# ---- block 1 ----
==> config.mk <==
export PLATFORM = sky130hd
export DESIGN_NAME = tmr_voter_monitor
export DESIGN_NICKNAME = d
export VERILOG_FILES = /design/src/rtl/tmr_voter_monitor.sv
export SDC_FILE = /design/constraint.sdc
export NUM_CORES = 1
export LEC_CHECK = 0
export ABC_AREA = 1
export CORE_MARGIN = 8
export CORE_UTILIZATION = 45
export CTS_CLUSTER_SIZE = 14
export DETAILED_ROUTE_END_ITERATION = 12
export HOLD_SLACK_MARGIN = 0.12
export PLACE_DENSITY = 0.73
export SLEW_MARGIN = 20
export SYNTH_ARGS = -nofsm -noshare
export SYNTH_HDL_FRONTEND = slang
export SYNTH_SLANG_ARGS = --single-unit
==> constraint.sdc <==
create_clock -name clk -period 2.2 [get_ports clk]
set_input_delay 0.44 -clock clk [delete_from_list [all_inputs] [get_ports clk]]
set_output_delay 0.44 -clock clk [all_outputs]
set_load 0.05 [all_outputs]
==> src/rtl/tmr_voter_monitor.sv <==
// Triple-modular-redundancy voter with per-lane fault tracking.
// Votes three redundant lanes into one registered word, degrading gracefully as lanes are declared faulty.
module tmr_voter_monitor #(
    parameter int WIDTH        = 8,
    parameter int FAULT_THRESH = 4,
    parameter int CNT_W        = 16
) (
    input  logic             clk,
    input  logic             rst_n,
    input  logic             in_valid,
    input  logic [WIDTH-1:0] a,
    input  logic [WIDTH-1:0] b,
    input  logic [WIDTH-1:0] c,
    input  logic             clr_fault,
    output logic [WIDTH-1:0] y,
    output logic             y_valid,
    output logic [2:0]       mism,
    output logic [2:0]       fault,
    output logic             uncorr,
    output logic             dead,
    output logic [CNT_W-1:0] err_total
);

    localparam int CW = $clog2(FAULT_THRESH + 1);

    function automatic logic [CW-1:0] cnt_sat_inc(input logic [CW-1:0] v);
        return (v >= CW'(FAULT_THRESH)) ? v : v + 1'b1;
    endfunction

    function automatic logic [CNT_W-1:0] err_sat_inc(input logic [CNT_W-1:0] v);
        return (&v) ? v : v + 1'b1;
    endfunction

    logic [WIDTH-1:0]       maj;
    logic                   mode_dead;
    logic                   mode_degr;
    logic                   vld_p0;
    logic [WIDTH-1:0]       y_p0;
    logic [2:0]             mism_p0;
    logic                   uncorr_p0;
    logic [WIDTH-1:0]       h_lo;
    logic [WIDTH-1:0]       h_hi;
    logic [2:0]             healthy;
    logic [2:0][CW-1:0]     cnt;
    logic [2:0][CW-1:0]     cnt_nxt;
    logic [2:0]             fault_nxt;
    logic [CNT_W-1:0]       err_nxt;

    assign maj       = (a & b) | (b & c) | (a & c);
    assign mode_dead = (fault[0] & fault[1]) | (fault[1] & fault[2]) | (fault[0] & fault[2]);
    assign mode_degr = (|fault) & ~mode_dead;
    assign dead      = mode_dead;
    assign vld_p0    = in_valid;

    // Stage p0: vote in the mode selected by the fault flags held before this edge
    always_comb begin
        y_p0      = y;
        mism_p0   = 3'b000;
        uncorr_p0 = 1'b0;
        h_lo      = a;
        h_hi      = b;
        healthy   = 3'b011;
        case (fault)
            3'b001: begin h_lo = b; h_hi = c; healthy = 3'b110; end
            3'b010: begin h_lo = a; h_hi = c; healthy = 3'b101; end
            default: begin h_lo = a; h_hi = b; healthy = 3'b011; end
        endcase
        if (mode_dead) begin
            uncorr_p0 = 1'b1;
        end else if (mode_degr) begin
            if (h_lo == h_hi) begin
                y_p0 = h_lo;
            end else begin
                uncorr_p0 = 1'b1;
                mism_p0   = healthy;
            end
        end else begin
            y_p0       = maj;
            mism_p0[0] = (a != maj);
            mism_p0[1] = (b != maj);
            mism_p0[2] = (c != maj);
            uncorr_p0  = (mism_p0[0] & mism_p0[1]) | (mism_p0[1] & mism_p0[2]) |
                         (mism_p0[0] & mism_p0[2]);
        end
    end

    // Faulted lanes freeze their counters; a clear pulse overrides anything this sample would do
    always_comb begin
        fault_nxt = fault;
        cnt_nxt   = cnt;
        for (int i = 0; i < 3; i++) begin
            if (vld_p0 && !fault[i]) begin
                cnt_nxt[i] = mism_p0[i] ? cnt_sat_inc(cnt[i]) : '0;
                if (cnt_nxt[i] == CW'(FAULT_THRESH)) fault_nxt[i] = 1'b1;
            end
        end
        if (clr_fault) begin
            fault_nxt = 3'b000;
            cnt_nxt   = '0;
        end
        err_nxt = err_total;
        if (vld_p0 && ((|mism_p0) || uncorr_p0)) err_nxt = err_sat_inc(err_total);
    end

    // Stage p1: registered vote results and monitor state
    always_ff @(posedge clk or negedge rst_n) begin
        if (!rst_n) begin
            y         <= '0;
            y_valid   <= 1'b0;
            mism      <= 3'b000;
            uncorr    <= 1'b0;
            fault     <= 3'b000;
            cnt       <= '0;
            err_total <= '0;
        end else begin
            y_valid   <= vld_p0;
            mism      <= vld_p0 ? mism_p0 : 3'b000;
            uncorr    <= vld_p0 & uncorr_p0;
            if (vld_p0) y <= y_p0;
            fault     <= fault_nxt;
            cnt       <= cnt_nxt;
            err_total <= err_nxt;
        end
    end

endmodule

# ---- block 2 ----
===== src/rtl/sb_cfg_defs.sv =====
// Shared switch-box configuration definitions: config/payload sizing and loader state encoding.
// Used by the loader, by clb_switch_box, and by their benches.
package sb_cfg_defs;

    typedef enum logic [1:0] {
        IDLE  = 2'd0,
        LOAD  = 2'd1,
        CHECK = 2'd2,
        WAIT  = 2'd3
    } sb_state_t;

    // Each single-wire track contributes 8 switch points per side set; doubles pair up.
    function automatic int sb_cw(input int ws, input int wd);
        return ws * 8 + (wd / 2) * 8;
    endfunction

    function automatic int sb_nw(input int cw, input int dw);
        return (cw + dw - 1) / dw;
    endfunction

endpackage


===== src/rtl/switch_box_cfg_loader.sv =====
// Loads a checksummed bitstream into a shadow register and commits it to c on cset.
// One word per cfg_valid&cfg_ready cycle; cfg_ready is registered, high only in LOAD/CHECK.
module switch_box_cfg_loader
    import sb_cfg_defs::*;
#(
    parameter int WS = 7,
    parameter int WD = 6,
    parameter int DW = 8,
    localparam int CW = sb_cw(WS, WD),
    localparam int NW = sb_nw(CW, DW)
) (
    input  logic          clk,
    input  logic          rst,
    input  logic          cfg_start,
    input  logic          cfg_valid,
    input  logic [DW-1:0] cfg_data,
    output logic          cfg_ready,
    input  logic          cset,
    output logic [CW-1:0] c,
    output logic          loaded,
    output logic          err
);

    localparam int CNT_W = $clog2(NW + 1);

    sb_state_t          state;
    sb_state_t          state_nxt;
    logic [CNT_W-1:0]   cnt;
    logic [DW-1:0]      xor_acc;
    logic [CW-1:0]      shadow;
    logic [CW-1:0]      shadow_nxt;
    logic [NW*DW-1:0]   shadow_wide;

    logic               xfer;
    logic               last_word;
    logic               sum_ok;
    logic               wr_word;
    logic               chk_fail;
    logic               commit;

    assign xfer      = cfg_valid & cfg_ready;
    assign last_word = (cnt == CNT_W'(NW - 1));
    assign sum_ok    = (cfg_data == xor_acc);

    // cfg_start always wins: it restarts from any state and masks transfers and commits.
    always_comb begin
        state_nxt = state;
        wr_word   = 1'b0;
        chk_fail  = 1'b0;
        commit    = 1'b0;
        case (state)
            IDLE: begin
                if (cfg_start) begin
                    state_nxt = LOAD;
                end
            end
            LOAD: begin
                if (cfg_start) begin
                    state_nxt = LOAD;
                end else if (xfer) begin
                    wr_word = 1'b1;
                    if (last_word) begin
                        state_nxt = CHECK;
                    end
                end
            end
            CHECK: begin
                if (cfg_start) begin
                    state_nxt = LOAD;
                end else if (xfer) begin
                    if (sum_ok) begin
                        state_nxt = WAIT;
                    end else begin
                        state_nxt = IDLE;
                        chk_fail  = 1'b1;
                    end
                end
            end
            WAIT: begin
                if (cfg_start) begin
                    state_nxt = LOAD;
                end else if (cset) begin
                    state_nxt = IDLE;
                    commit    = 1'b1;
                end
            end
            default: begin
                state_nxt = IDLE;
            end
        endcase
    end

    // Padded view so the last word may overhang CW; bits beyond CW are dropped.
    always_comb begin
        shadow_wide = (NW * DW)'(shadow);
        for (int k = 0; k < NW; k++) begin
            if (cnt == CNT_W'(k)) begin
                shadow_wide[k*DW +: DW] = cfg_data;
            end
        end
        shadow_nxt = shadow_wide[CW-1:0];
    end

    always_ff @(posedge clk or negedge rst) begin
        if (!rst) begin
            state <= IDLE;
        end else begin
            state <= state_nxt;
        end
    end

    always_ff @(posedge clk or negedge rst) begin
        if (!rst) begin
            cfg_ready <= 1'b0;
            loaded    <= 1'b0;
            err       <= 1'b0;
            cnt       <= '0;
            xor_acc   <= '0;
            shadow    <= '0;
            c         <= '0;
        end else begin
            cfg_ready <= (state_nxt == LOAD) || (state_nxt == CHECK);
            loaded    <= (state_nxt == WAIT);
            if (cfg_start) begin
                cnt     <= '0;
                xor_acc <= '0;
                err     <= 1'b0;
                shadow  <= '0;
            end else begin
                if (wr_word) begin
                    shadow  <= shadow_nxt;
                    xor_acc <= xor_acc ^ cfg_data;
                    cnt     <= cnt + CNT_W'(1);
                end
                if (chk_fail) begin
                    err <= 1'b1;
                end
                if (commit) begin
                    c <= shadow;
                end
            end
        end
    end

endmodule


===== config.mk =====
export PLATFORM = sky130hd
export DESIGN_NAME = switch_box_cfg_loader
export DESIGN_NICKNAME = d
export VERILOG_FILES = /design/src/rtl/sb_cfg_defs.sv /design/src/rtl/switch_box_cfg_loader.sv
export SDC_FILE = /design/constraint.sdc
export NUM_CORES = 1
export LEC_CHECK = 0
export CELL_PAD_IN_SITES_DETAIL_PLACEMENT = 1
export CELL_PAD_IN_SITES_GLOBAL_PLACEMENT = 2
export CORE_ASPECT_RATIO = 1.4
export CORE_MARGIN = 3
export CORE_UTILIZATION = 38
export CTS_BUF_LIST = sky130_fd_sc_hd__clkbuf_16
export CTS_CLUSTER_SIZE = 8
export DETAILED_ROUTE_END_ITERATION = 10
export GPL_TIMING_DRIVEN = 0
export PLACE_DENSITY_LB_ADDON = 0.1
export SYNTH_ARGS = -nofsm -noshare
export SYNTH_HDL_FRONTEND = slang
export SYNTH_SLANG_ARGS = --single-unit

===== constraint.sdc =====
create_clock -name clk -period 2.2 [get_ports clk]
set_input_delay 0.44 -clock clk [delete_from_list [all_inputs] [get_ports clk]]
set_output_delay 0.44 -clock clk [all_outputs]
set_load 0.05 [all_outputs]

==> block_2/floorplan.png <==
Pins as bars on the die edge. Tap cells in gray.
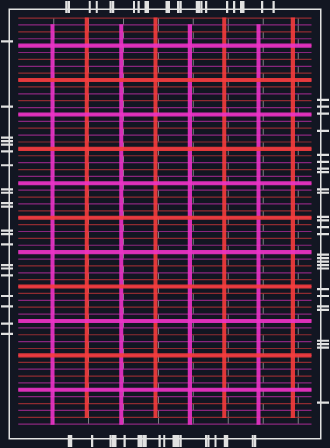
VDD: marked red. VSS: marked magenta.
11 straps on met5. 60 met1 rails follow the rows. 96 signal pins sit on the boundary. 8 straps on met4. 244 tap cells.

==> block_2/ff_map.png <==
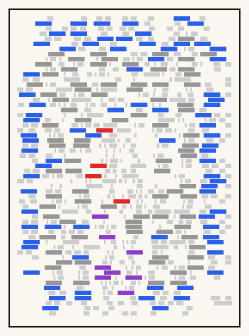
c: marked blue, placed flops 80, where widely spread. xor_acc: marked purple, placed flops 8, where bottom middle. cnt: marked red, placed flops 4, where middle.
Another 85 sequential cells are not colored.

==> impl_metrics.json, block 2 <==
{
  "logic_family": "multiplexers",
  "grt_use_met1_pct": 20.3,
  "edf_count": 0,
  "grt_pass1_vias": 4898,
  "critPathMaxStageDelay_ps": 820,
  "use_met3_pct": 3.64,
  "rr_endpoint": "c[77]",
  "clk_latency_ps": 430,
  "logic_area_um2": 2610,
  "dieWidth_um": 123,
  "yosys_register_bits": 177,
  "critPathKind": "reg2out",
  "buffers": 133,
  "synth.most_common_cell": "dfrtp_1",
  "r2r_slack_ps": 130,
  "status": "complete, no violations",
  "max_freq_mhz": 483
}
[block 2: power by group through the flow]
| stage | clock, mW | combinational (mW) | sequential, mW |
|---|---|---|---|
| after detailed placement | 0 | 0.310 | 3.37 |
| final | 2.92 | 0.299 | 3.30 |
| after global routing | 3.17 | 0.337 | 3.31 |
| after global placement | 0 | 0.294 | 3.37 |
| after CTS | 3.02 | 0.313 | 3.30 |
| after floorplan | 0 | 0.146 | 3.36 |
[block 2: registers in the layout (all words and copies together) (netlist names)]
register / count
err: 1
xor_acc: 8
cfg_ready: 1
c: 80
state: 2
cnt: 4
loaded: 1
shadow: 80
==> block_1/floorplan.png <==
Pins as bars on the die edge. Tap cells in gray.
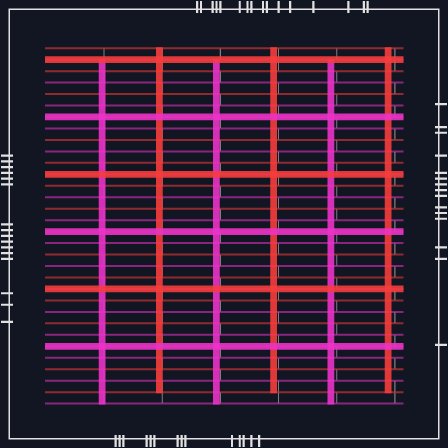
VSS: marked magenta. VDD: marked red.
61 signal pins sit on the boundary. 99 tap cells. 32 met1 rails follow the rows. 6 straps on met4. 6 straps on met5.

==> block_1/ff_map.png <==
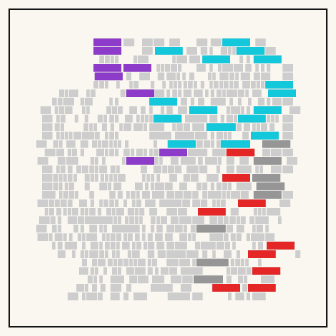
err_total: marked cyan, placed flops 16. cnt: marked red, placed flops 9. y: marked purple, placed flops 8.
Another 8 sequential cells are not colored.

==> impl_metrics.json, block 1 <==
{
  "drcViolationCount": 0,
  "lay_top_cells": "nand2_1, buf_4, o21ai_0",
  "final_hold_viol_count": 0,
  "register_area_um2": 1030,
  "nNetsFinal": 669,
  "clk_latency_ps": 300,
  "compound_area_share_pct": 15.2,
  "clk_pin_slew_ps": 80,
  "synth.most_common_cell": "nand2_1",
  "lay_top_count": "nand2_1",
  "critPathKind": "in2reg",
  "drv_cap": 0,
  "tool_warnings": 35,
  "wl_met1_um": 4000,
  "slew_violations": 0,
  "common_cells": "nand2_1, inv_1, o21ai_0, dfrtp_1, nor2_1",
  "nClkBuffers": 7,
  "setup_ws_ps": -208,
  "highest_layer": "met4",
  "critPathTopFamily": "simple AND/OR/NAND/NOR gates",
  "via_count": 3828,
  "logic_area_um2": 2120,
  "design_area_um2": 4840,
  "p_total_mw": 2.34,
  "yosys_warnings": 0,
  "yosysUniqueCellTypes": 31,
  "cp_max_fo": 11,
  "cts_sinks": 41,
  "clk_path_buf_depth": 2,
  "wl_met2_um": 5020,
  "crit_top_cell": "nand2_1",
  "synth.area.mux_share_pct": 0,
  "power.group.top": "sequential cells",
  "grt_antenna_before_repair": 0,
  "status": "complete, but fails checks",
  "cts_tree": "done",
  "fp_nets": 542,
  "dieArea_um2": 10300,
  "grt.total_usage_pct": 19.0,
  "critPathMaxStageDelay_ps": 500,
  "yosysTopAreaCellShare_pct": 31.2,
  "syn_area_um2": 3290,
  "finalSetupViolCount": 34,
  "overflow": 0,
  "syn_inst": 507,
  "cts_buffers": 5,
  "seq_area_frac_synth_pct": 31.2,
  "cp_slowest_cell": "clkdlybuf4s50_1",
  "die_h_um": 102,
  "clkCellAreaFrac_pct": 1.94,
  "violations": "setup timing",
  "finalSetupTns_ps": -3960,
  "swShare_pct": 38.7,
  "wire_per_inst_um": 13.5,
  "yosys-stat-area_um2": 3290,
  "worstHoldPathType": "in2async",
  "flop-count": 41,
  "pwr-share-comb_pct": 39.0,
  "grt-busiest-layer": "met2"
}
block 1: sequential cells by signal (all words and copies together) (netlist names):
register,cells
cnt,9
err_total,16
fault,3
mism,3
uncorr,1
y,8
y_valid,1
block 1: path summary, 6_finish.rpt:
path | startpoint | endpoint | slack (ps)
worst max-delay path | a[1] | err_total[5] | -210
worst min-delay path | rst_n | y_valid | 130
worst max register to register | fault[1] | err_total[5] | -210
worst min register to register | y[4] | y[4] | 530
max in group asynchronous | rst_n | err_total[10] | 1500
min in group clk | y[4] | y[4] | 530

==> screenshots <==
Clock distribution.
image #1
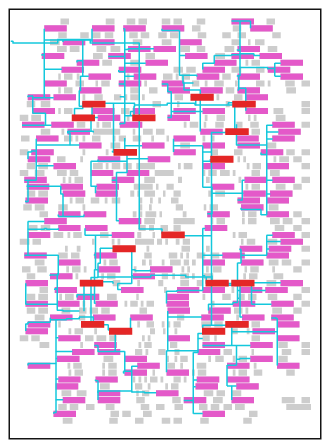
image #2
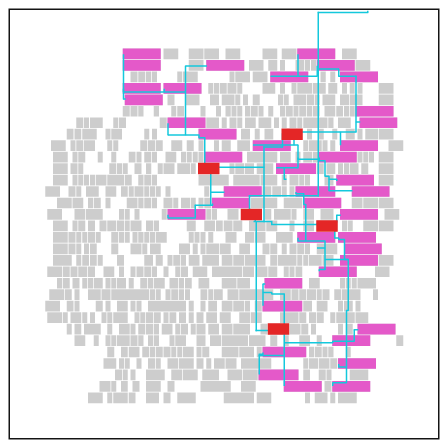
Of these, most sequential cells: image #1
Image #1 is block 2.
Image #2 is block 1.

Key to image #2:
clock wires: marked cyan, length 528 µm. flip-flops: marked magenta, count 41. clock-net drivers: marked red, count 5.
There are 6 routed clock nets.


# ---- block 3 ----
==> block_3/ff_map.png <==
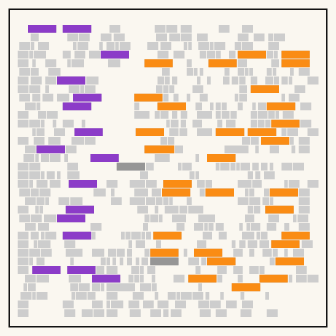

### src/rtl/instr_aligner_if.sv
// Fetch/decode-side signal bundle for instr_aligner.
// The aligner uses the slave modport; the fetch/decode environment uses master.
interface instr_aligner_if;
    logic        s_flush_i;
    logic [30:0] s_flush_addr_i;
    logic        s_fetch_val_i;
    logic [31:0] s_fetch_data_i;
    logic        s_fetch_rdy_o;
    logic        s_instr_val_o;
    logic        s_instr_rdy_i;
    logic [31:0] s_instr_o;
    logic        s_rvc_o;
    logic [30:0] s_pc_o;

    modport master (
        output s_flush_i, s_flush_addr_i, s_fetch_val_i, s_fetch_data_i, s_instr_rdy_i,
        input  s_fetch_rdy_o, s_instr_val_o, s_instr_o, s_rvc_o, s_pc_o
    );

    modport slave (
        input  s_flush_i, s_flush_addr_i, s_fetch_val_i, s_fetch_data_i, s_instr_rdy_i,
        output s_fetch_rdy_o, s_instr_val_o, s_instr_o, s_rvc_o, s_pc_o
    );
endinterface

### src/rtl/instr_aligner.sv
// Realigns word-aligned fetch words into RVC/RV32 instructions with PC tracking and redirect.
// Define ALIGNER_OREG_EN to add a one-cycle registered output stage.
module instr_aligner #(
    parameter logic [31:0] BOOT_ADDR = 32'h8000_0000
) (
    input  logic             s_clk_i,
    input  logic             s_rst_i,
    instr_aligner_if.slave   bus
);
    typedef enum logic [2:0] {
        SEL_SKIP,
        SEL_RVC,
        SEL_RV32,
        SEL_BUF_RVC,
        SEL_STRADDLE
    } sel_e;

    logic [15:0] half_q, half_d;
    logic        half_v_q, half_v_d;
    logic        skip_q, skip_d;
    logic [30:0] pc_q, pc_d;

    sel_e        sel;
    logic        sel_val;
    logic [31:0] sel_instr;
    logic        sel_rvc;
    logic        load_en;
    logic        hs;
    logic        fetch_rdy;
    logic [31:0] data;

    assign data = bus.s_fetch_data_i;

    always_comb begin
        if (skip_q)
            sel = SEL_SKIP;
        else if (!half_v_q)
            sel = (data[1:0] == 2'b11) ? SEL_RV32 : SEL_RVC;
        else
            sel = (half_q[1:0] == 2'b11) ? SEL_STRADDLE : SEL_BUF_RVC;
    end

    always_comb begin
        sel_val   = 1'b0;
        sel_instr = 32'h0;
        sel_rvc   = 1'b0;
        case (sel)
            SEL_RVC: begin
                sel_val   = bus.s_fetch_val_i;
                sel_instr = {16'h0, data[15:0]};
                sel_rvc   = 1'b1;
            end
            SEL_RV32: begin
                sel_val   = bus.s_fetch_val_i;
                sel_instr = data;
            end
            SEL_BUF_RVC: begin
                // buffered halfword is a whole instruction, no fetch word needed
                sel_val   = 1'b1;
                sel_instr = {16'h0, half_q};
                sel_rvc   = 1'b1;
            end
            SEL_STRADDLE: begin
                sel_val   = bus.s_fetch_val_i;
                sel_instr = {data[15:0], half_q};
            end
            default: ;
        endcase
        if (bus.s_flush_i)
            sel_val = 1'b0;
    end

    assign hs = sel_val & load_en;

    always_comb begin
        half_d    = half_q;
        half_v_d  = half_v_q;
        skip_d    = skip_q;
        pc_d      = pc_q;
        fetch_rdy = 1'b0;
        if (bus.s_flush_i) begin
            half_v_d = 1'b0;
            pc_d     = bus.s_flush_addr_i;
            skip_d   = bus.s_flush_addr_i[0];
        end else begin
            case (sel)
                SEL_SKIP: if (bus.s_fetch_val_i) begin
                    fetch_rdy = 1'b1;
                    half_d    = data[31:16];
                    half_v_d  = 1'b1;
                    skip_d    = 1'b0;
                end
                SEL_RVC: if (hs) begin
                    fetch_rdy = 1'b1;
                    half_d    = data[31:16];
                    half_v_d  = 1'b1;
                    pc_d      = pc_q + 31'd1;
                end
                SEL_RV32: if (hs) begin
                    fetch_rdy = 1'b1;
                    pc_d      = pc_q + 31'd2;
                end
                SEL_BUF_RVC: if (hs) begin
                    half_v_d  = 1'b0;
                    pc_d      = pc_q + 31'd1;
                end
                SEL_STRADDLE: if (hs) begin
                    fetch_rdy = 1'b1;
                    half_d    = data[31:16];
                    pc_d      = pc_q + 31'd2;
                end
                default: ;
            endcase
        end
    end

    always_ff @(posedge s_clk_i or posedge s_rst_i) begin
        if (s_rst_i) begin
            half_q   <= 16'h0;
            half_v_q <= 1'b0;
            skip_q   <= BOOT_ADDR[1];
            pc_q     <= BOOT_ADDR[31:1];
        end else begin
            half_q   <= half_d;
            half_v_q <= half_v_d;
            skip_q   <= skip_d;
            pc_q     <= pc_d;
        end
    end

    assign bus.s_fetch_rdy_o = fetch_rdy & ~s_rst_i;

`ifdef ALIGNER_OREG_EN
    logic        oreg_val_q, oreg_val_d;
    logic        oreg_rvc_q, oreg_rvc_d;
    logic [31:0] oreg_instr_q, oreg_instr_d;
    logic [30:0] oreg_pc_q, oreg_pc_d;

    // stage accepts a new instruction whenever it is empty or being drained
    assign load_en = ~oreg_val_q | bus.s_instr_rdy_i;

    always_comb begin
        oreg_val_d   = oreg_val_q;
        oreg_rvc_d   = oreg_rvc_q;
        oreg_instr_d = oreg_instr_q;
        oreg_pc_d    = oreg_pc_q;
        if (bus.s_flush_i) begin
            oreg_val_d = 1'b0;
        end else if (load_en) begin
            oreg_val_d   = sel_val;
            oreg_rvc_d   = sel_rvc;
            oreg_instr_d = sel_instr;
            oreg_pc_d    = pc_q;
        end
    end

    always_ff @(posedge s_clk_i or posedge s_rst_i) begin
        if (s_rst_i) begin
            oreg_val_q   <= 1'b0;
            oreg_rvc_q   <= 1'b0;
            oreg_instr_q <= 32'h0;
            oreg_pc_q    <= BOOT_ADDR[31:1];
        end else begin
            oreg_val_q   <= oreg_val_d;
            oreg_rvc_q   <= oreg_rvc_d;
            oreg_instr_q <= oreg_instr_d;
            oreg_pc_q    <= oreg_pc_d;
        end
    end

    assign bus.s_instr_val_o = oreg_val_q;
    assign bus.s_instr_o     = oreg_instr_q;
    assign bus.s_rvc_o       = oreg_rvc_q;
    assign bus.s_pc_o        = oreg_pc_q;
`else
    assign load_en = bus.s_instr_rdy_i;

    assign bus.s_instr_val_o = sel_val & ~s_rst_i;
    assign bus.s_instr_o     = s_rst_i ? 32'h0 : sel_instr;
    assign bus.s_rvc_o       = sel_rvc & ~s_rst_i;
    assign bus.s_pc_o        = pc_q;
`endif
endmodule

### src/flat_wrapper.sv
// flat-port wrapper written by rule: the top's interface ports become plain ports
module instr_aligner_flat 
#(
    parameter logic [31:0] BOOT_ADDR = 32'h8000_0000
)
  (s_clk_i, s_rst_i, bus_s_flush_i, bus_s_flush_addr_i, bus_s_fetch_val_i, bus_s_fetch_data_i, bus_s_instr_rdy_i, bus_s_fetch_rdy_o, bus_s_instr_val_o, bus_s_instr_o, bus_s_rvc_o, bus_s_pc_o);
  instr_aligner_if bus_i ();
  input  logic s_clk_i;
  input  logic s_rst_i;
  input wire logic [$bits(bus_i.s_flush_i)-1:0] bus_s_flush_i;
  input wire logic [$bits(bus_i.s_flush_addr_i)-1:0] bus_s_flush_addr_i;
  input wire logic [$bits(bus_i.s_fetch_val_i)-1:0] bus_s_fetch_val_i;
  input wire logic [$bits(bus_i.s_fetch_data_i)-1:0] bus_s_fetch_data_i;
  input wire logic [$bits(bus_i.s_instr_rdy_i)-1:0] bus_s_instr_rdy_i;
  output wire logic [$bits(bus_i.s_fetch_rdy_o)-1:0] bus_s_fetch_rdy_o;
  output wire logic [$bits(bus_i.s_instr_val_o)-1:0] bus_s_instr_val_o;
  output wire logic [$bits(bus_i.s_instr_o)-1:0] bus_s_instr_o;
  output wire logic [$bits(bus_i.s_rvc_o)-1:0] bus_s_rvc_o;
  output wire logic [$bits(bus_i.s_pc_o)-1:0] bus_s_pc_o;
  assign bus_i.s_flush_i = bus_s_flush_i;
  assign bus_i.s_flush_addr_i = bus_s_flush_addr_i;
  assign bus_i.s_fetch_val_i = bus_s_fetch_val_i;
  assign bus_i.s_fetch_data_i = bus_s_fetch_data_i;
  assign bus_i.s_instr_rdy_i = bus_s_instr_rdy_i;
  assign bus_s_fetch_rdy_o = bus_i.s_fetch_rdy_o;
  assign bus_s_instr_val_o = bus_i.s_instr_val_o;
  assign bus_s_instr_o = bus_i.s_instr_o;
  assign bus_s_rvc_o = bus_i.s_rvc_o;
  assign bus_s_pc_o = bus_i.s_pc_o;
  instr_aligner #(.BOOT_ADDR(BOOT_ADDR)) u_core (.s_clk_i(s_clk_i), .s_rst_i(s_rst_i), .bus(bus_i));
endmodule
### config.mk
export PLATFORM = sky130hd
export DESIGN_NAME = instr_aligner_flat
export DESIGN_NICKNAME = d
export VERILOG_FILES = /design/src/rtl/instr_aligner_if.sv /design/src/rtl/instr_aligner.sv /design/src/flat_wrapper.sv
export SDC_FILE = /design/constraint.sdc
export NUM_CORES = 1
export LEC_CHECK = 0
export CAP_MARGIN = 20
export CORE_MARGIN = 2
export CORE_UTILIZATION = 35
export DETAILED_ROUTE_END_ITERATION = 12
export PLACE_DENSITY_LB_ADDON = 0.1
export SLEW_MARGIN = 15
export SYNTH_ARGS = -nofsm -noshare
export SYNTH_HDL_FRONTEND = slang
export SYNTH_SLANG_ARGS = --single-unit
### constraint.sdc
create_clock -name s_clk_i -period 5.8 [get_ports s_clk_i]
set_input_delay 0.87 -clock s_clk_i [delete_from_list [all_inputs] [get_ports s_clk_i]]
set_output_delay 0.87 -clock s_clk_i [all_outputs]
set_load 0.03 [all_outputs]
# ---- block 4 ----
### config.mk
export PLATFORM = sky130hd
export DESIGN_NAME = msrv32_pc_gen
export DESIGN_NICKNAME = d
export VERILOG_FILES = /design/src/rtl/msrv32_pkg.sv /design/src/rtl/msrv32_pc_redirect_buf.sv /design/src/rtl/msrv32_pc_gen.sv
export SDC_FILE = /design/constraint.sdc
export NUM_CORES = 1
export LEC_CHECK = 0
export ABC_AREA = 0
export CORE_UTILIZATION = 45
export DETAILED_ROUTE_END_ITERATION = 16
export GPL_ROUTABILITY_DRIVEN = 0
export PLACE_DENSITY = 0.82
export SLEW_MARGIN = 25
export SYNTH_ARGS = -nofsm -noshare
export SYNTH_HDL_FRONTEND = slang
export SYNTH_SLANG_ARGS = --single-unit
export TNS_END_PERCENT = 20
### constraint.sdc
create_clock -name clk_in -period 2.69 [get_ports clk_in]
set_input_delay 0.538 -clock clk_in [delete_from_list [all_inputs] [get_ports clk_in]]
set_output_delay 0.538 -clock clk_in [all_outputs]
set_load 0.03 [all_outputs]
### src/rtl/msrv32_pkg.sv
// Shared msrv32 definitions: PC source encodings, pc_gen FSM states, default datapath width.
package msrv32_pkg;

   localparam int XLEN_DEF = 32;

   localparam logic [1:0] PC_SRC_BOOT = 2'b00;
   localparam logic [1:0] PC_SRC_EPC  = 2'b01;
   localparam logic [1:0] PC_SRC_TRAP = 2'b10;
   localparam logic [1:0] PC_SRC_NEXT = 2'b11;

   typedef enum logic [1:0] {
      ST_BOOT = 2'd0,
      ST_RUN  = 2'd1,
      ST_HOLD = 2'd2
   } pc_state_e;

endpackage

### src/rtl/msrv32_pc_redirect_buf.sv
// Single-entry buffer for a redirect that arrives while the instruction bus is stalled.
// First redirect is captured; while held, only trap/boot sources may overwrite it.
module msrv32_pc_redirect_buf
   import msrv32_pkg::*;
#(
   parameter int XLEN = XLEN_DEF
) (
   input  logic            clk_in,
   input  logic            rst_in,
   input  logic            capture,
   input  logic            offer,
   input  logic            clear,
   input  logic [1:0]      src_in,
   input  logic [XLEN-1:0] target_in,
   output logic            valid,
   output logic [XLEN-1:0] target
);

   logic high_prio;

   assign high_prio = (src_in == PC_SRC_TRAP) || (src_in == PC_SRC_BOOT);

   always_ff @(posedge clk_in) begin
      if (rst_in) begin
         valid  <= 1'b0;
         target <= '0;
      end else if (clear) begin
         valid  <= 1'b0;
      end else if (!valid && capture) begin
         valid  <= 1'b1;
         target <= target_in;
      end else if (valid && offer && high_prio) begin
         target <= target_in;
      end
   end

endmodule

### src/rtl/msrv32_pc_gen.sv
// Registered PC generator: boot delay, AHB wait-state stall, buffered redirect, misalign detect.
// Define MSRV32_PC_RVC_EN for compressed-instruction support (2-byte alignment, no misalign trap).
//
// state | meaning
// BOOT  | post-reset delay, PC held at BOOT_ADDR, no fetch request
// RUN   | normal fetch, PC advances when bus is ready
// HOLD  | bus stalled with a redirect buffered, waiting for ready
module msrv32_pc_gen
   import msrv32_pkg::*;
#(
   parameter int              XLEN      = XLEN_DEF,
   parameter logic [XLEN-1:0] BOOT_ADDR = '0,
   parameter int              BOOT_WAIT = 4
) (
   input  logic            clk_in,
   input  logic            rst_in,
   input  logic [1:0]      pc_src_in,
   input  logic [XLEN-1:0] epc_in,
   input  logic [XLEN-1:0] trap_address_in,
   input  logic            branch_taken_in,
   input  logic [XLEN-2:0] iaddr_in,
   input  logic            ahb_ready_in,
`ifdef MSRV32_PC_RVC_EN
   input  logic            is_compressed_in,
`endif
   output logic [XLEN-1:0] pc_out,
   output logic [XLEN-1:0] iaddr_out,
   output logic [XLEN-1:0] pc_plus_4_out,
   output logic [XLEN-1:0] pc_mux_out,
   output logic            fetch_valid_out,
   output logic            redirect_pending_out,
   output logic            misaligned_instr_logic_out
);

`ifdef MSRV32_PC_RVC_EN
   localparam logic [XLEN-1:0] ALIGN_MASK = ~XLEN'(1);
`else
   localparam logic [XLEN-1:0] ALIGN_MASK = ~XLEN'(3);
`endif

   pc_state_e       state_q, state_d;
   logic [31:0]     boot_cnt;
   logic            boot_done;
   logic [XLEN-1:0] pc_q, pc_d, iaddr_q;
   logic [XLEN-1:0] next_seq, branch_tgt;
   logic            redirect, misaligned, mis_q, mis_d;
   logic            capture, offer, commit;
   logic            pend_valid;
   logic [XLEN-1:0] pend_tgt;

`ifdef MSRV32_PC_RVC_EN
   assign next_seq   = pc_q + (is_compressed_in ? XLEN'(2) : XLEN'(4));
   assign misaligned = 1'b0;
`else
   assign next_seq   = pc_q + XLEN'(4);
   assign misaligned = (pc_src_in == PC_SRC_NEXT) && branch_taken_in && branch_tgt[1];
`endif

   assign branch_tgt = {iaddr_in, 1'b0};
   assign redirect   = (pc_src_in != PC_SRC_NEXT) || branch_taken_in;
   assign boot_done  = (BOOT_WAIT == 0) || (boot_cnt == 32'(BOOT_WAIT - 1));

   always_comb begin
      case (pc_src_in)
         PC_SRC_BOOT: pc_mux_out = BOOT_ADDR;
         PC_SRC_EPC:  pc_mux_out = epc_in;
         PC_SRC_TRAP: pc_mux_out = trap_address_in;
         default:     pc_mux_out = branch_taken_in ? branch_tgt : next_seq;
      endcase
   end

   always_comb begin
      state_d = state_q;
      pc_d    = pc_q;
      mis_d   = 1'b0;
      capture = 1'b0;
      offer   = 1'b0;
      commit  = 1'b0;
      case (state_q)
         ST_BOOT: begin
            if (boot_done) state_d = ST_RUN;
         end
         ST_RUN: begin
            if (ahb_ready_in) begin
               if (misaligned) mis_d = 1'b1;
               else            pc_d  = pc_mux_out;
            end else if (redirect) begin
               capture = 1'b1;
               state_d = ST_HOLD;
            end
         end
         ST_HOLD: begin
            // Buffered target wins over whatever the mux presents this cycle
            if (ahb_ready_in) begin
               pc_d    = pend_tgt;
               commit  = 1'b1;
               state_d = ST_RUN;
            end else begin
               offer = 1'b1;
            end
         end
         default: state_d = ST_BOOT;
      endcase
   end

   always_ff @(posedge clk_in) begin
      if (rst_in) begin
         state_q  <= ST_BOOT;
         boot_cnt <= '0;
         pc_q     <= BOOT_ADDR;
         iaddr_q  <= BOOT_ADDR & ALIGN_MASK;
         mis_q    <= 1'b0;
      end else begin
         state_q  <= state_d;
         pc_q     <= pc_d;
         iaddr_q  <= pc_d & ALIGN_MASK;
         mis_q    <= mis_d;
         if (state_q == ST_BOOT) boot_cnt <= boot_cnt + 32'd1;
      end
   end

   msrv32_pc_redirect_buf #(.XLEN(XLEN)) u_redirect_buf (
      .clk_in    (clk_in),
      .rst_in    (rst_in),
      .capture   (capture),
      .offer     (offer),
      .clear     (commit),
      .src_in    (pc_src_in),
      .target_in (pc_mux_out),
      .valid     (pend_valid),
      .target    (pend_tgt)
   );

   assign pc_out                     = pc_q;
   assign iaddr_out                  = iaddr_q;
   assign pc_plus_4_out              = pc_q + XLEN'(4);
   assign fetch_valid_out            = (state_q != ST_BOOT);
   assign redirect_pending_out       = pend_valid;
   assign misaligned_instr_logic_out = mis_q;

endmodule

# ---- block 5 ----
==> config.mk <==
export PLATFORM = sky130hd
export DESIGN_NAME = tmvp_top
export DESIGN_NICKNAME = d
export VERILOG_FILES = /design/src/rtl/tmvp_pkg.sv /design/src/rtl/tmvp_mac_lane.sv /design/src/rtl/tmvp_top.sv
export SDC_FILE = /design/constraint.sdc
export NUM_CORES = 2
export LEC_CHECK = 0
export ABC_CLOCK_PERIOD_IN_PS = 5800
export CORE_MARGIN = 8
export CORE_UTILIZATION = 45
export CTS_CLUSTER_SIZE = 14
export DETAILED_ROUTE_END_ITERATION = 16
export SKIP_LAST_GASP = 1
export SLEW_MARGIN = 20
export SYNTH_ARGS = -nofsm -noshare
export SYNTH_HDL_FRONTEND = slang
export SYNTH_SLANG_ARGS = --single-unit
==> constraint.sdc <==
create_clock -name clk -period 5.8 [get_ports clk]
set_input_delay 1.16 -clock clk [delete_from_list [all_inputs] [get_ports clk]]
set_output_delay 1.16 -clock clk [all_outputs]
set_load 0.05 [all_outputs]
==> src/rtl/tmvp_pkg.sv <==
// Shared constants, FSM state encoding and coefficient type for the TMVP engine.
package tmvp_pkg;

  localparam int N_DEF      = 512;
  localparam int REAL_N_DEF = 509;
  localparam int TILE_DEF   = 16;
  localparam int DW_DEF     = 8;
  localparam int ADDR_W     = $clog2(N_DEF);

  typedef enum logic [2:0] {
    IDLE,
    PRELOAD,
    MAC,
    DRAIN,
    FINISH
  } state_t;

  typedef logic [DW_DEF-1:0] coef_t;

endpackage

==> src/rtl/tmvp_mac_lane.sv <==
// One multiply-accumulate lane: acc <- acc + a*b, all truncated to DATA_WIDTH.
module tmvp_mac_lane #(
  parameter int DATA_WIDTH = 8
) (
  input  logic                  clk,
  input  logic                  reset,
  input  logic                  clear,
  input  logic                  en,
  input  logic [DATA_WIDTH-1:0] a,
  input  logic [DATA_WIDTH-1:0] b,
  output logic [DATA_WIDTH-1:0] acc
);

  logic [DATA_WIDTH-1:0] acc_reg;

  // Accumulator: cleared on reset or per-tile clear, otherwise wraps mod 2^DATA_WIDTH.
  always_ff @(posedge clk) begin
    if (!reset || clear) begin
      acc_reg <= '0;
    end else if (en) begin
      acc_reg <= acc_reg + a * b;
    end
  end

  assign acc = acc_reg;

endmodule

==> src/rtl/tmvp_top.sv <==
// Tiled Toeplitz-matrix-vector product: h = f*g mod (x^REAL_N - 1), streamed in index order.
module tmvp_top
  import tmvp_pkg::*;
#(
  parameter int N          = N_DEF,
  parameter int REAL_N     = REAL_N_DEF,
  parameter int TILE_SIZE  = TILE_DEF,
  parameter int DATA_WIDTH = DW_DEF
) (
  input  logic                  clk,
  input  logic                  reset,
  input  logic                  start,
  output logic                  ready,
  output logic                  done,
  output logic [$clog2(N)-1:0]  bram_f_address_a,
  output logic [$clog2(N)-1:0]  bram_f_address_b,
  input  logic [DATA_WIDTH-1:0] bram_f_data_out_a,
  input  logic [DATA_WIDTH-1:0] bram_f_data_out_b,
  output logic [$clog2(N)-1:0]  bram_g_address_a,
  output logic [$clog2(N)-1:0]  bram_g_address_b,
  input  logic [DATA_WIDTH-1:0] bram_g_data_out_a,
  input  logic [DATA_WIDTH-1:0] bram_g_data_out_b,
  output logic [DATA_WIDTH-1:0] m_axis_tdata,
  output logic                  m_axis_tvalid
);

  localparam int AW = $clog2(N);
  localparam int IW = AW + 1;               // room for b+TILE_SIZE and wrap compares
  localparam int LW = $clog2(TILE_SIZE);
  localparam logic [IW-1:0] REAL_N_I   = IW'(REAL_N);
  localparam logic [IW-1:0] TILE_I     = IW'(TILE_SIZE);
  localparam logic [IW-1:0] HALF_I     = IW'(TILE_SIZE / 2);
  // Preload: TILE_SIZE/2 pair fetches, plus two cycles of ROM latency during
  // which the first two MAC operands are issued ahead.
  localparam logic [IW-1:0] PRE_LAST_I = IW'(TILE_SIZE / 2 + 1);

  state_t state_reg, state_next;
  logic [IW-1:0] cnt_reg, cnt_next;
  logic [IW-1:0] base_reg, base_next;       // tile base b
  logic [IW-1:0] pre_idx_reg, pre_idx_next; // next g word to preload
  logic [IW-1:0] gw_idx_reg, gw_idx_next;   // next g word shifted into w[0]
  logic [IW-1:0] f_idx_reg, f_idx_next;     // next f word to fetch
  logic [AW-1:0] fa_reg, fa_next, ga_reg, ga_next, gb_reg, gb_next;
  logic [DATA_WIDTH-1:0] tdata_reg, tdata_next;
  logic tvalid_reg, tvalid_next, done_reg, done_next;

  logic [DATA_WIDTH-1:0] win_reg  [TILE_SIZE];
  logic [DATA_WIDTH-1:0] win_next [TILE_SIZE];
  logic [DATA_WIDTH-1:0] acc      [TILE_SIZE];

  logic [IW-1:0] rem, last_lane;
  logic last_tile, pre_shift, mac_step, lane_clear;
  logic unused_bits;

  // Index helpers: modular wrap by compare/subtract only.
  function automatic logic [IW-1:0] add_mod(input logic [IW-1:0] x, input logic [IW-1:0] s);
    logic [IW-1:0] y;
    y = x + s;
    if (y >= REAL_N_I) y = y - REAL_N_I;
    return y;
  endfunction

  function automatic logic [IW-1:0] dec_mod(input logic [IW-1:0] x);
    return (x == '0) ? REAL_N_I - IW'(1) : x - IW'(1);
  endfunction

  assign rem        = REAL_N_I - base_reg;
  assign last_tile  = (rem <= TILE_I);
  assign last_lane  = last_tile ? rem - IW'(1) : TILE_I - IW'(1);
  assign pre_shift  = (state_reg == PRELOAD) && (cnt_reg >= IW'(2));
  assign mac_step   = (state_reg == MAC);
  assign lane_clear = (state_reg == PRELOAD);

  // Next-state and datapath control; every _next defaults to hold.
  always_comb begin
    state_next   = state_reg;
    cnt_next     = cnt_reg;
    base_next    = base_reg;
    pre_idx_next = pre_idx_reg;
    gw_idx_next  = gw_idx_reg;
    f_idx_next   = f_idx_reg;
    fa_next      = fa_reg;
    ga_next      = ga_reg;
    gb_next      = gb_reg;
    tdata_next   = tdata_reg;
    tvalid_next  = 1'b0;
    done_next    = 1'b0;
    case (state_reg)
      IDLE: begin
        if (start) begin
          state_next   = PRELOAD;
          cnt_next     = '0;
          base_next    = '0;
          pre_idx_next = '0;
          gw_idx_next  = REAL_N_I - IW'(1);
          f_idx_next   = '0;
        end
      end
      PRELOAD: begin
        if (cnt_reg < HALF_I) begin
          ga_next      = AW'(pre_idx_reg);
          gb_next      = AW'(add_mod(pre_idx_reg, IW'(1)));
          pre_idx_next = add_mod(pre_idx_reg, IW'(2));
        end else begin
          fa_next     = AW'(f_idx_reg);
          f_idx_next  = f_idx_reg + IW'(1);
          ga_next     = AW'(gw_idx_reg);
          gw_idx_next = dec_mod(gw_idx_reg);
        end
        if (cnt_reg == PRE_LAST_I) begin
          state_next = MAC;
          cnt_next   = '0;
        end else begin
          cnt_next = cnt_reg + IW'(1);
        end
      end
      MAC: begin
        // f fetches stop at REAL_N-1 so padding words are never read.
        if (f_idx_reg < REAL_N_I) begin
          fa_next    = AW'(f_idx_reg);
          f_idx_next = f_idx_reg + IW'(1);
        end
        ga_next     = AW'(gw_idx_reg);
        gw_idx_next = dec_mod(gw_idx_reg);
        if (cnt_reg == REAL_N_I - IW'(1)) begin
          state_next = DRAIN;
          cnt_next   = '0;
        end else begin
          cnt_next = cnt_reg + IW'(1);
        end
      end
      DRAIN: begin
        tdata_next  = acc[cnt_reg[LW-1:0]];
        tvalid_next = 1'b1;
        if (cnt_reg == last_lane) begin
          cnt_next = '0;
          if (last_tile) begin
            state_next = FINISH;
          end else begin
            state_next   = PRELOAD;
            base_next    = base_reg + TILE_I;
            pre_idx_next = base_reg + TILE_I;
            gw_idx_next  = base_reg + TILE_I - IW'(1);
            f_idx_next   = '0;
          end
        end else begin
          cnt_next = cnt_reg + IW'(1);
        end
      end
      FINISH: begin
        done_next  = 1'b1;
        state_next = IDLE;
      end
      default: state_next = IDLE;
    endcase
  end

  // State and control registers with synchronous active-low reset.
  always_ff @(posedge clk) begin
    if (!reset) begin
      state_reg   <= IDLE;
      cnt_reg     <= '0;
      base_reg    <= '0;
      pre_idx_reg <= '0;
      gw_idx_reg  <= '0;
      f_idx_reg   <= '0;
      fa_reg      <= '0;
      ga_reg      <= '0;
      gb_reg      <= '0;
      tdata_reg   <= '0;
      tvalid_reg  <= 1'b0;
      done_reg    <= 1'b0;
    end else begin
      state_reg   <= state_next;
      cnt_reg     <= cnt_next;
      base_reg    <= base_next;
      pre_idx_reg <= pre_idx_next;
      gw_idx_reg  <= gw_idx_next;
      f_idx_reg   <= f_idx_next;
      fa_reg      <= fa_next;
      ga_reg      <= ga_next;
      gb_reg      <= gb_next;
      tdata_reg   <= tdata_next;
      tvalid_reg  <= tvalid_next;
      done_reg    <= done_next;
    end
  end

  // Window next values: preload shifts pairs down from the top, MAC shifts up by one.
  genvar gi;
  generate
    for (gi = 0; gi < TILE_SIZE; gi++) begin : g_win
      logic [DATA_WIDTH-1:0] pre_in, mac_in;
      if (gi < TILE_SIZE - 2) begin : g_pre_mid
        assign pre_in = win_reg[gi+2];
      end else if (gi == TILE_SIZE - 2) begin : g_pre_a
        assign pre_in = bram_g_data_out_a;
      end else begin : g_pre_b
        assign pre_in = bram_g_data_out_b;
      end
      if (gi == 0) begin : g_mac_in
        assign mac_in = bram_g_data_out_a;
      end else begin : g_mac_shift
        assign mac_in = win_reg[gi-1];
      end
      assign win_next[gi] = pre_shift ? pre_in : (mac_step ? mac_in : win_reg[gi]);

      tmvp_mac_lane #(.DATA_WIDTH(DATA_WIDTH)) u_lane (
        .clk   (clk),
        .reset (reset),
        .clear (lane_clear),
        .en    (mac_step),
        .a     (bram_f_data_out_a),
        .b     (win_reg[gi]),
        .acc   (acc[gi])
      );
    end
  endgenerate

  // Window register bank.
  always_ff @(posedge clk) begin
    for (int k = 0; k < TILE_SIZE; k++) begin
      if (!reset) win_reg[k] <= '0;
      else        win_reg[k] <= win_next[k];
    end
  end

  assign unused_bits      = ^bram_f_data_out_b;
  assign ready            = (state_reg == IDLE);
  assign done             = done_reg;
  assign m_axis_tdata     = tdata_reg;
  assign m_axis_tvalid    = tvalid_reg;
  assign bram_f_address_a = fa_reg;
  assign bram_f_address_b = '0;
  assign bram_g_address_a = ga_reg;
  assign bram_g_address_b = gb_reg;

endmodule

# ---- block 6 ----
<file path="src/rtl/mod_addsub_q.sv">
// mod_addsub_q: two-stage pipelined modular adder/subtractor over Z_q (q = 3329).
//   clk, rst             : clock, synchronous active-high reset
//   in_valid/in_ready    : operand beat handshake (in_op 0 = add, 1 = sub; in_a, in_b)
//   out_valid/out_ready  : result beat handshake (out_res residue, out_err operand >= Q)
//   op_count             : wrapping count of delivered result beats
module mod_addsub_q #(
   parameter int DATA_WID = 12,
   parameter int Q        = 3329
) (
   input  logic                clk,
   input  logic                rst,
   input  logic                in_valid,
   output logic                in_ready,
   input  logic                in_op,
   input  logic [DATA_WID-1:0] in_a,
   input  logic [DATA_WID-1:0] in_b,
   output logic                out_valid,
   input  logic                out_ready,
   output logic [DATA_WID-1:0] out_res,
   output logic                out_err,
   output logic [15:0]         op_count
);
   localparam logic [DATA_WID:0] QW = (DATA_WID+1)'(Q);
   logic                s1_valid_q, s1_valid_d, s1_err_q, s1_err_d;
   logic [DATA_WID:0]   s1_raw_q, s1_raw_d;
   logic                s2_valid_q, s2_valid_d, s2_err_q, s2_err_d;
   logic [DATA_WID-1:0] s2_res_q, s2_res_d;
   logic [15:0]         op_count_q, op_count_d;
   logic                adv1, adv2, ld1, ld2;
   always_comb begin
      adv2       = !s2_valid_q || out_ready;
      adv1       = !s1_valid_q || adv2;
      ld1        = adv1 && in_valid;
      ld2        = adv2 && s1_valid_q;
      s1_valid_d = adv1 ? in_valid : s1_valid_q;
      // subtraction is a + (Q - b) so the raw value stays non-negative for valid operands
      s1_raw_d   = ld1 ? (in_op ? {1'b0, in_a} + (QW - {1'b0, in_b}) : {1'b0, in_a} + {1'b0, in_b}) : s1_raw_q;
      s1_err_d   = ld1 ? ({1'b0, in_a} >= QW) || ({1'b0, in_b} >= QW) : s1_err_q;
      s2_valid_d = adv2 ? s1_valid_q : s2_valid_q;
      // single conditional subtraction, computed modulo 2^DATA_WID
      s2_res_d   = ld2 ? s1_raw_q[DATA_WID-1:0] - ((s1_raw_q >= QW) ? QW[DATA_WID-1:0] : '0) : s2_res_q;
      s2_err_d   = ld2 ? s1_err_q : s2_err_q;
      op_count_d = op_count_q + {15'd0, s2_valid_q && out_ready};
   end
   always_ff @(posedge clk) begin
      if (rst) begin
         s1_valid_q <= 1'b0;
         s1_raw_q   <= '0;
         s1_err_q   <= 1'b0;
         s2_valid_q <= 1'b0;
         s2_res_q   <= '0;
         s2_err_q   <= 1'b0;
         op_count_q <= '0;
      end else begin
         s1_valid_q <= s1_valid_d;
         s1_raw_q   <= s1_raw_d;
         s1_err_q   <= s1_err_d;
         s2_valid_q <= s2_valid_d;
         s2_res_q   <= s2_res_d;
         s2_err_q   <= s2_err_d;
         op_count_q <= op_count_d;
      end
   end
   assign in_ready  = adv1;
   assign out_valid = s2_valid_q;
   assign out_res   = s2_res_q;
   assign out_err   = s2_err_q;
   assign op_count  = op_count_q;
endmodule

</file>
<file path="config.mk">
export PLATFORM = sky130hd
export DESIGN_NAME = mod_addsub_q
export DESIGN_NICKNAME = d
export VERILOG_FILES = /design/src/rtl/mod_addsub_q.sv
export SDC_FILE = /design/constraint.sdc
export NUM_CORES = 1
export LEC_CHECK = 0
export ABC_AREA = 1
export CORE_MARGIN = 3
export CORE_UTILIZATION = 59
export DETAILED_ROUTE_END_ITERATION = 16
export PLACE_DENSITY = 0.87
export SYNTH_ARGS = -nofsm -noshare
export SYNTH_HDL_FRONTEND = slang
export SYNTH_SLANG_ARGS = --single-unit
</file>
<file path="constraint.sdc">
create_clock -name clk -period 4.1 [get_ports clk]
set_input_delay 0.82 -clock clk [delete_from_list [all_inputs] [get_ports clk]]
set_output_delay 0.82 -clock clk [all_outputs]
set_load 0.05 [all_outputs]
</file>

==> screenshots <==
Clock distribution.
shot_01.png
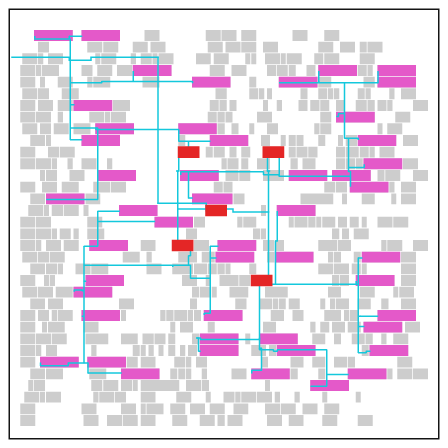
shot_02.png
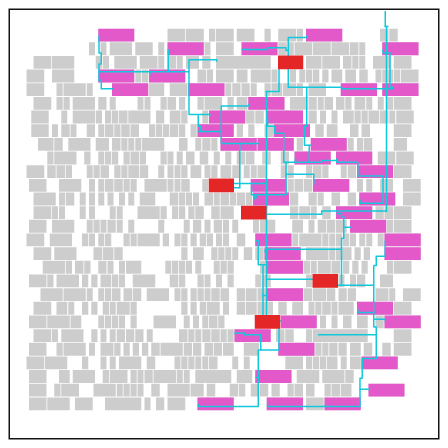
shot_03.png
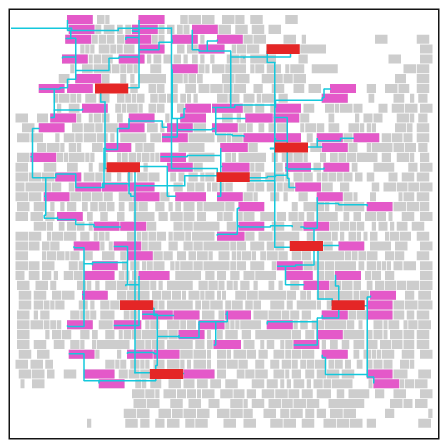
shot_04.png
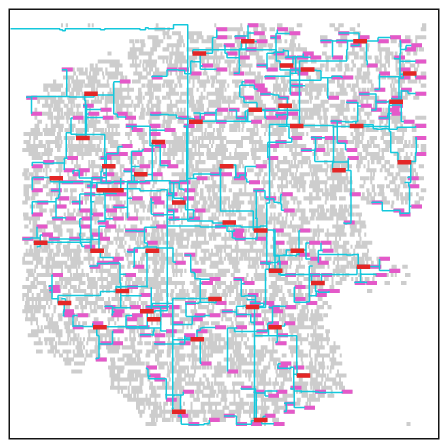
| picture | from |
|---|---|
| shot_03.png | block 4 |
| shot_04.png | block 5 |
| shot_02.png | block 6 |
| shot_01.png | block 3 |

Key to shot_02.png:
flip-flops: marked magenta, count 45. clock wires: marked cyan, length 580 µm. clock-net drivers: marked red, count 5.
There are 6 routed clock nets.

==> block_6/congestion_map.png <==
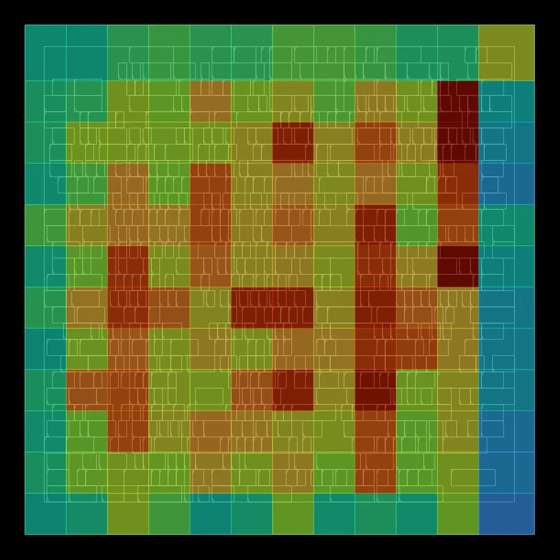
GR Util All Layers: 25.4%
GR peak layer: met2
grt met3 use: 2.82%

==> impl_metrics.json, block 6 <==
{
  "wl_met3_um": 502,
  "finalSetupViolCount": 0,
  "drcViolationCount": 0,
  "status": "complete, no violations",
  "synth.area.mux_share_pct": 0,
  "p_per_area_nw_per_um2": 298,
  "placed_cells": 717,
  "holdPathEnd": "s1_raw_q[0]",
  "ys_sh_xor_pct": 1.66,
  "critPathTopFamily": "buffers and inverters",
  "dominant-cell-class": "multi-input combinational cells",
  "inverters_excl_clock": 104,
  "rr_startpoint": "s1_raw_q[5]",
  "critical_path_buf_inv_count": 3,
  "period_minus_slack_ps": 3110,
  "buffer_area_share_pct": 13.6,
  "via_per_inst": 5.43,
  "fp_util_pct": 61.8,
  "finalSetupTns_ps": 0,
  "clkCellAreaFrac_pct": 3.05,
  "synth_top_flop_cell": "dfxtp_1",
  "tightestPinTransition_ps": 583,
  "crit_top_cell": "clkdlybuf4s50_1",
  "sh_seq_area_pct": 20.0,
  "yosys_warnings": 0,
  "yosys_register_bits": 45,
  "ys_cells": 590,
  "critPathKind": "in2out",
  "cts_buffers": 5,
  "seq_area_frac_synth_pct": 24.3,
  "drive_above_1_share_pct": 3.54,
  "clk_latency_ps": 310
}
[block 6: flip-flops by register name, indices dropped and copies added (netlist names)]
name	cells
out_valid	1
s1_raw_q	13
out_res	12
s1_valid_q	1
op_count	16
s1_err_q	1
out_err	1
[block 6: power breakdown]
group          switching [mW]  internal, mW  leakage [nW]
sequential             0.0182         0.462         0.369
combinational           0.283         0.168          1.71
clock                   0.166         0.245        0.0687
[block 6: cells by family after synthesis]
logic type               after synthesis
flip-flops                            45
AND/OR/NAND/NOR                      284
XOR/XNOR                               7
adder cells (fa/ha/maj)               43
AND-OR/OR-AND                         97
buffers and inverters                114
==> block_5/ff_map.png <==
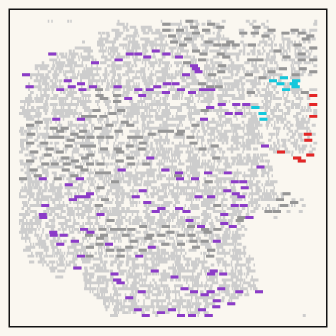
g_win.u_lane.acc: marked purple, placed flops 128. pre_idx_reg: marked cyan, placed flops 10, where top right. bram_g_address_b: marked red, placed flops 9, where right middle.
Another 195 sequential cells are not colored.

==> impl_metrics.json, block 5 <==
{
  "finalClockSkew_ps": 33.2,
  "first_iter_violations": 1942,
  "overflow": 0,
  "grt_max_degree": 202,
  "wire_per_inst_um": 19.0,
  "yosysUniqueCellTypes": 87,
  "buffer_area_share_pct": 3.10,
  "hold_depth": 2,
  "grt_pass1_vias": 26500,
  "crit_path_start_kind": "primary input",
  "dpl.hpwl_um": 68000,
  "yosys_register_bits": 342,
  "highest_layer": "met4",
  "cp_num_cells": 14,
  "crit_top_cell": "fa_1",
  "pwr-share-comb_pct": 44.1,
  "status": "complete, no violations",
  "post_cts_buffers": 0,
  "critPathKind": "in2reg",
  "finalClockPeriodUsage_pct": 80.3,
  "nClkBuffers": 66,
  "dieWidth_um": 289,
  "via_count": 27000,
  "comb_area_share_pct": 64.2,
  "wl_met1_um": 43100,
  "n_antenna_cell": 0,
  "clkCellAreaFrac_pct": 4.22,
  "lay_top_cells": "nand2_1, inv_1, dfxtp_1",
  "critical_path_buf_inv_count": 3,
  "design_area_um2": 36300
}
block 5: tightest hold or removal path, stage by stage (launching register included):
cell and delay, ps:
dfxtp_1 300, nand2_1 50, a21oi_1 50
block 5: power by group through the flow:
stage | clock (mW) | combinational, mW | sequential, mW
2_1_floorplan | 0 | 3.93 | 3.05
3_3_place_gp | 0 | 4.88 | 3.37
3_5_place_dp | 0 | 4.94 | 3.37
4_1_cts | 2.97 | 4.97 | 3.32
5_1_grt | 3.06 | 5.60 | 3.38
6_report | 2.93 | 4.93 | 3.33
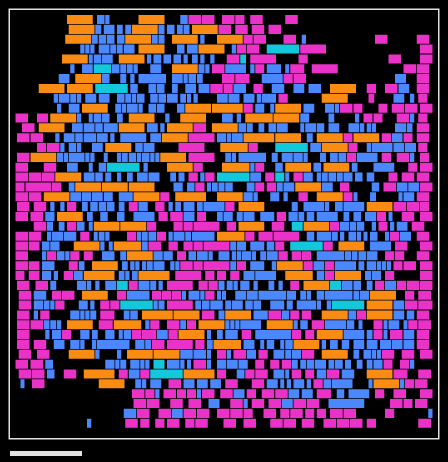
(block_4/class_map.png)
Scale bar: 20 µm.
registers: marked orange, cells 100, share of their area 22%. remaining buffers and delay cells: marked magenta, cells 351, share of their area 35%. remaining logic cells: marked blue, cells 583, share of their area 41%. clock drivers and dummy loads: marked cyan, cells 16, share of their area 3.0%.

==> impl_metrics.json, block 4 <==
{
  "status": "complete, but fails checks",
  "violations": "setup timing",
  "yosysUniqueCellTypes": 69,
  "syn_area_um2": 6080,
  "drv_cap": 0,
  "clkCellAreaFrac_pct": 2.95,
  "lay_top_count": "clkdlybuf4s50_1",
  "wl_met2_um": 10900,
  "via_count": 7009,
  "finalSetupViolCount": 6,
  "rsz0062_at_grt": "true",
  "grt-busiest-layer": "met2",
  "ctsHtreeMaxLevel": 3,
  "rr_endpoint": "boot_cnt[30]",
  "seq_area_frac_synth_pct": 32.9,
  "critPathKind": "reg2out",
  "flop-count": 100,
  "synth_top_flop_cell": "dfxtp_1",
  "synth.area.mux_share_pct": 1.15,
  "cellLeakagePower_nw": 3.98,
  "grtUsageMet2_pct": 53.5,
  "n_antenna_cell": 0,
  "fa_ha_area_share_pct": 0.412,
  "tool_warnings": 29,
  "edf_count": 0,
  "clk_latency_ps": 360,
  "setup_ws_ps": -21.4,
  "p_seq_mw": 1.72
}
[block 4: cell usage after synthesis, drive strengths merged (21+ instances only)]
master	instances	share of area, %
nand2	59	3.7
nand3	21	2.0
nor2	89	5.9
nand4	27	3.3
dfxtp	100	33
a21oi	44	3.6
xnor2	25	3.7
a22o	34	4.9
o21ai	37	3.0
clkbuf	39	2.5
buf	45	5.1
or3	21	2.2
inv	34	2.1
a211oi	30	3.7
xor2	26	3.9
[block 4: state kept, by name (all words and copies together), names as in the netlist]
name and flops:
pc_out 32, u_redirect_buf.valid 1, misaligned_instr_logic_out 1, u_redirect_buf.target 32, boot_cnt 32, state_q 2
==> block_3/congestion_map.png <==
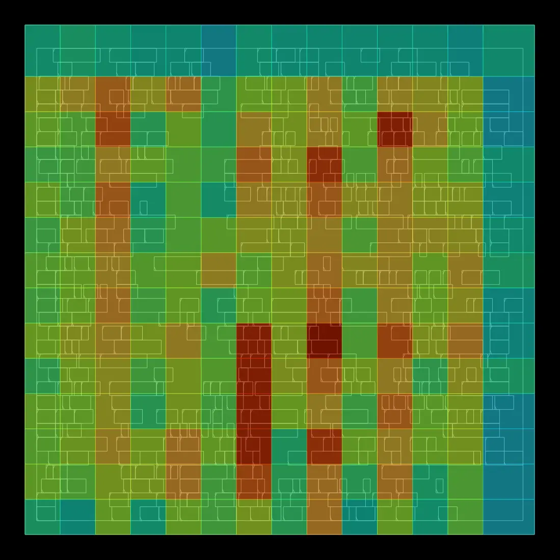
global routing usage on met2: 31.9%
GR Util All Layers: 18.7%
GR met1 Demand/Resource: 24.3%

Notes on block_3/ff_map.png above:
u_core.half_q: marked purple, placed flops 16. u_core.bus.s_pc_o: marked orange, placed flops 31.
Another 2 sequential cells are not colored.

==> impl_metrics.json, block 3 <==
{
  "crit_arrival_ps": 3070,
  "clk_pin_slew_ps": 90,
  "crit_path_start_kind": "primary input",
  "post_cts_buffers": 0,
  "yosysTopAreaCellShare_pct": 37.4,
  "register_area_um2": 1230,
  "syn_to_final_growth_pct": 47.9,
  "wire_per_inst_um": 15.6,
  "io_pins": 134,
  "grt_pass1_vias": 3211,
  "dieWidth_um": 99.8,
  "io_buffers": 133,
  "cts_hold_buf": 0,
  "dominant-cell-class": "multi-input combinational cells",
  "nClkBuffers": 7,
  "fp_nets": 437,
  "required_ps": 4930,
  "lay_top_cells": "clkdlybuf4s50_1, nor2_1, dfrtp_1",
  "fp_util_pct": 36.5,
  "finalClockSkew_ps": 7.17,
  "cts_resized": 0,
  "slew_violations": 0,
  "cp-startpoint": "bus_s_fetch_data_i[1]",
  "final_util_pct": 53.9,
  "nWellTaps": 108,
  "top_cells_by_area": "dfrtp_1, nor2_1, mux2i_1, mux2_2, a22oi_1",
  "placedInstanceArea_um2": 4620,
  "ctsHtreeMaxLevel": 2,
  "status": "complete, no violations",
  "worstHoldPathType": "reg2reg",
  "pre_cts_ws_ps": 1470,
  "lay_top_count": "clkdlybuf4s50_1",
  "final_hold_viol_count": 0,
  "dieArea_um2": 9960,
  "common_cells": "nor2_1, dfrtp_1, nand2_1, o21ai_0, a22oi_1",
  "drv_cap": 0,
  "grt-busiest-layer": "met2",
  "grt_antenna_before_repair": 0,
  "drcViolationCount": 0,
  "end_kind": "primary output",
  "cp_slowest_cell": "clkdlybuf4s50_1",
  "fp-row-count": 34,
  "crit_chain": "clkdlybuf4s50_1 -> nor4bb_4 -> buf_6 -> a22oi_1 -> nor2_1 -> clkdlybuf4s50_1",
  "irDropWorstVdd_mv": 0.110,
  "max_freq_mhz": 254
}
-- block 3: cells by family after synthesis --
kind of cell	synth area share, %
flops	38.2
fa+ha+maj	0.779
simple gates	24.8
mux	11.2
buf+inv	4.29
compound gates	17.4
xor+xnor	3.27
-- block 3: layer usage --
metal / vias to the layer above / part of all wire [%] / routed length (µm)
met4: 0 / 1.2 / 117
met2: 113 / 47 / 4440
li1: 1588 / - / -
met3: 13 / 7.2 / 671
met5: - / 0 / 0
met1: 1530 / 44 / 4140
-- block 3: power breakdown --
part / switching, mW / internal [mW]
sequential: 0.0489 / 0.391
combinational: 0.181 / 0.170
clock: 0.120 / 0.108

# ---- block 7 ----
===== src/rtl/dot_prod_pkg.sv =====
// Shared widths, depths and FSM state encodings for the dot-product sequencer.
// Latency: n/a (package only).
// Backpressure: n/a (package only).
package dot_prod_pkg;

  localparam int DEF_XI_BITS    = 16;
  localparam int DEF_XQ_BITS    = 16;
  localparam int DEF_YI_BITS    = 16;
  localparam int DEF_YQ_BITS    = 16;
  localparam int DEF_SUM_I_SIZE = 40;
  localparam int DEF_SUM_Q_SIZE = 40;
  localparam int DEF_BUF_DEPTH  = 256;
  localparam int DEF_TIMEOUT    = 64;

  typedef logic [1:0] state_t;

  localparam state_t ST_IDLE   = 2'd0;
  localparam state_t ST_FETCH  = 2'd1;
  localparam state_t ST_DRAIN  = 2'd2;
  localparam state_t ST_RESULT = 2'd3;

endpackage


===== src/rtl/dot_prod_seq_addr_gen.sv =====
// Read-address generator: x from 0, y from shift (wrapping), plus a 2-stage valid delay line.
// Latency: rd_en 1 cycle after launch; beat_vld trails rd_en by 2 cycles.
// Backpressure: none; once launched it issues len contiguous reads.
module dot_prod_seq_addr_gen #(
  parameter int ADDR_BITS = 8
) (
  input  logic                 clk,
  input  logic                 rst_n,
  input  logic                 launch,
  input  logic [ADDR_BITS:0]   len,
  input  logic [ADDR_BITS-1:0] shift,
  output logic                 rd_en,
  output logic [ADDR_BITS-1:0] x_addr,
  output logic [ADDR_BITS-1:0] y_addr,
  output logic                 last_rd,
  output logic                 dat_vld,
  output logic                 beat_vld
);

  logic [ADDR_BITS:0] remain;

  // The final read is the one issued with a single read left to go.
  assign last_rd = rd_en && (remain == (ADDR_BITS+1)'(1));

  // Address counters: y wraps through natural ADDR_BITS overflow.
  always_ff @(posedge clk or negedge rst_n) begin
    if (!rst_n) begin
      rd_en  <= 1'b0;
      x_addr <= '0;
      y_addr <= '0;
      remain <= '0;
    end else if (launch) begin
      rd_en  <= 1'b1;
      x_addr <= '0;
      y_addr <= shift;
      remain <= len;
    end else if (rd_en) begin
      if (last_rd) begin
        rd_en  <= 1'b0;
        x_addr <= '0;
        y_addr <= '0;
        remain <= '0;
      end else begin
        x_addr <= x_addr + ADDR_BITS'(1);
        y_addr <= y_addr + ADDR_BITS'(1);
        remain <= remain - (ADDR_BITS+1)'(1);
      end
    end
  end

  // Delay line: stage 1 marks buffer data valid, stage 2 marks the registered beat valid.
  always_ff @(posedge clk or negedge rst_n) begin
    if (!rst_n) begin
      dat_vld  <= 1'b0;
      beat_vld <= 1'b0;
    end else begin
      dat_vld  <= rd_en;
      beat_vld <= dat_vld;
    end
  end

endmodule


===== src/rtl/dot_prod_seq.sv =====
// Sequencer: streams one lag of x/y sample pairs into dot_prod_pip and returns the accumulated product.
// Latency: first beat 3 cycles after start; result whenever the pipeline answers (bounded by TIMEOUT).
// Backpressure: no x/y backpressure; result held on res_valid until res_ready.
module dot_prod_seq
  import dot_prod_pkg::*;
#(
  parameter int XI_BITS    = DEF_XI_BITS,
  parameter int XQ_BITS    = DEF_XQ_BITS,
  parameter int YI_BITS    = DEF_YI_BITS,
  parameter int YQ_BITS    = DEF_YQ_BITS,
  parameter int SUM_I_SIZE = DEF_SUM_I_SIZE,
  parameter int SUM_Q_SIZE = DEF_SUM_Q_SIZE,
  parameter int BUF_DEPTH  = DEF_BUF_DEPTH,
  parameter int TIMEOUT    = DEF_TIMEOUT,
  localparam int ADDR_BITS = $clog2(BUF_DEPTH)
) (
  input  logic                  clk,
  input  logic                  rst_n,
  input  logic                  start,
  input  logic [ADDR_BITS:0]    cfg_length,
  input  logic [ADDR_BITS-1:0]  cfg_shift,
  output logic                  busy,
  output logic                  done,
  output logic                  err_timeout,
  output logic                  x_rd_en,
  output logic [ADDR_BITS-1:0]  x_rd_addr,
  input  logic [XI_BITS-1:0]    x_rd_i,
  input  logic [XQ_BITS-1:0]    x_rd_q,
  output logic                  y_rd_en,
  output logic [ADDR_BITS-1:0]  y_rd_addr,
  input  logic [YI_BITS-1:0]    y_rd_i,
  input  logic [YQ_BITS-1:0]    y_rd_q,
  output logic                  m_axis_x_tvalid,
  output logic [XI_BITS-1:0]    xi,
  output logic [XQ_BITS-1:0]    xq,
  output logic                  m_axis_y_tvalid,
  output logic [YI_BITS-1:0]    yi,
  output logic [YQ_BITS-1:0]    yq,
  output logic                  m_axis_product_tready,
  input  logic                  s_axis_product_tvalid,
  input  logic [SUM_I_SIZE-1:0] i,
  input  logic [SUM_Q_SIZE-1:0] q,
  output logic                  res_valid,
  input  logic                  res_ready,
  output logic [SUM_I_SIZE-1:0] res_i,
  output logic [SUM_Q_SIZE-1:0] res_q,
  output logic [ADDR_BITS-1:0]  res_shift
);

  localparam int WD_BITS = $clog2(TIMEOUT + 1);

  state_t               state;
  logic [ADDR_BITS:0]   len_sat;
  logic [ADDR_BITS-1:0] shift_q;
  logic [WD_BITS-1:0]   wd_cnt;
  logic                 wd_expired;
  logic                 start_ok;
  logic                 launch;
  logic                 capture;
  logic                 ag_rd_en;
  logic                 ag_last;
  logic                 ag_dat_vld;
  logic                 ag_beat_vld;

  // Requests longer than the buffer are clamped to one full pass over it.
  assign len_sat = (cfg_length > (ADDR_BITS+1)'(BUF_DEPTH)) ? (ADDR_BITS+1)'(BUF_DEPTH) : cfg_length;

  assign start_ok   = (state == ST_IDLE) && start;
  assign launch     = start_ok && (len_sat != '0);
  assign capture    = (state == ST_DRAIN) && s_axis_product_tvalid;
  assign wd_expired = (wd_cnt == WD_BITS'(TIMEOUT - 1));

  assign busy                  = (state != ST_IDLE);
  assign m_axis_product_tready = (state == ST_DRAIN);
  assign x_rd_en               = ag_rd_en;
  assign y_rd_en               = ag_rd_en;
  assign m_axis_x_tvalid       = ag_beat_vld;
  assign m_axis_y_tvalid       = ag_beat_vld;

  dot_prod_seq_addr_gen #(
    .ADDR_BITS (ADDR_BITS)
  ) u_addr_gen (
    .clk      (clk),
    .rst_n    (rst_n),
    .launch   (launch),
    .len      (len_sat),
    .shift    (cfg_shift),
    .rd_en    (ag_rd_en),
    .x_addr   (x_rd_addr),
    .y_addr   (y_rd_addr),
    .last_rd  (ag_last),
    .dat_vld  (ag_dat_vld),
    .beat_vld (ag_beat_vld)
  );

  // Run control: state transitions, done pulse, sticky timeout flag, latched lag.
  always_ff @(posedge clk or negedge rst_n) begin
    if (!rst_n) begin
      state       <= ST_IDLE;
      done        <= 1'b0;
      err_timeout <= 1'b0;
      shift_q     <= '0;
    end else begin
      done <= 1'b0;
      case (state)
        ST_IDLE: begin
          if (start_ok) begin
            err_timeout <= 1'b0;
            shift_q     <= cfg_shift;
            if (len_sat == '0) begin
              done <= 1'b1;
            end else begin
              state <= ST_FETCH;
            end
          end
        end
        ST_FETCH: begin
          if (ag_last) begin
            state <= ST_DRAIN;
          end
        end
        ST_DRAIN: begin
          if (capture) begin
            state <= ST_RESULT;
          end else if (wd_expired) begin
            err_timeout <= 1'b1;
            done        <= 1'b1;
            state       <= ST_IDLE;
          end
        end
        ST_RESULT: begin
          if (res_valid && res_ready) begin
            done  <= 1'b1;
            state <= ST_IDLE;
          end
        end
        default: state <= ST_IDLE;
      endcase
    end
  end

  // Watchdog: counts cycles spent waiting in DRAIN, idles at zero elsewhere.
  always_ff @(posedge clk or negedge rst_n) begin
    if (!rst_n) begin
      wd_cnt <= '0;
    end else if (state != ST_DRAIN) begin
      wd_cnt <= '0;
    end else if (!wd_expired) begin
      wd_cnt <= wd_cnt + WD_BITS'(1);
    end
  end

  // Beat register: buffer read data lands here one cycle after it is valid.
  always_ff @(posedge clk or negedge rst_n) begin
    if (!rst_n) begin
      xi <= '0;
      xq <= '0;
      yi <= '0;
      yq <= '0;
    end else if (ag_dat_vld) begin
      xi <= x_rd_i;
      xq <= x_rd_q;
      yi <= y_rd_i;
      yq <= y_rd_q;
    end
  end

  // Result register: captured in DRAIN, held stable until the consumer takes it.
  always_ff @(posedge clk or negedge rst_n) begin
    if (!rst_n) begin
      res_valid <= 1'b0;
      res_i     <= '0;
      res_q     <= '0;
      res_shift <= '0;
    end else if (capture) begin
      res_valid <= 1'b1;
      res_i     <= i;
      res_q     <= q;
      res_shift <= shift_q;
    end else if (res_valid && res_ready) begin
      res_valid <= 1'b0;
    end
  end

endmodule

===== config.mk =====
export PLATFORM = sky130hd
export DESIGN_NAME = dot_prod_seq
export DESIGN_NICKNAME = d
export VERILOG_FILES = /design/src/rtl/dot_prod_pkg.sv /design/src/rtl/dot_prod_seq_addr_gen.sv /design/src/rtl/dot_prod_seq.sv
export SDC_FILE = /design/constraint.sdc
export NUM_CORES = 1
export LEC_CHECK = 0
export CAP_MARGIN = 20
export CORE_AREA = 2 2 132 134
export DETAILED_ROUTE_END_ITERATION = 10
export DIE_AREA = 0 0 134 136
export DONT_BUFFER_PORTS = 1
export GPL_TIMING_DRIVEN = 0
export PLACE_DENSITY_LB_ADDON = 0.1
export SLEW_MARGIN = 20
export SYNTH_ARGS = -nofsm -noshare
export SYNTH_HDL_FRONTEND = slang
export SYNTH_SLANG_ARGS = --single-unit

===== constraint.sdc =====
create_clock -name clk -period 2.5 [get_ports clk]
set_input_delay 0.5 -clock clk [delete_from_list [all_inputs] [get_ports clk]]
set_output_delay 0.5 -clock clk [all_outputs]
set_load 0.005 [all_outputs]

# ---- block 8 ----
[src/rtl/rotary_pkg.sv]
// Shared constants for the rotary encoder / LED level chain.
package rotary_pkg;

    localparam int CLK_HZ = 40_000_000;

    // WS2812B latch gap plus margin, in microseconds
    localparam int HOLDOFF_US = 60;
    localparam int HOLDOFF_CYCLES_DEF = (CLK_HZ / 1_000_000) * HOLDOFF_US;

    // LED strip length, shared with the decoder and the WS2812B driver
    localparam int LED_COUNT = 12;

    typedef enum logic [1:0] {
        ST_IDLE    = 2'd0,
        ST_OFFER   = 2'd1,
        ST_HOLDOFF = 2'd2
    } tracker_state_t;

endpackage

[src/rtl/rotary_level_tracker_level_step.sv]
// Next-level computation for one rotation step: saturate or wrap at the ends.
module level_step #(
    parameter int LEVEL_MAX = 12,
    parameter int LEVEL_W   = 4,
    parameter int WRAP      = 0
) (
    input  logic [LEVEL_W-1:0] level,
    input  logic               up,
    input  logic               dn,
    output logic [LEVEL_W-1:0] level_next,
    output logic               changed
);

    localparam logic [LEVEL_W-1:0] MAX_L = LEVEL_W'(LEVEL_MAX);

    // Bound check happens before the +1/-1 so unused codes are never produced
    always_comb begin
        level_next = level;
        if (up && !dn) begin
            if (level >= MAX_L) begin
                level_next = (WRAP != 0) ? '0 : MAX_L;
            end else begin
                level_next = level + 1'b1;
            end
        end else if (dn && !up) begin
            if (level == '0) begin
                level_next = (WRAP != 0) ? MAX_L : '0;
            end else begin
                level_next = level - 1'b1;
            end
        end
    end

    assign changed = (level_next != level);

endmodule

[src/rtl/rotary_level_tracker.sv]
// Bounded LED level tracker with coalesced frame offers and post-frame holdoff.
//
// state   | meaning
// IDLE    | no offer outstanding; offers a snapshot as soon as dirty is set
// OFFER   | frame_valid high, frame_level frozen until frame_ready
// HOLDOFF | counting down the latch gap after an accepted frame
module rotary_level_tracker
    import rotary_pkg::*;
#(
    parameter int LEVEL_MAX      = LED_COUNT,
    parameter int LEVEL_W        = 4,
    parameter int WRAP           = 0,
    parameter int RESET_LEVEL    = 0,
    parameter int HOLDOFF_CYCLES = HOLDOFF_CYCLES_DEF
) (
    input  logic               clk,
    input  logic               res_n,
    input  logic               rotation_up,
    input  logic               rotation_dn,
    output logic [LEVEL_W-1:0] level,
    output logic               frame_valid,
    input  logic               frame_ready,
    output logic [LEVEL_W-1:0] frame_level,
    output logic               busy
);

    localparam int CNT_W = (HOLDOFF_CYCLES > 1) ? $clog2(HOLDOFF_CYCLES) : 1;
    localparam logic [CNT_W-1:0]   CNT_LOAD  = CNT_W'(HOLDOFF_CYCLES - 1);
    localparam logic [LEVEL_W-1:0] LEVEL_RST = LEVEL_W'(RESET_LEVEL);

    tracker_state_t     state;
    logic [CNT_W-1:0]   cnt;
    logic               dirty;
    logic [LEVEL_W-1:0] level_next;
    logic               changed;

    level_step #(
        .LEVEL_MAX (LEVEL_MAX),
        .LEVEL_W   (LEVEL_W),
        .WRAP      (WRAP)
    ) u_step (
        .level      (level),
        .up         (rotation_up),
        .dn         (rotation_dn),
        .level_next (level_next),
        .changed    (changed)
    );

    // Level tracking plus offer/holdoff sequencing; dirty starts set so the
    // first frame after reset goes out without any rotation
    always_ff @(posedge clk or negedge res_n) begin
        if (!res_n) begin
            level       <= LEVEL_RST;
            frame_level <= LEVEL_RST;
            frame_valid <= 1'b0;
            busy        <= 1'b0;
            dirty       <= 1'b1;
            cnt         <= '0;
            state       <= ST_IDLE;
        end else begin
            level <= level_next;
            if (changed) begin
                dirty <= 1'b1;
            end
            case (state)
                ST_IDLE: begin
                    if (dirty) begin
                        frame_level <= level;
                        frame_valid <= 1'b1;
                        busy        <= 1'b1;
                        dirty       <= changed;
                        state       <= ST_OFFER;
                    end
                end
                ST_OFFER: begin
                    if (frame_ready) begin
                        frame_valid <= 1'b0;
                        cnt         <= CNT_LOAD;
                        state       <= ST_HOLDOFF;
                    end
                end
                ST_HOLDOFF: begin
                    if (cnt == '0) begin
                        busy  <= 1'b0;
                        state <= ST_IDLE;
                    end else begin
                        cnt <= cnt - 1'b1;
                    end
                end
                default: begin
                    frame_valid <= 1'b0;
                    busy        <= 1'b0;
                    state       <= ST_IDLE;
                end
            endcase
        end
    end

endmodule

[config.mk]
export PLATFORM = sky130hd
export DESIGN_NAME = rotary_level_tracker
export DESIGN_NICKNAME = d
export VERILOG_FILES = /design/src/rtl/rotary_pkg.sv /design/src/rtl/rotary_level_tracker_level_step.sv /design/src/rtl/rotary_level_tracker.sv
export SDC_FILE = /design/constraint.sdc
export NUM_CORES = 1
export LEC_CHECK = 0
export CORE_ASPECT_RATIO = 1.25
export CORE_UTILIZATION = 58
export CTS_BUF_LIST = sky130_fd_sc_hd__clkbuf_4
export CTS_CLUSTER_SIZE = 10
export DETAILED_ROUTE_END_ITERATION = 8
export GPL_ROUTABILITY_DRIVEN = 1
export PLACE_DENSITY_LB_ADDON = 0.25
export SYNTH_ARGS = -nofsm -noshare
export SYNTH_HDL_FRONTEND = slang
export SYNTH_HIERARCHICAL = 1
export SYNTH_SLANG_ARGS = --single-unit
[constraint.sdc]
create_clock -name clk -period 2.5 [get_ports clk]
set_input_delay 0.625 -clock clk [delete_from_list [all_inputs] [get_ports clk]]
set_output_delay 0.625 -clock clk [all_outputs]
set_load 0.03 [all_outputs]
# ---- block 9 ----
File: src/rtl/water_inlet_arbiter.sv
// Round-robin arbiter for a shared water inlet across 4 machines: grants last at most QUANTUM cycles,
// then a GAP-cycle valve-settle interval. All outputs are registered and hold pauses the active grant.
module water_inlet_arbiter #(
  parameter int QUANTUM = 10,
  parameter int GAP     = 2
) (
  input  logic       clk,
  input  logic       reset,
  input  logic [3:0] req,
  input  logic       hold,
  output logic [3:0] grant,
  output logic [1:0] owner,
  output logic       valve_open,
  output logic       busy,
  output logic       expired
);

  localparam logic [1:0] S_IDLE  = 2'd0;
  localparam logic [1:0] S_GRANT = 2'd1;
  localparam logic [1:0] S_GAP   = 2'd2;

  localparam logic [3:0] CNT_LAST = 4'(QUANTUM - 1);
  localparam logic [1:0] GAP_LAST = 2'(GAP - 1);

  logic [1:0] state_q, state_d;
  logic [3:0] grant_q, grant_d;
  logic [1:0] owner_q, owner_d;
  logic       valve_q, valve_d;
  logic       busy_q, busy_d;
  logic       expired_q, expired_d;
  logic [3:0] cnt_q, cnt_d;
  logic [1:0] gap_q, gap_d;
  logic [1:0] last_q, last_d;

  logic       win_vld;
  logic [1:0] win_idx;
  logic [1:0] cand;

  // Scan starts one past the previous owner so every requester is served in turn.
  always_comb begin
    win_vld = 1'b0;
    win_idx = last_q;
    cand    = last_q;
    for (int i = 1; i <= 4; i++) begin
      cand = last_q + 2'(i);
      if (!win_vld && req[cand]) begin
        win_vld = 1'b1;
        win_idx = cand;
      end
    end
  end

  always_comb begin
    state_d   = state_q;
    grant_d   = grant_q;
    owner_d   = owner_q;
    cnt_d     = cnt_q;
    gap_d     = gap_q;
    last_d    = last_q;
    expired_d = 1'b0;
    case (state_q)
      S_IDLE: begin
        grant_d = 4'b0000;
        if (win_vld && !hold) begin
          state_d = S_GRANT;
          grant_d = 4'b0001 << win_idx;
          owner_d = win_idx;
          cnt_d   = 4'd0;
        end
      end
      S_GRANT: begin
        // A dropped request wins over hold and over quantum exhaustion, and never flags expiry.
        if (!req[owner_q] || (!hold && cnt_q == CNT_LAST)) begin
          state_d   = S_GAP;
          grant_d   = 4'b0000;
          last_d    = owner_q;
          gap_d     = 2'd0;
          expired_d = req[owner_q];
        end else if (!hold) begin
          cnt_d = cnt_q + 4'd1;
        end
      end
      S_GAP: begin
        grant_d = 4'b0000;
        if (gap_q == GAP_LAST) begin
          state_d = S_IDLE;
        end else begin
          gap_d = gap_q + 2'd1;
        end
      end
      default: begin
        state_d = S_IDLE;
        grant_d = 4'b0000;
      end
    endcase
    valve_d = (state_d == S_GRANT) && !hold;
    busy_d  = (state_d != S_IDLE);
  end

  always_ff @(posedge clk) begin
    if (reset) begin
      state_q   <= S_IDLE;
      grant_q   <= 4'b0000;
      owner_q   <= 2'd0;
      valve_q   <= 1'b0;
      busy_q    <= 1'b0;
      expired_q <= 1'b0;
      cnt_q     <= 4'd0;
      gap_q     <= 2'd0;
      last_q    <= 2'd3;
    end else begin
      state_q   <= state_d;
      grant_q   <= grant_d;
      owner_q   <= owner_d;
      valve_q   <= valve_d;
      busy_q    <= busy_d;
      expired_q <= expired_d;
      cnt_q     <= cnt_d;
      gap_q     <= gap_d;
      last_q    <= last_d;
    end
  end

  assign grant      = grant_q;
  assign owner      = owner_q;
  assign valve_open = valve_q;
  assign busy       = busy_q;
  assign expired    = expired_q;

endmodule

File: config.mk
export PLATFORM = sky130hd
export DESIGN_NAME = water_inlet_arbiter
export DESIGN_NICKNAME = d
export VERILOG_FILES = /design/src/rtl/water_inlet_arbiter.sv
export SDC_FILE = /design/constraint.sdc
export NUM_CORES = 1
export LEC_CHECK = 0
export CAP_MARGIN = 20
export CORE_AREA = 2 2 43 45
export CTS_BUF_LIST = sky130_fd_sc_hd__clkbuf_4
export CTS_CLUSTER_DIAMETER = 40
export DETAILED_ROUTE_END_ITERATION = 8
export DIE_AREA = 0 0 45 47
export GPL_ROUTABILITY_DRIVEN = 0
export PLACE_DENSITY_LB_ADDON = 0.2
export SYNTH_ARGS = -nofsm -noshare
export SYNTH_HDL_FRONTEND = slang
export SYNTH_SLANG_ARGS = --single-unit
File: constraint.sdc
create_clock -name clk -period 4.5 [get_ports clk]
set_clock_uncertainty 0.05 [all_clocks]
set_input_delay 0.675 -clock clk [delete_from_list [all_inputs] [get_ports clk]]
set_output_delay 0.675 -clock clk [all_outputs]
set_load 0.05 [all_outputs]
==> block_7/clock_wires.png <==
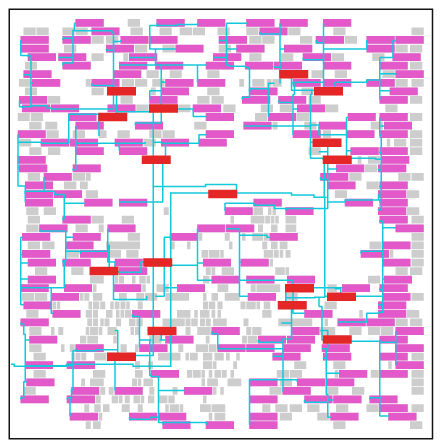
flip-flops: marked magenta, count 200. clock-net drivers: marked red, count 17. clock wires: marked cyan, length 2120 µm.
There are 18 routed clock nets. Position of the flops: widely spread.

==> impl_metrics.json, block 7 <==
{
  "pwr-share-comb_pct": 24.7,
  "yosysTopAreaCellShare_pct": 61.9,
  "finalSetupTns_ps": 0,
  "cp_max_fo": 10,
  "critPathMaxStageDelay_ps": 380,
  "final_hold_viol_count": 200,
  "grt_pass1_wl_um": 27200,
  "wl_met3_um": 1950,
  "via_count": 4573,
  "crit_arrival_ps": 2350,
  "io_pins": 343,
  "crit_chain": "inv_1 -> ha_1 -> nor2b_1 -> and3_1 -> buf_2 -> nor2_2 -> a221oi_1 -> nor2_1",
  "overflow": 0,
  "crit_path_start_kind": "register",
  "nNetsFinal": 757,
  "yosys_register_bits": 200,
  "setup_ws_ps": 454,
  "via_per_inst": 5.56,
  "seq_area_frac_synth_pct": 61.9,
  "place.gp.congestion": 0.805,
  "finalClockSkew_ps": 5.96,
  "pwr-share-seq_pct": 50.8,
  "cts_resized": 0,
  "first_pass_iters": 4,
  "synth.most_common_cell": "dfrtp_1",
  "common_cells": "dfrtp_1, mux2_2, nor2_1, nand2_1, o21ai_0",
  "grt-busiest-layer": "met2",
  "first_iter_violations": 207,
  "wl_met1_um": 6520,
  "worst_hold_slack_ps": -228,
  "yosys-stat-area_um2": 8080,
  "io_buffers": 0,
  "flop-count": 200,
  "dieWidth_um": 134,
  "grt_max_degree": 201,
  "status": "complete, but fails checks",
  "tool_warnings": 31,
  "fin_cells": 823,
  "highest_layer": "met4",
  "yosysTopAreaCell": "dfrtp_1",
  "violations": "hold timing"
}
-- block 7: kinds of logic after synthesis --
kind of cell	after synthesis	synth area share, %
AND-OR/OR-AND	53	4.41
XOR/XNOR	9	0.975
adder cells (fa/ha/maj)	5	0.774
buffers and inverters	37	2.34
flip-flops	200	61.9
multiplexers	165	22.9
AND/OR/NAND/NOR	98	6.64
-- block 7: worst max-delay path, delay by kind of cell, from the launching register on --
kind	cells	cell delay, ps
adder cells (fa/ha/maj)	1	190
AND-OR/OR-AND	1	300
AND/OR/NAND/NOR	4	650
buffers and inverters	2	390
flip-flops	1	380
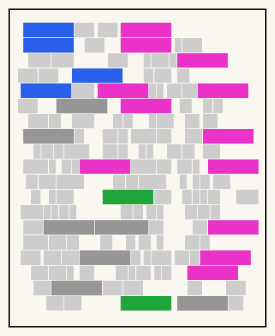
(block_8/ff_map.png)
frame_level: marked blue, placed flops 4, where top left. state: marked green, placed flops 2. cnt: marked magenta, placed flops 12.

==> impl_metrics.json, block 8 <==
{
  "top_regs": "cnt x12, frame_level x4, level x4",
  "p_switching_uw": 680,
  "fa_ha_area_share_pct": 3.61,
  "p_per_area_nw_per_um2": 1020,
  "inverters_excl_clock": 8,
  "pre_cts_ws_ps": 514,
  "comb.multi_input.count": 99,
  "buffers": 16,
  "io_pins": 15,
  "cts_sinks": 25,
  "period_minus_slack_ps": 2210,
  "power_frac_clock_pct": 11.4,
  "status": "complete, no violations",
  "fp_util_pct": 62.0,
  "grt_max_degree": 26,
  "cts_buffers": 3,
  "grt_antenna_before_repair": 0,
  "n_antenna_cell": 0,
  "wl_met3_um": 114,
  "dpl.hpwl_um": 2060,
  "crit_path_start_kind": "register",
  "flop-count": 25,
  "hold_depth": 2,
  "slew_violations": 0,
  "ys_sh_xor_pct": 1.90,
  "syn_to_final_growth_pct": 13.0,
  "yosysTopAreaCell": "dfrtp_1",
  "comb_cell_power_uw": 748,
  "finalClockSkew_ps": 1.46,
  "ys_cells": 137,
  "top_cells_by_area": "dfrtp_1, a21oi_1, ha_1, mux2_2, nor2_1",
  "sh_seq_area_pct": 40.0,
  "nClkBuffers": 3,
  "dieArea_um2": 2590,
  "yosys-stat-area_um2": 1390,
  "largest-register": "cnt",
  "clk_latency_ps": 320,
  "worstHoldStart": "dirty",
  "p_total_mw": 1.60,
  "ctsHtreeMaxLevel": 1,
  "yosysTopAreaCellShare_pct": 43.4,
  "common_cells": "dfrtp_1, a21oi_1, nor2_1, inv_1, nand2_1",
  "seq_area_frac_synth_pct": 45.3,
  "syn_area_um2": 1390,
  "highest_layer": "met4",
  "tool_warnings": 28,
  "cp_slowest_cell": "clkdlybuf4s50_1",
  "rr_endpoint": "state[1]",
  "final_util_pct": 70.0,
  "first_pass_iters": 4,
  "worstHoldPathType": "reg2reg",
  "setup_ws_ps": 293,
  "via_count": 1130,
  "yosys_register_bits": 25,
  "placed_cells": 179,
  "synth_top_flop_cell": "dfrtp_1",
  "end_kind": "primary output",
  "compound_area_share_pct": 15.9,
  "largest_reg_flops": 12,
  "p_seq_uw": 672,
  "overflow": 0,
  "placedInstanceArea_um2": 1540,
  "antenna_left": 0,
  "pg_clk_uw": 182,
  "drv_cap": 0,
  "finalSetupViolCount": 0
}
block 8: layout by cell type, fill, tap and decap left out, drive strengths merged, types with 4 or more instances in the layout:
master         count
a311oi             4
nor2              10
o31ai              4
nand2              8
ha                 4
dfrtp             24
a21oi             12
mux2               4
clkdlybuf4s50     14
inv                8
nor4               4
block 8: worst register-to-register path: cells and delay by family (launching register included):
kind | cells | cell delay (ps)
and+or+nand+nor | 2 | 880
DFF | 1 | 440
AOI/OAI and AO/OA | 1 | 300
buffers and inverters | 1 | 90
adders and majority gates | 1 | 160
==> block_9/ff_map.png <==
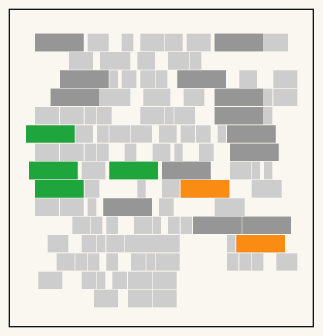
last_q: marked orange, placed flops 2. grant: marked green, placed flops 4, where left middle.

==> impl_metrics.json, block 9 <==
{
  "status": "complete, no violations",
  "cts_tree": "done",
  "wl_met2_um": 899,
  "grt_pass1_wl_um": 3190,
  "grt_max_degree": 19,
  "fp_nets": 105,
  "grt_pass1_vias": 692,
  "slew_headroom_pct": 43.0,
  "grtUsageMet2_pct": 32.0,
  "worstHoldPathType": "reg2reg",
  "pre_cts_ws_ps": 1990,
  "fp-row-count": 15,
  "inverters_excl_clock": 6,
  "ys_sh_xor_pct": 2.95,
  "synthArstFlopShare_pct": 0,
  "dpl.hpwl_um": 1380,
  "fp_util_pct": 54.0,
  "post_cts_buffers": 0,
  "drive_above_1_share_pct": 8.11,
  "wl_met3_um": 83,
  "sh_seq_area_pct": 35.3,
  "clk_latency_ps": 290,
  "setup_ws_ps": 2230,
  "ys_sh_simple_pct": 23.7,
  "cp_max_fo": 4,
  "placed_cells": 124,
  "seq_area_frac_synth_pct": 42.6,
  "wl_met1_um": 911,
  "highest_layer": "met3",
  "via_count": 756,
  "wire_per_inst_um": 14.8,
  "edf_count": 0,
  "lay_top_count": "dfxtp_1"
}
block 9: report_power, final:
group	internal, mW	leakage, nW	switching [mW]
clock network	0.0331	0.0177	0.0501
logic	0.0323	0.224	0.0525
registers	0.178	0.155	0.00933
total	0.244	0.396	0.112
block 9: worst paths after layout:
check | to | slack [ps] | cells past startpoint | startpoint
min reg2reg | grant[1] | 430 | 1 | grant[1]
min | grant[1] | 430 | 1 | grant[1]
max | owner[1] | 2230 | 1 | owner[1]
max reg2reg | last_q[1] | 2750 | 5 | cnt_q[0]

==> layout pictures side by side <==
Track usage over the die.
panel A
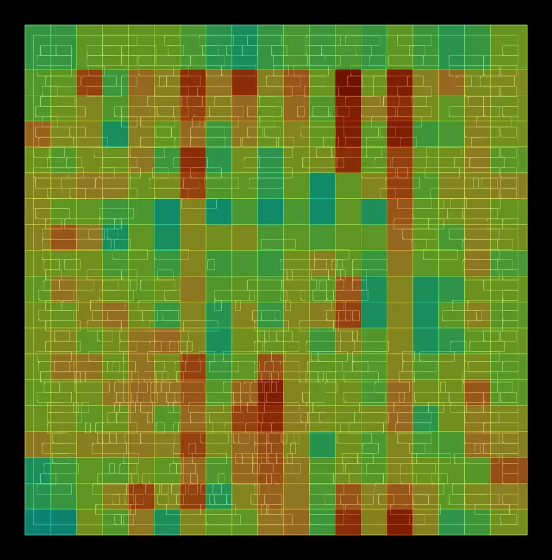
panel B
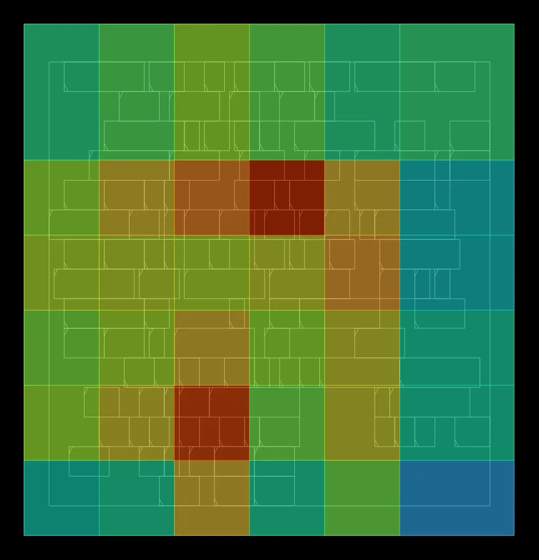
panel C
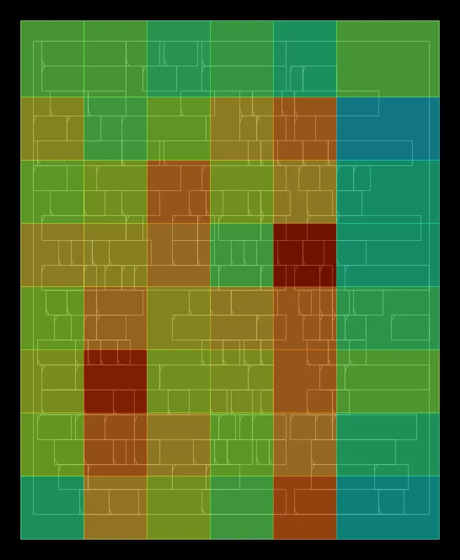
- block 7 = panel A
- block 8 = panel C
- block 9 = panel B
The one with the lowest utilization is panel A.


# ---- block 10 ----
==> block_10/congestion_map.png <==
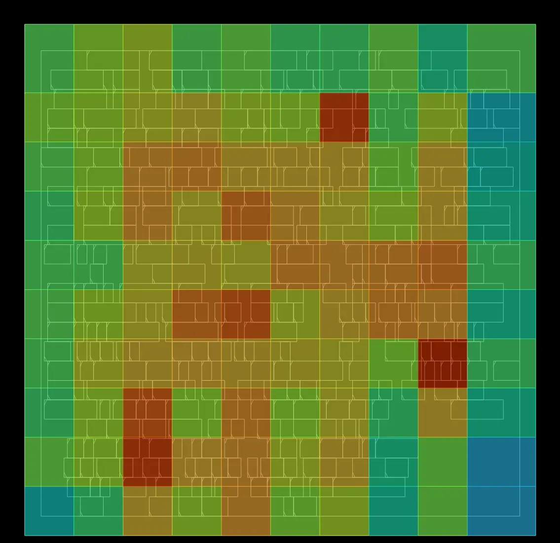

<file path="src/rtl/uart_rx.sv">
// -----------------------------------------------------------------------------
// uart_rx -- oversampling UART receiver.
//
// Recovers frames of the form: start bit (0), 8 data bits LSB first, an
// optional parity bit, and a stop bit (1). Each bit lasts PRESCALE clock
// cycles. Bits are resolved by a 2-of-3 majority vote taken around the middle
// of the bit period. A good frame is delivered on P_DATA with a one-cycle
// Data_Valid strobe. Parity and stop-bit failures give one-cycle error
// strobes instead.
//
// Ports
//   CLK          in   rising-edge clock; all logic runs in this domain
//   RST          in   synchronous reset, active low
//   RX_IN        in   serial line, idles high, asynchronous to CLK
//   PRESCALE     in   [5:0] clock cycles per bit (even, 8..32)
//   PAR_EN       in   1 = a parity bit follows the data bits
//   PAR_TYP      in   0 = even parity, 1 = odd parity
//   P_DATA       out  [7:0] last good byte; updates only with Data_Valid
//   Data_Valid   out  one-cycle strobe: good frame received
//   Parity_Error out  one-cycle strobe: parity bit mismatched
//   Stop_Error   out  one-cycle strobe: stop bit sampled as 0
// -----------------------------------------------------------------------------
module uart_rx (
  input  logic       CLK,
  input  logic       RST,
  input  logic       RX_IN,
  input  logic [5:0] PRESCALE,
  input  logic       PAR_EN,
  input  logic       PAR_TYP,
  output logic [7:0] P_DATA,
  output logic       Data_Valid,
  output logic       Parity_Error,
  output logic       Stop_Error
);

  typedef enum logic [2:0] {
    S_IDLE,
    S_START,
    S_DATA,
    S_PARITY,
    S_STOP
  } state_e;

  // Two-flop synchronizer for the asynchronous serial line.
  logic       sync1_q;
  logic       rx_s_q;

  state_e     state_q,        state_d;
  logic [5:0] edge_cnt_q,     edge_cnt_d;
  logic [2:0] bit_cnt_q,      bit_cnt_d;

  // Frame settings, frozen for the duration of a frame.
  logic [5:0] prescale_q,     prescale_d;
  logic       par_en_q,       par_en_d;
  logic       par_typ_q,      par_typ_d;

  // Majority sampler: first two samples, then the voted bit.
  logic [1:0] samp_q,         samp_d;
  logic       samp_bit_q,     samp_bit_d;

  logic [7:0] shift_q,        shift_d;
  logic       par_err_q,      par_err_d;

  logic [7:0] p_data_q,       p_data_d;
  logic       data_valid_q,   data_valid_d;
  logic       parity_error_q, parity_error_d;
  logic       stop_error_q,   stop_error_d;

  // Positions within a bit period, derived from the latched prescale.
  logic [5:0] half;
  logic [5:0] pt_early;
  logic [5:0] pt_mid;
  logic [5:0] pt_late;
  logic [5:0] pt_eval;
  logic [5:0] pt_last;
  logic       at_eval;
  logic       at_last;

  assign half     = {1'b0, prescale_q[5:1]};
  assign pt_early = half - 6'd2;
  assign pt_mid   = half - 6'd1;
  assign pt_late  = half;
  assign pt_eval  = half + 6'd1;
  assign pt_last  = prescale_q - 6'd1;
  assign at_eval  = (edge_cnt_q == pt_eval);
  assign at_last  = (edge_cnt_q == pt_last);

  // ---------------------------------------------------------------------------
  // Next-state and output logic
  // ---------------------------------------------------------------------------
  always_comb begin
    // NOTE: every _d takes its hold value first, so no path through this
    // block leaves a signal unassigned and no latch is inferred.
    state_d        = state_q;
    edge_cnt_d     = edge_cnt_q;
    bit_cnt_d      = bit_cnt_q;
    prescale_d     = prescale_q;
    par_en_d       = par_en_q;
    par_typ_d      = par_typ_q;
    samp_d         = samp_q;
    samp_bit_d     = samp_bit_q;
    shift_d        = shift_q;
    par_err_d      = par_err_q;
    p_data_d       = p_data_q;
    // Strobes are low unless the frame evaluation raises them this cycle.
    data_valid_d   = 1'b0;
    parity_error_d = 1'b0;
    stop_error_d   = 1'b0;

    // Bit-period counter and sampler run in every state except IDLE.
    if (state_q != S_IDLE) begin
      edge_cnt_d = at_last ? 6'd0 : edge_cnt_q + 6'd1;
      if (edge_cnt_q == pt_early) samp_d[0] = rx_s_q;
      if (edge_cnt_q == pt_mid)   samp_d[1] = rx_s_q;
      if (edge_cnt_q == pt_late) begin
        samp_bit_d = (samp_q[0] & samp_q[1]) |
                     (samp_q[0] & rx_s_q)    |
                     (samp_q[1] & rx_s_q);
      end
    end

    unique case (state_q)
      S_IDLE: begin
        edge_cnt_d = 6'd0;
        if (!rx_s_q) begin
          state_d    = S_START;
          bit_cnt_d  = 3'd0;
          par_err_d  = 1'b0;
          prescale_d = PRESCALE;
          par_en_d   = PAR_EN;
          par_typ_d  = PAR_TYP;
        end
      end

      S_START: begin
        // A high majority in the middle of the start bit is a glitch.
        if (at_eval && samp_bit_q) begin
          state_d    = S_IDLE;
          edge_cnt_d = 6'd0;
        end else if (at_last) begin
          state_d = S_DATA;
        end
      end

      S_DATA: begin
        if (at_eval) shift_d[bit_cnt_q] = samp_bit_q;
        if (at_last) begin
          if (bit_cnt_q == 3'd7) begin
            bit_cnt_d = 3'd0;
            state_d   = par_en_q ? S_PARITY : S_STOP;
          end else begin
            bit_cnt_d = bit_cnt_q + 3'd1;
          end
        end
      end

      S_PARITY: begin
        // Expected bit is the data XOR, inverted for odd parity.
        if (at_eval) par_err_d = samp_bit_q ^ (^shift_q) ^ par_typ_q;
        if (at_last) state_d = S_STOP;
      end

      S_STOP: begin
        // Leave at the stop sample so the rest of the stop bit is spent in
        // IDLE, where a back-to-back start edge can be caught.
        if (at_eval) begin
          state_d        = S_IDLE;
          edge_cnt_d     = 6'd0;
          stop_error_d   = ~samp_bit_q;
          parity_error_d = par_err_q;
          if (samp_bit_q && !par_err_q) begin
            data_valid_d = 1'b1;
            p_data_d     = shift_q;
          end
        end
      end

      default: begin
        state_d    = S_IDLE;
        edge_cnt_d = 6'd0;
      end
    endcase
  end

  // ---------------------------------------------------------------------------
  // State registers
  // ---------------------------------------------------------------------------
  // NOTE: sequential state uses non-blocking assignments so every flop samples
  // the pre-edge value of every other flop, independent of statement order.
  always_ff @(posedge CLK) begin
    if (!RST) begin
      // NOTE: the synchronizer resets to the idle level (1) so that a line
      // held low through reset still shows up as a falling edge afterwards.
      sync1_q        <= 1'b1;
      rx_s_q         <= 1'b1;
      state_q        <= S_IDLE;
      edge_cnt_q     <= 6'd0;
      bit_cnt_q      <= 3'd0;
      prescale_q     <= 6'd8;
      par_en_q       <= 1'b0;
      par_typ_q      <= 1'b0;
      samp_q         <= 2'b11;
      samp_bit_q     <= 1'b1;
      shift_q        <= 8'h00;
      par_err_q      <= 1'b0;
      p_data_q       <= 8'h00;
      data_valid_q   <= 1'b0;
      parity_error_q <= 1'b0;
      stop_error_q   <= 1'b0;
    end else begin
      sync1_q        <= RX_IN;
      rx_s_q         <= sync1_q;
      state_q        <= state_d;
      edge_cnt_q     <= edge_cnt_d;
      bit_cnt_q      <= bit_cnt_d;
      prescale_q     <= prescale_d;
      par_en_q       <= par_en_d;
      par_typ_q      <= par_typ_d;
      samp_q         <= samp_d;
      samp_bit_q     <= samp_bit_d;
      shift_q        <= shift_d;
      par_err_q      <= par_err_d;
      p_data_q       <= p_data_d;
      data_valid_q   <= data_valid_d;
      parity_error_q <= parity_error_d;
      stop_error_q   <= stop_error_d;
    end
  end

  assign P_DATA       = p_data_q;
  assign Data_Valid   = data_valid_q;
  assign Parity_Error = parity_error_q;
  assign Stop_Error   = stop_error_q;

endmodule

</file>
<file path="config.mk">
export PLATFORM = sky130hd
export DESIGN_NAME = uart_rx
export DESIGN_NICKNAME = d
export VERILOG_FILES = /design/src/rtl/uart_rx.sv
export SDC_FILE = /design/constraint.sdc
export NUM_CORES = 1
export LEC_CHECK = 0
export ABC_AREA = 0
export CORE_MARGIN = 2
export CORE_UTILIZATION = 60
export DETAILED_ROUTE_END_ITERATION = 6
export MAX_ROUTING_LAYER = met4
export PLACE_DENSITY_LB_ADDON = 0.15
export REMOVE_ABC_BUFFERS = 1
export SLEW_MARGIN = 20
export SYNTH_ARGS = -nofsm -noshare
export SYNTH_HDL_FRONTEND = slang
export SYNTH_SLANG_ARGS = --single-unit
</file>
<file path="constraint.sdc">
create_clock -name CLK -period 4.75 [get_ports CLK]
set_clock_uncertainty 0.05 [all_clocks]
set_input_delay 0.95 -clock CLK [delete_from_list [all_inputs] [get_ports CLK]]
set_output_delay 0.95 -clock CLK [all_outputs]
set_load 0.1 [all_outputs]
</file>
# ---- block 11 ----
$ cat src/rtl/mac_pkg.sv
// Shared constants and helpers for the multi-lane MAC engine.
package mac_pkg;

  localparam logic [1:0] MODE_2B = 2'd0;
  localparam logic [1:0] MODE_4B = 2'd1;
  localparam logic [1:0] MODE_8B = 2'd2;

  localparam logic [1:0] StIdle  = 2'd0;
  localparam logic [1:0] StAccum = 2'd1;
  localparam logic [1:0] StDrain = 2'd2;
  localparam logic [1:0] StOut   = 2'd3;

  // Operands arrive already sign/zero-extended to 8 bits; sa/sw pick the 9th bit.
  function automatic logic signed [17:0] elem_mul(input logic [7:0] a, input logic [7:0] w,
                                                  input logic sa, input logic sw);
    logic signed [8:0]  ae;
    logic signed [8:0]  we;
    logic signed [17:0] p;
    ae = {sa & a[7], a};
    we = {sw & w[7], w};
    p  = ae * we;
    return p;
  endfunction

endpackage

$ cat src/rtl/mac_array_engine_if.sv
// Operand and result streams of the MAC engine, both valid/ready.
interface mac_array_engine_if #(
  parameter int unsigned LANES = 4,
  parameter int unsigned ACC_W = 24
);
  logic                   in_valid;
  logic                   in_ready;
  logic [8*LANES-1:0]     activations;
  logic [8*LANES-1:0]     weights;
  logic                   out_valid;
  logic                   out_ready;
  logic [ACC_W*LANES-1:0] sums;
  logic [LANES-1:0]       ovf;

  modport master (
    output in_valid, activations, weights, out_ready,
    input  in_ready, out_valid, sums, ovf
  );

  modport slave (
    input  in_valid, activations, weights, out_ready,
    output in_ready, out_valid, sums, ovf
  );
endinterface

$ cat src/rtl/mac_lane.sv
// One MAC lane: gated operand register, packed sub-word products, saturating accumulator.
module mac_lane
  import mac_pkg::*;
#(
  parameter int unsigned ACC_W = 24
) (
  input  logic             clk,
  input  logic             nrst,
  input  logic             clr,
  input  logic             load,
  input  logic [7:0]       a_in,
  input  logic [7:0]       w_in,
  input  logic [1:0]       mode,
  input  logic             sx,
  input  logic             sy,
  output logic [ACC_W-1:0] acc,
  output logic             ovf
);

  logic [7:0]         a_q, w_q;
  logic               vld_q;
  logic signed [17:0] ws_wide;
  logic [15:0]        word_sum;
  logic               sgn;
  logic [ACC_W:0]     acc_ext, word_ext, sum, sat_val;
  logic               sat;
  logic [ACC_W-1:0]   acc_q;
  logic               ovf_q;

  // Idle cycles load zero so the multipliers see no toggling.
  always_ff @(posedge clk or negedge nrst) begin
    if (!nrst) begin
      a_q   <= '0;
      w_q   <= '0;
      vld_q <= 1'b0;
    end else begin
      a_q   <= load ? a_in : '0;
      w_q   <= load ? w_in : '0;
      vld_q <= load;
    end
  end

  always_comb begin
    logic [3:0] na, nw;
    logic [1:0] da, dw;
    ws_wide = '0;
    na = '0;
    nw = '0;
    da = '0;
    dw = '0;
    unique case (mode)
      MODE_2B: begin
        for (int k = 0; k < 4; k++) begin
          da = a_q[2*k +: 2];
          dw = w_q[2*k +: 2];
          ws_wide = ws_wide + elem_mul({{6{sx & da[1]}}, da}, {{6{sy & dw[1]}}, dw}, sx, sy);
        end
      end
      MODE_4B: begin
        for (int k = 0; k < 2; k++) begin
          na = a_q[4*k +: 4];
          nw = w_q[4*k +: 4];
          ws_wide = ws_wide + elem_mul({{4{sx & na[3]}}, na}, {{4{sy & nw[3]}}, nw}, sx, sy);
        end
      end
      default: ws_wide = elem_mul(a_q, w_q, sx, sy);
    endcase
  end

  assign word_sum = ws_wide[15:0];
  assign sgn      = sx | sy;

  // One guard bit suffices: |word_sum| < 2**16 and ACC_W >= 17.
  always_comb begin
    acc_ext  = sgn ? {acc_q[ACC_W-1], acc_q} : {1'b0, acc_q};
    word_ext = {{(ACC_W-15){sgn & word_sum[15]}}, word_sum};
    sum      = acc_ext + word_ext;
    sat      = 1'b0;
    sat_val  = sum;
    if (sgn) begin
      if (sum[ACC_W] != sum[ACC_W-1]) begin
        sat     = 1'b1;
        sat_val = sum[ACC_W] ? {2'b11, {(ACC_W-1){1'b0}}} : {2'b00, {(ACC_W-1){1'b1}}};
      end
    end else if (sum[ACC_W]) begin
      sat     = 1'b1;
      sat_val = {1'b0, {ACC_W{1'b1}}};
    end
  end

  always_ff @(posedge clk or negedge nrst) begin
    if (!nrst) begin
      acc_q <= '0;
      ovf_q <= 1'b0;
    end else if (clr) begin
      acc_q <= '0;
      ovf_q <= 1'b0;
    end else if (vld_q) begin
      acc_q <= sat_val[ACC_W-1:0];
      ovf_q <= ovf_q | sat;
    end
  end

  assign acc = acc_q;
  assign ovf = ovf_q;

endmodule

$ cat src/rtl/mac_array_engine.sv
// LANES-wide MAC engine: config latch, batch FSM, beat counter and stream handshakes.
module mac_array_engine
  import mac_pkg::*;
#(
  parameter int unsigned LANES   = 4,
  parameter int unsigned ACC_W   = 24,
  parameter int unsigned BATCH_W = 8
) (
  input  logic               clk,
  input  logic               nrst,
  input  logic               cfg_start,
  input  logic [BATCH_W-1:0] batch_size,
  input  logic [3:0]         mode,
  input  logic               sx,
  input  logic               sy,
  mac_array_engine_if.slave  bus,
  output logic               busy,
  output logic               cfg_err
);

  logic [1:0]         state_q, state_d;
  logic [BATCH_W-1:0] cnt_q, bsize_q, last_idx;
  logic [1:0]         mode_q;
  logic               sx_q, sy_q, cfg_err_q;
  logic               cfg_go, xfer, last_beat;

  assign cfg_go    = cfg_start && (state_q == StIdle);
  assign xfer      = bus.in_valid && bus.in_ready;
  assign last_idx  = bsize_q - BATCH_W'(1);
  assign last_beat = (cnt_q == last_idx);

  always_comb begin
    state_d = state_q;
    unique case (state_q)
      StIdle:  if (cfg_start) state_d = (batch_size == '0) ? StOut : StAccum;
      StAccum: if (xfer && last_beat) state_d = StDrain;
      StDrain: state_d = StOut;
      StOut:   if (bus.out_ready) state_d = StIdle;
      default: state_d = StIdle;
    endcase
  end

  // Reserved modes are stored as 8bx8b so the lanes only ever see legal modes.
  always_ff @(posedge clk or negedge nrst) begin
    if (!nrst) begin
      state_q   <= StIdle;
      cnt_q     <= '0;
      bsize_q   <= '0;
      mode_q    <= '0;
      sx_q      <= 1'b0;
      sy_q      <= 1'b0;
      cfg_err_q <= 1'b0;
    end else begin
      state_q <= state_d;
      if (cfg_go) begin
        cnt_q     <= '0;
        bsize_q   <= batch_size;
        mode_q    <= (mode > {2'b00, MODE_8B}) ? MODE_8B : mode[1:0];
        sx_q      <= sx;
        sy_q      <= sy;
        cfg_err_q <= (mode > {2'b00, MODE_8B});
      end else if (xfer) begin
        cnt_q <= cnt_q + BATCH_W'(1);
      end
    end
  end

  assign bus.in_ready  = (state_q == StAccum);
  assign bus.out_valid = (state_q == StOut);
  assign busy          = (state_q != StIdle);
  assign cfg_err       = cfg_err_q;

  for (genvar i = 0; i < LANES; i++) begin : g_lane
    mac_lane #(
      .ACC_W (ACC_W)
    ) u_lane (
      .clk  (clk),
      .nrst (nrst),
      .clr  (cfg_go),
      .load (xfer),
      .a_in (bus.activations[8*i +: 8]),
      .w_in (bus.weights[8*i +: 8]),
      .mode (mode_q),
      .sx   (sx_q),
      .sy   (sy_q),
      .acc  (bus.sums[ACC_W*i +: ACC_W]),
      .ovf  (bus.ovf[i])
    );
  end

endmodule

$ cat src/flat_wrapper.sv
// flat-port wrapper written by rule: the top's interface ports become plain ports
module mac_array_engine_flat import mac_pkg::*;
#(
  parameter int unsigned LANES   = 4,
  parameter int unsigned ACC_W   = 24,
  parameter int unsigned BATCH_W = 8
)
  (clk, nrst, cfg_start, batch_size, mode, sx, sy, busy, cfg_err, bus_in_valid, bus_activations, bus_weights, bus_out_ready, bus_in_ready, bus_out_valid, bus_sums, bus_ovf);
  mac_array_engine_if #(.LANES(LANES), .ACC_W(ACC_W)) bus_i ();
  input  logic clk;
  input  logic nrst;
  input  logic cfg_start;
  input  logic [BATCH_W-1:0] batch_size;
  input  logic [3:0] mode;
  input  logic sx;
  input  logic sy;
  output logic busy;
  output logic cfg_err;
  input wire logic [$bits(bus_i.in_valid)-1:0] bus_in_valid;
  input wire logic [$bits(bus_i.activations)-1:0] bus_activations;
  input wire logic [$bits(bus_i.weights)-1:0] bus_weights;
  input wire logic [$bits(bus_i.out_ready)-1:0] bus_out_ready;
  output wire logic [$bits(bus_i.in_ready)-1:0] bus_in_ready;
  output wire logic [$bits(bus_i.out_valid)-1:0] bus_out_valid;
  output wire logic [$bits(bus_i.sums)-1:0] bus_sums;
  output wire logic [$bits(bus_i.ovf)-1:0] bus_ovf;
  assign bus_i.in_valid = bus_in_valid;
  assign bus_i.activations = bus_activations;
  assign bus_i.weights = bus_weights;
  assign bus_i.out_ready = bus_out_ready;
  assign bus_in_ready = bus_i.in_ready;
  assign bus_out_valid = bus_i.out_valid;
  assign bus_sums = bus_i.sums;
  assign bus_ovf = bus_i.ovf;
  mac_array_engine #(.LANES(LANES), .ACC_W(ACC_W), .BATCH_W(BATCH_W)) u_core (.clk(clk), .nrst(nrst), .cfg_start(cfg_start), .batch_size(batch_size), .mode(mode), .sx(sx), .sy(sy), .bus(bus_i), .busy(busy), .cfg_err(cfg_err));
endmodule
$ cat config.mk
export PLATFORM = sky130hd
export DESIGN_NAME = mac_array_engine_flat
export DESIGN_NICKNAME = d
export VERILOG_FILES = /design/src/rtl/mac_pkg.sv /design/src/rtl/mac_array_engine_if.sv /design/src/rtl/mac_lane.sv /design/src/rtl/mac_array_engine.sv /design/src/flat_wrapper.sv
export SDC_FILE = /design/constraint.sdc
export NUM_CORES = 2
export LEC_CHECK = 0
export CAP_MARGIN = 10
export CELL_PAD_IN_SITES_DETAIL_PLACEMENT = 1
export CELL_PAD_IN_SITES_GLOBAL_PLACEMENT = 2
export CORE_MARGIN = 4
export CORE_UTILIZATION = 44
export DETAILED_ROUTE_END_ITERATION = 12
export DONT_BUFFER_PORTS = 1
export GPL_TIMING_DRIVEN = 0
export PLACE_DENSITY_LB_ADDON = 0.1
export SLEW_MARGIN = 20
export SYNTH_ARGS = -nofsm -noshare
export SYNTH_HDL_FRONTEND = slang
export SYNTH_SLANG_ARGS = --single-unit
export TNS_END_PERCENT = 50
$ cat constraint.sdc
create_clock -name clk -period 14.6 [get_ports clk]
set_input_delay 2.92 -clock clk [delete_from_list [all_inputs] [get_ports clk]]
set_output_delay 2.92 -clock clk [all_outputs]
set_load 0.01 [all_outputs]
==> block_10/floorplan.png <==
Pins as bars on the die edge. Tap cells in gray.
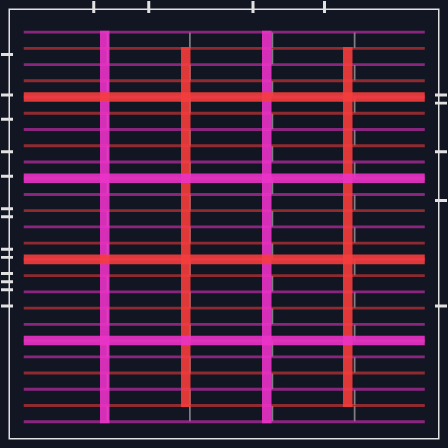
VDD: marked red. VSS: marked magenta.
52 tap cells. 4 straps on met4.

==> block_10/ff_map.png <==
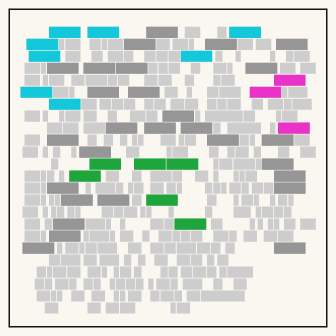
bit_cnt_q: marked magenta, placed flops 3. P_DATA: marked cyan, placed flops 8. edge_cnt_q: marked green, placed flops 6, where middle.
Another 28 sequential cells are not colored.

## Picture notes: block_10/congestion_map.png
GR met1 Demand/Resource: 33.7%
GR Util All Layers: 24.7%
fin util: 68.1%
global routing usage on met2: 38.0%

==> impl_metrics.json, block 10 <==
{
  "antenna_left": 0,
  "r2r_slack_ps": 1630,
  "comb.multi_input.count": 239,
  "crit_arrival_ps": 3260,
  "cp-startpoint": "prescale_q[3]",
  "ys_sh_simple_pct": 23.3,
  "wl_met3_um": 282,
  "register_area_um2": 901,
  "nNetsFinal": 347,
  "place.gp.congestion": 0.889,
  "cts_buffers": 5,
  "worstHoldPathType": "reg2reg",
  "grt_pass1_vias": 2085,
  "syn_inst": 317,
  "fa_ha_area_share_pct": 5.28,
  "seq_area_frac_synth_pct": 32.8,
  "ys_cells": 317,
  "pwr-share-comb_pct": 28.1,
  "first_iter_violations": 151,
  "lay_top_count": "dfxtp_1",
  "tightestPinTransition_ps": 977,
  "grt-busiest-layer": "met2",
  "cts_hold_buf": 0,
  "status": "complete, no violations",
  "overflow": 0,
  "compound_area_share_pct": 15.7,
  "logic_area_um2": 1670,
  "cp_max_fo": 13
}
[block 10: power by group through the flow]
stage / Combinational (mW) / Clock, mW / Sequential, mW
2_1_floorplan: 0.206 / 0 / 0.443
3_3_place_gp: 0.259 / 0 / 0.457
3_5_place_dp: 0.263 / 0 / 0.458
4_1_cts: 0.265 / 0.233 / 0.449
5_1_grt: 0.296 / 0.246 / 0.454
6_report: 0.266 / 0.231 / 0.450
[block 10: worst max-delay path, stage by stage (launching register included)]
cell and delay (ps):
dfxtp_1 610, ha_1 240, a21boi_0 110, or3_1 350, a311o_1 480, nor4_1 740
a21boi_0 210, o21a_1 210
==> block_11/congestion_map.png <==
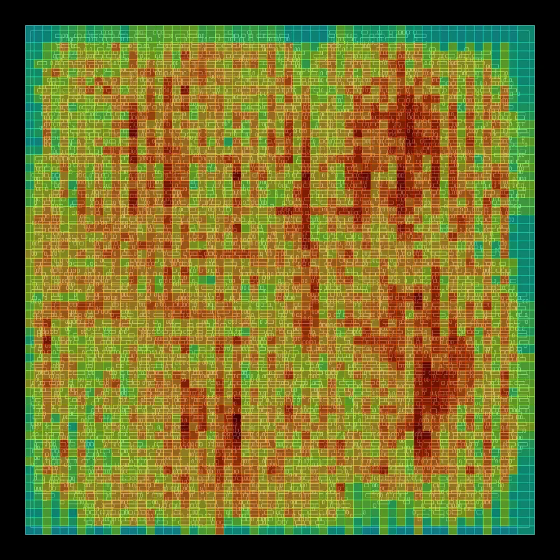
GR Util All Layers: 30.3%
wire length per cell: 25.5 µm

==> block_11/class_map.png <==
Scale bar: 100 µm.
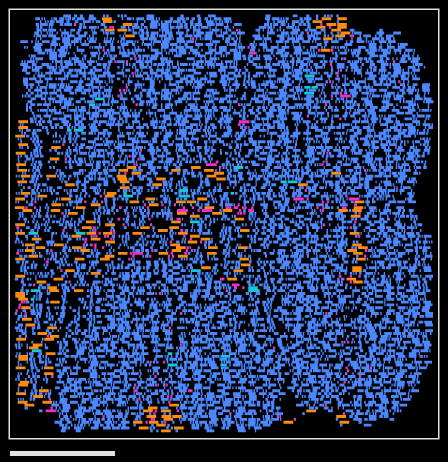
remaining logic cells: marked blue, cells 6983, share of their area 91%. registers: marked orange, cells 188, share of their area 6.6%. clock drivers and dummy loads: marked cyan, cells 31, share of their area 0.89%. remaining buffers and delay cells: marked magenta, cells 211, share of their area 1.7%.

==> impl_metrics.json, block 11 <==
{
  "status": "complete, no violations",
  "compound_area_share_pct": 6.75,
  "worstHoldPathType": "reg2reg",
  "ctsHtreeMaxLevel": 4,
  "cts_root_buf": "clkbuf_16",
  "design_area_um2": 73700,
  "drive_above_1_share_pct": 2.62,
  "largest_reg_flops": 96,
  "cp_slowest_cell": "o41ai_1",
  "grt-busiest-layer": "met2",
  "fp_util_pct": 44.2,
  "cts_hold_buf": 0,
  "pwr-share-comb_pct": 71.5,
  "logic_family": "adder cells",
  "power_frac_clock_pct": 10.5,
  "rr_startpoint": "u_core.sy_q",
  "overflow": 0
}
-- block 11: worst reg2reg max path: cells and delay by family (launching register included) --
family / cells / cell delay [ps]
AND-OR/OR-AND: 13 / 3780
XOR/XNOR: 2 / 410
AND/OR/NAND/NOR: 8 / 1160
buffers and inverters: 14 / 3390
flip-flops: 1 / 580
adder cells (fa/ha/maj): 11 / 4520

==> screenshots <==
Clock distribution.
picture 1
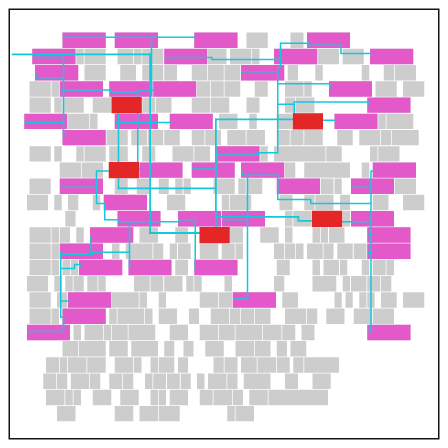
picture 2
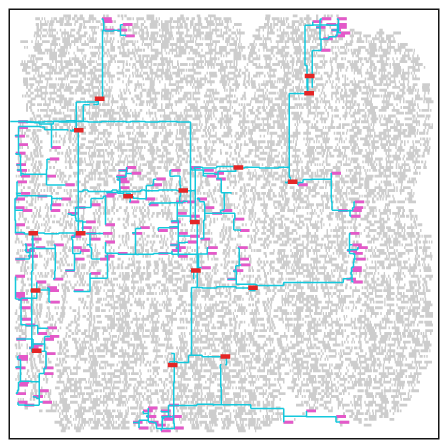
- block 11 = picture 2
- block 10 = picture 1
Of these, most sequential cells: picture 2

Key to picture 1:
clock wires: marked cyan, length 555 µm. clock-net drivers: marked red, count 5. flip-flops: marked magenta, count 45.
There are 6 routed clock nets.


# ---- block 12 ----
File: config.mk
export PLATFORM = sky130hd
export DESIGN_NAME = i2s_tx_sequencer_flat
export DESIGN_NICKNAME = d
export VERILOG_FILES = /design/src/rtl/i2s_tx_sequencer_if.sv /design/src/rtl/i2s_tx_sequencer.sv /design/src/flat_wrapper.sv
export SDC_FILE = /design/constraint.sdc
export NUM_CORES = 1
export LEC_CHECK = 0
export ABC_CLOCK_PERIOD_IN_PS = 4300
export CORE_MARGIN = 2
export CORE_UTILIZATION = 42
export CTS_CLUSTER_DIAMETER = 60
export DETAILED_ROUTE_END_ITERATION = 12
export HOLD_SLACK_MARGIN = 0.1
export PLACE_DENSITY = 0.69
export SYNTH_ARGS = -nofsm -noshare
export SYNTH_HDL_FRONTEND = slang
export SYNTH_SLANG_ARGS = --single-unit
File: constraint.sdc
create_clock -name ck -period 4.3 [get_ports ck]
set_input_delay 0.43 -clock ck [delete_from_list [all_inputs] [get_ports ck]]
set_output_delay 0.43 -clock ck [all_outputs]
set_load 0.05 [all_outputs]
File: src/rtl/i2s_tx_sequencer_if.sv
// Upstream sample-pair handshake for the I2S transmit sequencer.
// The producer drives {in_left, in_right} and is accepted on in_valid && in_ready.
interface i2s_tx_sequencer_if #(
  parameter int WIDTH = 16
) ();
  logic             in_valid;
  logic             in_ready;
  logic [WIDTH-1:0] in_left;
  logic [WIDTH-1:0] in_right;

  modport master (
    output in_valid,
    output in_left,
    output in_right,
    input  in_ready
  );

  modport slave (
    input  in_valid,
    input  in_left,
    input  in_right,
    output in_ready
  );
endinterface

File: src/rtl/i2s_tx_sequencer.sv
// I2S transmit sequencer: 2-deep pair FIFO, frame-locked bit scheduler, underrun report.
// Optional macro I2S_TX_UNDERRUN_COUNT_EN adds the 8-bit saturating underrun counter.
module i2s_tx_sequencer #(
  parameter int WIDTH = 16
) (
  input  logic                ck,
  input  logic                rst,
  input  logic                sck,
  input  logic [5:0]          frame_posn,
  i2s_tx_sequencer_if.slave   up,
  output logic                sd,
  output logic                frame_start,
  output logic                underrun,
  output logic [7:0]          underrun_count
);

  typedef enum logic {
    SYNC,
    RUN
  } state_t;

  state_t state_q, state_d;

  logic             sck_prev_q, sck_prev_d;
  logic [5:0]       p_prev_q, p_prev_d;
  logic             sd_q, sd_d;
  logic             fs_q, fs_d;
  logic             ur_q, ur_d;
  logic [WIDTH-1:0] tx_l_q, tx_l_d;
  logic [WIDTH-1:0] tx_r_q, tx_r_d;

  logic [2*WIDTH-1:0] mem_q [2];
  logic [2*WIDTH-1:0] mem_d [2];
  logic               wr_ptr_q, wr_ptr_d;
  logic               rd_ptr_q, rd_ptr_d;
  logic [1:0]         count_q, count_d;

  logic        fe;
  logic        push;
  logic        pop;
  logic        start;
  logic        slip;
  logic        slot_bit;
  logic [31:0] l_word;
  logic [31:0] r_word;

  assign fe          = sck_prev_q & ~sck;
  assign up.in_ready = (count_q != 2'd2);
  assign push        = up.in_valid & up.in_ready;
  assign pop         = start & (count_q != 2'd0);
  assign slip        = (frame_posn != p_prev_q + 6'd1);

  // Words are MSB-aligned at bit 30 so slot n reads bit 31-n.
  assign l_word   = 32'({1'b0, tx_l_q}) << (31 - WIDTH);
  assign r_word   = 32'({1'b0, tx_r_q}) << (31 - WIDTH);
  assign slot_bit = frame_posn[5] ? r_word[~frame_posn[4:0]]
                                  : l_word[~frame_posn[4:0]];

  always_comb begin
    state_d = state_q;
    sd_d    = sd_q;
    start   = 1'b0;
    unique case (state_q)
      SYNC: begin
        sd_d = 1'b0;
        if (fe && frame_posn == 6'd0) begin
          state_d = RUN;
          start   = 1'b1;
        end
      end
      RUN: begin
        if (fe) begin
          if (slip) begin
            state_d = SYNC;
            sd_d    = 1'b0;
          end else begin
            sd_d  = slot_bit;
            start = (frame_posn == 6'd0);
          end
        end
      end
      default: state_d = SYNC;
    endcase
  end

  always_comb begin
    sck_prev_d = sck;
    p_prev_d   = fe ? frame_posn : p_prev_q;
    fs_d       = start;
    ur_d       = start & ~pop;
    tx_l_d     = tx_l_q;
    tx_r_d     = tx_r_q;
    if (start) begin
      if (pop) begin
        {tx_l_d, tx_r_d} = mem_q[rd_ptr_q];
      end else begin
        tx_l_d = '0;
        tx_r_d = '0;
      end
    end
  end

  always_comb begin
    mem_d    = mem_q;
    wr_ptr_d = wr_ptr_q ^ push;
    rd_ptr_d = rd_ptr_q ^ pop;
    if (push) begin
      mem_d[wr_ptr_q] = {up.in_left, up.in_right};
    end
    unique case ({push, pop})
      2'b10:   count_d = count_q + 2'd1;
      2'b01:   count_d = count_q - 2'd1;
      default: count_d = count_q;
    endcase
  end

  always_ff @(posedge ck or posedge rst) begin
    if (rst) begin
      state_q    <= SYNC;
      sck_prev_q <= 1'b0;
      p_prev_q   <= 6'd0;
      sd_q       <= 1'b0;
      fs_q       <= 1'b0;
      ur_q       <= 1'b0;
      tx_l_q     <= '0;
      tx_r_q     <= '0;
      mem_q[0]   <= '0;
      mem_q[1]   <= '0;
      wr_ptr_q   <= 1'b0;
      rd_ptr_q   <= 1'b0;
      count_q    <= 2'd0;
    end else begin
      state_q    <= state_d;
      sck_prev_q <= sck_prev_d;
      p_prev_q   <= p_prev_d;
      sd_q       <= sd_d;
      fs_q       <= fs_d;
      ur_q       <= ur_d;
      tx_l_q     <= tx_l_d;
      tx_r_q     <= tx_r_d;
      mem_q      <= mem_d;
      wr_ptr_q   <= wr_ptr_d;
      rd_ptr_q   <= rd_ptr_d;
      count_q    <= count_d;
    end
  end

`ifdef I2S_TX_UNDERRUN_COUNT_EN
  logic [7:0] ucnt_q, ucnt_d;

  always_comb begin
    ucnt_d = ucnt_q;
    if (ur_d && ucnt_q != 8'hFF) begin
      ucnt_d = ucnt_q + 8'd1;
    end
  end

  always_ff @(posedge ck or posedge rst) begin
    if (rst) begin
      ucnt_q <= 8'd0;
    end else begin
      ucnt_q <= ucnt_d;
    end
  end

  assign underrun_count = ucnt_q;
`else
  assign underrun_count = 8'd0;
`endif

  assign sd          = sd_q;
  assign frame_start = fs_q;
  assign underrun    = ur_q;

endmodule
File: src/flat_wrapper.sv
// flat-port wrapper written by rule: the top's interface ports become plain ports
module i2s_tx_sequencer_flat 
#(
  parameter int WIDTH = 16
)
  (ck, rst, sck, frame_posn, sd, frame_start, underrun, underrun_count, up_in_valid, up_in_left, up_in_right, up_in_ready);
  i2s_tx_sequencer_if #(.WIDTH(WIDTH)) up_i ();
  input  logic ck;
  input  logic rst;
  input  logic sck;
  input  logic [5:0] frame_posn;
  output logic sd;
  output logic frame_start;
  output logic underrun;
  output logic [7:0] underrun_count;
  input wire logic [$bits(up_i.in_valid)-1:0] up_in_valid;
  input wire logic [$bits(up_i.in_left)-1:0] up_in_left;
  input wire logic [$bits(up_i.in_right)-1:0] up_in_right;
  output wire logic [$bits(up_i.in_ready)-1:0] up_in_ready;
  assign up_i.in_valid = up_in_valid;
  assign up_i.in_left = up_in_left;
  assign up_i.in_right = up_in_right;
  assign up_in_ready = up_i.in_ready;
  i2s_tx_sequencer #(.WIDTH(WIDTH)) u_core (.ck(ck), .rst(rst), .sck(sck), .frame_posn(frame_posn), .up(up_i), .sd(sd), .frame_start(frame_start), .underrun(underrun), .underrun_count(underrun_count));
endmodule
# ---- block 13 ----
`config.mk`:
```
export PLATFORM = sky130hd
export DESIGN_NAME = mul_seq_32
export DESIGN_NICKNAME = d
export VERILOG_FILES = /design/src/rtl/mul_seq_32.sv
export SDC_FILE = /design/constraint.sdc
export NUM_CORES = 1
export LEC_CHECK = 0
export CAP_MARGIN = 20
export CORE_MARGIN = 4
export CORE_UTILIZATION = 40
export CTS_CLUSTER_DIAMETER = 100
export DETAILED_ROUTE_END_ITERATION = 10
export MAX_ROUTING_LAYER = met4
export PLACE_DENSITY = 0.62
export SYNTH_ARGS = -nofsm -noshare
export SYNTH_HDL_FRONTEND = slang
export SYNTH_SLANG_ARGS = --single-unit
```
`constraint.sdc`:
```
create_clock -name clk -period 7.4 [get_ports clk]
set_input_delay 1.48 -clock clk [delete_from_list [all_inputs] [get_ports clk]]
set_output_delay 1.48 -clock clk [all_outputs]
set_load 0.02 [all_outputs]
```
`src/rtl/mul_seq_32.sv`:
```
// Radix-2 shift-and-add 32x32->64 multiplier sequencer built around one
// carry-lookahead adder, which also performs the two's-complement fix-ups.
module Adder_CLA_32bit (
  input  logic [0:31] a,
  input  logic [0:31] b,
  input  logic        inC,
  output logic [0:31] s,
  output logic        outC
);
  logic [31:0] g;
  logic [31:0] p;
  logic [32:0] c;
  logic        gg;
  logic        pp;

  // internal vectors are LSB-first; ports are MSB-first (bit 0 = MSB)
  always_comb begin
    g = '0;
    p = '0;
    c = '0;
    s = '0;
    gg = 1'b0;
    pp = 1'b0;
    c[0] = inC;
    for (int i = 0; i < 32; i++) begin
      g[i] = a[31-i] & b[31-i];
      p[i] = a[31-i] ^ b[31-i];
    end
    for (int k = 0; k < 8; k++) begin
      gg = g[4*k+3]
         | (p[4*k+3] & g[4*k+2])
         | (p[4*k+3] & p[4*k+2] & g[4*k+1])
         | (p[4*k+3] & p[4*k+2] & p[4*k+1] & g[4*k]);
      pp = &p[4*k +: 4];
      for (int j = 0; j < 3; j++)
        c[4*k+j+1] = g[4*k+j] | (p[4*k+j] & c[4*k+j]);
      c[4*k+4] = gg | (pp & c[4*k]);
    end
    for (int i = 0; i < 32; i++)
      s[31-i] = p[i] ^ c[i];
    outC = c[32];
  end
endmodule

module mul_seq_32 #(
  parameter bit SIGNED_EN = 1'b1
) (
  input  logic        clk,
  input  logic        rst_n,
  input  logic        start,
  input  logic        signed_op,
  input  logic [0:31] a,
  input  logic [0:31] b,
  output logic        busy,
  output logic        done,
  output logic [0:31] prod_hi,
  output logic [0:31] prod_lo
);
  typedef enum logic [2:0] {
    S_IDLE, S_NEGA, S_NEGB, S_RUN,
    S_FIXL, S_FIXH, S_DONE
  } state_t;

  state_t      state_q, state_d;
  logic [0:31] mcand_q, mcand_d;
  logic [0:31] q_q, q_d;
  logic [0:31] acc_q, acc_d;
  logic [0:31] hi_q, hi_d;
  logic [0:31] lo_q, lo_d;
  logic [4:0]  cnt_q, cnt_d;
  logic        sgn_q, sgn_d;
  logic        neg_q, neg_d;
  logic        cy_q, cy_d;

  logic [0:31] add_a, add_b, add_s;
  logic        add_ci, add_co;

  Adder_CLA_32bit u_add (
    .a    (add_a),
    .b    (add_b),
    .inC  (add_ci),
    .s    (add_s),
    .outC (add_co)
  );

  always_comb begin
    state_d = state_q;
    mcand_d = mcand_q;
    q_d     = q_q;
    acc_d   = acc_q;
    hi_d    = hi_q;
    lo_d    = lo_q;
    cnt_d   = cnt_q;
    sgn_d   = sgn_q;
    neg_d   = neg_q;
    cy_d    = cy_q;
    add_a   = '0;
    add_b   = '0;
    add_ci  = 1'b0;
    unique case (state_q)
      S_IDLE: begin
        if (start) begin
          mcand_d = a;
          q_d     = b;
          sgn_d   = signed_op & SIGNED_EN;
          neg_d   = signed_op & SIGNED_EN & (a[0] ^ b[0]);
          state_d = S_NEGA;
        end
      end
      S_NEGA: begin
        add_a  = ~mcand_q;
        add_ci = 1'b1;
        if (sgn_q & mcand_q[0])
          mcand_d = add_s;
        state_d = S_NEGB;
      end
      S_NEGB: begin
        add_a  = ~q_q;
        add_ci = 1'b1;
        if (sgn_q & q_q[0])
          q_d = add_s;
        acc_d   = '0;
        cnt_d   = '0;
        state_d = S_RUN;
      end
      S_RUN: begin
        add_a = acc_q;
        add_b = q_q[31] ? mcand_q : '0;
        acc_d = {add_co, add_s[0:30]};
        q_d   = {add_s[31], q_q[0:30]};
        cnt_d = cnt_q + 5'd1;
        if (cnt_q == 5'd31)
          state_d = S_FIXL;
      end
      S_FIXL: begin
        add_a  = ~q_q;
        add_ci = 1'b1;
        if (neg_q) begin
          q_d  = add_s;
          cy_d = add_co;
        end else begin
          cy_d = 1'b0;
        end
        state_d = S_FIXH;
      end
      S_FIXH: begin
        add_a  = ~acc_q;
        add_ci = cy_q;
        if (neg_q)
          acc_d = add_s;
        // product words are captured on the same edge as the high fix-up
        hi_d    = neg_q ? add_s : acc_q;
        lo_d    = q_q;
        state_d = S_DONE;
      end
      S_DONE: state_d = S_IDLE;
      default: state_d = S_IDLE;
    endcase
  end

  always_ff @(posedge clk or negedge rst_n) begin
    if (!rst_n) begin
      state_q <= S_IDLE;
      mcand_q <= '0;
      q_q     <= '0;
      acc_q   <= '0;
      hi_q    <= '0;
      lo_q    <= '0;
      cnt_q   <= '0;
      sgn_q   <= 1'b0;
      neg_q   <= 1'b0;
      cy_q    <= 1'b0;
    end else begin
      state_q <= state_d;
      mcand_q <= mcand_d;
      q_q     <= q_d;
      acc_q   <= acc_d;
      hi_q    <= hi_d;
      lo_q    <= lo_d;
      cnt_q   <= cnt_d;
      sgn_q   <= sgn_d;
      neg_q   <= neg_d;
      cy_q    <= cy_d;
    end
  end

  assign busy    = (state_q != S_IDLE);
  assign done    = (state_q == S_DONE);
  assign prod_hi = hi_q;
  assign prod_lo = lo_q;
endmodule

```
==> block_13/floorplan.png <==
Pins as bars on the die edge. Tap cells in gray.
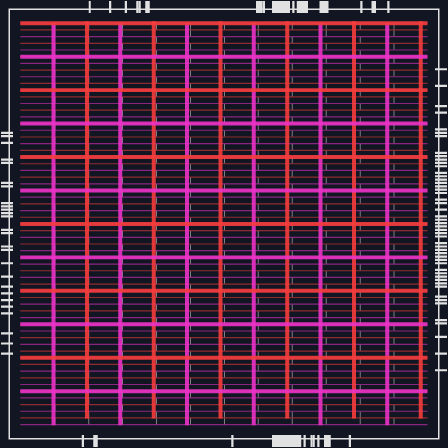
VSS: marked magenta. VDD: marked red.
12 straps on met4. 341 tap cells. 12 straps on met5. 134 signal pins sit on the boundary. The core has 60 rows.

==> block_13/congestion_map.png <==
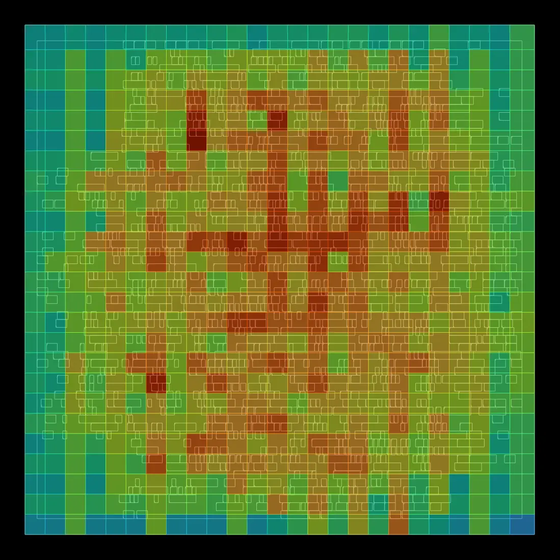
grt met3 use: 4.07%
GR met1 Demand/Resource: 37.4%

==> impl_metrics.json, block 13 <==
{
  "yosys-stat-area_um2": 11000,
  "period_minus_slack_ps": 6050,
  "holdPathEnd": "prod_hi[27]",
  "finalClockPeriodUsage_pct": 81.7,
  "nWellTaps": 341,
  "finalSetupTns_ps": 0,
  "setup_ws_ps": 1350,
  "first_iter_violations": 970,
  "power.group.top": "combinational cells",
  "r2r_slack_ps": 1350,
  "worstHoldStart": "prod_hi[27]",
  "required_ps": 7710,
  "status": "complete, no violations",
  "yosysTopAreaCellShare_pct": 38.8,
  "clk_path_buf_depth": 2,
  "pre_cts_ws_ps": 1390,
  "logic_area_um2": 6290,
  "finalClockSkew_ps": 15.3,
  "ys_sh_simple_pct": 16.8,
  "pwr-share-comb_pct": 62.6,
  "flop-count": 171,
  "nClkBuffers": 18,
  "clk_pin_slew_ps": 70,
  "finalSetupViolCount": 0,
  "pg_clk_uw": 872,
  "wl_um": 34100,
  "compound_area_share_pct": 21.1,
  "cts_tree": "done",
  "logic_family": "AND-OR/OR-AND gates",
  "yosys_register_bits": 171,
  "design_area_um2": 13100,
  "lay_top_cells": "nor2_1, nand2_1, dfrtp_1",
  "swShare_pct": 49.7,
  "post_cts_buffers": 0
}
## block 13: critical path: stages, from the launching register on
cell,delay (ps)
dfrtp_4,670
inv_2,240
nor2_1,460
and3_1,220
buf_4,320
and2_1,230
ha_1,260
a21oi_1,140
o21ai_0,130
a211o_1,280
a21o_2,220
a21o_1,220
nand2b_1,80
a31oi_1,120
fa_1,470
fa_1,470
fa_1,440
xnor2_1,400
o21ai_0,160
a221o_1,360
## block 13: per-layer routing
metal,vias to the layer above,part of all wire [%],track usage (%)
met5,-,0,-
met3,30,7.9,4.07
met2,378,38,28.7
met1,4654,53,37.4
li1,4743,-,-
met4,0,1.3,5.11
==> block_12/floorplan.png <==
Pins as bars on the die edge. Tap cells in gray.
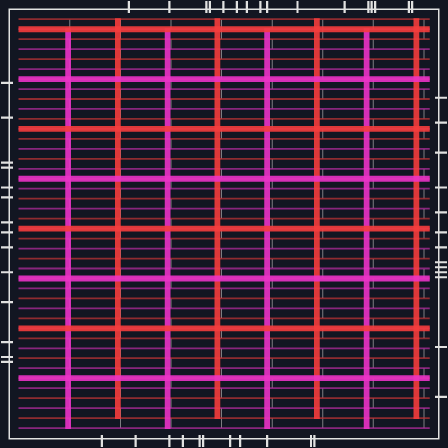
VDD: marked red. VSS: marked magenta.
42 met1 rails follow the rows. The core has 41 rows. 172 tap cells. 8 straps on met5.

==> block_12/ff_map.png <==
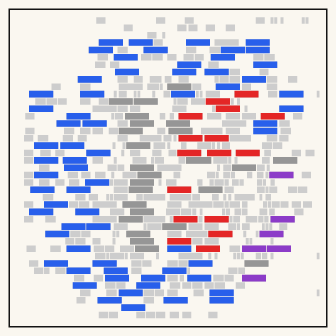
u_core.p_prev_q: marked purple, placed flops 6, where bottom right. u_core.mem_q: marked blue, placed flops 64, where widely spread. u_core.tx_l_q: marked red, placed flops 16.
Another 25 sequential cells are not colored.

==> impl_metrics.json, block 12 <==
{
  "first_pass_iters": 4,
  "clk_latency_ps": 340,
  "drcViolationCount": 0,
  "tool_warnings": 27,
  "crit_arrival_ps": 3390,
  "top_cells_by_area": "dfrtp_1, mux2_2, mux2_4, mux2i_1, mux4_2",
  "finalClockSkew_ps": 4.78,
  "nWellTaps": 172,
  "overflow": 0,
  "cp_slowest_cell": "or4_4",
  "cts_buffers": 9,
  "pre_cts_ws_ps": 822,
  "largest_reg_flops": 64,
  "syn_inst": 405,
  "grt_antenna_before_repair": 0,
  "comb_cell_power_mw": 1.11,
  "tightestPinTransition_ps": 1110,
  "fa_ha_area_share_pct": 0.937,
  "placedInstanceArea_um2": 5930,
  "drv_cap": 0,
  "yosysTopAreaCellShare_pct": 52.0,
  "cts_hold_buf": 0,
  "wire_per_inst_um": 16.0,
  "clk_pin_slew_ps": 70,
  "yosysUniqueCellTypes": 37,
  "place.gp.congestion": 0.913,
  "rr_startpoint": "u_core.p_prev_q[0]",
  "inverters_excl_clock": 7,
  "pwr-share-comb_pct": 31.1,
  "wl_um": 9920,
  "period_minus_slack_ps": 3120,
  "lay_top_count": "dfrtp_1",
  "finalSetupViolCount": 0,
  "status": "complete, no violations",
  "sh_seq_area_pct": 44.8,
  "hold_depth": 1,
  "r2r_slack_ps": 1400,
  "antenna_left": 0,
  "required_ps": 4570,
  "largest-register": "u_core.mem_q",
  "dieWidth_um": 117,
  "cp_max_fo": 19,
  "dieArea_um2": 13600,
  "p_switching_mw": 1.10,
  "finalSetupTns_ps": 0,
  "via_per_inst": 5.02,
  "worstHoldPathType": "reg2reg",
  "finalClockPeriodUsage_pct": 72.6,
  "via_count": 3121,
  "power.group.top": "sequential cells",
  "setup_ws_ps": 1180,
  "ys_sh_simple_pct": 6.84,
  "edf_count": 0,
  "top_regs": "u_core.mem_q x64, u_core.tx_l_q x16, u_core.tx_r_q x16",
  "grt_pass1_wl_um": 16800
}
## block 12: layer usage
metal,wire [µm],up-vias,share of wire (%),track usage (%)
met2,4690,60,47,25.8
met5,0,-,0,0
met1,4670,1581,47,21.4
met3,444,12,4.5,3.43
met4,127,0,1.3,5.96
li1,-,1468,-,-
## block 12: worst max-delay path, delay by kind of cell
| family | cells | cell delay (ps) |
|---|---|---|
| AND/OR/NAND/NOR | 5 | 1650 |
| XOR/XNOR | 1 | 160 |
| AND-OR/OR-AND | 1 | 320 |
| adder cells (fa/ha/maj) | 1 | 270 |
| buffers and inverters | 2 | 560 |

==> screenshots <==
Placement by cell class.
Plate I
Scale bar: 20 µm.
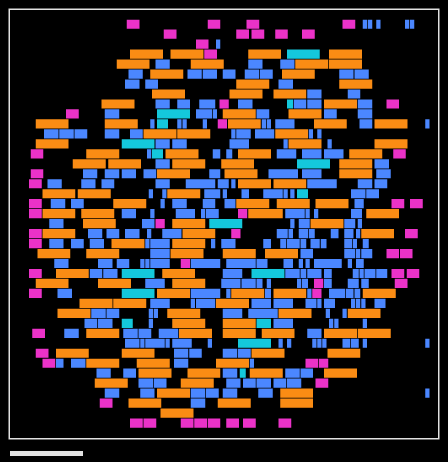
Plate II
Scale bar: 50 µm.
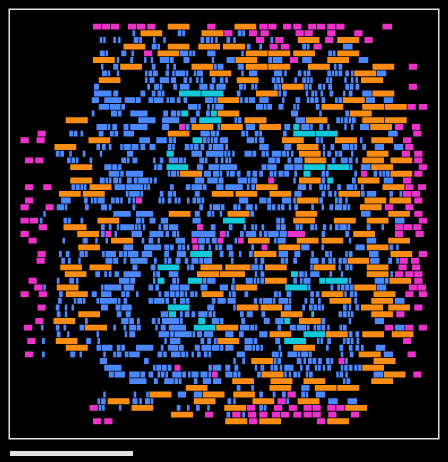
- Plate II = block 13
- Plate I = block 12

Key to Plate I:
remaining buffers and delay cells: marked magenta, cells 54, share of their area 8.6%. registers: marked orange, cells 111, share of their area 46%. clock drivers and dummy loads: marked cyan, cells 16, share of their area 4.7%. remaining logic cells: marked blue, cells 269, share of their area 40%.


# ---- block 14 ----
==> block_14/class_map.png <==
Scale bar: 20 µm.
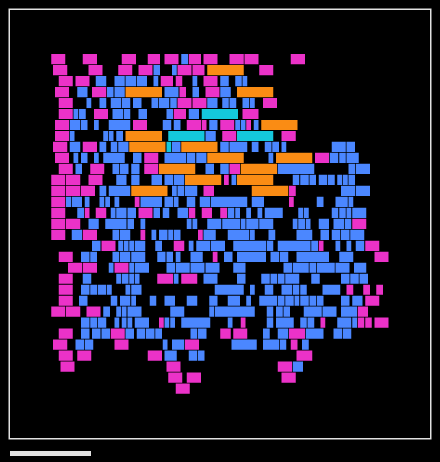

<file path="config.mk">
export PLATFORM = sky130hd
export DESIGN_NAME = mux_arb_pipe
export DESIGN_NICKNAME = d
export VERILOG_FILES = /design/src/rtl/mux_arb_pipe_pkg.sv /design/src/rtl/mux_arb_pipe_rr_pick.sv /design/src/rtl/mux_arb_pipe.sv
export SDC_FILE = /design/constraint.sdc
export NUM_CORES = 1
export LEC_CHECK = 0
export ABC_CLOCK_PERIOD_IN_PS = 10930
export CAP_MARGIN = 10
export CORE_AREA = 10 10 94 96
export CTS_BUF_LIST = sky130_fd_sc_hd__clkbuf_16
export DETAILED_ROUTE_END_ITERATION = 10
export DIE_AREA = 0 0 104 106
export GPL_TIMING_DRIVEN = 0
export PLACE_DENSITY = 0.82
export SLEW_MARGIN = 20
export SYNTH_ARGS = -nofsm -noshare
export SYNTH_HDL_FRONTEND = slang
export SYNTH_SLANG_ARGS = --single-unit
export TNS_END_PERCENT = 5
</file>
<file path="constraint.sdc">
create_clock -name clk -period 10.93 [get_ports clk]
set_input_delay 3.279 -clock clk [delete_from_list [all_inputs] [get_ports clk]]
set_output_delay 3.279 -clock clk [all_outputs]
set_load 0.02 [all_outputs]
</file>
<file path="src/rtl/mux_arb_pipe_pkg.sv">
// Shared definitions for the pipelined N-way arbitrating multiplexer.
package mux_arb_pipe_pkg;

    // Select-mode encodings for the mode input
    localparam logic MODE_FIXED = 1'b0;
    localparam logic MODE_RR    = 1'b1;

    // Round-robin pointer advance: one past the granted channel, wrapping at n
    function automatic int unsigned wrap_inc(input int unsigned idx, input int unsigned n);
        return (idx == n - 1) ? 0 : idx + 1;
    endfunction

endpackage

</file>
<file path="src/rtl/mux_arb_pipe_rr_pick.sv">
// Round-robin picker: first requester at or after ptr, wrapping N-1 -> 0.
// Rotates the request vector so ptr lands at bit 0, priority-encodes, then
// adds ptr back (mod N). Works for any N >= 2, not only powers of two.
module rr_pick #(
    parameter int N    = 8,
    parameter int SELW = $clog2(N)
) (
    input  logic [N-1:0]    req,
    input  logic [SELW-1:0] ptr,
    output logic [SELW-1:0] gnt_idx,
    output logic            gnt_any
);

    logic [N-1:0]    w_rot;
    logic [SELW-1:0] w_off;
    logic [SELW:0]   w_sum;

    // Rotate, lowest-set-bit priority, unrotate
    always_comb begin
        w_rot = N'({req, req} >> ptr);
        w_off = '0;
        for (int unsigned i = N; i > 0; i--) begin
            if (w_rot[i-1]) w_off = SELW'(i - 1);
        end
        w_sum = {1'b0, ptr} + {1'b0, w_off};
        if (w_sum >= (SELW+1)'(N)) w_sum = w_sum - (SELW+1)'(N);
        gnt_idx = w_sum[SELW-1:0];
        gnt_any = |req;
    end

endmodule

</file>
<file path="src/rtl/mux_arb_pipe.sv">
// N-way W-bit multiplexer with valid/ready handshake, fixed or round-robin
// select, and a single registered output stage (latency 1, full throughput).
module mux_arb_pipe
    import mux_arb_pipe_pkg::*;
#(
    parameter int N    = 8,
    parameter int W    = 8,
    parameter int SELW = $clog2(N)
) (
    input  logic            clk,
    input  logic            rst_n,
    input  logic [N*W-1:0]  in_data,
    input  logic [N-1:0]    in_valid,
    output logic [N-1:0]    in_ready,
    input  logic            mode,
    input  logic [SELW-1:0] sel,
    output logic [W-1:0]    out_data,
    output logic [SELW-1:0] out_src,
    output logic            out_valid,
    input  logic            out_ready
);

    logic [W-1:0]    r_out_data;
    logic [SELW-1:0] r_out_src;
    logic            r_out_valid;
    logic [SELW-1:0] r_rr_ptr;

    logic [SELW-1:0] w_rr_idx;
    logic            w_rr_any;
    logic            w_fixed_any;
    logic [SELW-1:0] w_gnt_idx;
    logic            w_gnt_any;
    logic            w_accept;
    logic [W-1:0]    w_gnt_data;
    logic [N-1:0]    w_in_ready;

    rr_pick #(.N(N), .SELW(SELW)) u_rr_pick (
        .req     (in_valid),
        .ptr     (r_rr_ptr),
        .gnt_idx (w_rr_idx),
        .gnt_any (w_rr_any)
    );

    // Grant select, data mux and in_ready decode
    always_comb begin
        w_accept    = !r_out_valid || out_ready;
        // Loop compare keeps sel >= N from ever matching a channel
        w_fixed_any = 1'b0;
        for (int unsigned i = 0; i < N; i++) begin
            if (sel == SELW'(i) && in_valid[i]) w_fixed_any = 1'b1;
        end
        if (mode == MODE_RR) begin
            w_gnt_idx = w_rr_idx;
            w_gnt_any = w_rr_any;
        end else begin
            w_gnt_idx = sel;
            w_gnt_any = w_fixed_any;
        end
        w_gnt_data = '0;
        w_in_ready = '0;
        for (int unsigned i = 0; i < N; i++) begin
            if (w_gnt_idx == SELW'(i)) begin
                w_gnt_data    = in_data[i*W +: W];
                w_in_ready[i] = rst_n && w_accept && w_gnt_any;
            end
        end
    end

    assign in_ready  = w_in_ready;
    assign out_data  = r_out_data;
    assign out_src   = r_out_src;
    assign out_valid = r_out_valid;

    // Output register and round-robin pointer
    always_ff @(posedge clk or negedge rst_n) begin
        if (!rst_n) begin
            r_out_data  <= '0;
            r_out_src   <= '0;
            r_out_valid <= 1'b0;
            r_rr_ptr    <= '0;
        end else if (w_accept) begin
            if (w_gnt_any) begin
                r_out_data  <= w_gnt_data;
                r_out_src   <= w_gnt_idx;
                r_out_valid <= 1'b1;
                if (mode == MODE_RR) r_rr_ptr <= SELW'(wrap_inc(32'(w_gnt_idx), N));
            end else begin
                r_out_valid <= 1'b0;
            end
        end
    end

endmodule
</file>
# ---- block 15 ----
<file path="src/rtl/ram_arb_pkg.sv">
// ============================================================================
// Module   : ram_arb_pkg
// Purpose  : Shared types and constants for the block-RAM port arbiter.
//            Holds the sequencer state encoding, the requester identifiers
//            and the two byte-strobe patterns that pick the write class.
// Ports    : none (package)
// Revision : 1.0 - initial release
// ============================================================================
`default_nettype none

package ram_arb_pkg;

  // Sequencer states: IDLE arbitrates, ISSUE drives the RAM, RESP consumes
  // the read data one cycle later (read return or merged write-back).
  typedef enum logic [1:0] {
    IDLE  = 2'd0,
    ISSUE = 2'd1,
    RESP  = 2'd2
  } arb_state_e;

  typedef enum logic {
    REQ_CPU = 1'b0,
    REQ_VID = 1'b1
  } req_id_e;

  localparam logic [3:0] STRB_FULL = 4'b1111;
  localparam logic [3:0] STRB_NONE = 4'b0000;

endpackage

`default_nettype wire

</file>
<file path="src/rtl/ram_byte_merge.sv">
// ============================================================================
// Module   : ram_byte_merge
// Purpose  : Combinational byte-lane merge for read-modify-write. Each byte
//            lane takes the new data when its strobe is set, otherwise keeps
//            the word currently stored in the RAM.
// Ports    : old_i    - word read back from the RAM
//            new_i    - lane-aligned write data
//            strb_i   - byte enables, bit n covers bits [8n+7:8n]
//            merged_o - resulting word to write back
// Revision : 1.0 - initial release
// ============================================================================
`default_nettype none

module ram_byte_merge
  import ram_arb_pkg::*;
#(
  parameter int DATA_W = 32
) (
  input  logic [DATA_W-1:0]   old_i,
  input  logic [DATA_W-1:0]   new_i,
  input  logic [DATA_W/8-1:0] strb_i,
  output logic [DATA_W-1:0]   merged_o
);

  for (genvar n = 0; n < DATA_W / 8; n++) begin : g_lane
    assign merged_o[8*n +: 8] = strb_i[n] ? new_i[8*n +: 8] : old_i[8*n +: 8];
  end

endmodule

`default_nettype wire

</file>
<file path="src/rtl/ram_port_arbiter.sv">
// ============================================================================
// Module   : ram_port_arbiter
// Purpose  : Shares one single-port synchronous-read block RAM between the
//            CPU and the video/DMA requester. Round-robin arbitration in
//            IDLE, then a short sequence per command: full writes go straight
//            out, reads return data one cycle after issue, and partial writes
//            become an atomic read-modify-write.
// Ports    : sys_clk, sys_rst        - clock, async active-high reset
//            cpu_req/we/addr/wdata/wstrb -> cpu_gnt/rvalid/rdata
//            vid_req/we/addr/wdata/wstrb -> vid_gnt/rvalid/rdata
//            ram_ce/wre/ad/din       - RAM command outputs
//            ram_dout                - RAM read data (one cycle latency)
// Revision : 1.0 - initial release
// ============================================================================
`default_nettype none

module ram_port_arbiter
  import ram_arb_pkg::*;
#(
  parameter int ADDR_W = 13,
  parameter int DATA_W = 32
) (
  input  logic              sys_clk,
  input  logic              sys_rst,
  // CPU requester
  input  logic              cpu_req,
  input  logic              cpu_we,
  input  logic [ADDR_W-1:0] cpu_addr,
  input  logic [DATA_W-1:0] cpu_wdata,
  input  logic [3:0]        cpu_wstrb,
  output logic              cpu_gnt,
  output logic              cpu_rvalid,
  output logic [DATA_W-1:0] cpu_rdata,
  // Video / DMA requester
  input  logic              vid_req,
  input  logic              vid_we,
  input  logic [ADDR_W-1:0] vid_addr,
  input  logic [DATA_W-1:0] vid_wdata,
  input  logic [3:0]        vid_wstrb,
  output logic              vid_gnt,
  output logic              vid_rvalid,
  output logic [DATA_W-1:0] vid_rdata,
  // RAM primitive
  output logic              ram_ce,
  output logic              ram_wre,
  output logic [ADDR_W-1:0] ram_ad,
  output logic [DATA_W-1:0] ram_din,
  input  logic [DATA_W-1:0] ram_dout
);

  arb_state_e        state_q;
  req_id_e           owner_q;
  req_id_e           last_q;
  logic              we_q;
  logic [ADDR_W-1:0] addr_q;
  logic [DATA_W-1:0] wdata_q;
  logic [3:0]        wstrb_q;
  logic [DATA_W-1:0] cpu_rdata_q;
  logic [DATA_W-1:0] vid_rdata_q;

  logic              w_pick_vid;
  logic              w_grant;
  logic              w_is_read;
  logic              w_is_full;
  logic              w_is_none;
  logic              w_is_part;
  logic [DATA_W-1:0] w_merged;

  // Video wins when it is the only requester, or on a tie when the CPU was
  // served last. Everything else (including a tie after reset) goes to CPU.
  assign w_pick_vid = vid_req && (!cpu_req || (last_q == REQ_CPU));
  assign w_grant    = (state_q == IDLE) && (cpu_req || vid_req);

  // Reset gating keeps the combinational grants at their reset value while
  // reset is held, without feeding the reset into the synchronous logic.
  assign cpu_gnt = w_grant && !w_pick_vid && !sys_rst;
  assign vid_gnt = w_grant &&  w_pick_vid && !sys_rst;

  // Command class of the latched transaction.
  assign w_is_read = !we_q;
  assign w_is_full = we_q && (wstrb_q == STRB_FULL);
  assign w_is_none = we_q && (wstrb_q == STRB_NONE);
  assign w_is_part = we_q && !w_is_full && !w_is_none;

  ram_byte_merge #(
    .DATA_W (DATA_W)
  ) u_merge (
    .old_i    (ram_dout),
    .new_i    (wdata_q),
    .strb_i   (wstrb_q),
    .merged_o (w_merged)
  );

  always_ff @(posedge sys_clk or posedge sys_rst) begin
    if (sys_rst) begin
      state_q     <= IDLE;
      owner_q     <= REQ_CPU;
      last_q      <= REQ_VID;
      we_q        <= 1'b0;
      addr_q      <= '0;
      wdata_q     <= '0;
      wstrb_q     <= STRB_NONE;
      cpu_rdata_q <= '0;
      vid_rdata_q <= '0;
    end else begin
      case (state_q)
        IDLE: begin
          if (w_grant) begin
            owner_q <= w_pick_vid ? REQ_VID : REQ_CPU;
            last_q  <= w_pick_vid ? REQ_VID : REQ_CPU;
            we_q    <= w_pick_vid ? vid_we    : cpu_we;
            addr_q  <= w_pick_vid ? vid_addr  : cpu_addr;
            wdata_q <= w_pick_vid ? vid_wdata : cpu_wdata;
            wstrb_q <= w_pick_vid ? vid_wstrb : cpu_wstrb;
            state_q <= ISSUE;
          end
        end
        ISSUE: begin
          // Reads and partial writes need the RAM word back next cycle.
          state_q <= (w_is_full || w_is_none) ? IDLE : RESP;
        end
        RESP: begin
          if (w_is_read) begin
            if (owner_q == REQ_CPU) cpu_rdata_q <= ram_dout;
            else                    vid_rdata_q <= ram_dout;
          end
          state_q <= IDLE;
        end
        default: state_q <= IDLE;
      endcase
    end
  end

  // RAM command is decoded from the state so that an asynchronous reset
  // drops ram_wre immediately and the merged write-back can use ram_dout
  // in the same cycle it becomes valid.
  assign ram_ce  = ((state_q == ISSUE) && !w_is_none) || ((state_q == RESP) && w_is_part);
  assign ram_wre = ((state_q == ISSUE) &&  w_is_full) || ((state_q == RESP) && w_is_part);
  assign ram_ad  = addr_q;
  assign ram_din = (state_q == RESP) ? w_merged : wdata_q;

  // Read return: pulse to the owner only, with the RAM data bypassed so it
  // is visible in the pulse cycle and held in the register afterwards.
  assign cpu_rvalid = (state_q == RESP) && w_is_read && (owner_q == REQ_CPU);
  assign vid_rvalid = (state_q == RESP) && w_is_read && (owner_q == REQ_VID);
  assign cpu_rdata  = cpu_rvalid ? ram_dout : cpu_rdata_q;
  assign vid_rdata  = vid_rvalid ? ram_dout : vid_rdata_q;

endmodule

`default_nettype wire

</file>
<file path="config.mk">
export PLATFORM = sky130hd
export DESIGN_NAME = ram_port_arbiter
export DESIGN_NICKNAME = d
export VERILOG_FILES = /design/src/rtl/ram_arb_pkg.sv /design/src/rtl/ram_byte_merge.sv /design/src/rtl/ram_port_arbiter.sv
export SDC_FILE = /design/constraint.sdc
export NUM_CORES = 1
export LEC_CHECK = 0
export CORE_MARGIN = 1
export CORE_UTILIZATION = 39
export DETAILED_ROUTE_END_ITERATION = 16
export GPL_ROUTABILITY_DRIVEN = 0
export PLACE_DENSITY = 0.86
export RECOVER_POWER = 25
export SLEW_MARGIN = 5
export SYNTH_ARGS = -nofsm -noshare
export SYNTH_HDL_FRONTEND = slang
export SYNTH_SLANG_ARGS = --single-unit
</file>
<file path="constraint.sdc">
create_clock -name sys_clk -period 4.6 [get_ports sys_clk]
set_input_delay 0.69 -clock sys_clk [delete_from_list [all_inputs] [get_ports sys_clk]]
set_output_delay 0.69 -clock sys_clk [all_outputs]
set_load 0.05 [all_outputs]
</file>
# ---- block 16 ----
## config.mk

```make
export PLATFORM = sky130hd
export DESIGN_NAME = rr_sel_mux
export DESIGN_NICKNAME = d
export VERILOG_FILES = /design/src/rtl/rr_sel_pkg.sv /design/src/rtl/rr_pick.sv /design/src/rtl/rr_sel_mux.sv
export SDC_FILE = /design/constraint.sdc
export NUM_CORES = 1
export LEC_CHECK = 0
export CAP_MARGIN = 20
export CORE_MARGIN = 2
export CORE_UTILIZATION = 34
export DETAILED_ROUTE_END_ITERATION = 6
export HOLD_SLACK_MARGIN = 0.05
export PLACE_DENSITY = 0.82
export SKIP_LAST_GASP = 1
export SYNTH_ARGS = -nofsm -noshare
export SYNTH_HDL_FRONTEND = slang
export SYNTH_SLANG_ARGS = --single-unit
```

## constraint.sdc

```tcl
create_clock -name clk -period 2.4 [get_ports clk]
set_input_delay 0.24 -clock clk [delete_from_list [all_inputs] [get_ports clk]]
set_output_delay 0.24 -clock clk [all_outputs]
set_load 0.02 [all_outputs]
```

## src/rtl/rr_sel_pkg.sv

```systemverilog
// Shared types and helpers for the channel select mux.
package rr_sel_pkg;

  // How the mux picks its source channel.
  typedef enum logic {
    SEL_EXPLICIT = 1'b0,
    SEL_RR       = 1'b1
  } sel_mode_e;

  // (idx + 1) mod n with an explicit wrap; never relies on counter overflow.
  function automatic int unsigned next_idx(input int unsigned idx, input int unsigned n);
    int unsigned nxt;
    nxt = idx + 32'd1;
    if (nxt >= n) begin
      return 32'd0;
    end else begin
      return nxt;
    end
  endfunction

endpackage

```

## src/rtl/rr_pick.sv

```systemverilog
// Rotating priority picker: the first requester at or after ptr (mod NCH) wins.
// Purely combinational.
module rr_pick #(
  parameter  int NCH = 4,
  localparam int CW  = $clog2(NCH)
) (
  input  logic [NCH-1:0] req,
  input  logic [CW-1:0]  ptr,
  output logic           gnt_valid,
  output logic [CW-1:0]  gnt_idx
);

  localparam logic [CW:0] nch_w = (CW+1)'(NCH);

  logic [CW:0] sum_s;
  logic [CW:0] idx_s;
  logic        hit_s;

  // Scan NCH positions from ptr upward, wrapping in CW+1 bits; keep the first hit.
  always_comb begin
    gnt_valid = 1'b0;
    gnt_idx   = {CW{1'b0}};
    sum_s     = {(CW+1){1'b0}};
    idx_s     = {(CW+1){1'b0}};
    hit_s     = 1'b0;
    for (int k = 0; k < NCH; k++) begin
      sum_s = {1'b0, ptr} + (CW+1)'(k);
      idx_s = (sum_s >= nch_w) ? (sum_s - nch_w) : sum_s;
      hit_s = ~gnt_valid & req[idx_s[CW-1:0]];
      if (hit_s) begin
        gnt_valid = 1'b1;
        gnt_idx   = idx_s[CW-1:0];
      end else begin
        gnt_valid = gnt_valid;
        gnt_idx   = gnt_idx;
      end
    end
  end

endmodule

```

## src/rtl/rr_sel_mux.sv

```systemverilog
// NCH-way channel select mux with a one-entry registered output stage.
// Source chosen by explicit index (MODE 0) or round-robin over valid channels (MODE 1).
module rr_sel_mux
  import rr_sel_pkg::*;
#(
  parameter  int NCH  = 4,
  parameter  int W    = 4,
  parameter  int MODE = 0,
  localparam int CW   = $clog2(NCH)
) (
  input  logic                  clk,
  input  logic                  rst,
  input  logic [CW-1:0]         sel,
  input  logic [NCH-1:0]        in_valid,
  input  logic [NCH-1:0][W-1:0] in_data,
  output logic [NCH-1:0]        in_ready,
  output logic                  out_valid,
  output logic [W-1:0]          out_data,
  output logic [CW-1:0]         out_ch,
  input  logic                  out_ready
);

  localparam sel_mode_e   mode_c = sel_mode_e'(MODE[0]);
  localparam logic [CW:0] nch_w  = (CW+1)'(NCH);

  logic           can_take_s;
  logic           gnt_valid_s;
  logic [CW-1:0]  gnt_idx_s;
  logic [NCH-1:0] in_ready_s;
  logic           xfer_s;
  logic [W-1:0]   sel_data_s;

  logic           out_valid_r;
  logic [W-1:0]   out_data_r;
  logic [CW-1:0]  out_ch_r;
  logic [CW-1:0]  rr_ptr_r;

  assign can_take_s = ~out_valid_r | out_ready;

  generate
    if (mode_c == SEL_RR) begin : g_rr
      logic unused_sel_s;
      assign unused_sel_s = ^sel;

      rr_pick #(.NCH(NCH)) u_pick (
        .req       (in_valid),
        .ptr       (rr_ptr_r),
        .gnt_valid (gnt_valid_s),
        .gnt_idx   (gnt_idx_s)
      );
    end else begin : g_sel
      logic unused_ptr_s;
      assign unused_ptr_s = ^rr_ptr_r;

      // Explicit select; an index past the last channel grants nothing.
      always_comb begin
        gnt_idx_s = sel;
        if ({1'b0, sel} < nch_w) begin
          gnt_valid_s = 1'b1;
        end else begin
          gnt_valid_s = 1'b0;
        end
      end
    end
  endgenerate

  // One-hot ready for the granted channel and the matching data word; all defaults first.
  always_comb begin
    in_ready_s = {NCH{1'b0}};
    sel_data_s = {W{1'b0}};
    for (int i = 0; i < NCH; i++) begin
      if (gnt_idx_s == CW'(i)) begin
        in_ready_s[i] = gnt_valid_s & can_take_s & ~rst;
        sel_data_s    = in_data[i];
      end else begin
        in_ready_s[i] = 1'b0;
      end
    end
  end

  assign xfer_s = |(in_ready_s & in_valid);

  // Output register and round-robin pointer: load on transfer, clear valid on a bare drain.
  always_ff @(posedge clk or posedge rst) begin
    if (rst) begin
      out_valid_r <= 1'b0;
      out_data_r  <= {W{1'b0}};
      out_ch_r    <= {CW{1'b0}};
      rr_ptr_r    <= {CW{1'b0}};
    end else begin
      if (xfer_s) begin
        out_valid_r <= 1'b1;
        out_data_r  <= sel_data_s;
        out_ch_r    <= gnt_idx_s;
      end else if (out_ready) begin
        out_valid_r <= 1'b0;
      end else begin
        out_valid_r <= out_valid_r;
      end
      if (xfer_s && (mode_c == SEL_RR)) begin
        rr_ptr_r <= CW'(next_idx(32'(gnt_idx_s), 32'(NCH)));
      end else begin
        rr_ptr_r <= rr_ptr_r;
      end
    end
  end

  assign in_ready  = in_ready_s;
  assign out_valid = out_valid_r;
  assign out_data  = out_data_r;
  assign out_ch    = out_ch_r;

endmodule

```

# ---- block 17 ----
**config.mk**
```make
export PLATFORM = sky130hd
export DESIGN_NAME = down_counter_reload_flat
export DESIGN_NICKNAME = d
export VERILOG_FILES = /design/src/rtl/down_counter_reload_pkg.sv /design/src/rtl/down_counter_reload_if.sv /design/src/rtl/down_counter_reload_core.sv /design/src/rtl/down_counter_reload.sv /design/src/flat_wrapper.sv
export SDC_FILE = /design/constraint.sdc
export NUM_CORES = 1
export LEC_CHECK = 0
export CORE_MARGIN = 2
export CORE_UTILIZATION = 34
export DETAILED_ROUTE_END_ITERATION = 10
export PLACE_DENSITY = 0.64
export SLEW_MARGIN = 10
export SYNTH_ARGS = -nofsm -noshare
export SYNTH_HDL_FRONTEND = slang
export SYNTH_SLANG_ARGS = --single-unit
export TNS_END_PERCENT = 100
```
**constraint.sdc**
```tcl
create_clock -name c -period 1.6 [get_ports c]
set_input_delay 0.4 -clock c [delete_from_list [all_inputs] [get_ports c]]
set_output_delay 0.4 -clock c [all_outputs]
set_load 0.01 [all_outputs]
```
**src/rtl/down_counter_reload_pkg.sv**
```systemverilog
// Shared encodings for the reloadable down counter/timer.
package down_counter_reload_pkg;

  typedef enum logic [1:0] {
    ST_IDLE = 2'd0,
    ST_RUN  = 2'd1,
    ST_DONE = 2'd2
  } state_e;

  localparam logic MODE_ONESHOT  = 1'b0;
  localparam logic MODE_PERIODIC = 1'b1;

endpackage

```
**src/rtl/down_counter_reload_if.sv**
```systemverilog
// Control/status bundle between a controller and the down counter.
interface down_counter_reload_if #(
  parameter int unsigned WIDTH = 4
) ();

  logic             load;
  logic [WIDTH-1:0] d;
  logic             start;
  logic             ce;
  logic             mode;
  logic [WIDTH-1:0] q;
  logic             tc;
  logic             busy;
  logic             done;

  modport master (
    output load, d, start, ce, mode,
    input  q, tc, busy, done
  );

  modport slave (
    input  load, d, start, ce, mode,
    output q, tc, busy, done
  );

endinterface

```
**src/rtl/down_counter_reload_core.sv**
```systemverilog
// WIDTH-bit count register with clear, load and decrement, plus zero detect.
module down_counter_core #(
  parameter int unsigned WIDTH = 4
) (
  input  logic             c,
  input  logic             clr,
  input  logic             ld,
  input  logic [WIDTH-1:0] ld_val,
  input  logic             dec,
  output logic [WIDTH-1:0] q,
  output logic             zero_c
);

  always_ff @(posedge c) begin
    if (clr) begin
      q <= '0;
    end else if (ld) begin
      q <= ld_val;
    end else if (dec) begin
      q <= q - WIDTH'(1);
    end
  end

  assign zero_c = (q == '0);

endmodule

```
**src/rtl/down_counter_reload.sv**
```systemverilog
// Programmable interval timer: counts a reload value down to zero, one-shot or periodic.
module down_counter_reload
  import down_counter_reload_pkg::*;
#(
  parameter int unsigned WIDTH = 4
) (
  input  logic                  c,
  input  logic                  clr,
  down_counter_reload_if.slave  bus
);

  state_e           state, state_n;
  logic [WIDTH-1:0] reload, reload_n;
  logic             tc_q, tc_n;
  logic             busy_q, done_q;

  logic             core_ld;
  logic [WIDTH-1:0] core_ld_val;
  logic             core_dec;
  logic [WIDTH-1:0] cnt;
  logic             cnt_zero_c;

  down_counter_core #(.WIDTH(WIDTH)) u_core (
    .c      (c),
    .clr    (clr),
    .ld     (core_ld),
    .ld_val (core_ld_val),
    .dec    (core_dec),
    .q      (cnt),
    .zero_c (cnt_zero_c)
  );

  // State, reload and status registers; busy/done are registered copies of the next state.
  always_ff @(posedge c) begin
    if (clr) begin
      state  <= ST_IDLE;
      reload <= '0;
      tc_q   <= 1'b0;
      busy_q <= 1'b0;
      done_q <= 1'b0;
    end else begin
      state  <= state_n;
      reload <= reload_n;
      tc_q   <= tc_n;
      busy_q <= (state_n == ST_RUN);
      done_q <= (state_n == ST_DONE);
    end
  end

  // Next-state and counter control; LOAD outranks START, START outranks counting.
  always_comb begin
    state_n     = state;
    reload_n    = reload;
    tc_n        = 1'b0;
    core_ld     = 1'b0;
    core_ld_val = reload;
    core_dec    = 1'b0;

    if (bus.load) begin
      reload_n    = bus.d;
      core_ld     = 1'b1;
      core_ld_val = bus.d;
      state_n     = ST_IDLE;
    end else begin
      case (state)
        ST_IDLE, ST_DONE: begin
          if (bus.start) begin
            core_ld = 1'b1;
            state_n = ST_RUN;
          end
        end
        ST_RUN: begin
          if (bus.ce) begin
            if (cnt_zero_c) begin
              tc_n = 1'b1;
              // Mode is sampled here so a mid-run change applies at this terminal count.
              if (bus.mode == MODE_ONESHOT) begin
                state_n = ST_DONE;
              end else begin
                core_ld = 1'b1;
              end
            end else begin
              core_dec = 1'b1;
            end
          end
        end
        default: state_n = ST_IDLE;
      endcase
    end
  end

  assign bus.q    = cnt;
  assign bus.tc   = tc_q;
  assign bus.busy = busy_q;
  assign bus.done = done_q;

endmodule

```
**src/flat_wrapper.sv**
```systemverilog
// flat-port wrapper written by rule: the top's interface ports become plain ports
module down_counter_reload_flat import down_counter_reload_pkg::*;
#(
  parameter int unsigned WIDTH = 4
)
  (c, clr, bus_load, bus_d, bus_start, bus_ce, bus_mode, bus_q, bus_tc, bus_busy, bus_done);
  down_counter_reload_if #(.WIDTH(WIDTH)) bus_i ();
  input  logic c;
  input  logic clr;
  input wire logic [$bits(bus_i.load)-1:0] bus_load;
  input wire logic [$bits(bus_i.d)-1:0] bus_d;
  input wire logic [$bits(bus_i.start)-1:0] bus_start;
  input wire logic [$bits(bus_i.ce)-1:0] bus_ce;
  input wire logic [$bits(bus_i.mode)-1:0] bus_mode;
  output wire logic [$bits(bus_i.q)-1:0] bus_q;
  output wire logic [$bits(bus_i.tc)-1:0] bus_tc;
  output wire logic [$bits(bus_i.busy)-1:0] bus_busy;
  output wire logic [$bits(bus_i.done)-1:0] bus_done;
  assign bus_i.load = bus_load;
  assign bus_i.d = bus_d;
  assign bus_i.start = bus_start;
  assign bus_i.ce = bus_ce;
  assign bus_i.mode = bus_mode;
  assign bus_q = bus_i.q;
  assign bus_tc = bus_i.tc;
  assign bus_busy = bus_i.busy;
  assign bus_done = bus_i.done;
  down_counter_reload #(.WIDTH(WIDTH)) u_core (.c(c), .clr(clr), .bus(bus_i));
endmodule
```
==> block_17/congestion_map.png <==
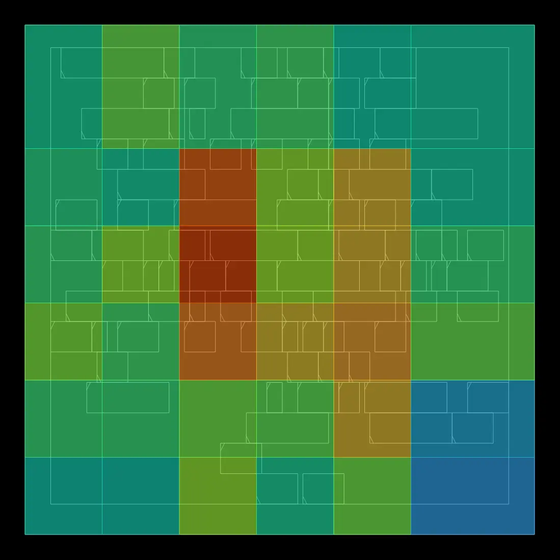
GR peak layer: met2
global routing usage on met2: 21.7%

==> impl_metrics.json, block 17 <==
{
  "comb_area_share_pct": 35.4,
  "num-fill-cells": 161,
  "wl_met2_um": 575,
  "syn_to_final_growth_pct": 55.4,
  "power.group.top": "sequential cells",
  "grt_use_met1_pct": 16.3,
  "required_ps": 1760,
  "cp_slowest_cell": "a311o_2",
  "wl_met3_um": 55,
  "wl_um": 1230,
  "status": "complete, no violations",
  "dieArea_um2": 2070,
  "period_minus_slack_ps": 1550,
  "clkCellAreaFrac_pct": 2.88,
  "clk_latency_ps": 270,
  "cp_num_cells": 5,
  "rr_endpoint": "u_core.u_core.q[2]",
  "critPathMaxStageDelay_ps": 450,
  "io_pins": 17,
  "synth.area.mux_share_pct": 10.4,
  "r2r_slack_ps": 50,
  "fa_ha_area_share_pct": 2.13,
  "cts_root_buf": "clkbuf_4",
  "wl_met1_um": 554,
  "cts_tree": "done",
  "pre_cts_ws_ps": -262,
  "logic_area_um2": 323,
  "post_cts_buffers": 0,
  "yosys-stat-area_um2": 587,
  "grt_pass1_vias": 483,
  "placedInstanceArea_um2": 836,
  "ctsHtreeMaxLevel": 1,
  "final_util_pct": 54.6,
  "cts_hold_buf": 0,
  "wire_per_inst_um": 11.5,
  "lay_top_count": "buf_4",
  "grt_max_degree": 14,
  "tool_warnings": 26,
  "edf_count": 0,
  "finalSetupViolCount": 0,
  "antenna_left": 0,
  "inverters_excl_clock": 3,
  "yosysUniqueCellTypes": 24,
  "drcViolationCount": 0,
  "via_count": 537,
  "comb_cell_power_uw": 172,
  "n_antenna_cell": 0,
  "clk_pin_slew_ps": 80,
  "yosys_register_bits": 13,
  "drive_above_1_share_pct": 34.4,
  "syn_inst": 58,
  "p_seq_uw": 354,
  "ys_sh_xor_pct": 1.49,
  "logic_family": "simple AND/OR/NAND/NOR gates",
  "irDropWorstVdd_mv": 0.504,
  "sh_seq_area_pct": 29.4,
  "top_regs": "u_core.reload x4, u_core.u_core.q x4, u_core.state x2",
  "place.gp.congestion": 0.721
}
==> block 17: cell usage after synthesis (2+ instances only) <==
master / number
dfxtp_1: 13
nor2_1: 6
mux2i_1: 5
a21oi_1: 4
nor3_1: 4
inv_1: 3
a211oi_2: 2
nand2_1: 2
nor2b_1: 2
nor3b_1: 2
o21a_1: 2
==> block 17: worst min path at each step <==
stage                            end  slack, ps  cells after the start
global route        u_core.reload[2]        560                      2
CTS                 u_core.reload[2]        530                      2
global placement    u_core.reload[0]        500                      2
detailed placement  u_core.reload[2]        510                      2
finish              u_core.reload[2]        520                      2
floorplan           u_core.reload[1]        460                      2
==> block_15/congestion_map.png <==
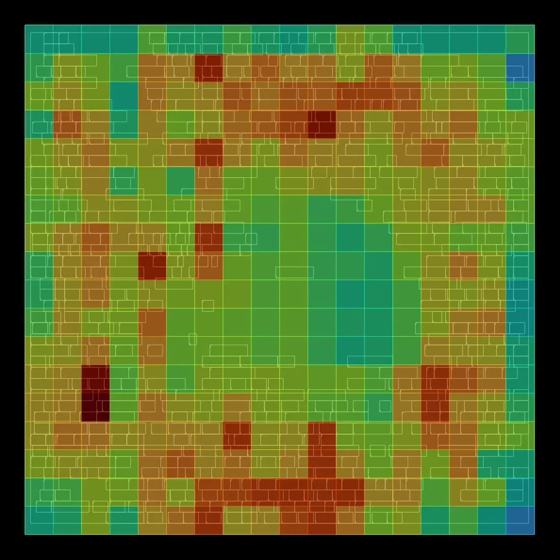
GR met1 Demand/Resource: 26.0%
global routing usage on met2: 39.2%
fin util: 62.4%
grt met3 use: 7.17%
GR peak layer: met2

==> block_15/class_map.png <==
Scale bar: 20 µm.
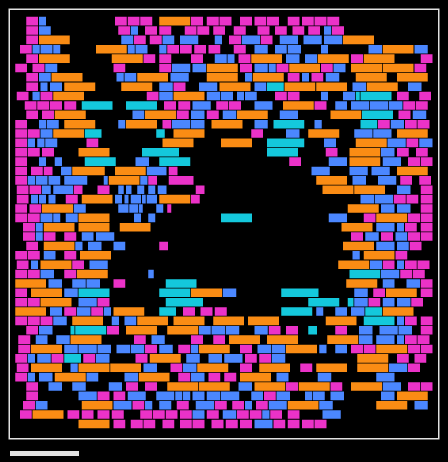
clock drivers and dummy loads: marked cyan, cells 32, share of their area 7.4%. remaining logic cells: marked blue, cells 256, share of their area 30%. remaining buffers and delay cells: marked magenta, cells 260, share of their area 29%. registers: marked orange, cells 118, share of their area 33%.

==> impl_metrics.json, block 15 <==
{
  "ys_cells": 406,
  "cts_hold_buf": 0,
  "ys_sh_simple_pct": 7.75,
  "worstHoldPathType": "reg2reg",
  "fp_util_pct": 40.1,
  "top_cells_by_area": "dfrtp_1, mux2_2, mux2_4, a221o_1, and3_1",
  "edf_count": 0,
  "required_ps": 3910,
  "cts_tree": "done",
  "fa_ha_area_share_pct": 0,
  "worst_hold_slack_ps": 482,
  "grt_pass1_vias": 5038,
  "cts_root_buf": "clkbuf_16",
  "tightestPinTransition_ps": 932,
  "dieArea_um2": 15400,
  "cts_resized": 0,
  "p_switching_mw": 3.79,
  "rsz0062_at_grt": "false",
  "p_total_mw": 8.31,
  "pre_cts_ws_ps": 1380,
  "antenna_left": 0,
  "placedInstanceArea_um2": 8440,
  "seq_area_frac_synth_pct": 50.7,
  "lay_top_cells": "clkdlybuf4s50_1, dfrtp_1, mux2_2",
  "p_per_area_nw_per_um2": 916,
  "yosys_warnings": 0,
  "compound_area_share_pct": 9.33,
  "critPathMaxStageDelay_ps": 720,
  "avgSynthCellArea_um2": 14.4,
  "finalClockPeriodUsage_pct": 84.9,
  "drv_cap": 0,
  "top_regs": "cpu_rdata_q x32, vid_rdata_q x32, wdata_q x32",
  "cp_slowest_cell": "clkbuf_1",
  "setup_ws_ps": 697,
  "slew_headroom_pct": 37.9,
  "grt_max_degree": 70,
  "slew_violations": 0,
  "ctsHtreeMaxLevel": 4,
  "via_count": 4647,
  "io_pins": 251,
  "status": "complete, no violations",
  "yosysUniqueCellTypes": 28,
  "syn_area_um2": 5830,
  "fp_nets": 542,
  "swShare_pct": 45.5,
  "drcViolationCount": 0,
  "period_minus_slack_ps": 3900,
  "pwr-share-seq_pct": 22.1
}
==> block 15: final cells by class <==
cell class | instances | area [µm²] | area share, %
multi-input combinational | 253 | 2630 | 29.0
tap | 184 | 230 | 2.54
timing repair buffer | 260 | 2590 | 28.5
clock inverter | 7 | 140 | 1.55
clock buffer | 25 | 515 | 5.68
sequential | 118 | 2950 | 32.6
inverter | 3 | 12.5 | 0.138
==> block 15: routing by layer <==
metal / GRT usage, % / vias up / routed length [µm]
li1: - / 2054 / -
met1: 26.0 / 2318 / 6760
met2: 39.2 / 236 / 8740
met3: 7.17 / 37 / 1190
met4: 7.02 / 2 / 350
met5: 0 / - / 10
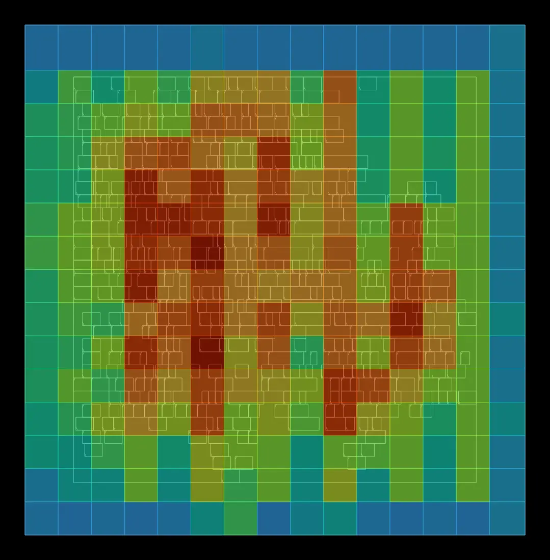
(block_14/congestion_map.png)
GR met1 Demand/Resource: 19.1%
wire length per cell: 18.5 µm
global routing usage on met2: 33.4%

==> block_14/floorplan.png <==
Pins as bars on the die edge. Tap cells in gray.
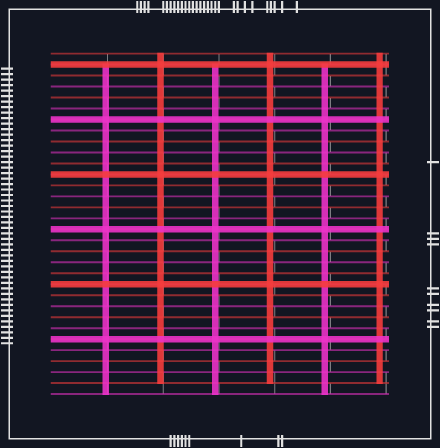
VDD: marked red. VSS: marked magenta.
99 signal pins sit on the boundary. 99 tap cells. The core has 31 rows. 32 met1 rails follow the rows. 6 straps on met4.

Notes on block_14/class_map.png above:
remaining logic cells: marked blue, cells 324, share of their area 58%. registers: marked orange, cells 15, share of their area 9.9%. clock drivers and dummy loads: marked cyan, cells 4, share of their area 2.1%. remaining buffers and delay cells: marked magenta, cells 127, share of their area 30%.

==> impl_metrics.json, block 14 <==
{
  "fin_cells": 569,
  "fp_util_pct": 38.4,
  "syn_inst": 373,
  "first_pass_iters": 4,
  "rsz0062_at_grt": "true",
  "holdPathEnd": "out_src[1]",
  "p_total_mw": 1.30,
  "highest_layer": "met4",
  "status": "complete, no violations",
  "setup_ws_ps": 117,
  "wl_um": 10500,
  "pwr-share-comb_pct": 86.2,
  "placedInstanceArea_um2": 3770,
  "pre_cts_ws_ps": -1430,
  "via_count": 3324,
  "cts_hold_buf": 0,
  "wl_met3_um": 942,
  "dieArea_um2": 11000,
  "seq_area_frac_synth_pct": 13.9
}
==> block 14: critical path, cell delays in order <==
cell,delay (ps)
clkdlybuf4s50_1,420
buf_2,190
or2_2,300
o221ai_1,180
a32o_1,200
o22a_1,130
a21oi_1,60
a2111oi_1,340
a31oi_1,110
ha_1,220
fa_1,370
xor2_1,170
or2_4,280
a2111oi_4,280
a211oi_4,70
buf_4,210
ha_4,220
and3_1,160
dlygate4sd2_1,330
==> block 14: state kept, by name, indices dropped and copies added (netlist names) <==
register	cells
out_data	8
out_valid	1
r_rr_ptr	3
out_src	3
==> block_16/ff_map.png <==
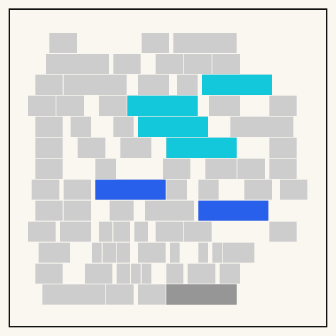
out_ch: marked blue, placed flops 2. out_data: marked cyan, placed flops 4.
Another 1 sequential cells are not colored.

==> impl_metrics.json, block 16 <==
{
  "crit_arrival_ps": 1860,
  "yosysTopAreaCell": "dfrtp_1",
  "fin_cells": 91,
  "grt_pass1_wl_um": 1870,
  "p_switching_uw": 144,
  "design_area_um2": 875,
  "ys_sh_simple_pct": 12.1,
  "status": "complete, no violations",
  "irDropWorstVdd_mv": 0.332,
  "io_pins": 36,
  "syn_area_um2": 465,
  "overflow": 0,
  "cts_root_buf": "clkbuf_4",
  "rr_startpoint": "out_valid",
  "nNetsFinal": 102,
  "wire_per_inst_um": 13.7,
  "max_freq_mhz": 477,
  "pg_clk_uw": 104,
  "compound_area_share_pct": 3.23,
  "edf_count": 0,
  "top_cells_by_area": "dfrtp_1, mux4_2, mux2_2, nor3_1, nand3_4",
  "common_cells": "dfrtp_1, mux2_2, mux4_2, nor3_1, inv_1",
  "clk_latency_ps": 250,
  "worstHoldPathType": "in2async",
  "largest_reg_flops": 4,
  "final_util_pct": 68.1,
  "die_h_um": 41,
  "power.group.top": "combinational cells",
  "dieArea_um2": 1680,
  "rsz0062_at_grt": "false",
  "yosys_register_bits": 7,
  "via_count": 461,
  "avgSynthCellArea_um2": 13.3,
  "pwr-share-comb_pct": 45.1,
  "swShare_pct": 29.8,
  "logic_family": "multiplexers",
  "cts_tree": "done",
  "ys_sh_xor_pct": 0,
  "drive_above_1_share_pct": 25.0,
  "drv_cap": 0,
  "coreArea_um2": 1280,
  "p_total_uw": 484,
  "lay_top_cells": "clkdlybuf4s50_1, dfrtp_1, mux2_2",
  "finalClockPeriodUsage_pct": 87.4,
  "wl_um": 1250,
  "finalClockSkew_ps": 7.95,
  "tool_warnings": 26
}
-- block 16: per-layer routing --
metal | wire length, µm | track usage [%]
met5 | 0 | 0
met4 | 0 | 7.50
met3 | 105 | 4.89
met2 | 657 | 30.1
met1 | 483 | 21.6
-- block 16: layout make-up --
type / count / area [µm²]
multi-input cells: 23 / 263
inverters: 3 / 11.3
well taps: 15 / 18.8
flip-flops and latches: 7 / 175
clock buffers: 4 / 26.3
repair buffers: 39 / 380
fillers: 114 / 410
-- block 16: critical path, stage by stage --
cell	delay, ps
clkdlybuf4s50_1	450
nand2b_1	230
nand2_1	150
nor3_1	150
clkdlybuf4s50_1	640

## Gallery

Clock distribution.
(a)
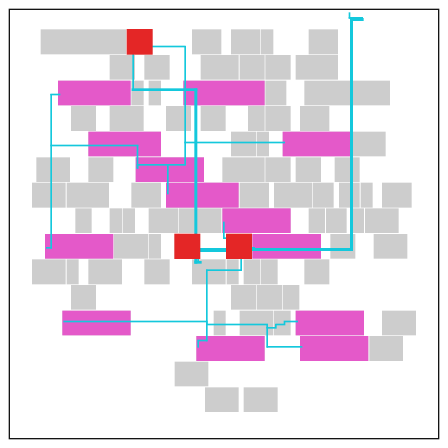
(b)
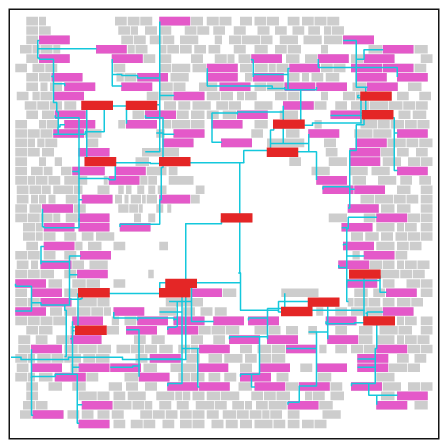
(c)
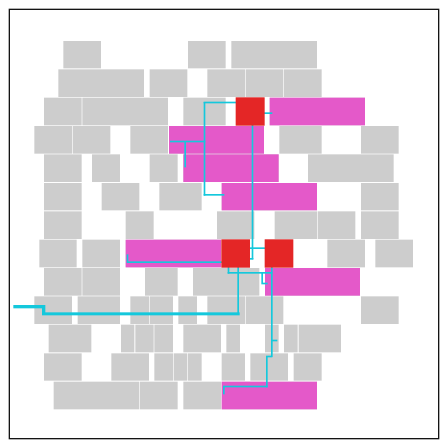
(d)
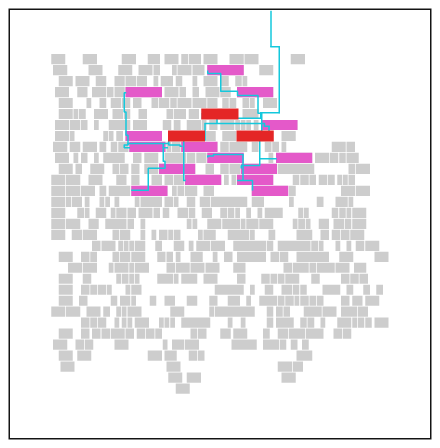
(b) -> block 15
(c) -> block 16
(d) -> block 14
(a) -> block 17

Key to (d):
clock wires: marked cyan, length 235 µm. flip-flops: marked magenta, count 15. clock-net drivers: marked red, count 3.
There are 4 routed clock nets.


# ---- block 18 ----
### src/rtl/mult4_pkg.sv
// Shared constants for the sequential 4x4 shift-and-add multiplier.
package mult4_pkg;

    typedef enum logic [1:0] {
        IDLE = 2'd0,
        RUN  = 2'd1,
        DONE = 2'd2
    } state_e;

    localparam int N_ITER = 4;

    // Count value seen on the final iteration.
    localparam logic [1:0] CNT_LAST = 2'(N_ITER - 1);

endpackage

### src/rtl/fulladd4.sv
// 4-bit ripple-carry adder built from a chain of full-adder cells.
module fulladd4 (
    input  logic [3:0] a_94,
    input  logic [3:0] b_94,
    input  logic       cin_94,
    output logic [3:0] sum_94,
    output logic       cout_94
);

    logic [4:0] carry;

    // Ripple the carry bit by bit, LSB first.
    always_comb begin
        carry    = '0;
        sum_94   = '0;
        carry[0] = cin_94;
        for (int i = 0; i < 4; i++) begin
            sum_94[i]  = a_94[i] ^ b_94[i] ^ carry[i];
            carry[i+1] = (a_94[i] & b_94[i]) | (carry[i] & (a_94[i] ^ b_94[i]));
        end
        cout_94 = carry[4];
    end

endmodule

### src/rtl/mult4_seq.sv
// Sequential 4x4 unsigned multiplier: one add/shift iteration per cycle
// through the shared fulladd4, product registered after four iterations.
module mult4_seq
    import mult4_pkg::*;
(
    input  logic       clk_94,
    input  logic       rst_n_94,
    input  logic       start_94,
    input  logic [3:0] a_94,
    input  logic [3:0] b_94,
    output logic [7:0] prod_94,
    output logic       busy_94,
    output logic       done_94
);

    state_e     state_q, state_d;
    logic [3:0] mcand_q, mcand_d;
    logic [3:0] acc_q,   acc_d;
    logic [3:0] q_q,     q_d;
    logic [1:0] cnt_q,   cnt_d;
    logic [7:0] prod_q,  prod_d;
    logic       busy_q,  busy_d;
    logic       done_q,  done_d;

    logic [3:0] addend;
    logic [3:0] sum;
    logic       cout;
    logic [8:0] shifted;

    // Add the multiplicand only when the current multiplier LSB is set.
    assign addend  = q_q[0] ? mcand_q : 4'b0;
    // 9-bit right shift keeps the adder carry as the new MSB.
    assign shifted = {cout, sum, q_q[3:1]};

    fulladd4 u_add (
        .a_94    (acc_q),
        .b_94    (addend),
        .cin_94  (1'b0),
        .sum_94  (sum),
        .cout_94 (cout)
    );

    // Next-state and datapath update; outputs decoded from the next state.
    always_comb begin
        state_d = state_q;
        mcand_d = mcand_q;
        acc_d   = acc_q;
        q_d     = q_q;
        cnt_d   = cnt_q;
        prod_d  = prod_q;
        case (state_q)
            IDLE, DONE: begin
                if (start_94) begin
                    mcand_d = a_94;
                    q_d     = b_94;
                    acc_d   = 4'b0;
                    cnt_d   = 2'd0;
                    state_d = RUN;
                end else begin
                    state_d = IDLE;
                end
            end
            RUN: begin
                {acc_d, q_d} = shifted;
                if (cnt_q == CNT_LAST) begin
                    prod_d  = shifted[7:0];
                    state_d = DONE;
                end else begin
                    cnt_d = cnt_q + 2'd1;
                end
            end
            // Unused encoding recovers to IDLE.
            default: state_d = IDLE;
        endcase
        busy_d = (state_d == RUN);
        done_d = (state_d == DONE);
    end

    // Register all state; synchronous reset wins over everything.
    always_ff @(posedge clk_94) begin
        if (!rst_n_94) begin
            state_q <= IDLE;
            mcand_q <= 4'b0;
            acc_q   <= 4'b0;
            q_q     <= 4'b0;
            cnt_q   <= 2'd0;
            prod_q  <= 8'h00;
            busy_q  <= 1'b0;
            done_q  <= 1'b0;
        end else begin
            state_q <= state_d;
            mcand_q <= mcand_d;
            acc_q   <= acc_d;
            q_q     <= q_d;
            cnt_q   <= cnt_d;
            prod_q  <= prod_d;
            busy_q  <= busy_d;
            done_q  <= done_d;
        end
    end

    assign prod_94 = prod_q;
    assign busy_94 = busy_q;
    assign done_94 = done_q;

endmodule

### config.mk
export PLATFORM = sky130hd
export DESIGN_NAME = mult4_seq
export DESIGN_NICKNAME = d
export VERILOG_FILES = /design/src/rtl/mult4_pkg.sv /design/src/rtl/fulladd4.sv /design/src/rtl/mult4_seq.sv
export SDC_FILE = /design/constraint.sdc
export NUM_CORES = 1
export LEC_CHECK = 0
export ABC_CLOCK_PERIOD_IN_PS = 2200
export CORE_MARGIN = 2
export CORE_UTILIZATION = 40
export DETAILED_ROUTE_END_ITERATION = 12
export PLACE_DENSITY = 0.69
export SKIP_LAST_GASP = 1
export SLEW_MARGIN = 20
export SYNTH_ARGS = -nofsm -noshare
export SYNTH_HDL_FRONTEND = slang
export SYNTH_SLANG_ARGS = --single-unit
### constraint.sdc
create_clock -name clk_94 -period 2.2 [get_ports clk_94]
set_clock_uncertainty 0.2 [all_clocks]
set_input_delay 0.22 -clock clk_94 [delete_from_list [all_inputs] [get_ports clk_94]]
set_output_delay 0.22 -clock clk_94 [all_outputs]
set_load 0.005 [all_outputs]
# ---- block 19 ----
==> config.mk <==
export PLATFORM = sky130hd
export DESIGN_NAME = dbg_responder
export DESIGN_NICKNAME = d
export VERILOG_FILES = /design/src/rtl/dbg_responder.sv
export SDC_FILE = /design/constraint.sdc
export NUM_CORES = 1
export LEC_CHECK = 0
export ABC_AREA = 0
export CAP_MARGIN = 20
export CORE_MARGIN = 4
export CORE_UTILIZATION = 46
export CTS_CLUSTER_DIAMETER = 60
export DETAILED_ROUTE_END_ITERATION = 8
export GPL_TIMING_DRIVEN = 0
export PLACE_DENSITY_LB_ADDON = 0.12
export SLEW_MARGIN = 0
export SYNTH_ARGS = -nofsm -noshare
export SYNTH_HDL_FRONTEND = slang
export SYNTH_SLANG_ARGS = --single-unit
==> constraint.sdc <==
create_clock -name clk -period 10.54 [get_ports clk]
set_input_delay 2.108 -clock clk [delete_from_list [all_inputs] [get_ports clk]]
set_output_delay 2.108 -clock clk [all_outputs]
set_load 0.03 [all_outputs]
==> src/rtl/dbg_responder.sv <==
// -----------------------------------------------------------------------------
// dbg_responder
//   CPU-side end of the debug interface.
//   - Turns the debug run request into a registered CPU clock-enable.
//   - Registers the register-file debug read data (address = m_rf_addr LSBs).
//   - Reads data memory at the debug address through a req/ack port that the
//     CPU datapath has priority on. It re-reads on address change and on an
//     idle refresh interval. It aborts a read that gets no ack within TIMEOUT
//     cycles.
//
// Ports
//   clk, rst          clock, asynchronous active-high reset
//   i_run             level run request (1-cycle pulse = single step)
//   i_m_rf_addr       debug address for memory and register-file reads
//   o_cpu_en          registered CPU clock-enable
//   o_halted          ~o_cpu_en
//   o_rf_raddr        register-file read address (combinational)
//   i_rf_rdata        register-file read data (same cycle)
//   o_rf_data         registered register-file data
//   i_cpu_mem_busy    CPU owns the memory port this cycle
//   o_mem_req         debug memory read request
//   o_mem_addr        debug memory read address
//   i_mem_ack         1-cycle ack, i_mem_rdata valid in the same cycle
//   i_mem_rdata       memory read data
//   o_m_data          last memory read result
//   o_m_valid         o_m_data belongs to the current i_m_rf_addr
//   o_m_err           last memory read timed out
// -----------------------------------------------------------------------------
module dbg_responder #(
  parameter int ADDR_W  = 8,
  parameter int DATA_W  = 32,
  parameter int RF_AW   = 5,
  parameter int REFRESH = 1023,
  parameter int TIMEOUT = 15
) (
  input  logic              clk,
  input  logic              rst,
  input  logic              i_run,
  input  logic [ADDR_W-1:0] i_m_rf_addr,
  output logic              o_cpu_en,
  output logic              o_halted,
  output logic [RF_AW-1:0]  o_rf_raddr,
  input  logic [DATA_W-1:0] i_rf_rdata,
  output logic [DATA_W-1:0] o_rf_data,
  input  logic              i_cpu_mem_busy,
  output logic              o_mem_req,
  output logic [ADDR_W-1:0] o_mem_addr,
  input  logic              i_mem_ack,
  input  logic [DATA_W-1:0] i_mem_rdata,
  output logic [DATA_W-1:0] o_m_data,
  output logic              o_m_valid,
  output logic              o_m_err
);

  localparam int TO_W = $clog2(TIMEOUT + 1);
  localparam int RC_W = $clog2(REFRESH + 1);
  localparam logic [31:0] TIMEOUT_DATA = 32'hDEAD_BEEF;

  typedef enum logic [1:0] {
    IDLE      = 2'd0,
    WAIT_PORT = 2'd1,
    REQ       = 2'd2,
    DONE      = 2'd3
  } state_t;

  state_t            r_state;
  logic [ADDR_W-1:0] r_addr_q;     // address of the last issued request
  logic [RC_W-1:0]   r_ref_cnt;
  logic [TO_W-1:0]   r_to_cnt;
  logic              r_pending;    // address moved while a read was in flight
  logic              r_cpu_en;
  logic [DATA_W-1:0] r_rf_data;
  logic              r_mem_req;
  logic [ADDR_W-1:0] r_mem_addr;
  logic [DATA_W-1:0] r_m_data;
  logic              r_m_valid;
  logic              r_m_err;

  logic w_addr_diff;
  logic w_ref_hit;
  logic w_chg;

  assign w_addr_diff = (i_m_rf_addr != r_addr_q);
  assign w_ref_hit   = (r_ref_cnt == RC_W'(REFRESH));
  assign w_chg       = w_addr_diff | w_ref_hit;

  assign o_rf_raddr  = i_m_rf_addr[RF_AW-1:0];
  assign o_cpu_en    = r_cpu_en;
  assign o_halted    = ~r_cpu_en;
  assign o_rf_data   = r_rf_data;
  assign o_mem_req   = r_mem_req;
  assign o_mem_addr  = r_mem_addr;
  assign o_m_data    = r_m_data;
  assign o_m_valid   = r_m_valid;
  assign o_m_err     = r_m_err;

  // Run control, RF data capture and the memory-read FSM with its outputs.
  always_ff @(posedge clk or posedge rst) begin
    if (rst) begin
      r_state    <= IDLE;
      r_addr_q   <= '0;
      r_ref_cnt  <= '0;
      r_to_cnt   <= '0;
      r_pending  <= 1'b0;
      r_cpu_en   <= 1'b0;
      r_rf_data  <= '0;
      r_mem_req  <= 1'b0;
      r_mem_addr <= '0;
      r_m_data   <= '0;
      r_m_valid  <= 1'b0;
      r_m_err    <= 1'b0;
    end else begin
      r_cpu_en  <= i_run;
      r_rf_data <= i_rf_rdata;

      case (r_state)
        IDLE: begin
          // A pending flag forces a reissue even if the address came back.
          if (w_chg || r_pending) begin
            r_addr_q  <= i_m_rf_addr;
            r_m_valid <= 1'b0;
            r_pending <= 1'b0;
            r_ref_cnt <= '0;
            if (i_cpu_mem_busy) begin
              r_state <= WAIT_PORT;
            end else begin
              r_state    <= REQ;
              r_mem_req  <= 1'b1;
              r_mem_addr <= i_m_rf_addr;
              r_to_cnt   <= '0;
            end
          end else if (!w_ref_hit) begin
            r_ref_cnt <= r_ref_cnt + RC_W'(1);
          end else begin
            r_ref_cnt <= r_ref_cnt;
          end
        end

        WAIT_PORT: begin
          if (w_addr_diff) begin
            r_pending <= 1'b1;
          end
          if (!i_cpu_mem_busy) begin
            r_state    <= REQ;
            r_mem_req  <= 1'b1;
            r_mem_addr <= r_addr_q;
            r_to_cnt   <= '0;
          end
        end

        REQ: begin
          // The CPU may grab the port mid-request; the arbiter stalls the
          // ack, so the request stays up and only the timeout ends it.
          if (w_addr_diff) begin
            r_pending <= 1'b1;
          end
          if (i_mem_ack) begin
            r_m_data  <= i_mem_rdata;
            r_m_err   <= 1'b0;
            r_mem_req <= 1'b0;
            r_state   <= DONE;
          end else if (r_to_cnt >= TO_W'(TIMEOUT - 1)) begin
            r_m_data  <= DATA_W'(TIMEOUT_DATA);
            r_m_err   <= 1'b1;
            r_mem_req <= 1'b0;
            r_state   <= DONE;
          end else begin
            r_to_cnt <= r_to_cnt + TO_W'(1);
          end
        end

        DONE: begin
          // A mismatch here leaves pending set, so IDLE reissues next cycle.
          r_m_valid <= ~w_addr_diff;
          if (w_addr_diff) begin
            r_pending <= 1'b1;
          end
          r_state <= IDLE;
        end

        default: begin
          r_state   <= IDLE;
          r_mem_req <= 1'b0;
        end
      endcase
    end
  end

endmodule

# ---- block 20 ----
--- src/rtl/freq_gate_ctrl_if.sv ---
// -----------------------------------------------------------------------------
// freq_gate_ctrl_if
//
// Purpose:
//   Bundles the request, test-signal and result signals exchanged between the
//   frequency/phase gate sequencer and its surroundings.
//
// Signals:
//   start   1      one-cycle request to begin a measurement
//   sig_a   1      synchronised test signal A (gate reference)
//   sig_b   1      synchronised test signal B (phase target)
//   busy    1      measurement in progress
//   done    1      one-cycle pulse when the results below are updated
//   err     1      last measurement timed out or a counter saturated
//   nx      CNT_W  A periods counted across the gate
//   ns      CNT_W  clk cycles counted across the gate
//   ph      CNT_W  clk cycles from the gate-opening A edge to the first B edge
//   ph_vld  1      ph is meaningful
//
// Modports:
//   master  stimulus / consumer side (drives start, sig_a, sig_b)
//   slave   sequencer side (drives the status and result signals)
//
// CNT_W must match the CNT_W of the freq_gate_ctrl instance it connects to.
// -----------------------------------------------------------------------------
interface freq_gate_ctrl_if #(
    parameter int unsigned CNT_W = 32
);

    logic             start;
    logic             sig_a;
    logic             sig_b;
    logic             busy;
    logic             done;
    logic             err;
    logic [CNT_W-1:0] nx;
    logic [CNT_W-1:0] ns;
    logic [CNT_W-1:0] ph;
    logic             ph_vld;

    modport master (
        output start, sig_a, sig_b,
        input  busy, done, err, nx, ns, ph, ph_vld
    );

    modport slave (
        input  start, sig_a, sig_b,
        output busy, done, err, nx, ns, ph, ph_vld
    );

endinterface

--- src/rtl/freq_gate_ctrl.sv ---
// -----------------------------------------------------------------------------
// freq_gate_ctrl
//
// Purpose:
//   Equal-precision gate sequencer for the frequency/phase meter path.
//   After a start request the gate opens on a rising edge of A, stays open
//   for at least GATE_CYCLES clocks and closes on the first rising edge of A
//   after that. Across the gate it counts A periods (nx) and reference clocks
//   (ns), and measures the delay from the opening A edge to the first rising
//   edge of B (ph). Results are latched and announced with a one-cycle done
//   pulse. Waiting for the opening or the closing edge is bounded by
//   TMO_CYCLES clocks; an expired wait aborts with err set and zero results.
//
// Parameters:
//   GATE_CYCLES  minimum gate length in clk cycles, 2 .. 2^CNT_W-2
//   TMO_CYCLES   abort limit in clk cycles for the ARM and CLOSE waits
//   CNT_W        width of the Nx, Ns and phase counters and results
//
// Ports:
//   clk   in     system clock
//   rst   in     synchronous reset, active-high
//   bus   slave  freq_gate_ctrl_if: start, sig_a, sig_b in;
//                busy, done, err, nx, ns, ph, ph_vld out (all registered)
// -----------------------------------------------------------------------------
module freq_gate_ctrl #(
    parameter int unsigned GATE_CYCLES = 50000000,
    parameter int unsigned TMO_CYCLES  = 100000000,
    parameter int unsigned CNT_W       = 32
) (
    input  logic            clk,
    input  logic            rst,
    freq_gate_ctrl_if.slave bus
);

    localparam int unsigned TMO_W = $clog2(TMO_CYCLES + 1);

    localparam logic [CNT_W-1:0] CNT_MAX  = '1;
    localparam logic [CNT_W-1:0] CNT_ONE  = CNT_W'(1);
    localparam logic [TMO_W-1:0] TMO_ONE  = TMO_W'(1);
    localparam logic [TMO_W-1:0] TMO_LAST = TMO_W'(TMO_CYCLES - 1);

    // gate_cnt holds (clocks since the opening edge) - 1. The last GATE cycle
    // is GATE_CYCLES-1 clocks after the opening edge, so an A edge exactly
    // GATE_CYCLES clocks after opening is already seen in CLOSE and ends the
    // gate; a clean period P dividing GATE_CYCLES then gives ns = GATE_CYCLES.
    localparam logic [CNT_W-1:0] GATE_LAST = CNT_W'(GATE_CYCLES - 2);

    typedef enum logic [2:0] {
        S_IDLE,
        S_ARM,
        S_GATE,
        S_CLOSE,
        S_DONE
    } state_t;

    state_t           state;

    // Edge detection on the already-synchronised test signals.
    logic             sig_a_d;
    logic             sig_b_d;
    logic             rise_a;
    logic             rise_b;

    // Measurement counters.
    logic [CNT_W-1:0] cnt_s;
    logic [CNT_W-1:0] cnt_x;
    logic [CNT_W-1:0] ph_cnt;
    logic [CNT_W-1:0] gate_cnt;
    logic [TMO_W-1:0] tmo_cnt;
    logic             ph_seen;

    // Registered outputs.
    logic             busy_q;
    logic             done_q;
    logic             err_q;
    logic             ph_vld_q;
    logic [CNT_W-1:0] nx_q;
    logic [CNT_W-1:0] ns_q;
    logic [CNT_W-1:0] ph_q;

    // Terminating events of a measurement.
    logic             close_hit;
    logic             timeout_hit;

    // Values latched on a clean close.
    logic [CNT_W-1:0] nx_fin;
    logic [CNT_W-1:0] ns_fin;
    logic             sat_fin;

    function automatic logic [CNT_W-1:0] sat_inc(input logic [CNT_W-1:0] v);
        return (v == CNT_MAX) ? v : v + CNT_ONE;
    endfunction

    assign rise_a = bus.sig_a & ~sig_a_d;
    assign rise_b = bus.sig_b & ~sig_b_d;

    // The closing edge itself is the last A period and the last reference
    // clock, hence the +1 on both counts.
    assign nx_fin = sat_inc(cnt_x);
    assign ns_fin = sat_inc(cnt_s);

    // Counters are monotonic and stick at all-ones, so a counter that ever
    // saturated is all-ones at the end; an all-ones result is therefore
    // treated as untrustworthy.
    assign sat_fin = (nx_fin == CNT_MAX) | (ns_fin == CNT_MAX) | (ph_cnt == CNT_MAX);

    // NOTE: every output of a combinational block gets a default before the
    // case so that no path leaves it unassigned and no latch is inferred.
    always_comb begin
        close_hit   = 1'b0;
        timeout_hit = 1'b0;
        unique case (state)
            S_ARM: begin
                timeout_hit = ~rise_a & (tmo_cnt == TMO_LAST);
            end
            S_CLOSE: begin
                close_hit   = rise_a;
                timeout_hit = ~rise_a & (tmo_cnt == TMO_LAST);
            end
            default: begin
            end
        endcase
    end

    // NOTE: all state here is updated with non-blocking assignments so every
    // branch sees the pre-edge values of cnt_x, cnt_s, ph_cnt and ph_seen,
    // which is what the latched results are defined against.
    always_ff @(posedge clk) begin
        if (rst) begin
            state    <= S_IDLE;
            // Edge registers start high: a level already high when reset is
            // released must not be mistaken for a rising edge.
            sig_a_d  <= 1'b1;
            sig_b_d  <= 1'b1;
            cnt_s    <= '0;
            cnt_x    <= '0;
            ph_cnt   <= '0;
            gate_cnt <= '0;
            tmo_cnt  <= '0;
            ph_seen  <= 1'b0;
            busy_q   <= 1'b0;
            done_q   <= 1'b0;
            err_q    <= 1'b0;
            ph_vld_q <= 1'b0;
            nx_q     <= '0;
            ns_q     <= '0;
            ph_q     <= '0;
        end else begin
            sig_a_d <= bus.sig_a;
            sig_b_d <= bus.sig_b;
            done_q  <= 1'b0;

            unique case (state)
                S_IDLE: begin
                    cnt_s    <= '0;
                    cnt_x    <= '0;
                    ph_cnt   <= '0;
                    gate_cnt <= '0;
                    tmo_cnt  <= '0;
                    ph_seen  <= 1'b0;
                    if (bus.start) begin
                        state  <= S_ARM;
                        busy_q <= 1'b1;
                    end
                end

                S_ARM: begin
                    tmo_cnt <= tmo_cnt + TMO_ONE;
                    if (rise_a) begin
                        state    <= S_GATE;
                        cnt_s    <= '0;
                        cnt_x    <= '0;
                        gate_cnt <= '0;
                        ph_cnt   <= '0;
                        // B rising together with the opening edge is phase 0.
                        ph_seen  <= rise_b;
                    end
                end

                S_GATE: begin
                    cnt_s    <= sat_inc(cnt_s);
                    gate_cnt <= gate_cnt + CNT_ONE;
                    // An A edge in the last GATE cycle is only counted; the
                    // gate can close no earlier than the next one.
                    if (rise_a) begin
                        cnt_x <= sat_inc(cnt_x);
                    end
                    // The phase count includes the cycle B rises in, then
                    // freezes.
                    if (!ph_seen) begin
                        ph_cnt  <= sat_inc(ph_cnt);
                        ph_seen <= rise_b;
                    end
                    if (gate_cnt == GATE_LAST) begin
                        state   <= S_CLOSE;
                        tmo_cnt <= '0;
                    end
                end

                S_CLOSE: begin
                    cnt_s   <= sat_inc(cnt_s);
                    tmo_cnt <= tmo_cnt + TMO_ONE;
                    if (!ph_seen) begin
                        ph_cnt  <= sat_inc(ph_cnt);
                        ph_seen <= rise_b;
                    end
                end

                S_DONE: begin
                    state <= S_IDLE;
                end

                default: begin
                    state <= S_IDLE;
                end
            endcase

            // A clean close or a timeout both end in DONE; this overrides any
            // state update made above in the same cycle.
            if (close_hit || timeout_hit) begin
                state  <= S_DONE;
                busy_q <= 1'b0;
                done_q <= 1'b1;
                if (close_hit) begin
                    nx_q     <= nx_fin;
                    ns_q     <= ns_fin;
                    ph_q     <= ph_cnt;
                    ph_vld_q <= ph_seen;
                    err_q    <= sat_fin;
                end else begin
                    nx_q     <= '0;
                    ns_q     <= '0;
                    ph_q     <= '0;
                    ph_vld_q <= 1'b0;
                    err_q    <= 1'b1;
                end
            end
        end
    end

    assign bus.busy   = busy_q;
    assign bus.done   = done_q;
    assign bus.err    = err_q;
    assign bus.nx     = nx_q;
    assign bus.ns     = ns_q;
    assign bus.ph     = ph_q;
    assign bus.ph_vld = ph_vld_q;

endmodule
--- src/flat_wrapper.sv ---
// flat-port wrapper written by rule: the top's interface ports become plain ports
module freq_gate_ctrl_flat 
#(
    parameter int unsigned GATE_CYCLES = 50000000,
    parameter int unsigned TMO_CYCLES  = 100000000,
    parameter int unsigned CNT_W       = 32
)
  (clk, rst, bus_start, bus_sig_a, bus_sig_b, bus_busy, bus_done, bus_err, bus_nx, bus_ns, bus_ph, bus_ph_vld);
  freq_gate_ctrl_if #(.CNT_W(CNT_W)) bus_i ();
  input  logic clk;
  input  logic rst;
  input wire logic [$bits(bus_i.start)-1:0] bus_start;
  input wire logic [$bits(bus_i.sig_a)-1:0] bus_sig_a;
  input wire logic [$bits(bus_i.sig_b)-1:0] bus_sig_b;
  output wire logic [$bits(bus_i.busy)-1:0] bus_busy;
  output wire logic [$bits(bus_i.done)-1:0] bus_done;
  output wire logic [$bits(bus_i.err)-1:0] bus_err;
  output wire logic [$bits(bus_i.nx)-1:0] bus_nx;
  output wire logic [$bits(bus_i.ns)-1:0] bus_ns;
  output wire logic [$bits(bus_i.ph)-1:0] bus_ph;
  output wire logic [$bits(bus_i.ph_vld)-1:0] bus_ph_vld;
  assign bus_i.start = bus_start;
  assign bus_i.sig_a = bus_sig_a;
  assign bus_i.sig_b = bus_sig_b;
  assign bus_busy = bus_i.busy;
  assign bus_done = bus_i.done;
  assign bus_err = bus_i.err;
  assign bus_nx = bus_i.nx;
  assign bus_ns = bus_i.ns;
  assign bus_ph = bus_i.ph;
  assign bus_ph_vld = bus_i.ph_vld;
  freq_gate_ctrl #(.GATE_CYCLES(GATE_CYCLES), .TMO_CYCLES(TMO_CYCLES), .CNT_W(CNT_W)) u_core (.clk(clk), .rst(rst), .bus(bus_i));
endmodule
--- config.mk ---
export PLATFORM = sky130hd
export DESIGN_NAME = freq_gate_ctrl_flat
export DESIGN_NICKNAME = d
export VERILOG_FILES = /design/src/rtl/freq_gate_ctrl_if.sv /design/src/rtl/freq_gate_ctrl.sv /design/src/flat_wrapper.sv
export SDC_FILE = /design/constraint.sdc
export NUM_CORES = 1
export LEC_CHECK = 0
export CAP_MARGIN = 20
export CORE_MARGIN = 2
export CORE_UTILIZATION = 55
export DETAILED_ROUTE_END_ITERATION = 7
export GPL_ROUTABILITY_DRIVEN = 0
export PLACE_DENSITY = 0.77
export SLEW_MARGIN = 10
export SYNTH_ARGS = -nofsm -noshare
export SYNTH_HDL_FRONTEND = slang
export SYNTH_SLANG_ARGS = --single-unit
--- constraint.sdc ---
create_clock -name clk -period 9.4 [get_ports clk]
set_input_delay 1.88 -clock clk [delete_from_list [all_inputs] [get_ports clk]]
set_output_delay 1.88 -clock clk [all_outputs]
set_load 0.1 [all_outputs]
# ---- block 21 ----
$ cat config.mk
export PLATFORM = sky130hd
export DESIGN_NAME = ddr_cmd_sched
export DESIGN_NICKNAME = d
export VERILOG_FILES = /design/src/rtl/ddr_cmd_sched.sv
export SDC_FILE = /design/constraint.sdc
export NUM_CORES = 1
export LEC_CHECK = 0
export CAP_MARGIN = 20
export CORE_UTILIZATION = 30
export CTS_CLUSTER_DIAMETER = 40
export DETAILED_ROUTE_END_ITERATION = 10
export DONT_BUFFER_PORTS = 1
export GPL_TIMING_DRIVEN = 0
export PLACE_DENSITY = 0.44
export SETUP_SLACK_MARGIN = 0.05
export SYNTH_ARGS = -nofsm -noshare
export SYNTH_HDL_FRONTEND = slang
export SYNTH_SLANG_ARGS = --single-unit
$ cat constraint.sdc
create_clock -name sys_clk -period 6.6 [get_ports sys_clk]
set_input_delay 1.32 -clock sys_clk [delete_from_list [all_inputs] [get_ports sys_clk]]
set_output_delay 1.32 -clock sys_clk [all_outputs]
set_load 0.02 [all_outputs]
$ cat src/rtl/ddr_cmd_sched.sv
// DDR2 command scheduler: arbitrates write bursts against read requests and
// hands out ring-buffer burst addresses to the memory controller user interface.
//
//   state    | meaning
//   ---------+-----------------------------------------------------------
//   IDLE     | waiting for calibration and room in the controller FIFOs
//   ARB      | choosing between an eligible write burst and a read
//   WR_BURST | streaming WORDS beats; the first beat carries the command
//   RD_CMD   | one-cycle read command with rd_ack
module ddr_cmd_sched #(
    parameter int DATA_WIDTH  = 64,
    parameter int WRITE_BURST = 8,
    parameter int ADDR_WIDTH  = 31,
    parameter int ADDR_BASE   = 0,
    parameter int ADDR_SPAN   = 1024,
    parameter int CNT_W       = 10,
    parameter int RD_PRIORITY = 1
) (
    input  logic                        sys_clk,
    input  logic                        reset_n,
    input  logic                        phy_init_done,
    input  logic                        app_wdf_afull,
    input  logic                        app_af_afull,
    input  logic [CNT_W-1:0]            wr_fifo_count,
    input  logic                        rd_req,
    output logic                        wr_fifo_rd,
    output logic                        app_wdf_wren,
    output logic                        app_af_wren,
    output logic [2:0]                  app_af_cmd,
    output logic [ADDR_WIDTH-1:0]       app_af_addr,
    output logic                        rd_ack,
    output logic [$clog2(ADDR_SPAN):0]  fill_level
);

    localparam int WORDS  = WRITE_BURST / 2;
    localparam int PTR_W  = $clog2(ADDR_SPAN);
    localparam int FILL_W = PTR_W + 1;
    localparam int BEAT_W = $clog2(WORDS);

    localparam logic [CNT_W:0]      WORDS_C = (CNT_W+1)'(WORDS);
    localparam logic [FILL_W-1:0]   SPAN_C  = FILL_W'(ADDR_SPAN);
    localparam logic [BEAT_W-1:0]   LAST_BEAT = BEAT_W'(WORDS - 1);
    localparam logic [2:0]          CMD_WR  = 3'b000;
    localparam logic [2:0]          CMD_RD  = 3'b001;

    // Reject configurations the ring/beat arithmetic cannot represent.
    if (WRITE_BURST < 4 || (WRITE_BURST % 2) != 0 || ADDR_SPAN < 2 || DATA_WIDTH < 1) begin : g_bad_params
        $error("ddr_cmd_sched: illegal parameter set");
    end

    typedef enum logic [1:0] {
        IDLE     = 2'd0,
        ARB      = 2'd1,
        WR_BURST = 2'd2,
        RD_CMD   = 2'd3
    } state_t;

    state_t                 state_q, state_d;
    logic [PTR_W-1:0]       wr_ptr_q, wr_ptr_d;
    logic [PTR_W-1:0]       rd_ptr_q, rd_ptr_d;
    logic [FILL_W-1:0]      fill_q, fill_d;
    logic [BEAT_W-1:0]      beat_q, beat_d;
    logic                   tok_wr_q, tok_wr_d;
    logic                   wr_fifo_rd_q, wr_fifo_rd_d;
    logic                   app_wdf_wren_q;
    logic                   af_wren_q, af_wren_d;
    logic [2:0]             cmd_q, cmd_d;
    logic [ADDR_WIDTH-1:0]  addr_q, addr_d;
    logic                   rd_ack_q, rd_ack_d;

    logic                   ok, wr_ok, rd_ok, pick_rd, beat_go;
    logic [ADDR_WIDTH-1:0]  wr_addr, rd_addr;

    function automatic logic [PTR_W-1:0] ptr_inc(input logic [PTR_W-1:0] p);
        return (p == PTR_W'(ADDR_SPAN - 1)) ? '0 : p + 1'b1;
    endfunction

    assign ok      = !app_af_afull && !app_wdf_afull;
    assign wr_ok   = ({1'b0, wr_fifo_count} >= WORDS_C) && (fill_q < SPAN_C);
    assign rd_ok   = rd_req && (fill_q != '0);
    assign wr_addr = ADDR_WIDTH'(ADDR_BASE) + ADDR_WIDTH'(wr_ptr_q) * ADDR_WIDTH'(WRITE_BURST);
    assign rd_addr = ADDR_WIDTH'(ADDR_BASE) + ADDR_WIDTH'(rd_ptr_q) * ADDR_WIDTH'(WRITE_BURST);

    // Next-state, pointer, occupancy and output decode.
    always_comb begin
        state_d      = state_q;
        wr_ptr_d     = wr_ptr_q;
        rd_ptr_d     = rd_ptr_q;
        fill_d       = fill_q;
        beat_d       = beat_q;
        tok_wr_d     = tok_wr_q;
        wr_fifo_rd_d = 1'b0;
        af_wren_d    = 1'b0;
        cmd_d        = 3'b000;
        addr_d       = '0;
        rd_ack_d     = 1'b0;
        pick_rd      = 1'b0;
        beat_go      = 1'b0;

        case (state_q)
            IDLE: begin
                if (phy_init_done && ok) state_d = ARB;
            end
            ARB: begin
                if (!phy_init_done) begin
                    state_d = IDLE;
                end else if (ok && (wr_ok || rd_ok)) begin
                    // Token set means the write side is owed the next tie.
                    pick_rd = rd_ok && (!wr_ok || (RD_PRIORITY != 0) || !tok_wr_q);
                    if (pick_rd) begin
                        state_d  = RD_CMD;
                        tok_wr_d = 1'b1;
                    end else begin
                        state_d  = WR_BURST;
                        tok_wr_d = 1'b0;
                    end
                end
            end
            WR_BURST: begin
                // The command rides on the first beat, so that beat also needs address-FIFO room.
                beat_go = !app_wdf_afull && ((beat_q != '0) || !app_af_afull);
                if (beat_go) begin
                    wr_fifo_rd_d = 1'b1;
                    if (beat_q == '0) begin
                        af_wren_d = 1'b1;
                        cmd_d     = CMD_WR;
                        addr_d    = wr_addr;
                    end
                    if (beat_q == LAST_BEAT) begin
                        beat_d   = '0;
                        wr_ptr_d = ptr_inc(wr_ptr_q);
                        fill_d   = fill_q + 1'b1;
                        state_d  = ARB;
                    end else begin
                        beat_d = beat_q + 1'b1;
                    end
                end
            end
            RD_CMD: begin
                af_wren_d = 1'b1;
                cmd_d     = CMD_RD;
                addr_d    = rd_addr;
                rd_ack_d  = 1'b1;
                rd_ptr_d  = ptr_inc(rd_ptr_q);
                fill_d    = fill_q - 1'b1;
                state_d   = ARB;
            end
            default: state_d = IDLE;
        endcase
    end

    // State and registered outputs; app_wdf_wren trails the FIFO read by its one-cycle latency.
    always_ff @(posedge sys_clk or negedge reset_n) begin
        if (!reset_n) begin
            state_q        <= IDLE;
            wr_ptr_q       <= '0;
            rd_ptr_q       <= '0;
            fill_q         <= '0;
            beat_q         <= '0;
            tok_wr_q       <= 1'b1;
            wr_fifo_rd_q   <= 1'b0;
            app_wdf_wren_q <= 1'b0;
            af_wren_q      <= 1'b0;
            cmd_q          <= 3'b000;
            addr_q         <= '0;
            rd_ack_q       <= 1'b0;
        end else begin
            state_q        <= state_d;
            wr_ptr_q       <= wr_ptr_d;
            rd_ptr_q       <= rd_ptr_d;
            fill_q         <= fill_d;
            beat_q         <= beat_d;
            tok_wr_q       <= tok_wr_d;
            wr_fifo_rd_q   <= wr_fifo_rd_d;
            app_wdf_wren_q <= wr_fifo_rd_q;
            af_wren_q      <= af_wren_d;
            cmd_q          <= cmd_d;
            addr_q         <= addr_d;
            rd_ack_q       <= rd_ack_d;
        end
    end

    assign wr_fifo_rd   = wr_fifo_rd_q;
    assign app_wdf_wren = app_wdf_wren_q;
    assign app_af_wren  = af_wren_q;
    assign app_af_cmd   = cmd_q;
    assign app_af_addr  = addr_q;
    assign rd_ack       = rd_ack_q;
    assign fill_level   = fill_q;

endmodule

==> block_19/congestion_map.png <==
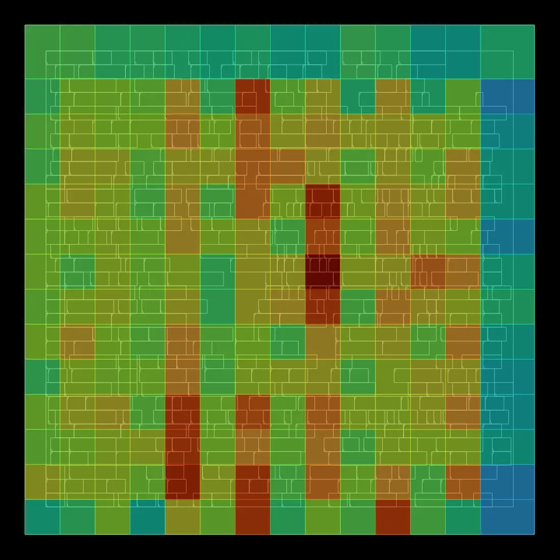
wire length per cell: 16.5 µm
global routing usage on met2: 33.3%

==> impl_metrics.json, block 19 <==
{
  "clk_path_buf_depth": 2,
  "via_per_inst": 5.02,
  "setup_ws_ps": 4990,
  "finalSetupViolCount": 0,
  "crit_path_start_kind": "primary input",
  "compound_area_share_pct": 11.4,
  "placedInstanceArea_um2": 5660,
  "comb_area_share_pct": 21.1,
  "register_area_um2": 2530,
  "pwr-share-comb_pct": 45.0,
  "critPathKind": "in2out",
  "swShare_pct": 36.4,
  "placed_cells": 547,
  "finalClockPeriodUsage_pct": 52.7,
  "avgSynthCellArea_um2": 13.9,
  "wl_met1_um": 3520,
  "n_antenna_cell": 0,
  "dieWidth_um": 100,
  "fp_nets": 367,
  "cts_buffers": 9,
  "status": "complete, no violations"
}
==> block 19: path summary, 6_finish.rpt <==
path | from | to | slack, ps | cells after the start
worst min-delay path | r_to_cnt[0] | r_to_cnt[0] | 510 | 1
worst max-delay path | i_m_rf_addr[4] | o_rf_raddr[4] | 4990 | 3
min in group asynchronous | rst | o_m_data[6] | 2080 | 2
worst min register to register | r_to_cnt[0] | r_to_cnt[0] | 510 | 1
max in group asynchronous | rst | o_m_data[2] | 7800 | 3
worst max register to register | r_state[1] | o_mem_addr[4] | 8100 | 6
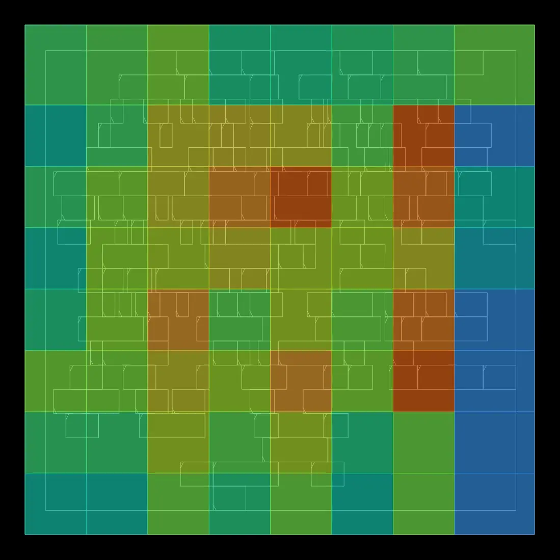
(block_18/congestion_map.png)
global routing usage on met2: 26.3%
GR peak layer: met2
fin util: 51.2%
wire length per cell: 12.2 µm

==> impl_metrics.json, block 18 <==
{
  "comb.multi_input.count": 80,
  "tightestPinTransition_ps": 657,
  "cts_buffers": 3,
  "period_minus_slack_ps": 2350,
  "dieWidth_um": 57.3,
  "crit_arrival_ps": 2380,
  "slew_headroom_pct": 56.2,
  "cts_hold_buf": 0,
  "wl_met2_um": 1020,
  "irDropWorstVdd_mv": 0.433,
  "power.group.top": "sequential cells",
  "yosys_warnings": 0,
  "ys_cells": 118,
  "comb_cell_power_uw": 87.6,
  "sh_seq_area_pct": 37.4,
  "status": "complete, but fails checks",
  "io_buffers": 20,
  "post_cts_buffers": 0,
  "pre_cts_ws_ps": -166,
  "yosysTopAreaCell": "dfxtp_1",
  "slew_violations": 0,
  "setup_ws_ps": -154,
  "drv_cap": 0,
  "cellLeakagePower_nw": 0.549,
  "wl_um": 2070,
  "num-fill-cells": 266,
  "fin_cells": 169,
  "lay_top_cells": "dfxtp_1, nand2_1, clkdlybuf4s50_1",
  "ctsHtreeMaxLevel": 1,
  "common_cells": "dfxtp_1, nand2_1, nor2b_1, o21ai_0",
  "n_antenna_cell": 0,
  "io_pins": 21,
  "violations": "setup timing",
  "dieArea_um2": 3280,
  "design_area_um2": 1400,
  "grt_max_degree": 22,
  "synth_top_flop_cell": "dfxtp_1",
  "r2r_slack_ps": -150,
  "first_iter_violations": 8,
  "largest_reg_flops": 8,
  "finalClockPeriodUsage_pct": 107,
  "pwr-share-comb_pct": 10.6,
  "coreArea_um2": 2730,
  "p_int_uw": 635,
  "cts_resized": 4,
  "finalSetupViolCount": 3,
  "cts_sinks": 26,
  "syn_area_um2": 1140,
  "syn_to_final_growth_pct": 23.1,
  "cp_max_fo": 2,
  "clk_latency_ps": 310,
  "grt.total_usage_pct": 14.3,
  "buffer_area_share_pct": 16.5,
  "register_area_um2": 523,
  "p_switching_uw": 190,
  "cp_slowest_cell": "fa_1",
  "synthArstFlopShare_pct": 0,
  "rsz0062_at_grt": "true",
  "wl_met1_um": 971,
  "fp_nets": 134,
  "final_hold_viol_count": 0,
  "logic_area_um2": 556,
  "lay_top_count": "dfxtp_1",
  "die_h_um": 57.3
}
-- block 18: path summary, 6_finish.rpt --
check                to  cells past startpoint
max reg2reg    acc_q[2]                      8
min reg2reg  mcand_q[2]                      2
min          mcand_q[0]                      3
max            acc_q[2]                      8
-- block 18: kinds of logic (layout without fill, tap and decap cells) --
family	count (synthesis)	in the layout	synth area share [%]
multiplexers	4	4	3.52
adder cells (fa/ha/maj)	5	5	7.49
AND-OR/OR-AND	25	25	15.9
AND/OR/NAND/NOR	46	46	20.3
buffers and inverters	12	32	7.05
flip-flops	26	26	45.8
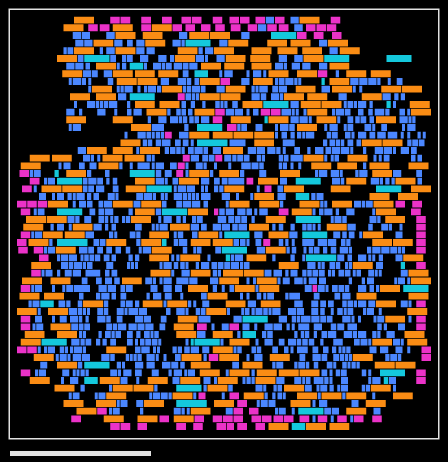
(block_20/class_map.png)
Scale bar: 50 µm.
remaining logic cells: marked blue, cells 1079, share of their area 47%. remaining buffers and delay cells: marked magenta, cells 116, share of their area 8.2%. registers: marked orange, cells 261, share of their area 38%. clock drivers and dummy loads: marked cyan, cells 47, share of their area 6.8%.

==> impl_metrics.json, block 20 <==
{
  "crit_chain": "clkdlybuf4s50_1 -> or3b_1 -> a2111oi_1 -> and3_1 -> nor3b_1 -> and4_1 -> nand4_1 -> xor2_1 -> nor2_1",
  "yosysUniqueCellTypes": 68,
  "yosysTopAreaCell": "dfxtp_1",
  "seq_area_frac_synth_pct": 43.5,
  "clk_latency_ps": 530,
  "grt-busiest-layer": "met2",
  "cts_buffers": 27,
  "max_freq_mhz": 210,
  "nNetsFinal": 1496,
  "setup_ws_ps": 4640,
  "critical_path_buf_inv_count": 1,
  "grt.total_usage_pct": 24.7,
  "coreArea_um2": 21600,
  "antenna_left": 0,
  "p_int_mw": 1.81,
  "first_pass_iters": 7,
  "hold_depth": 1,
  "common_cells": "nor2_1, dfxtp_1, a22oi_1, clkbuf_1, nand2_1",
  "drive_above_1_share_pct": 4.99,
  "syn_area_um2": 12000,
  "slew_violations": 0,
  "finalClockPeriodUsage_pct": 50.7,
  "tool_warnings": 27,
  "swShare_pct": 20.9,
  "n_antenna_cell": 0,
  "syn_inst": 1436,
  "yosys-stat-area_um2": 12000,
  "status": "complete, no violations",
  "cts_root_buf": "clkbuf_16",
  "grt_pass1_vias": 10100,
  "rr_endpoint": "u_core.bus.err",
  "yosys_warnings": 0,
  "p_switching_uw": 478,
  "grt_max_degree": 92,
  "reg2regPathDepth": 9,
  "fp_util_pct": 55.6,
  "endpoint": "u_core.gate_cnt[29]",
  "p_total_mw": 2.29,
  "rr_startpoint": "u_core.cnt_s[0]"
}
==> block 20: cell families after synthesis <==
family          after synthesis  synth area share, %
xor+xnor                    137                 10.0
fa+ha+maj                     8                0.791
compound gates              267                 15.4
buf+inv                     116                 3.85
flops                       261                 43.5
simple gates                643                 26.1
mux                           4                0.344
==> block 20: cell type report <==
type | count | area [µm²] | share of cell area (%)
clock buffer | 37 | 783 | 5.56
clock inverter | 10 | 150 | 1.07
inverter | 20 | 75.1 | 0.533
multi-input combinational | 1059 | 6370 | 45.2
sequential | 261 | 5230 | 37.1
tap | 280 | 350 | 2.49
timing repair buffer | 116 | 1120 | 7.98
==> block_21/congestion_map.png <==
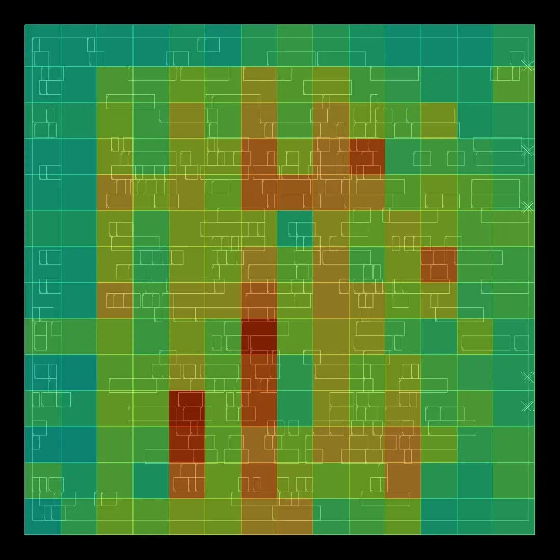
GR Util All Layers: 12.7%
wire length per cell: 13.8 µm
global routing usage on met2: 20.2%

==> impl_metrics.json, block 21 <==
{
  "status": "complete, but fails checks",
  "crit_arrival_ps": 3400,
  "cts_resized": 0,
  "first_pass_iters": 7,
  "hold_depth": 1,
  "critical_path_buf_inv_count": 3,
  "power_frac_clock_pct": 21.4,
  "violations": "DRC",
  "design_area_um2": 3050,
  "r2r_slack_ps": 3400,
  "irDropWorstVdd_mv": 0.0913,
  "clk_latency_ps": 300,
  "p_int_uw": 519,
  "pwr-share-comb_pct": 28.1,
  "largest_reg_flops": 11,
  "cts_root_buf": "clkbuf_8",
  "critPathKind": "reg2reg",
  "drcViolationCount": 10,
  "comb_area_share_pct": 44.1,
  "syn_to_final_growth_pct": 11.1,
  "slew_headroom_pct": 35.3,
  "common_cells": "dfrtp_1, nand2_1, buf_4, xnor2_1, nor2_1",
  "via_per_inst": 4.68
}
-- block 21: metal layers --
layer | wire length [µm] | GRT usage, %
met5 | 0 | 0
met3 | 278 | 3.02
met1 | 2900 | 16.9
met4 | 47 | 4.31
met2 | 2560 | 20.2
-- block 21: cell families after synthesis --
family	after synthesis	share of synthesized area, %
AND-OR/OR-AND	56	14.4
XOR/XNOR	22	7.02
adder cells (fa/ha/maj)	14	6.65
buffers and inverters	41	9.34
flip-flops	49	44.7
other	1	0.137
AND/OR/NAND/NOR	98	17.8

==> gallery <==
Clock distribution.
panel A
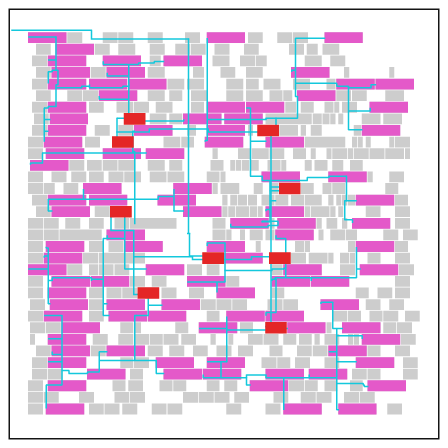
panel B
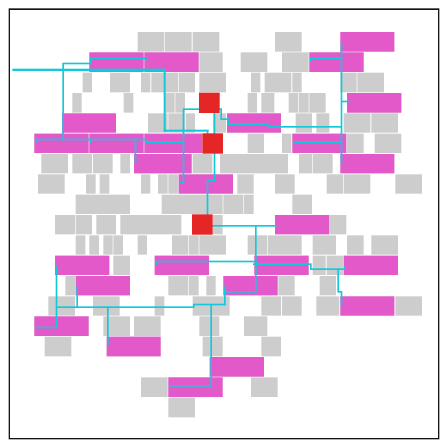
panel C
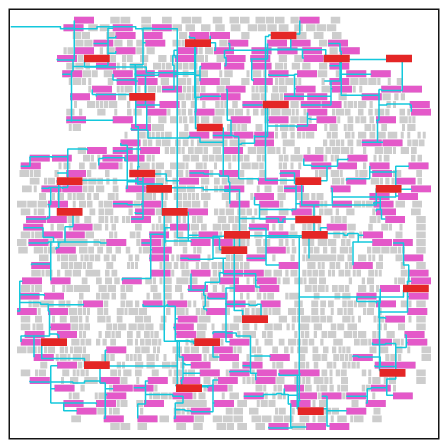
panel D
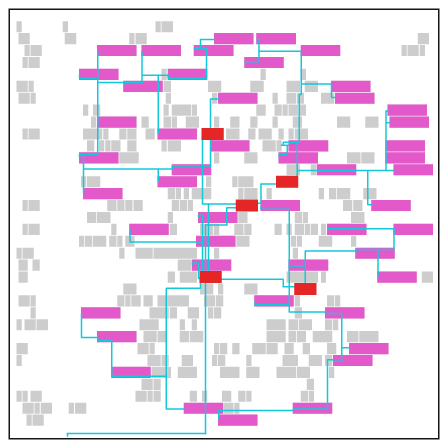
block 21 -> panel D
block 18 -> panel B
block 19 -> panel A
block 20 -> panel C
The one with the most sequential cells is panel C.
The one with the fewest sequential cells is panel B.



==> gallery <==
Power grid.
Pins as bars on the die edge. Tap cells in gray.
image #1
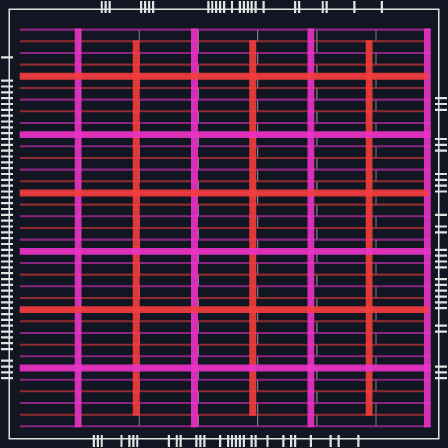
image #2
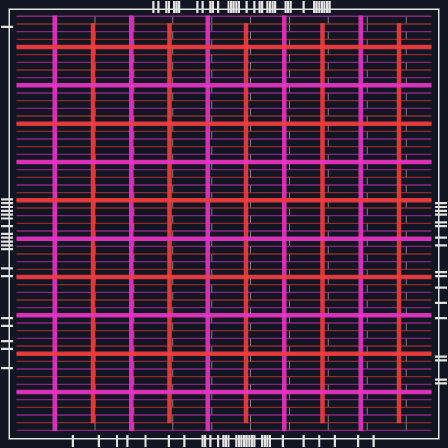
image #3
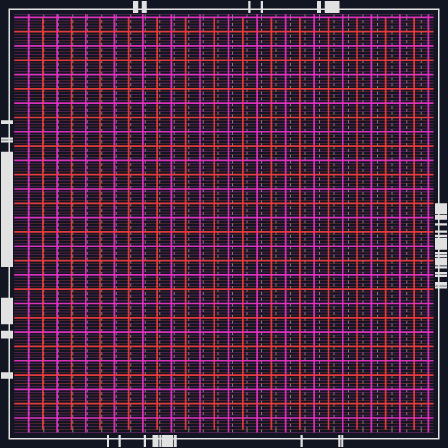
image #4
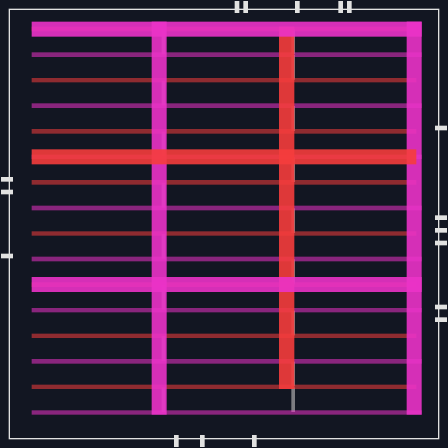
image #5
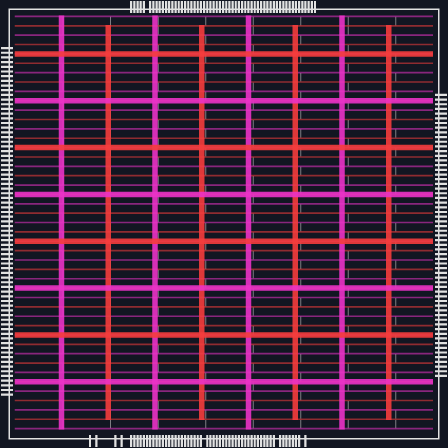
image #6
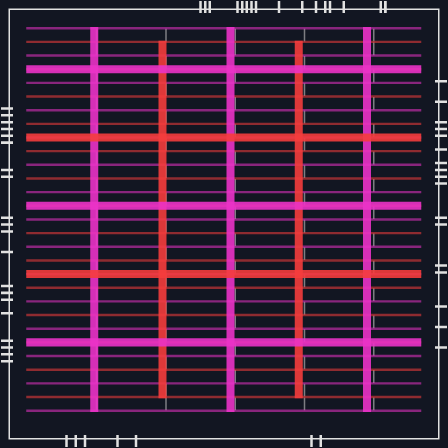
Block 11 is image #3.
Block 6 is image #6.
Block 3 is image #1.
Block 20 is image #2.
Block 17 is image #4.
Block 15 is image #5.
- fewest pins: image #4
- most pins: image #5


==> gallery <==
Clock distribution.
shot_01.png
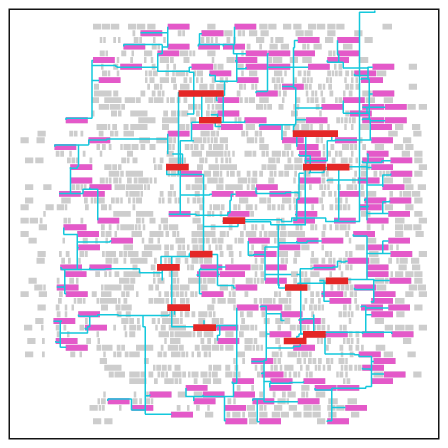
shot_02.png
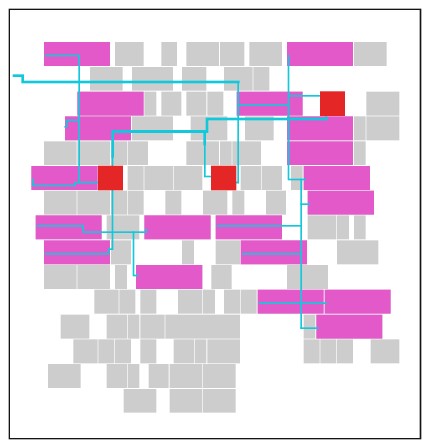
shot_03.png
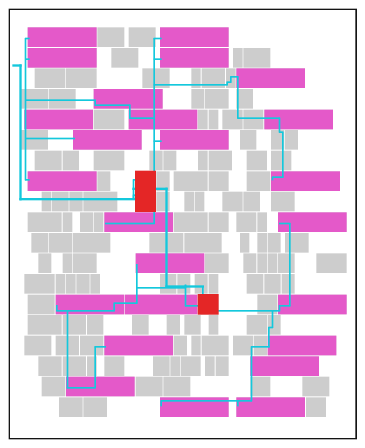
shot_04.png
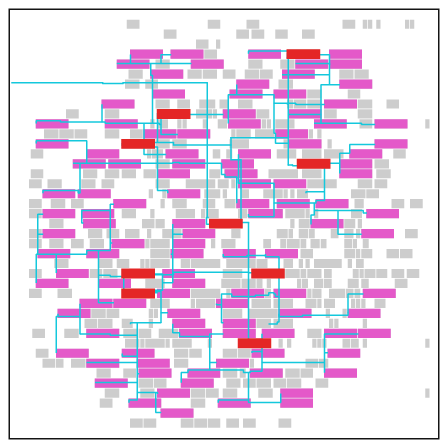
Block 13 is shot_01.png.
Block 12 is shot_04.png.
Block 8 is shot_03.png.
Block 9 is shot_02.png.
The one with the fewest sequential cells is shot_02.png.
The one with the most sequential cells is shot_01.png.

Key to shot_03.png:
clock wires: marked cyan, length 280 µm. flip-flops: marked magenta, count 25. clock-net drivers: marked red, count 3.
There are 4 routed clock nets. Position of the flops: widely spread.

Power figures rest on the tool's default switching activity, not on a simulated workload.
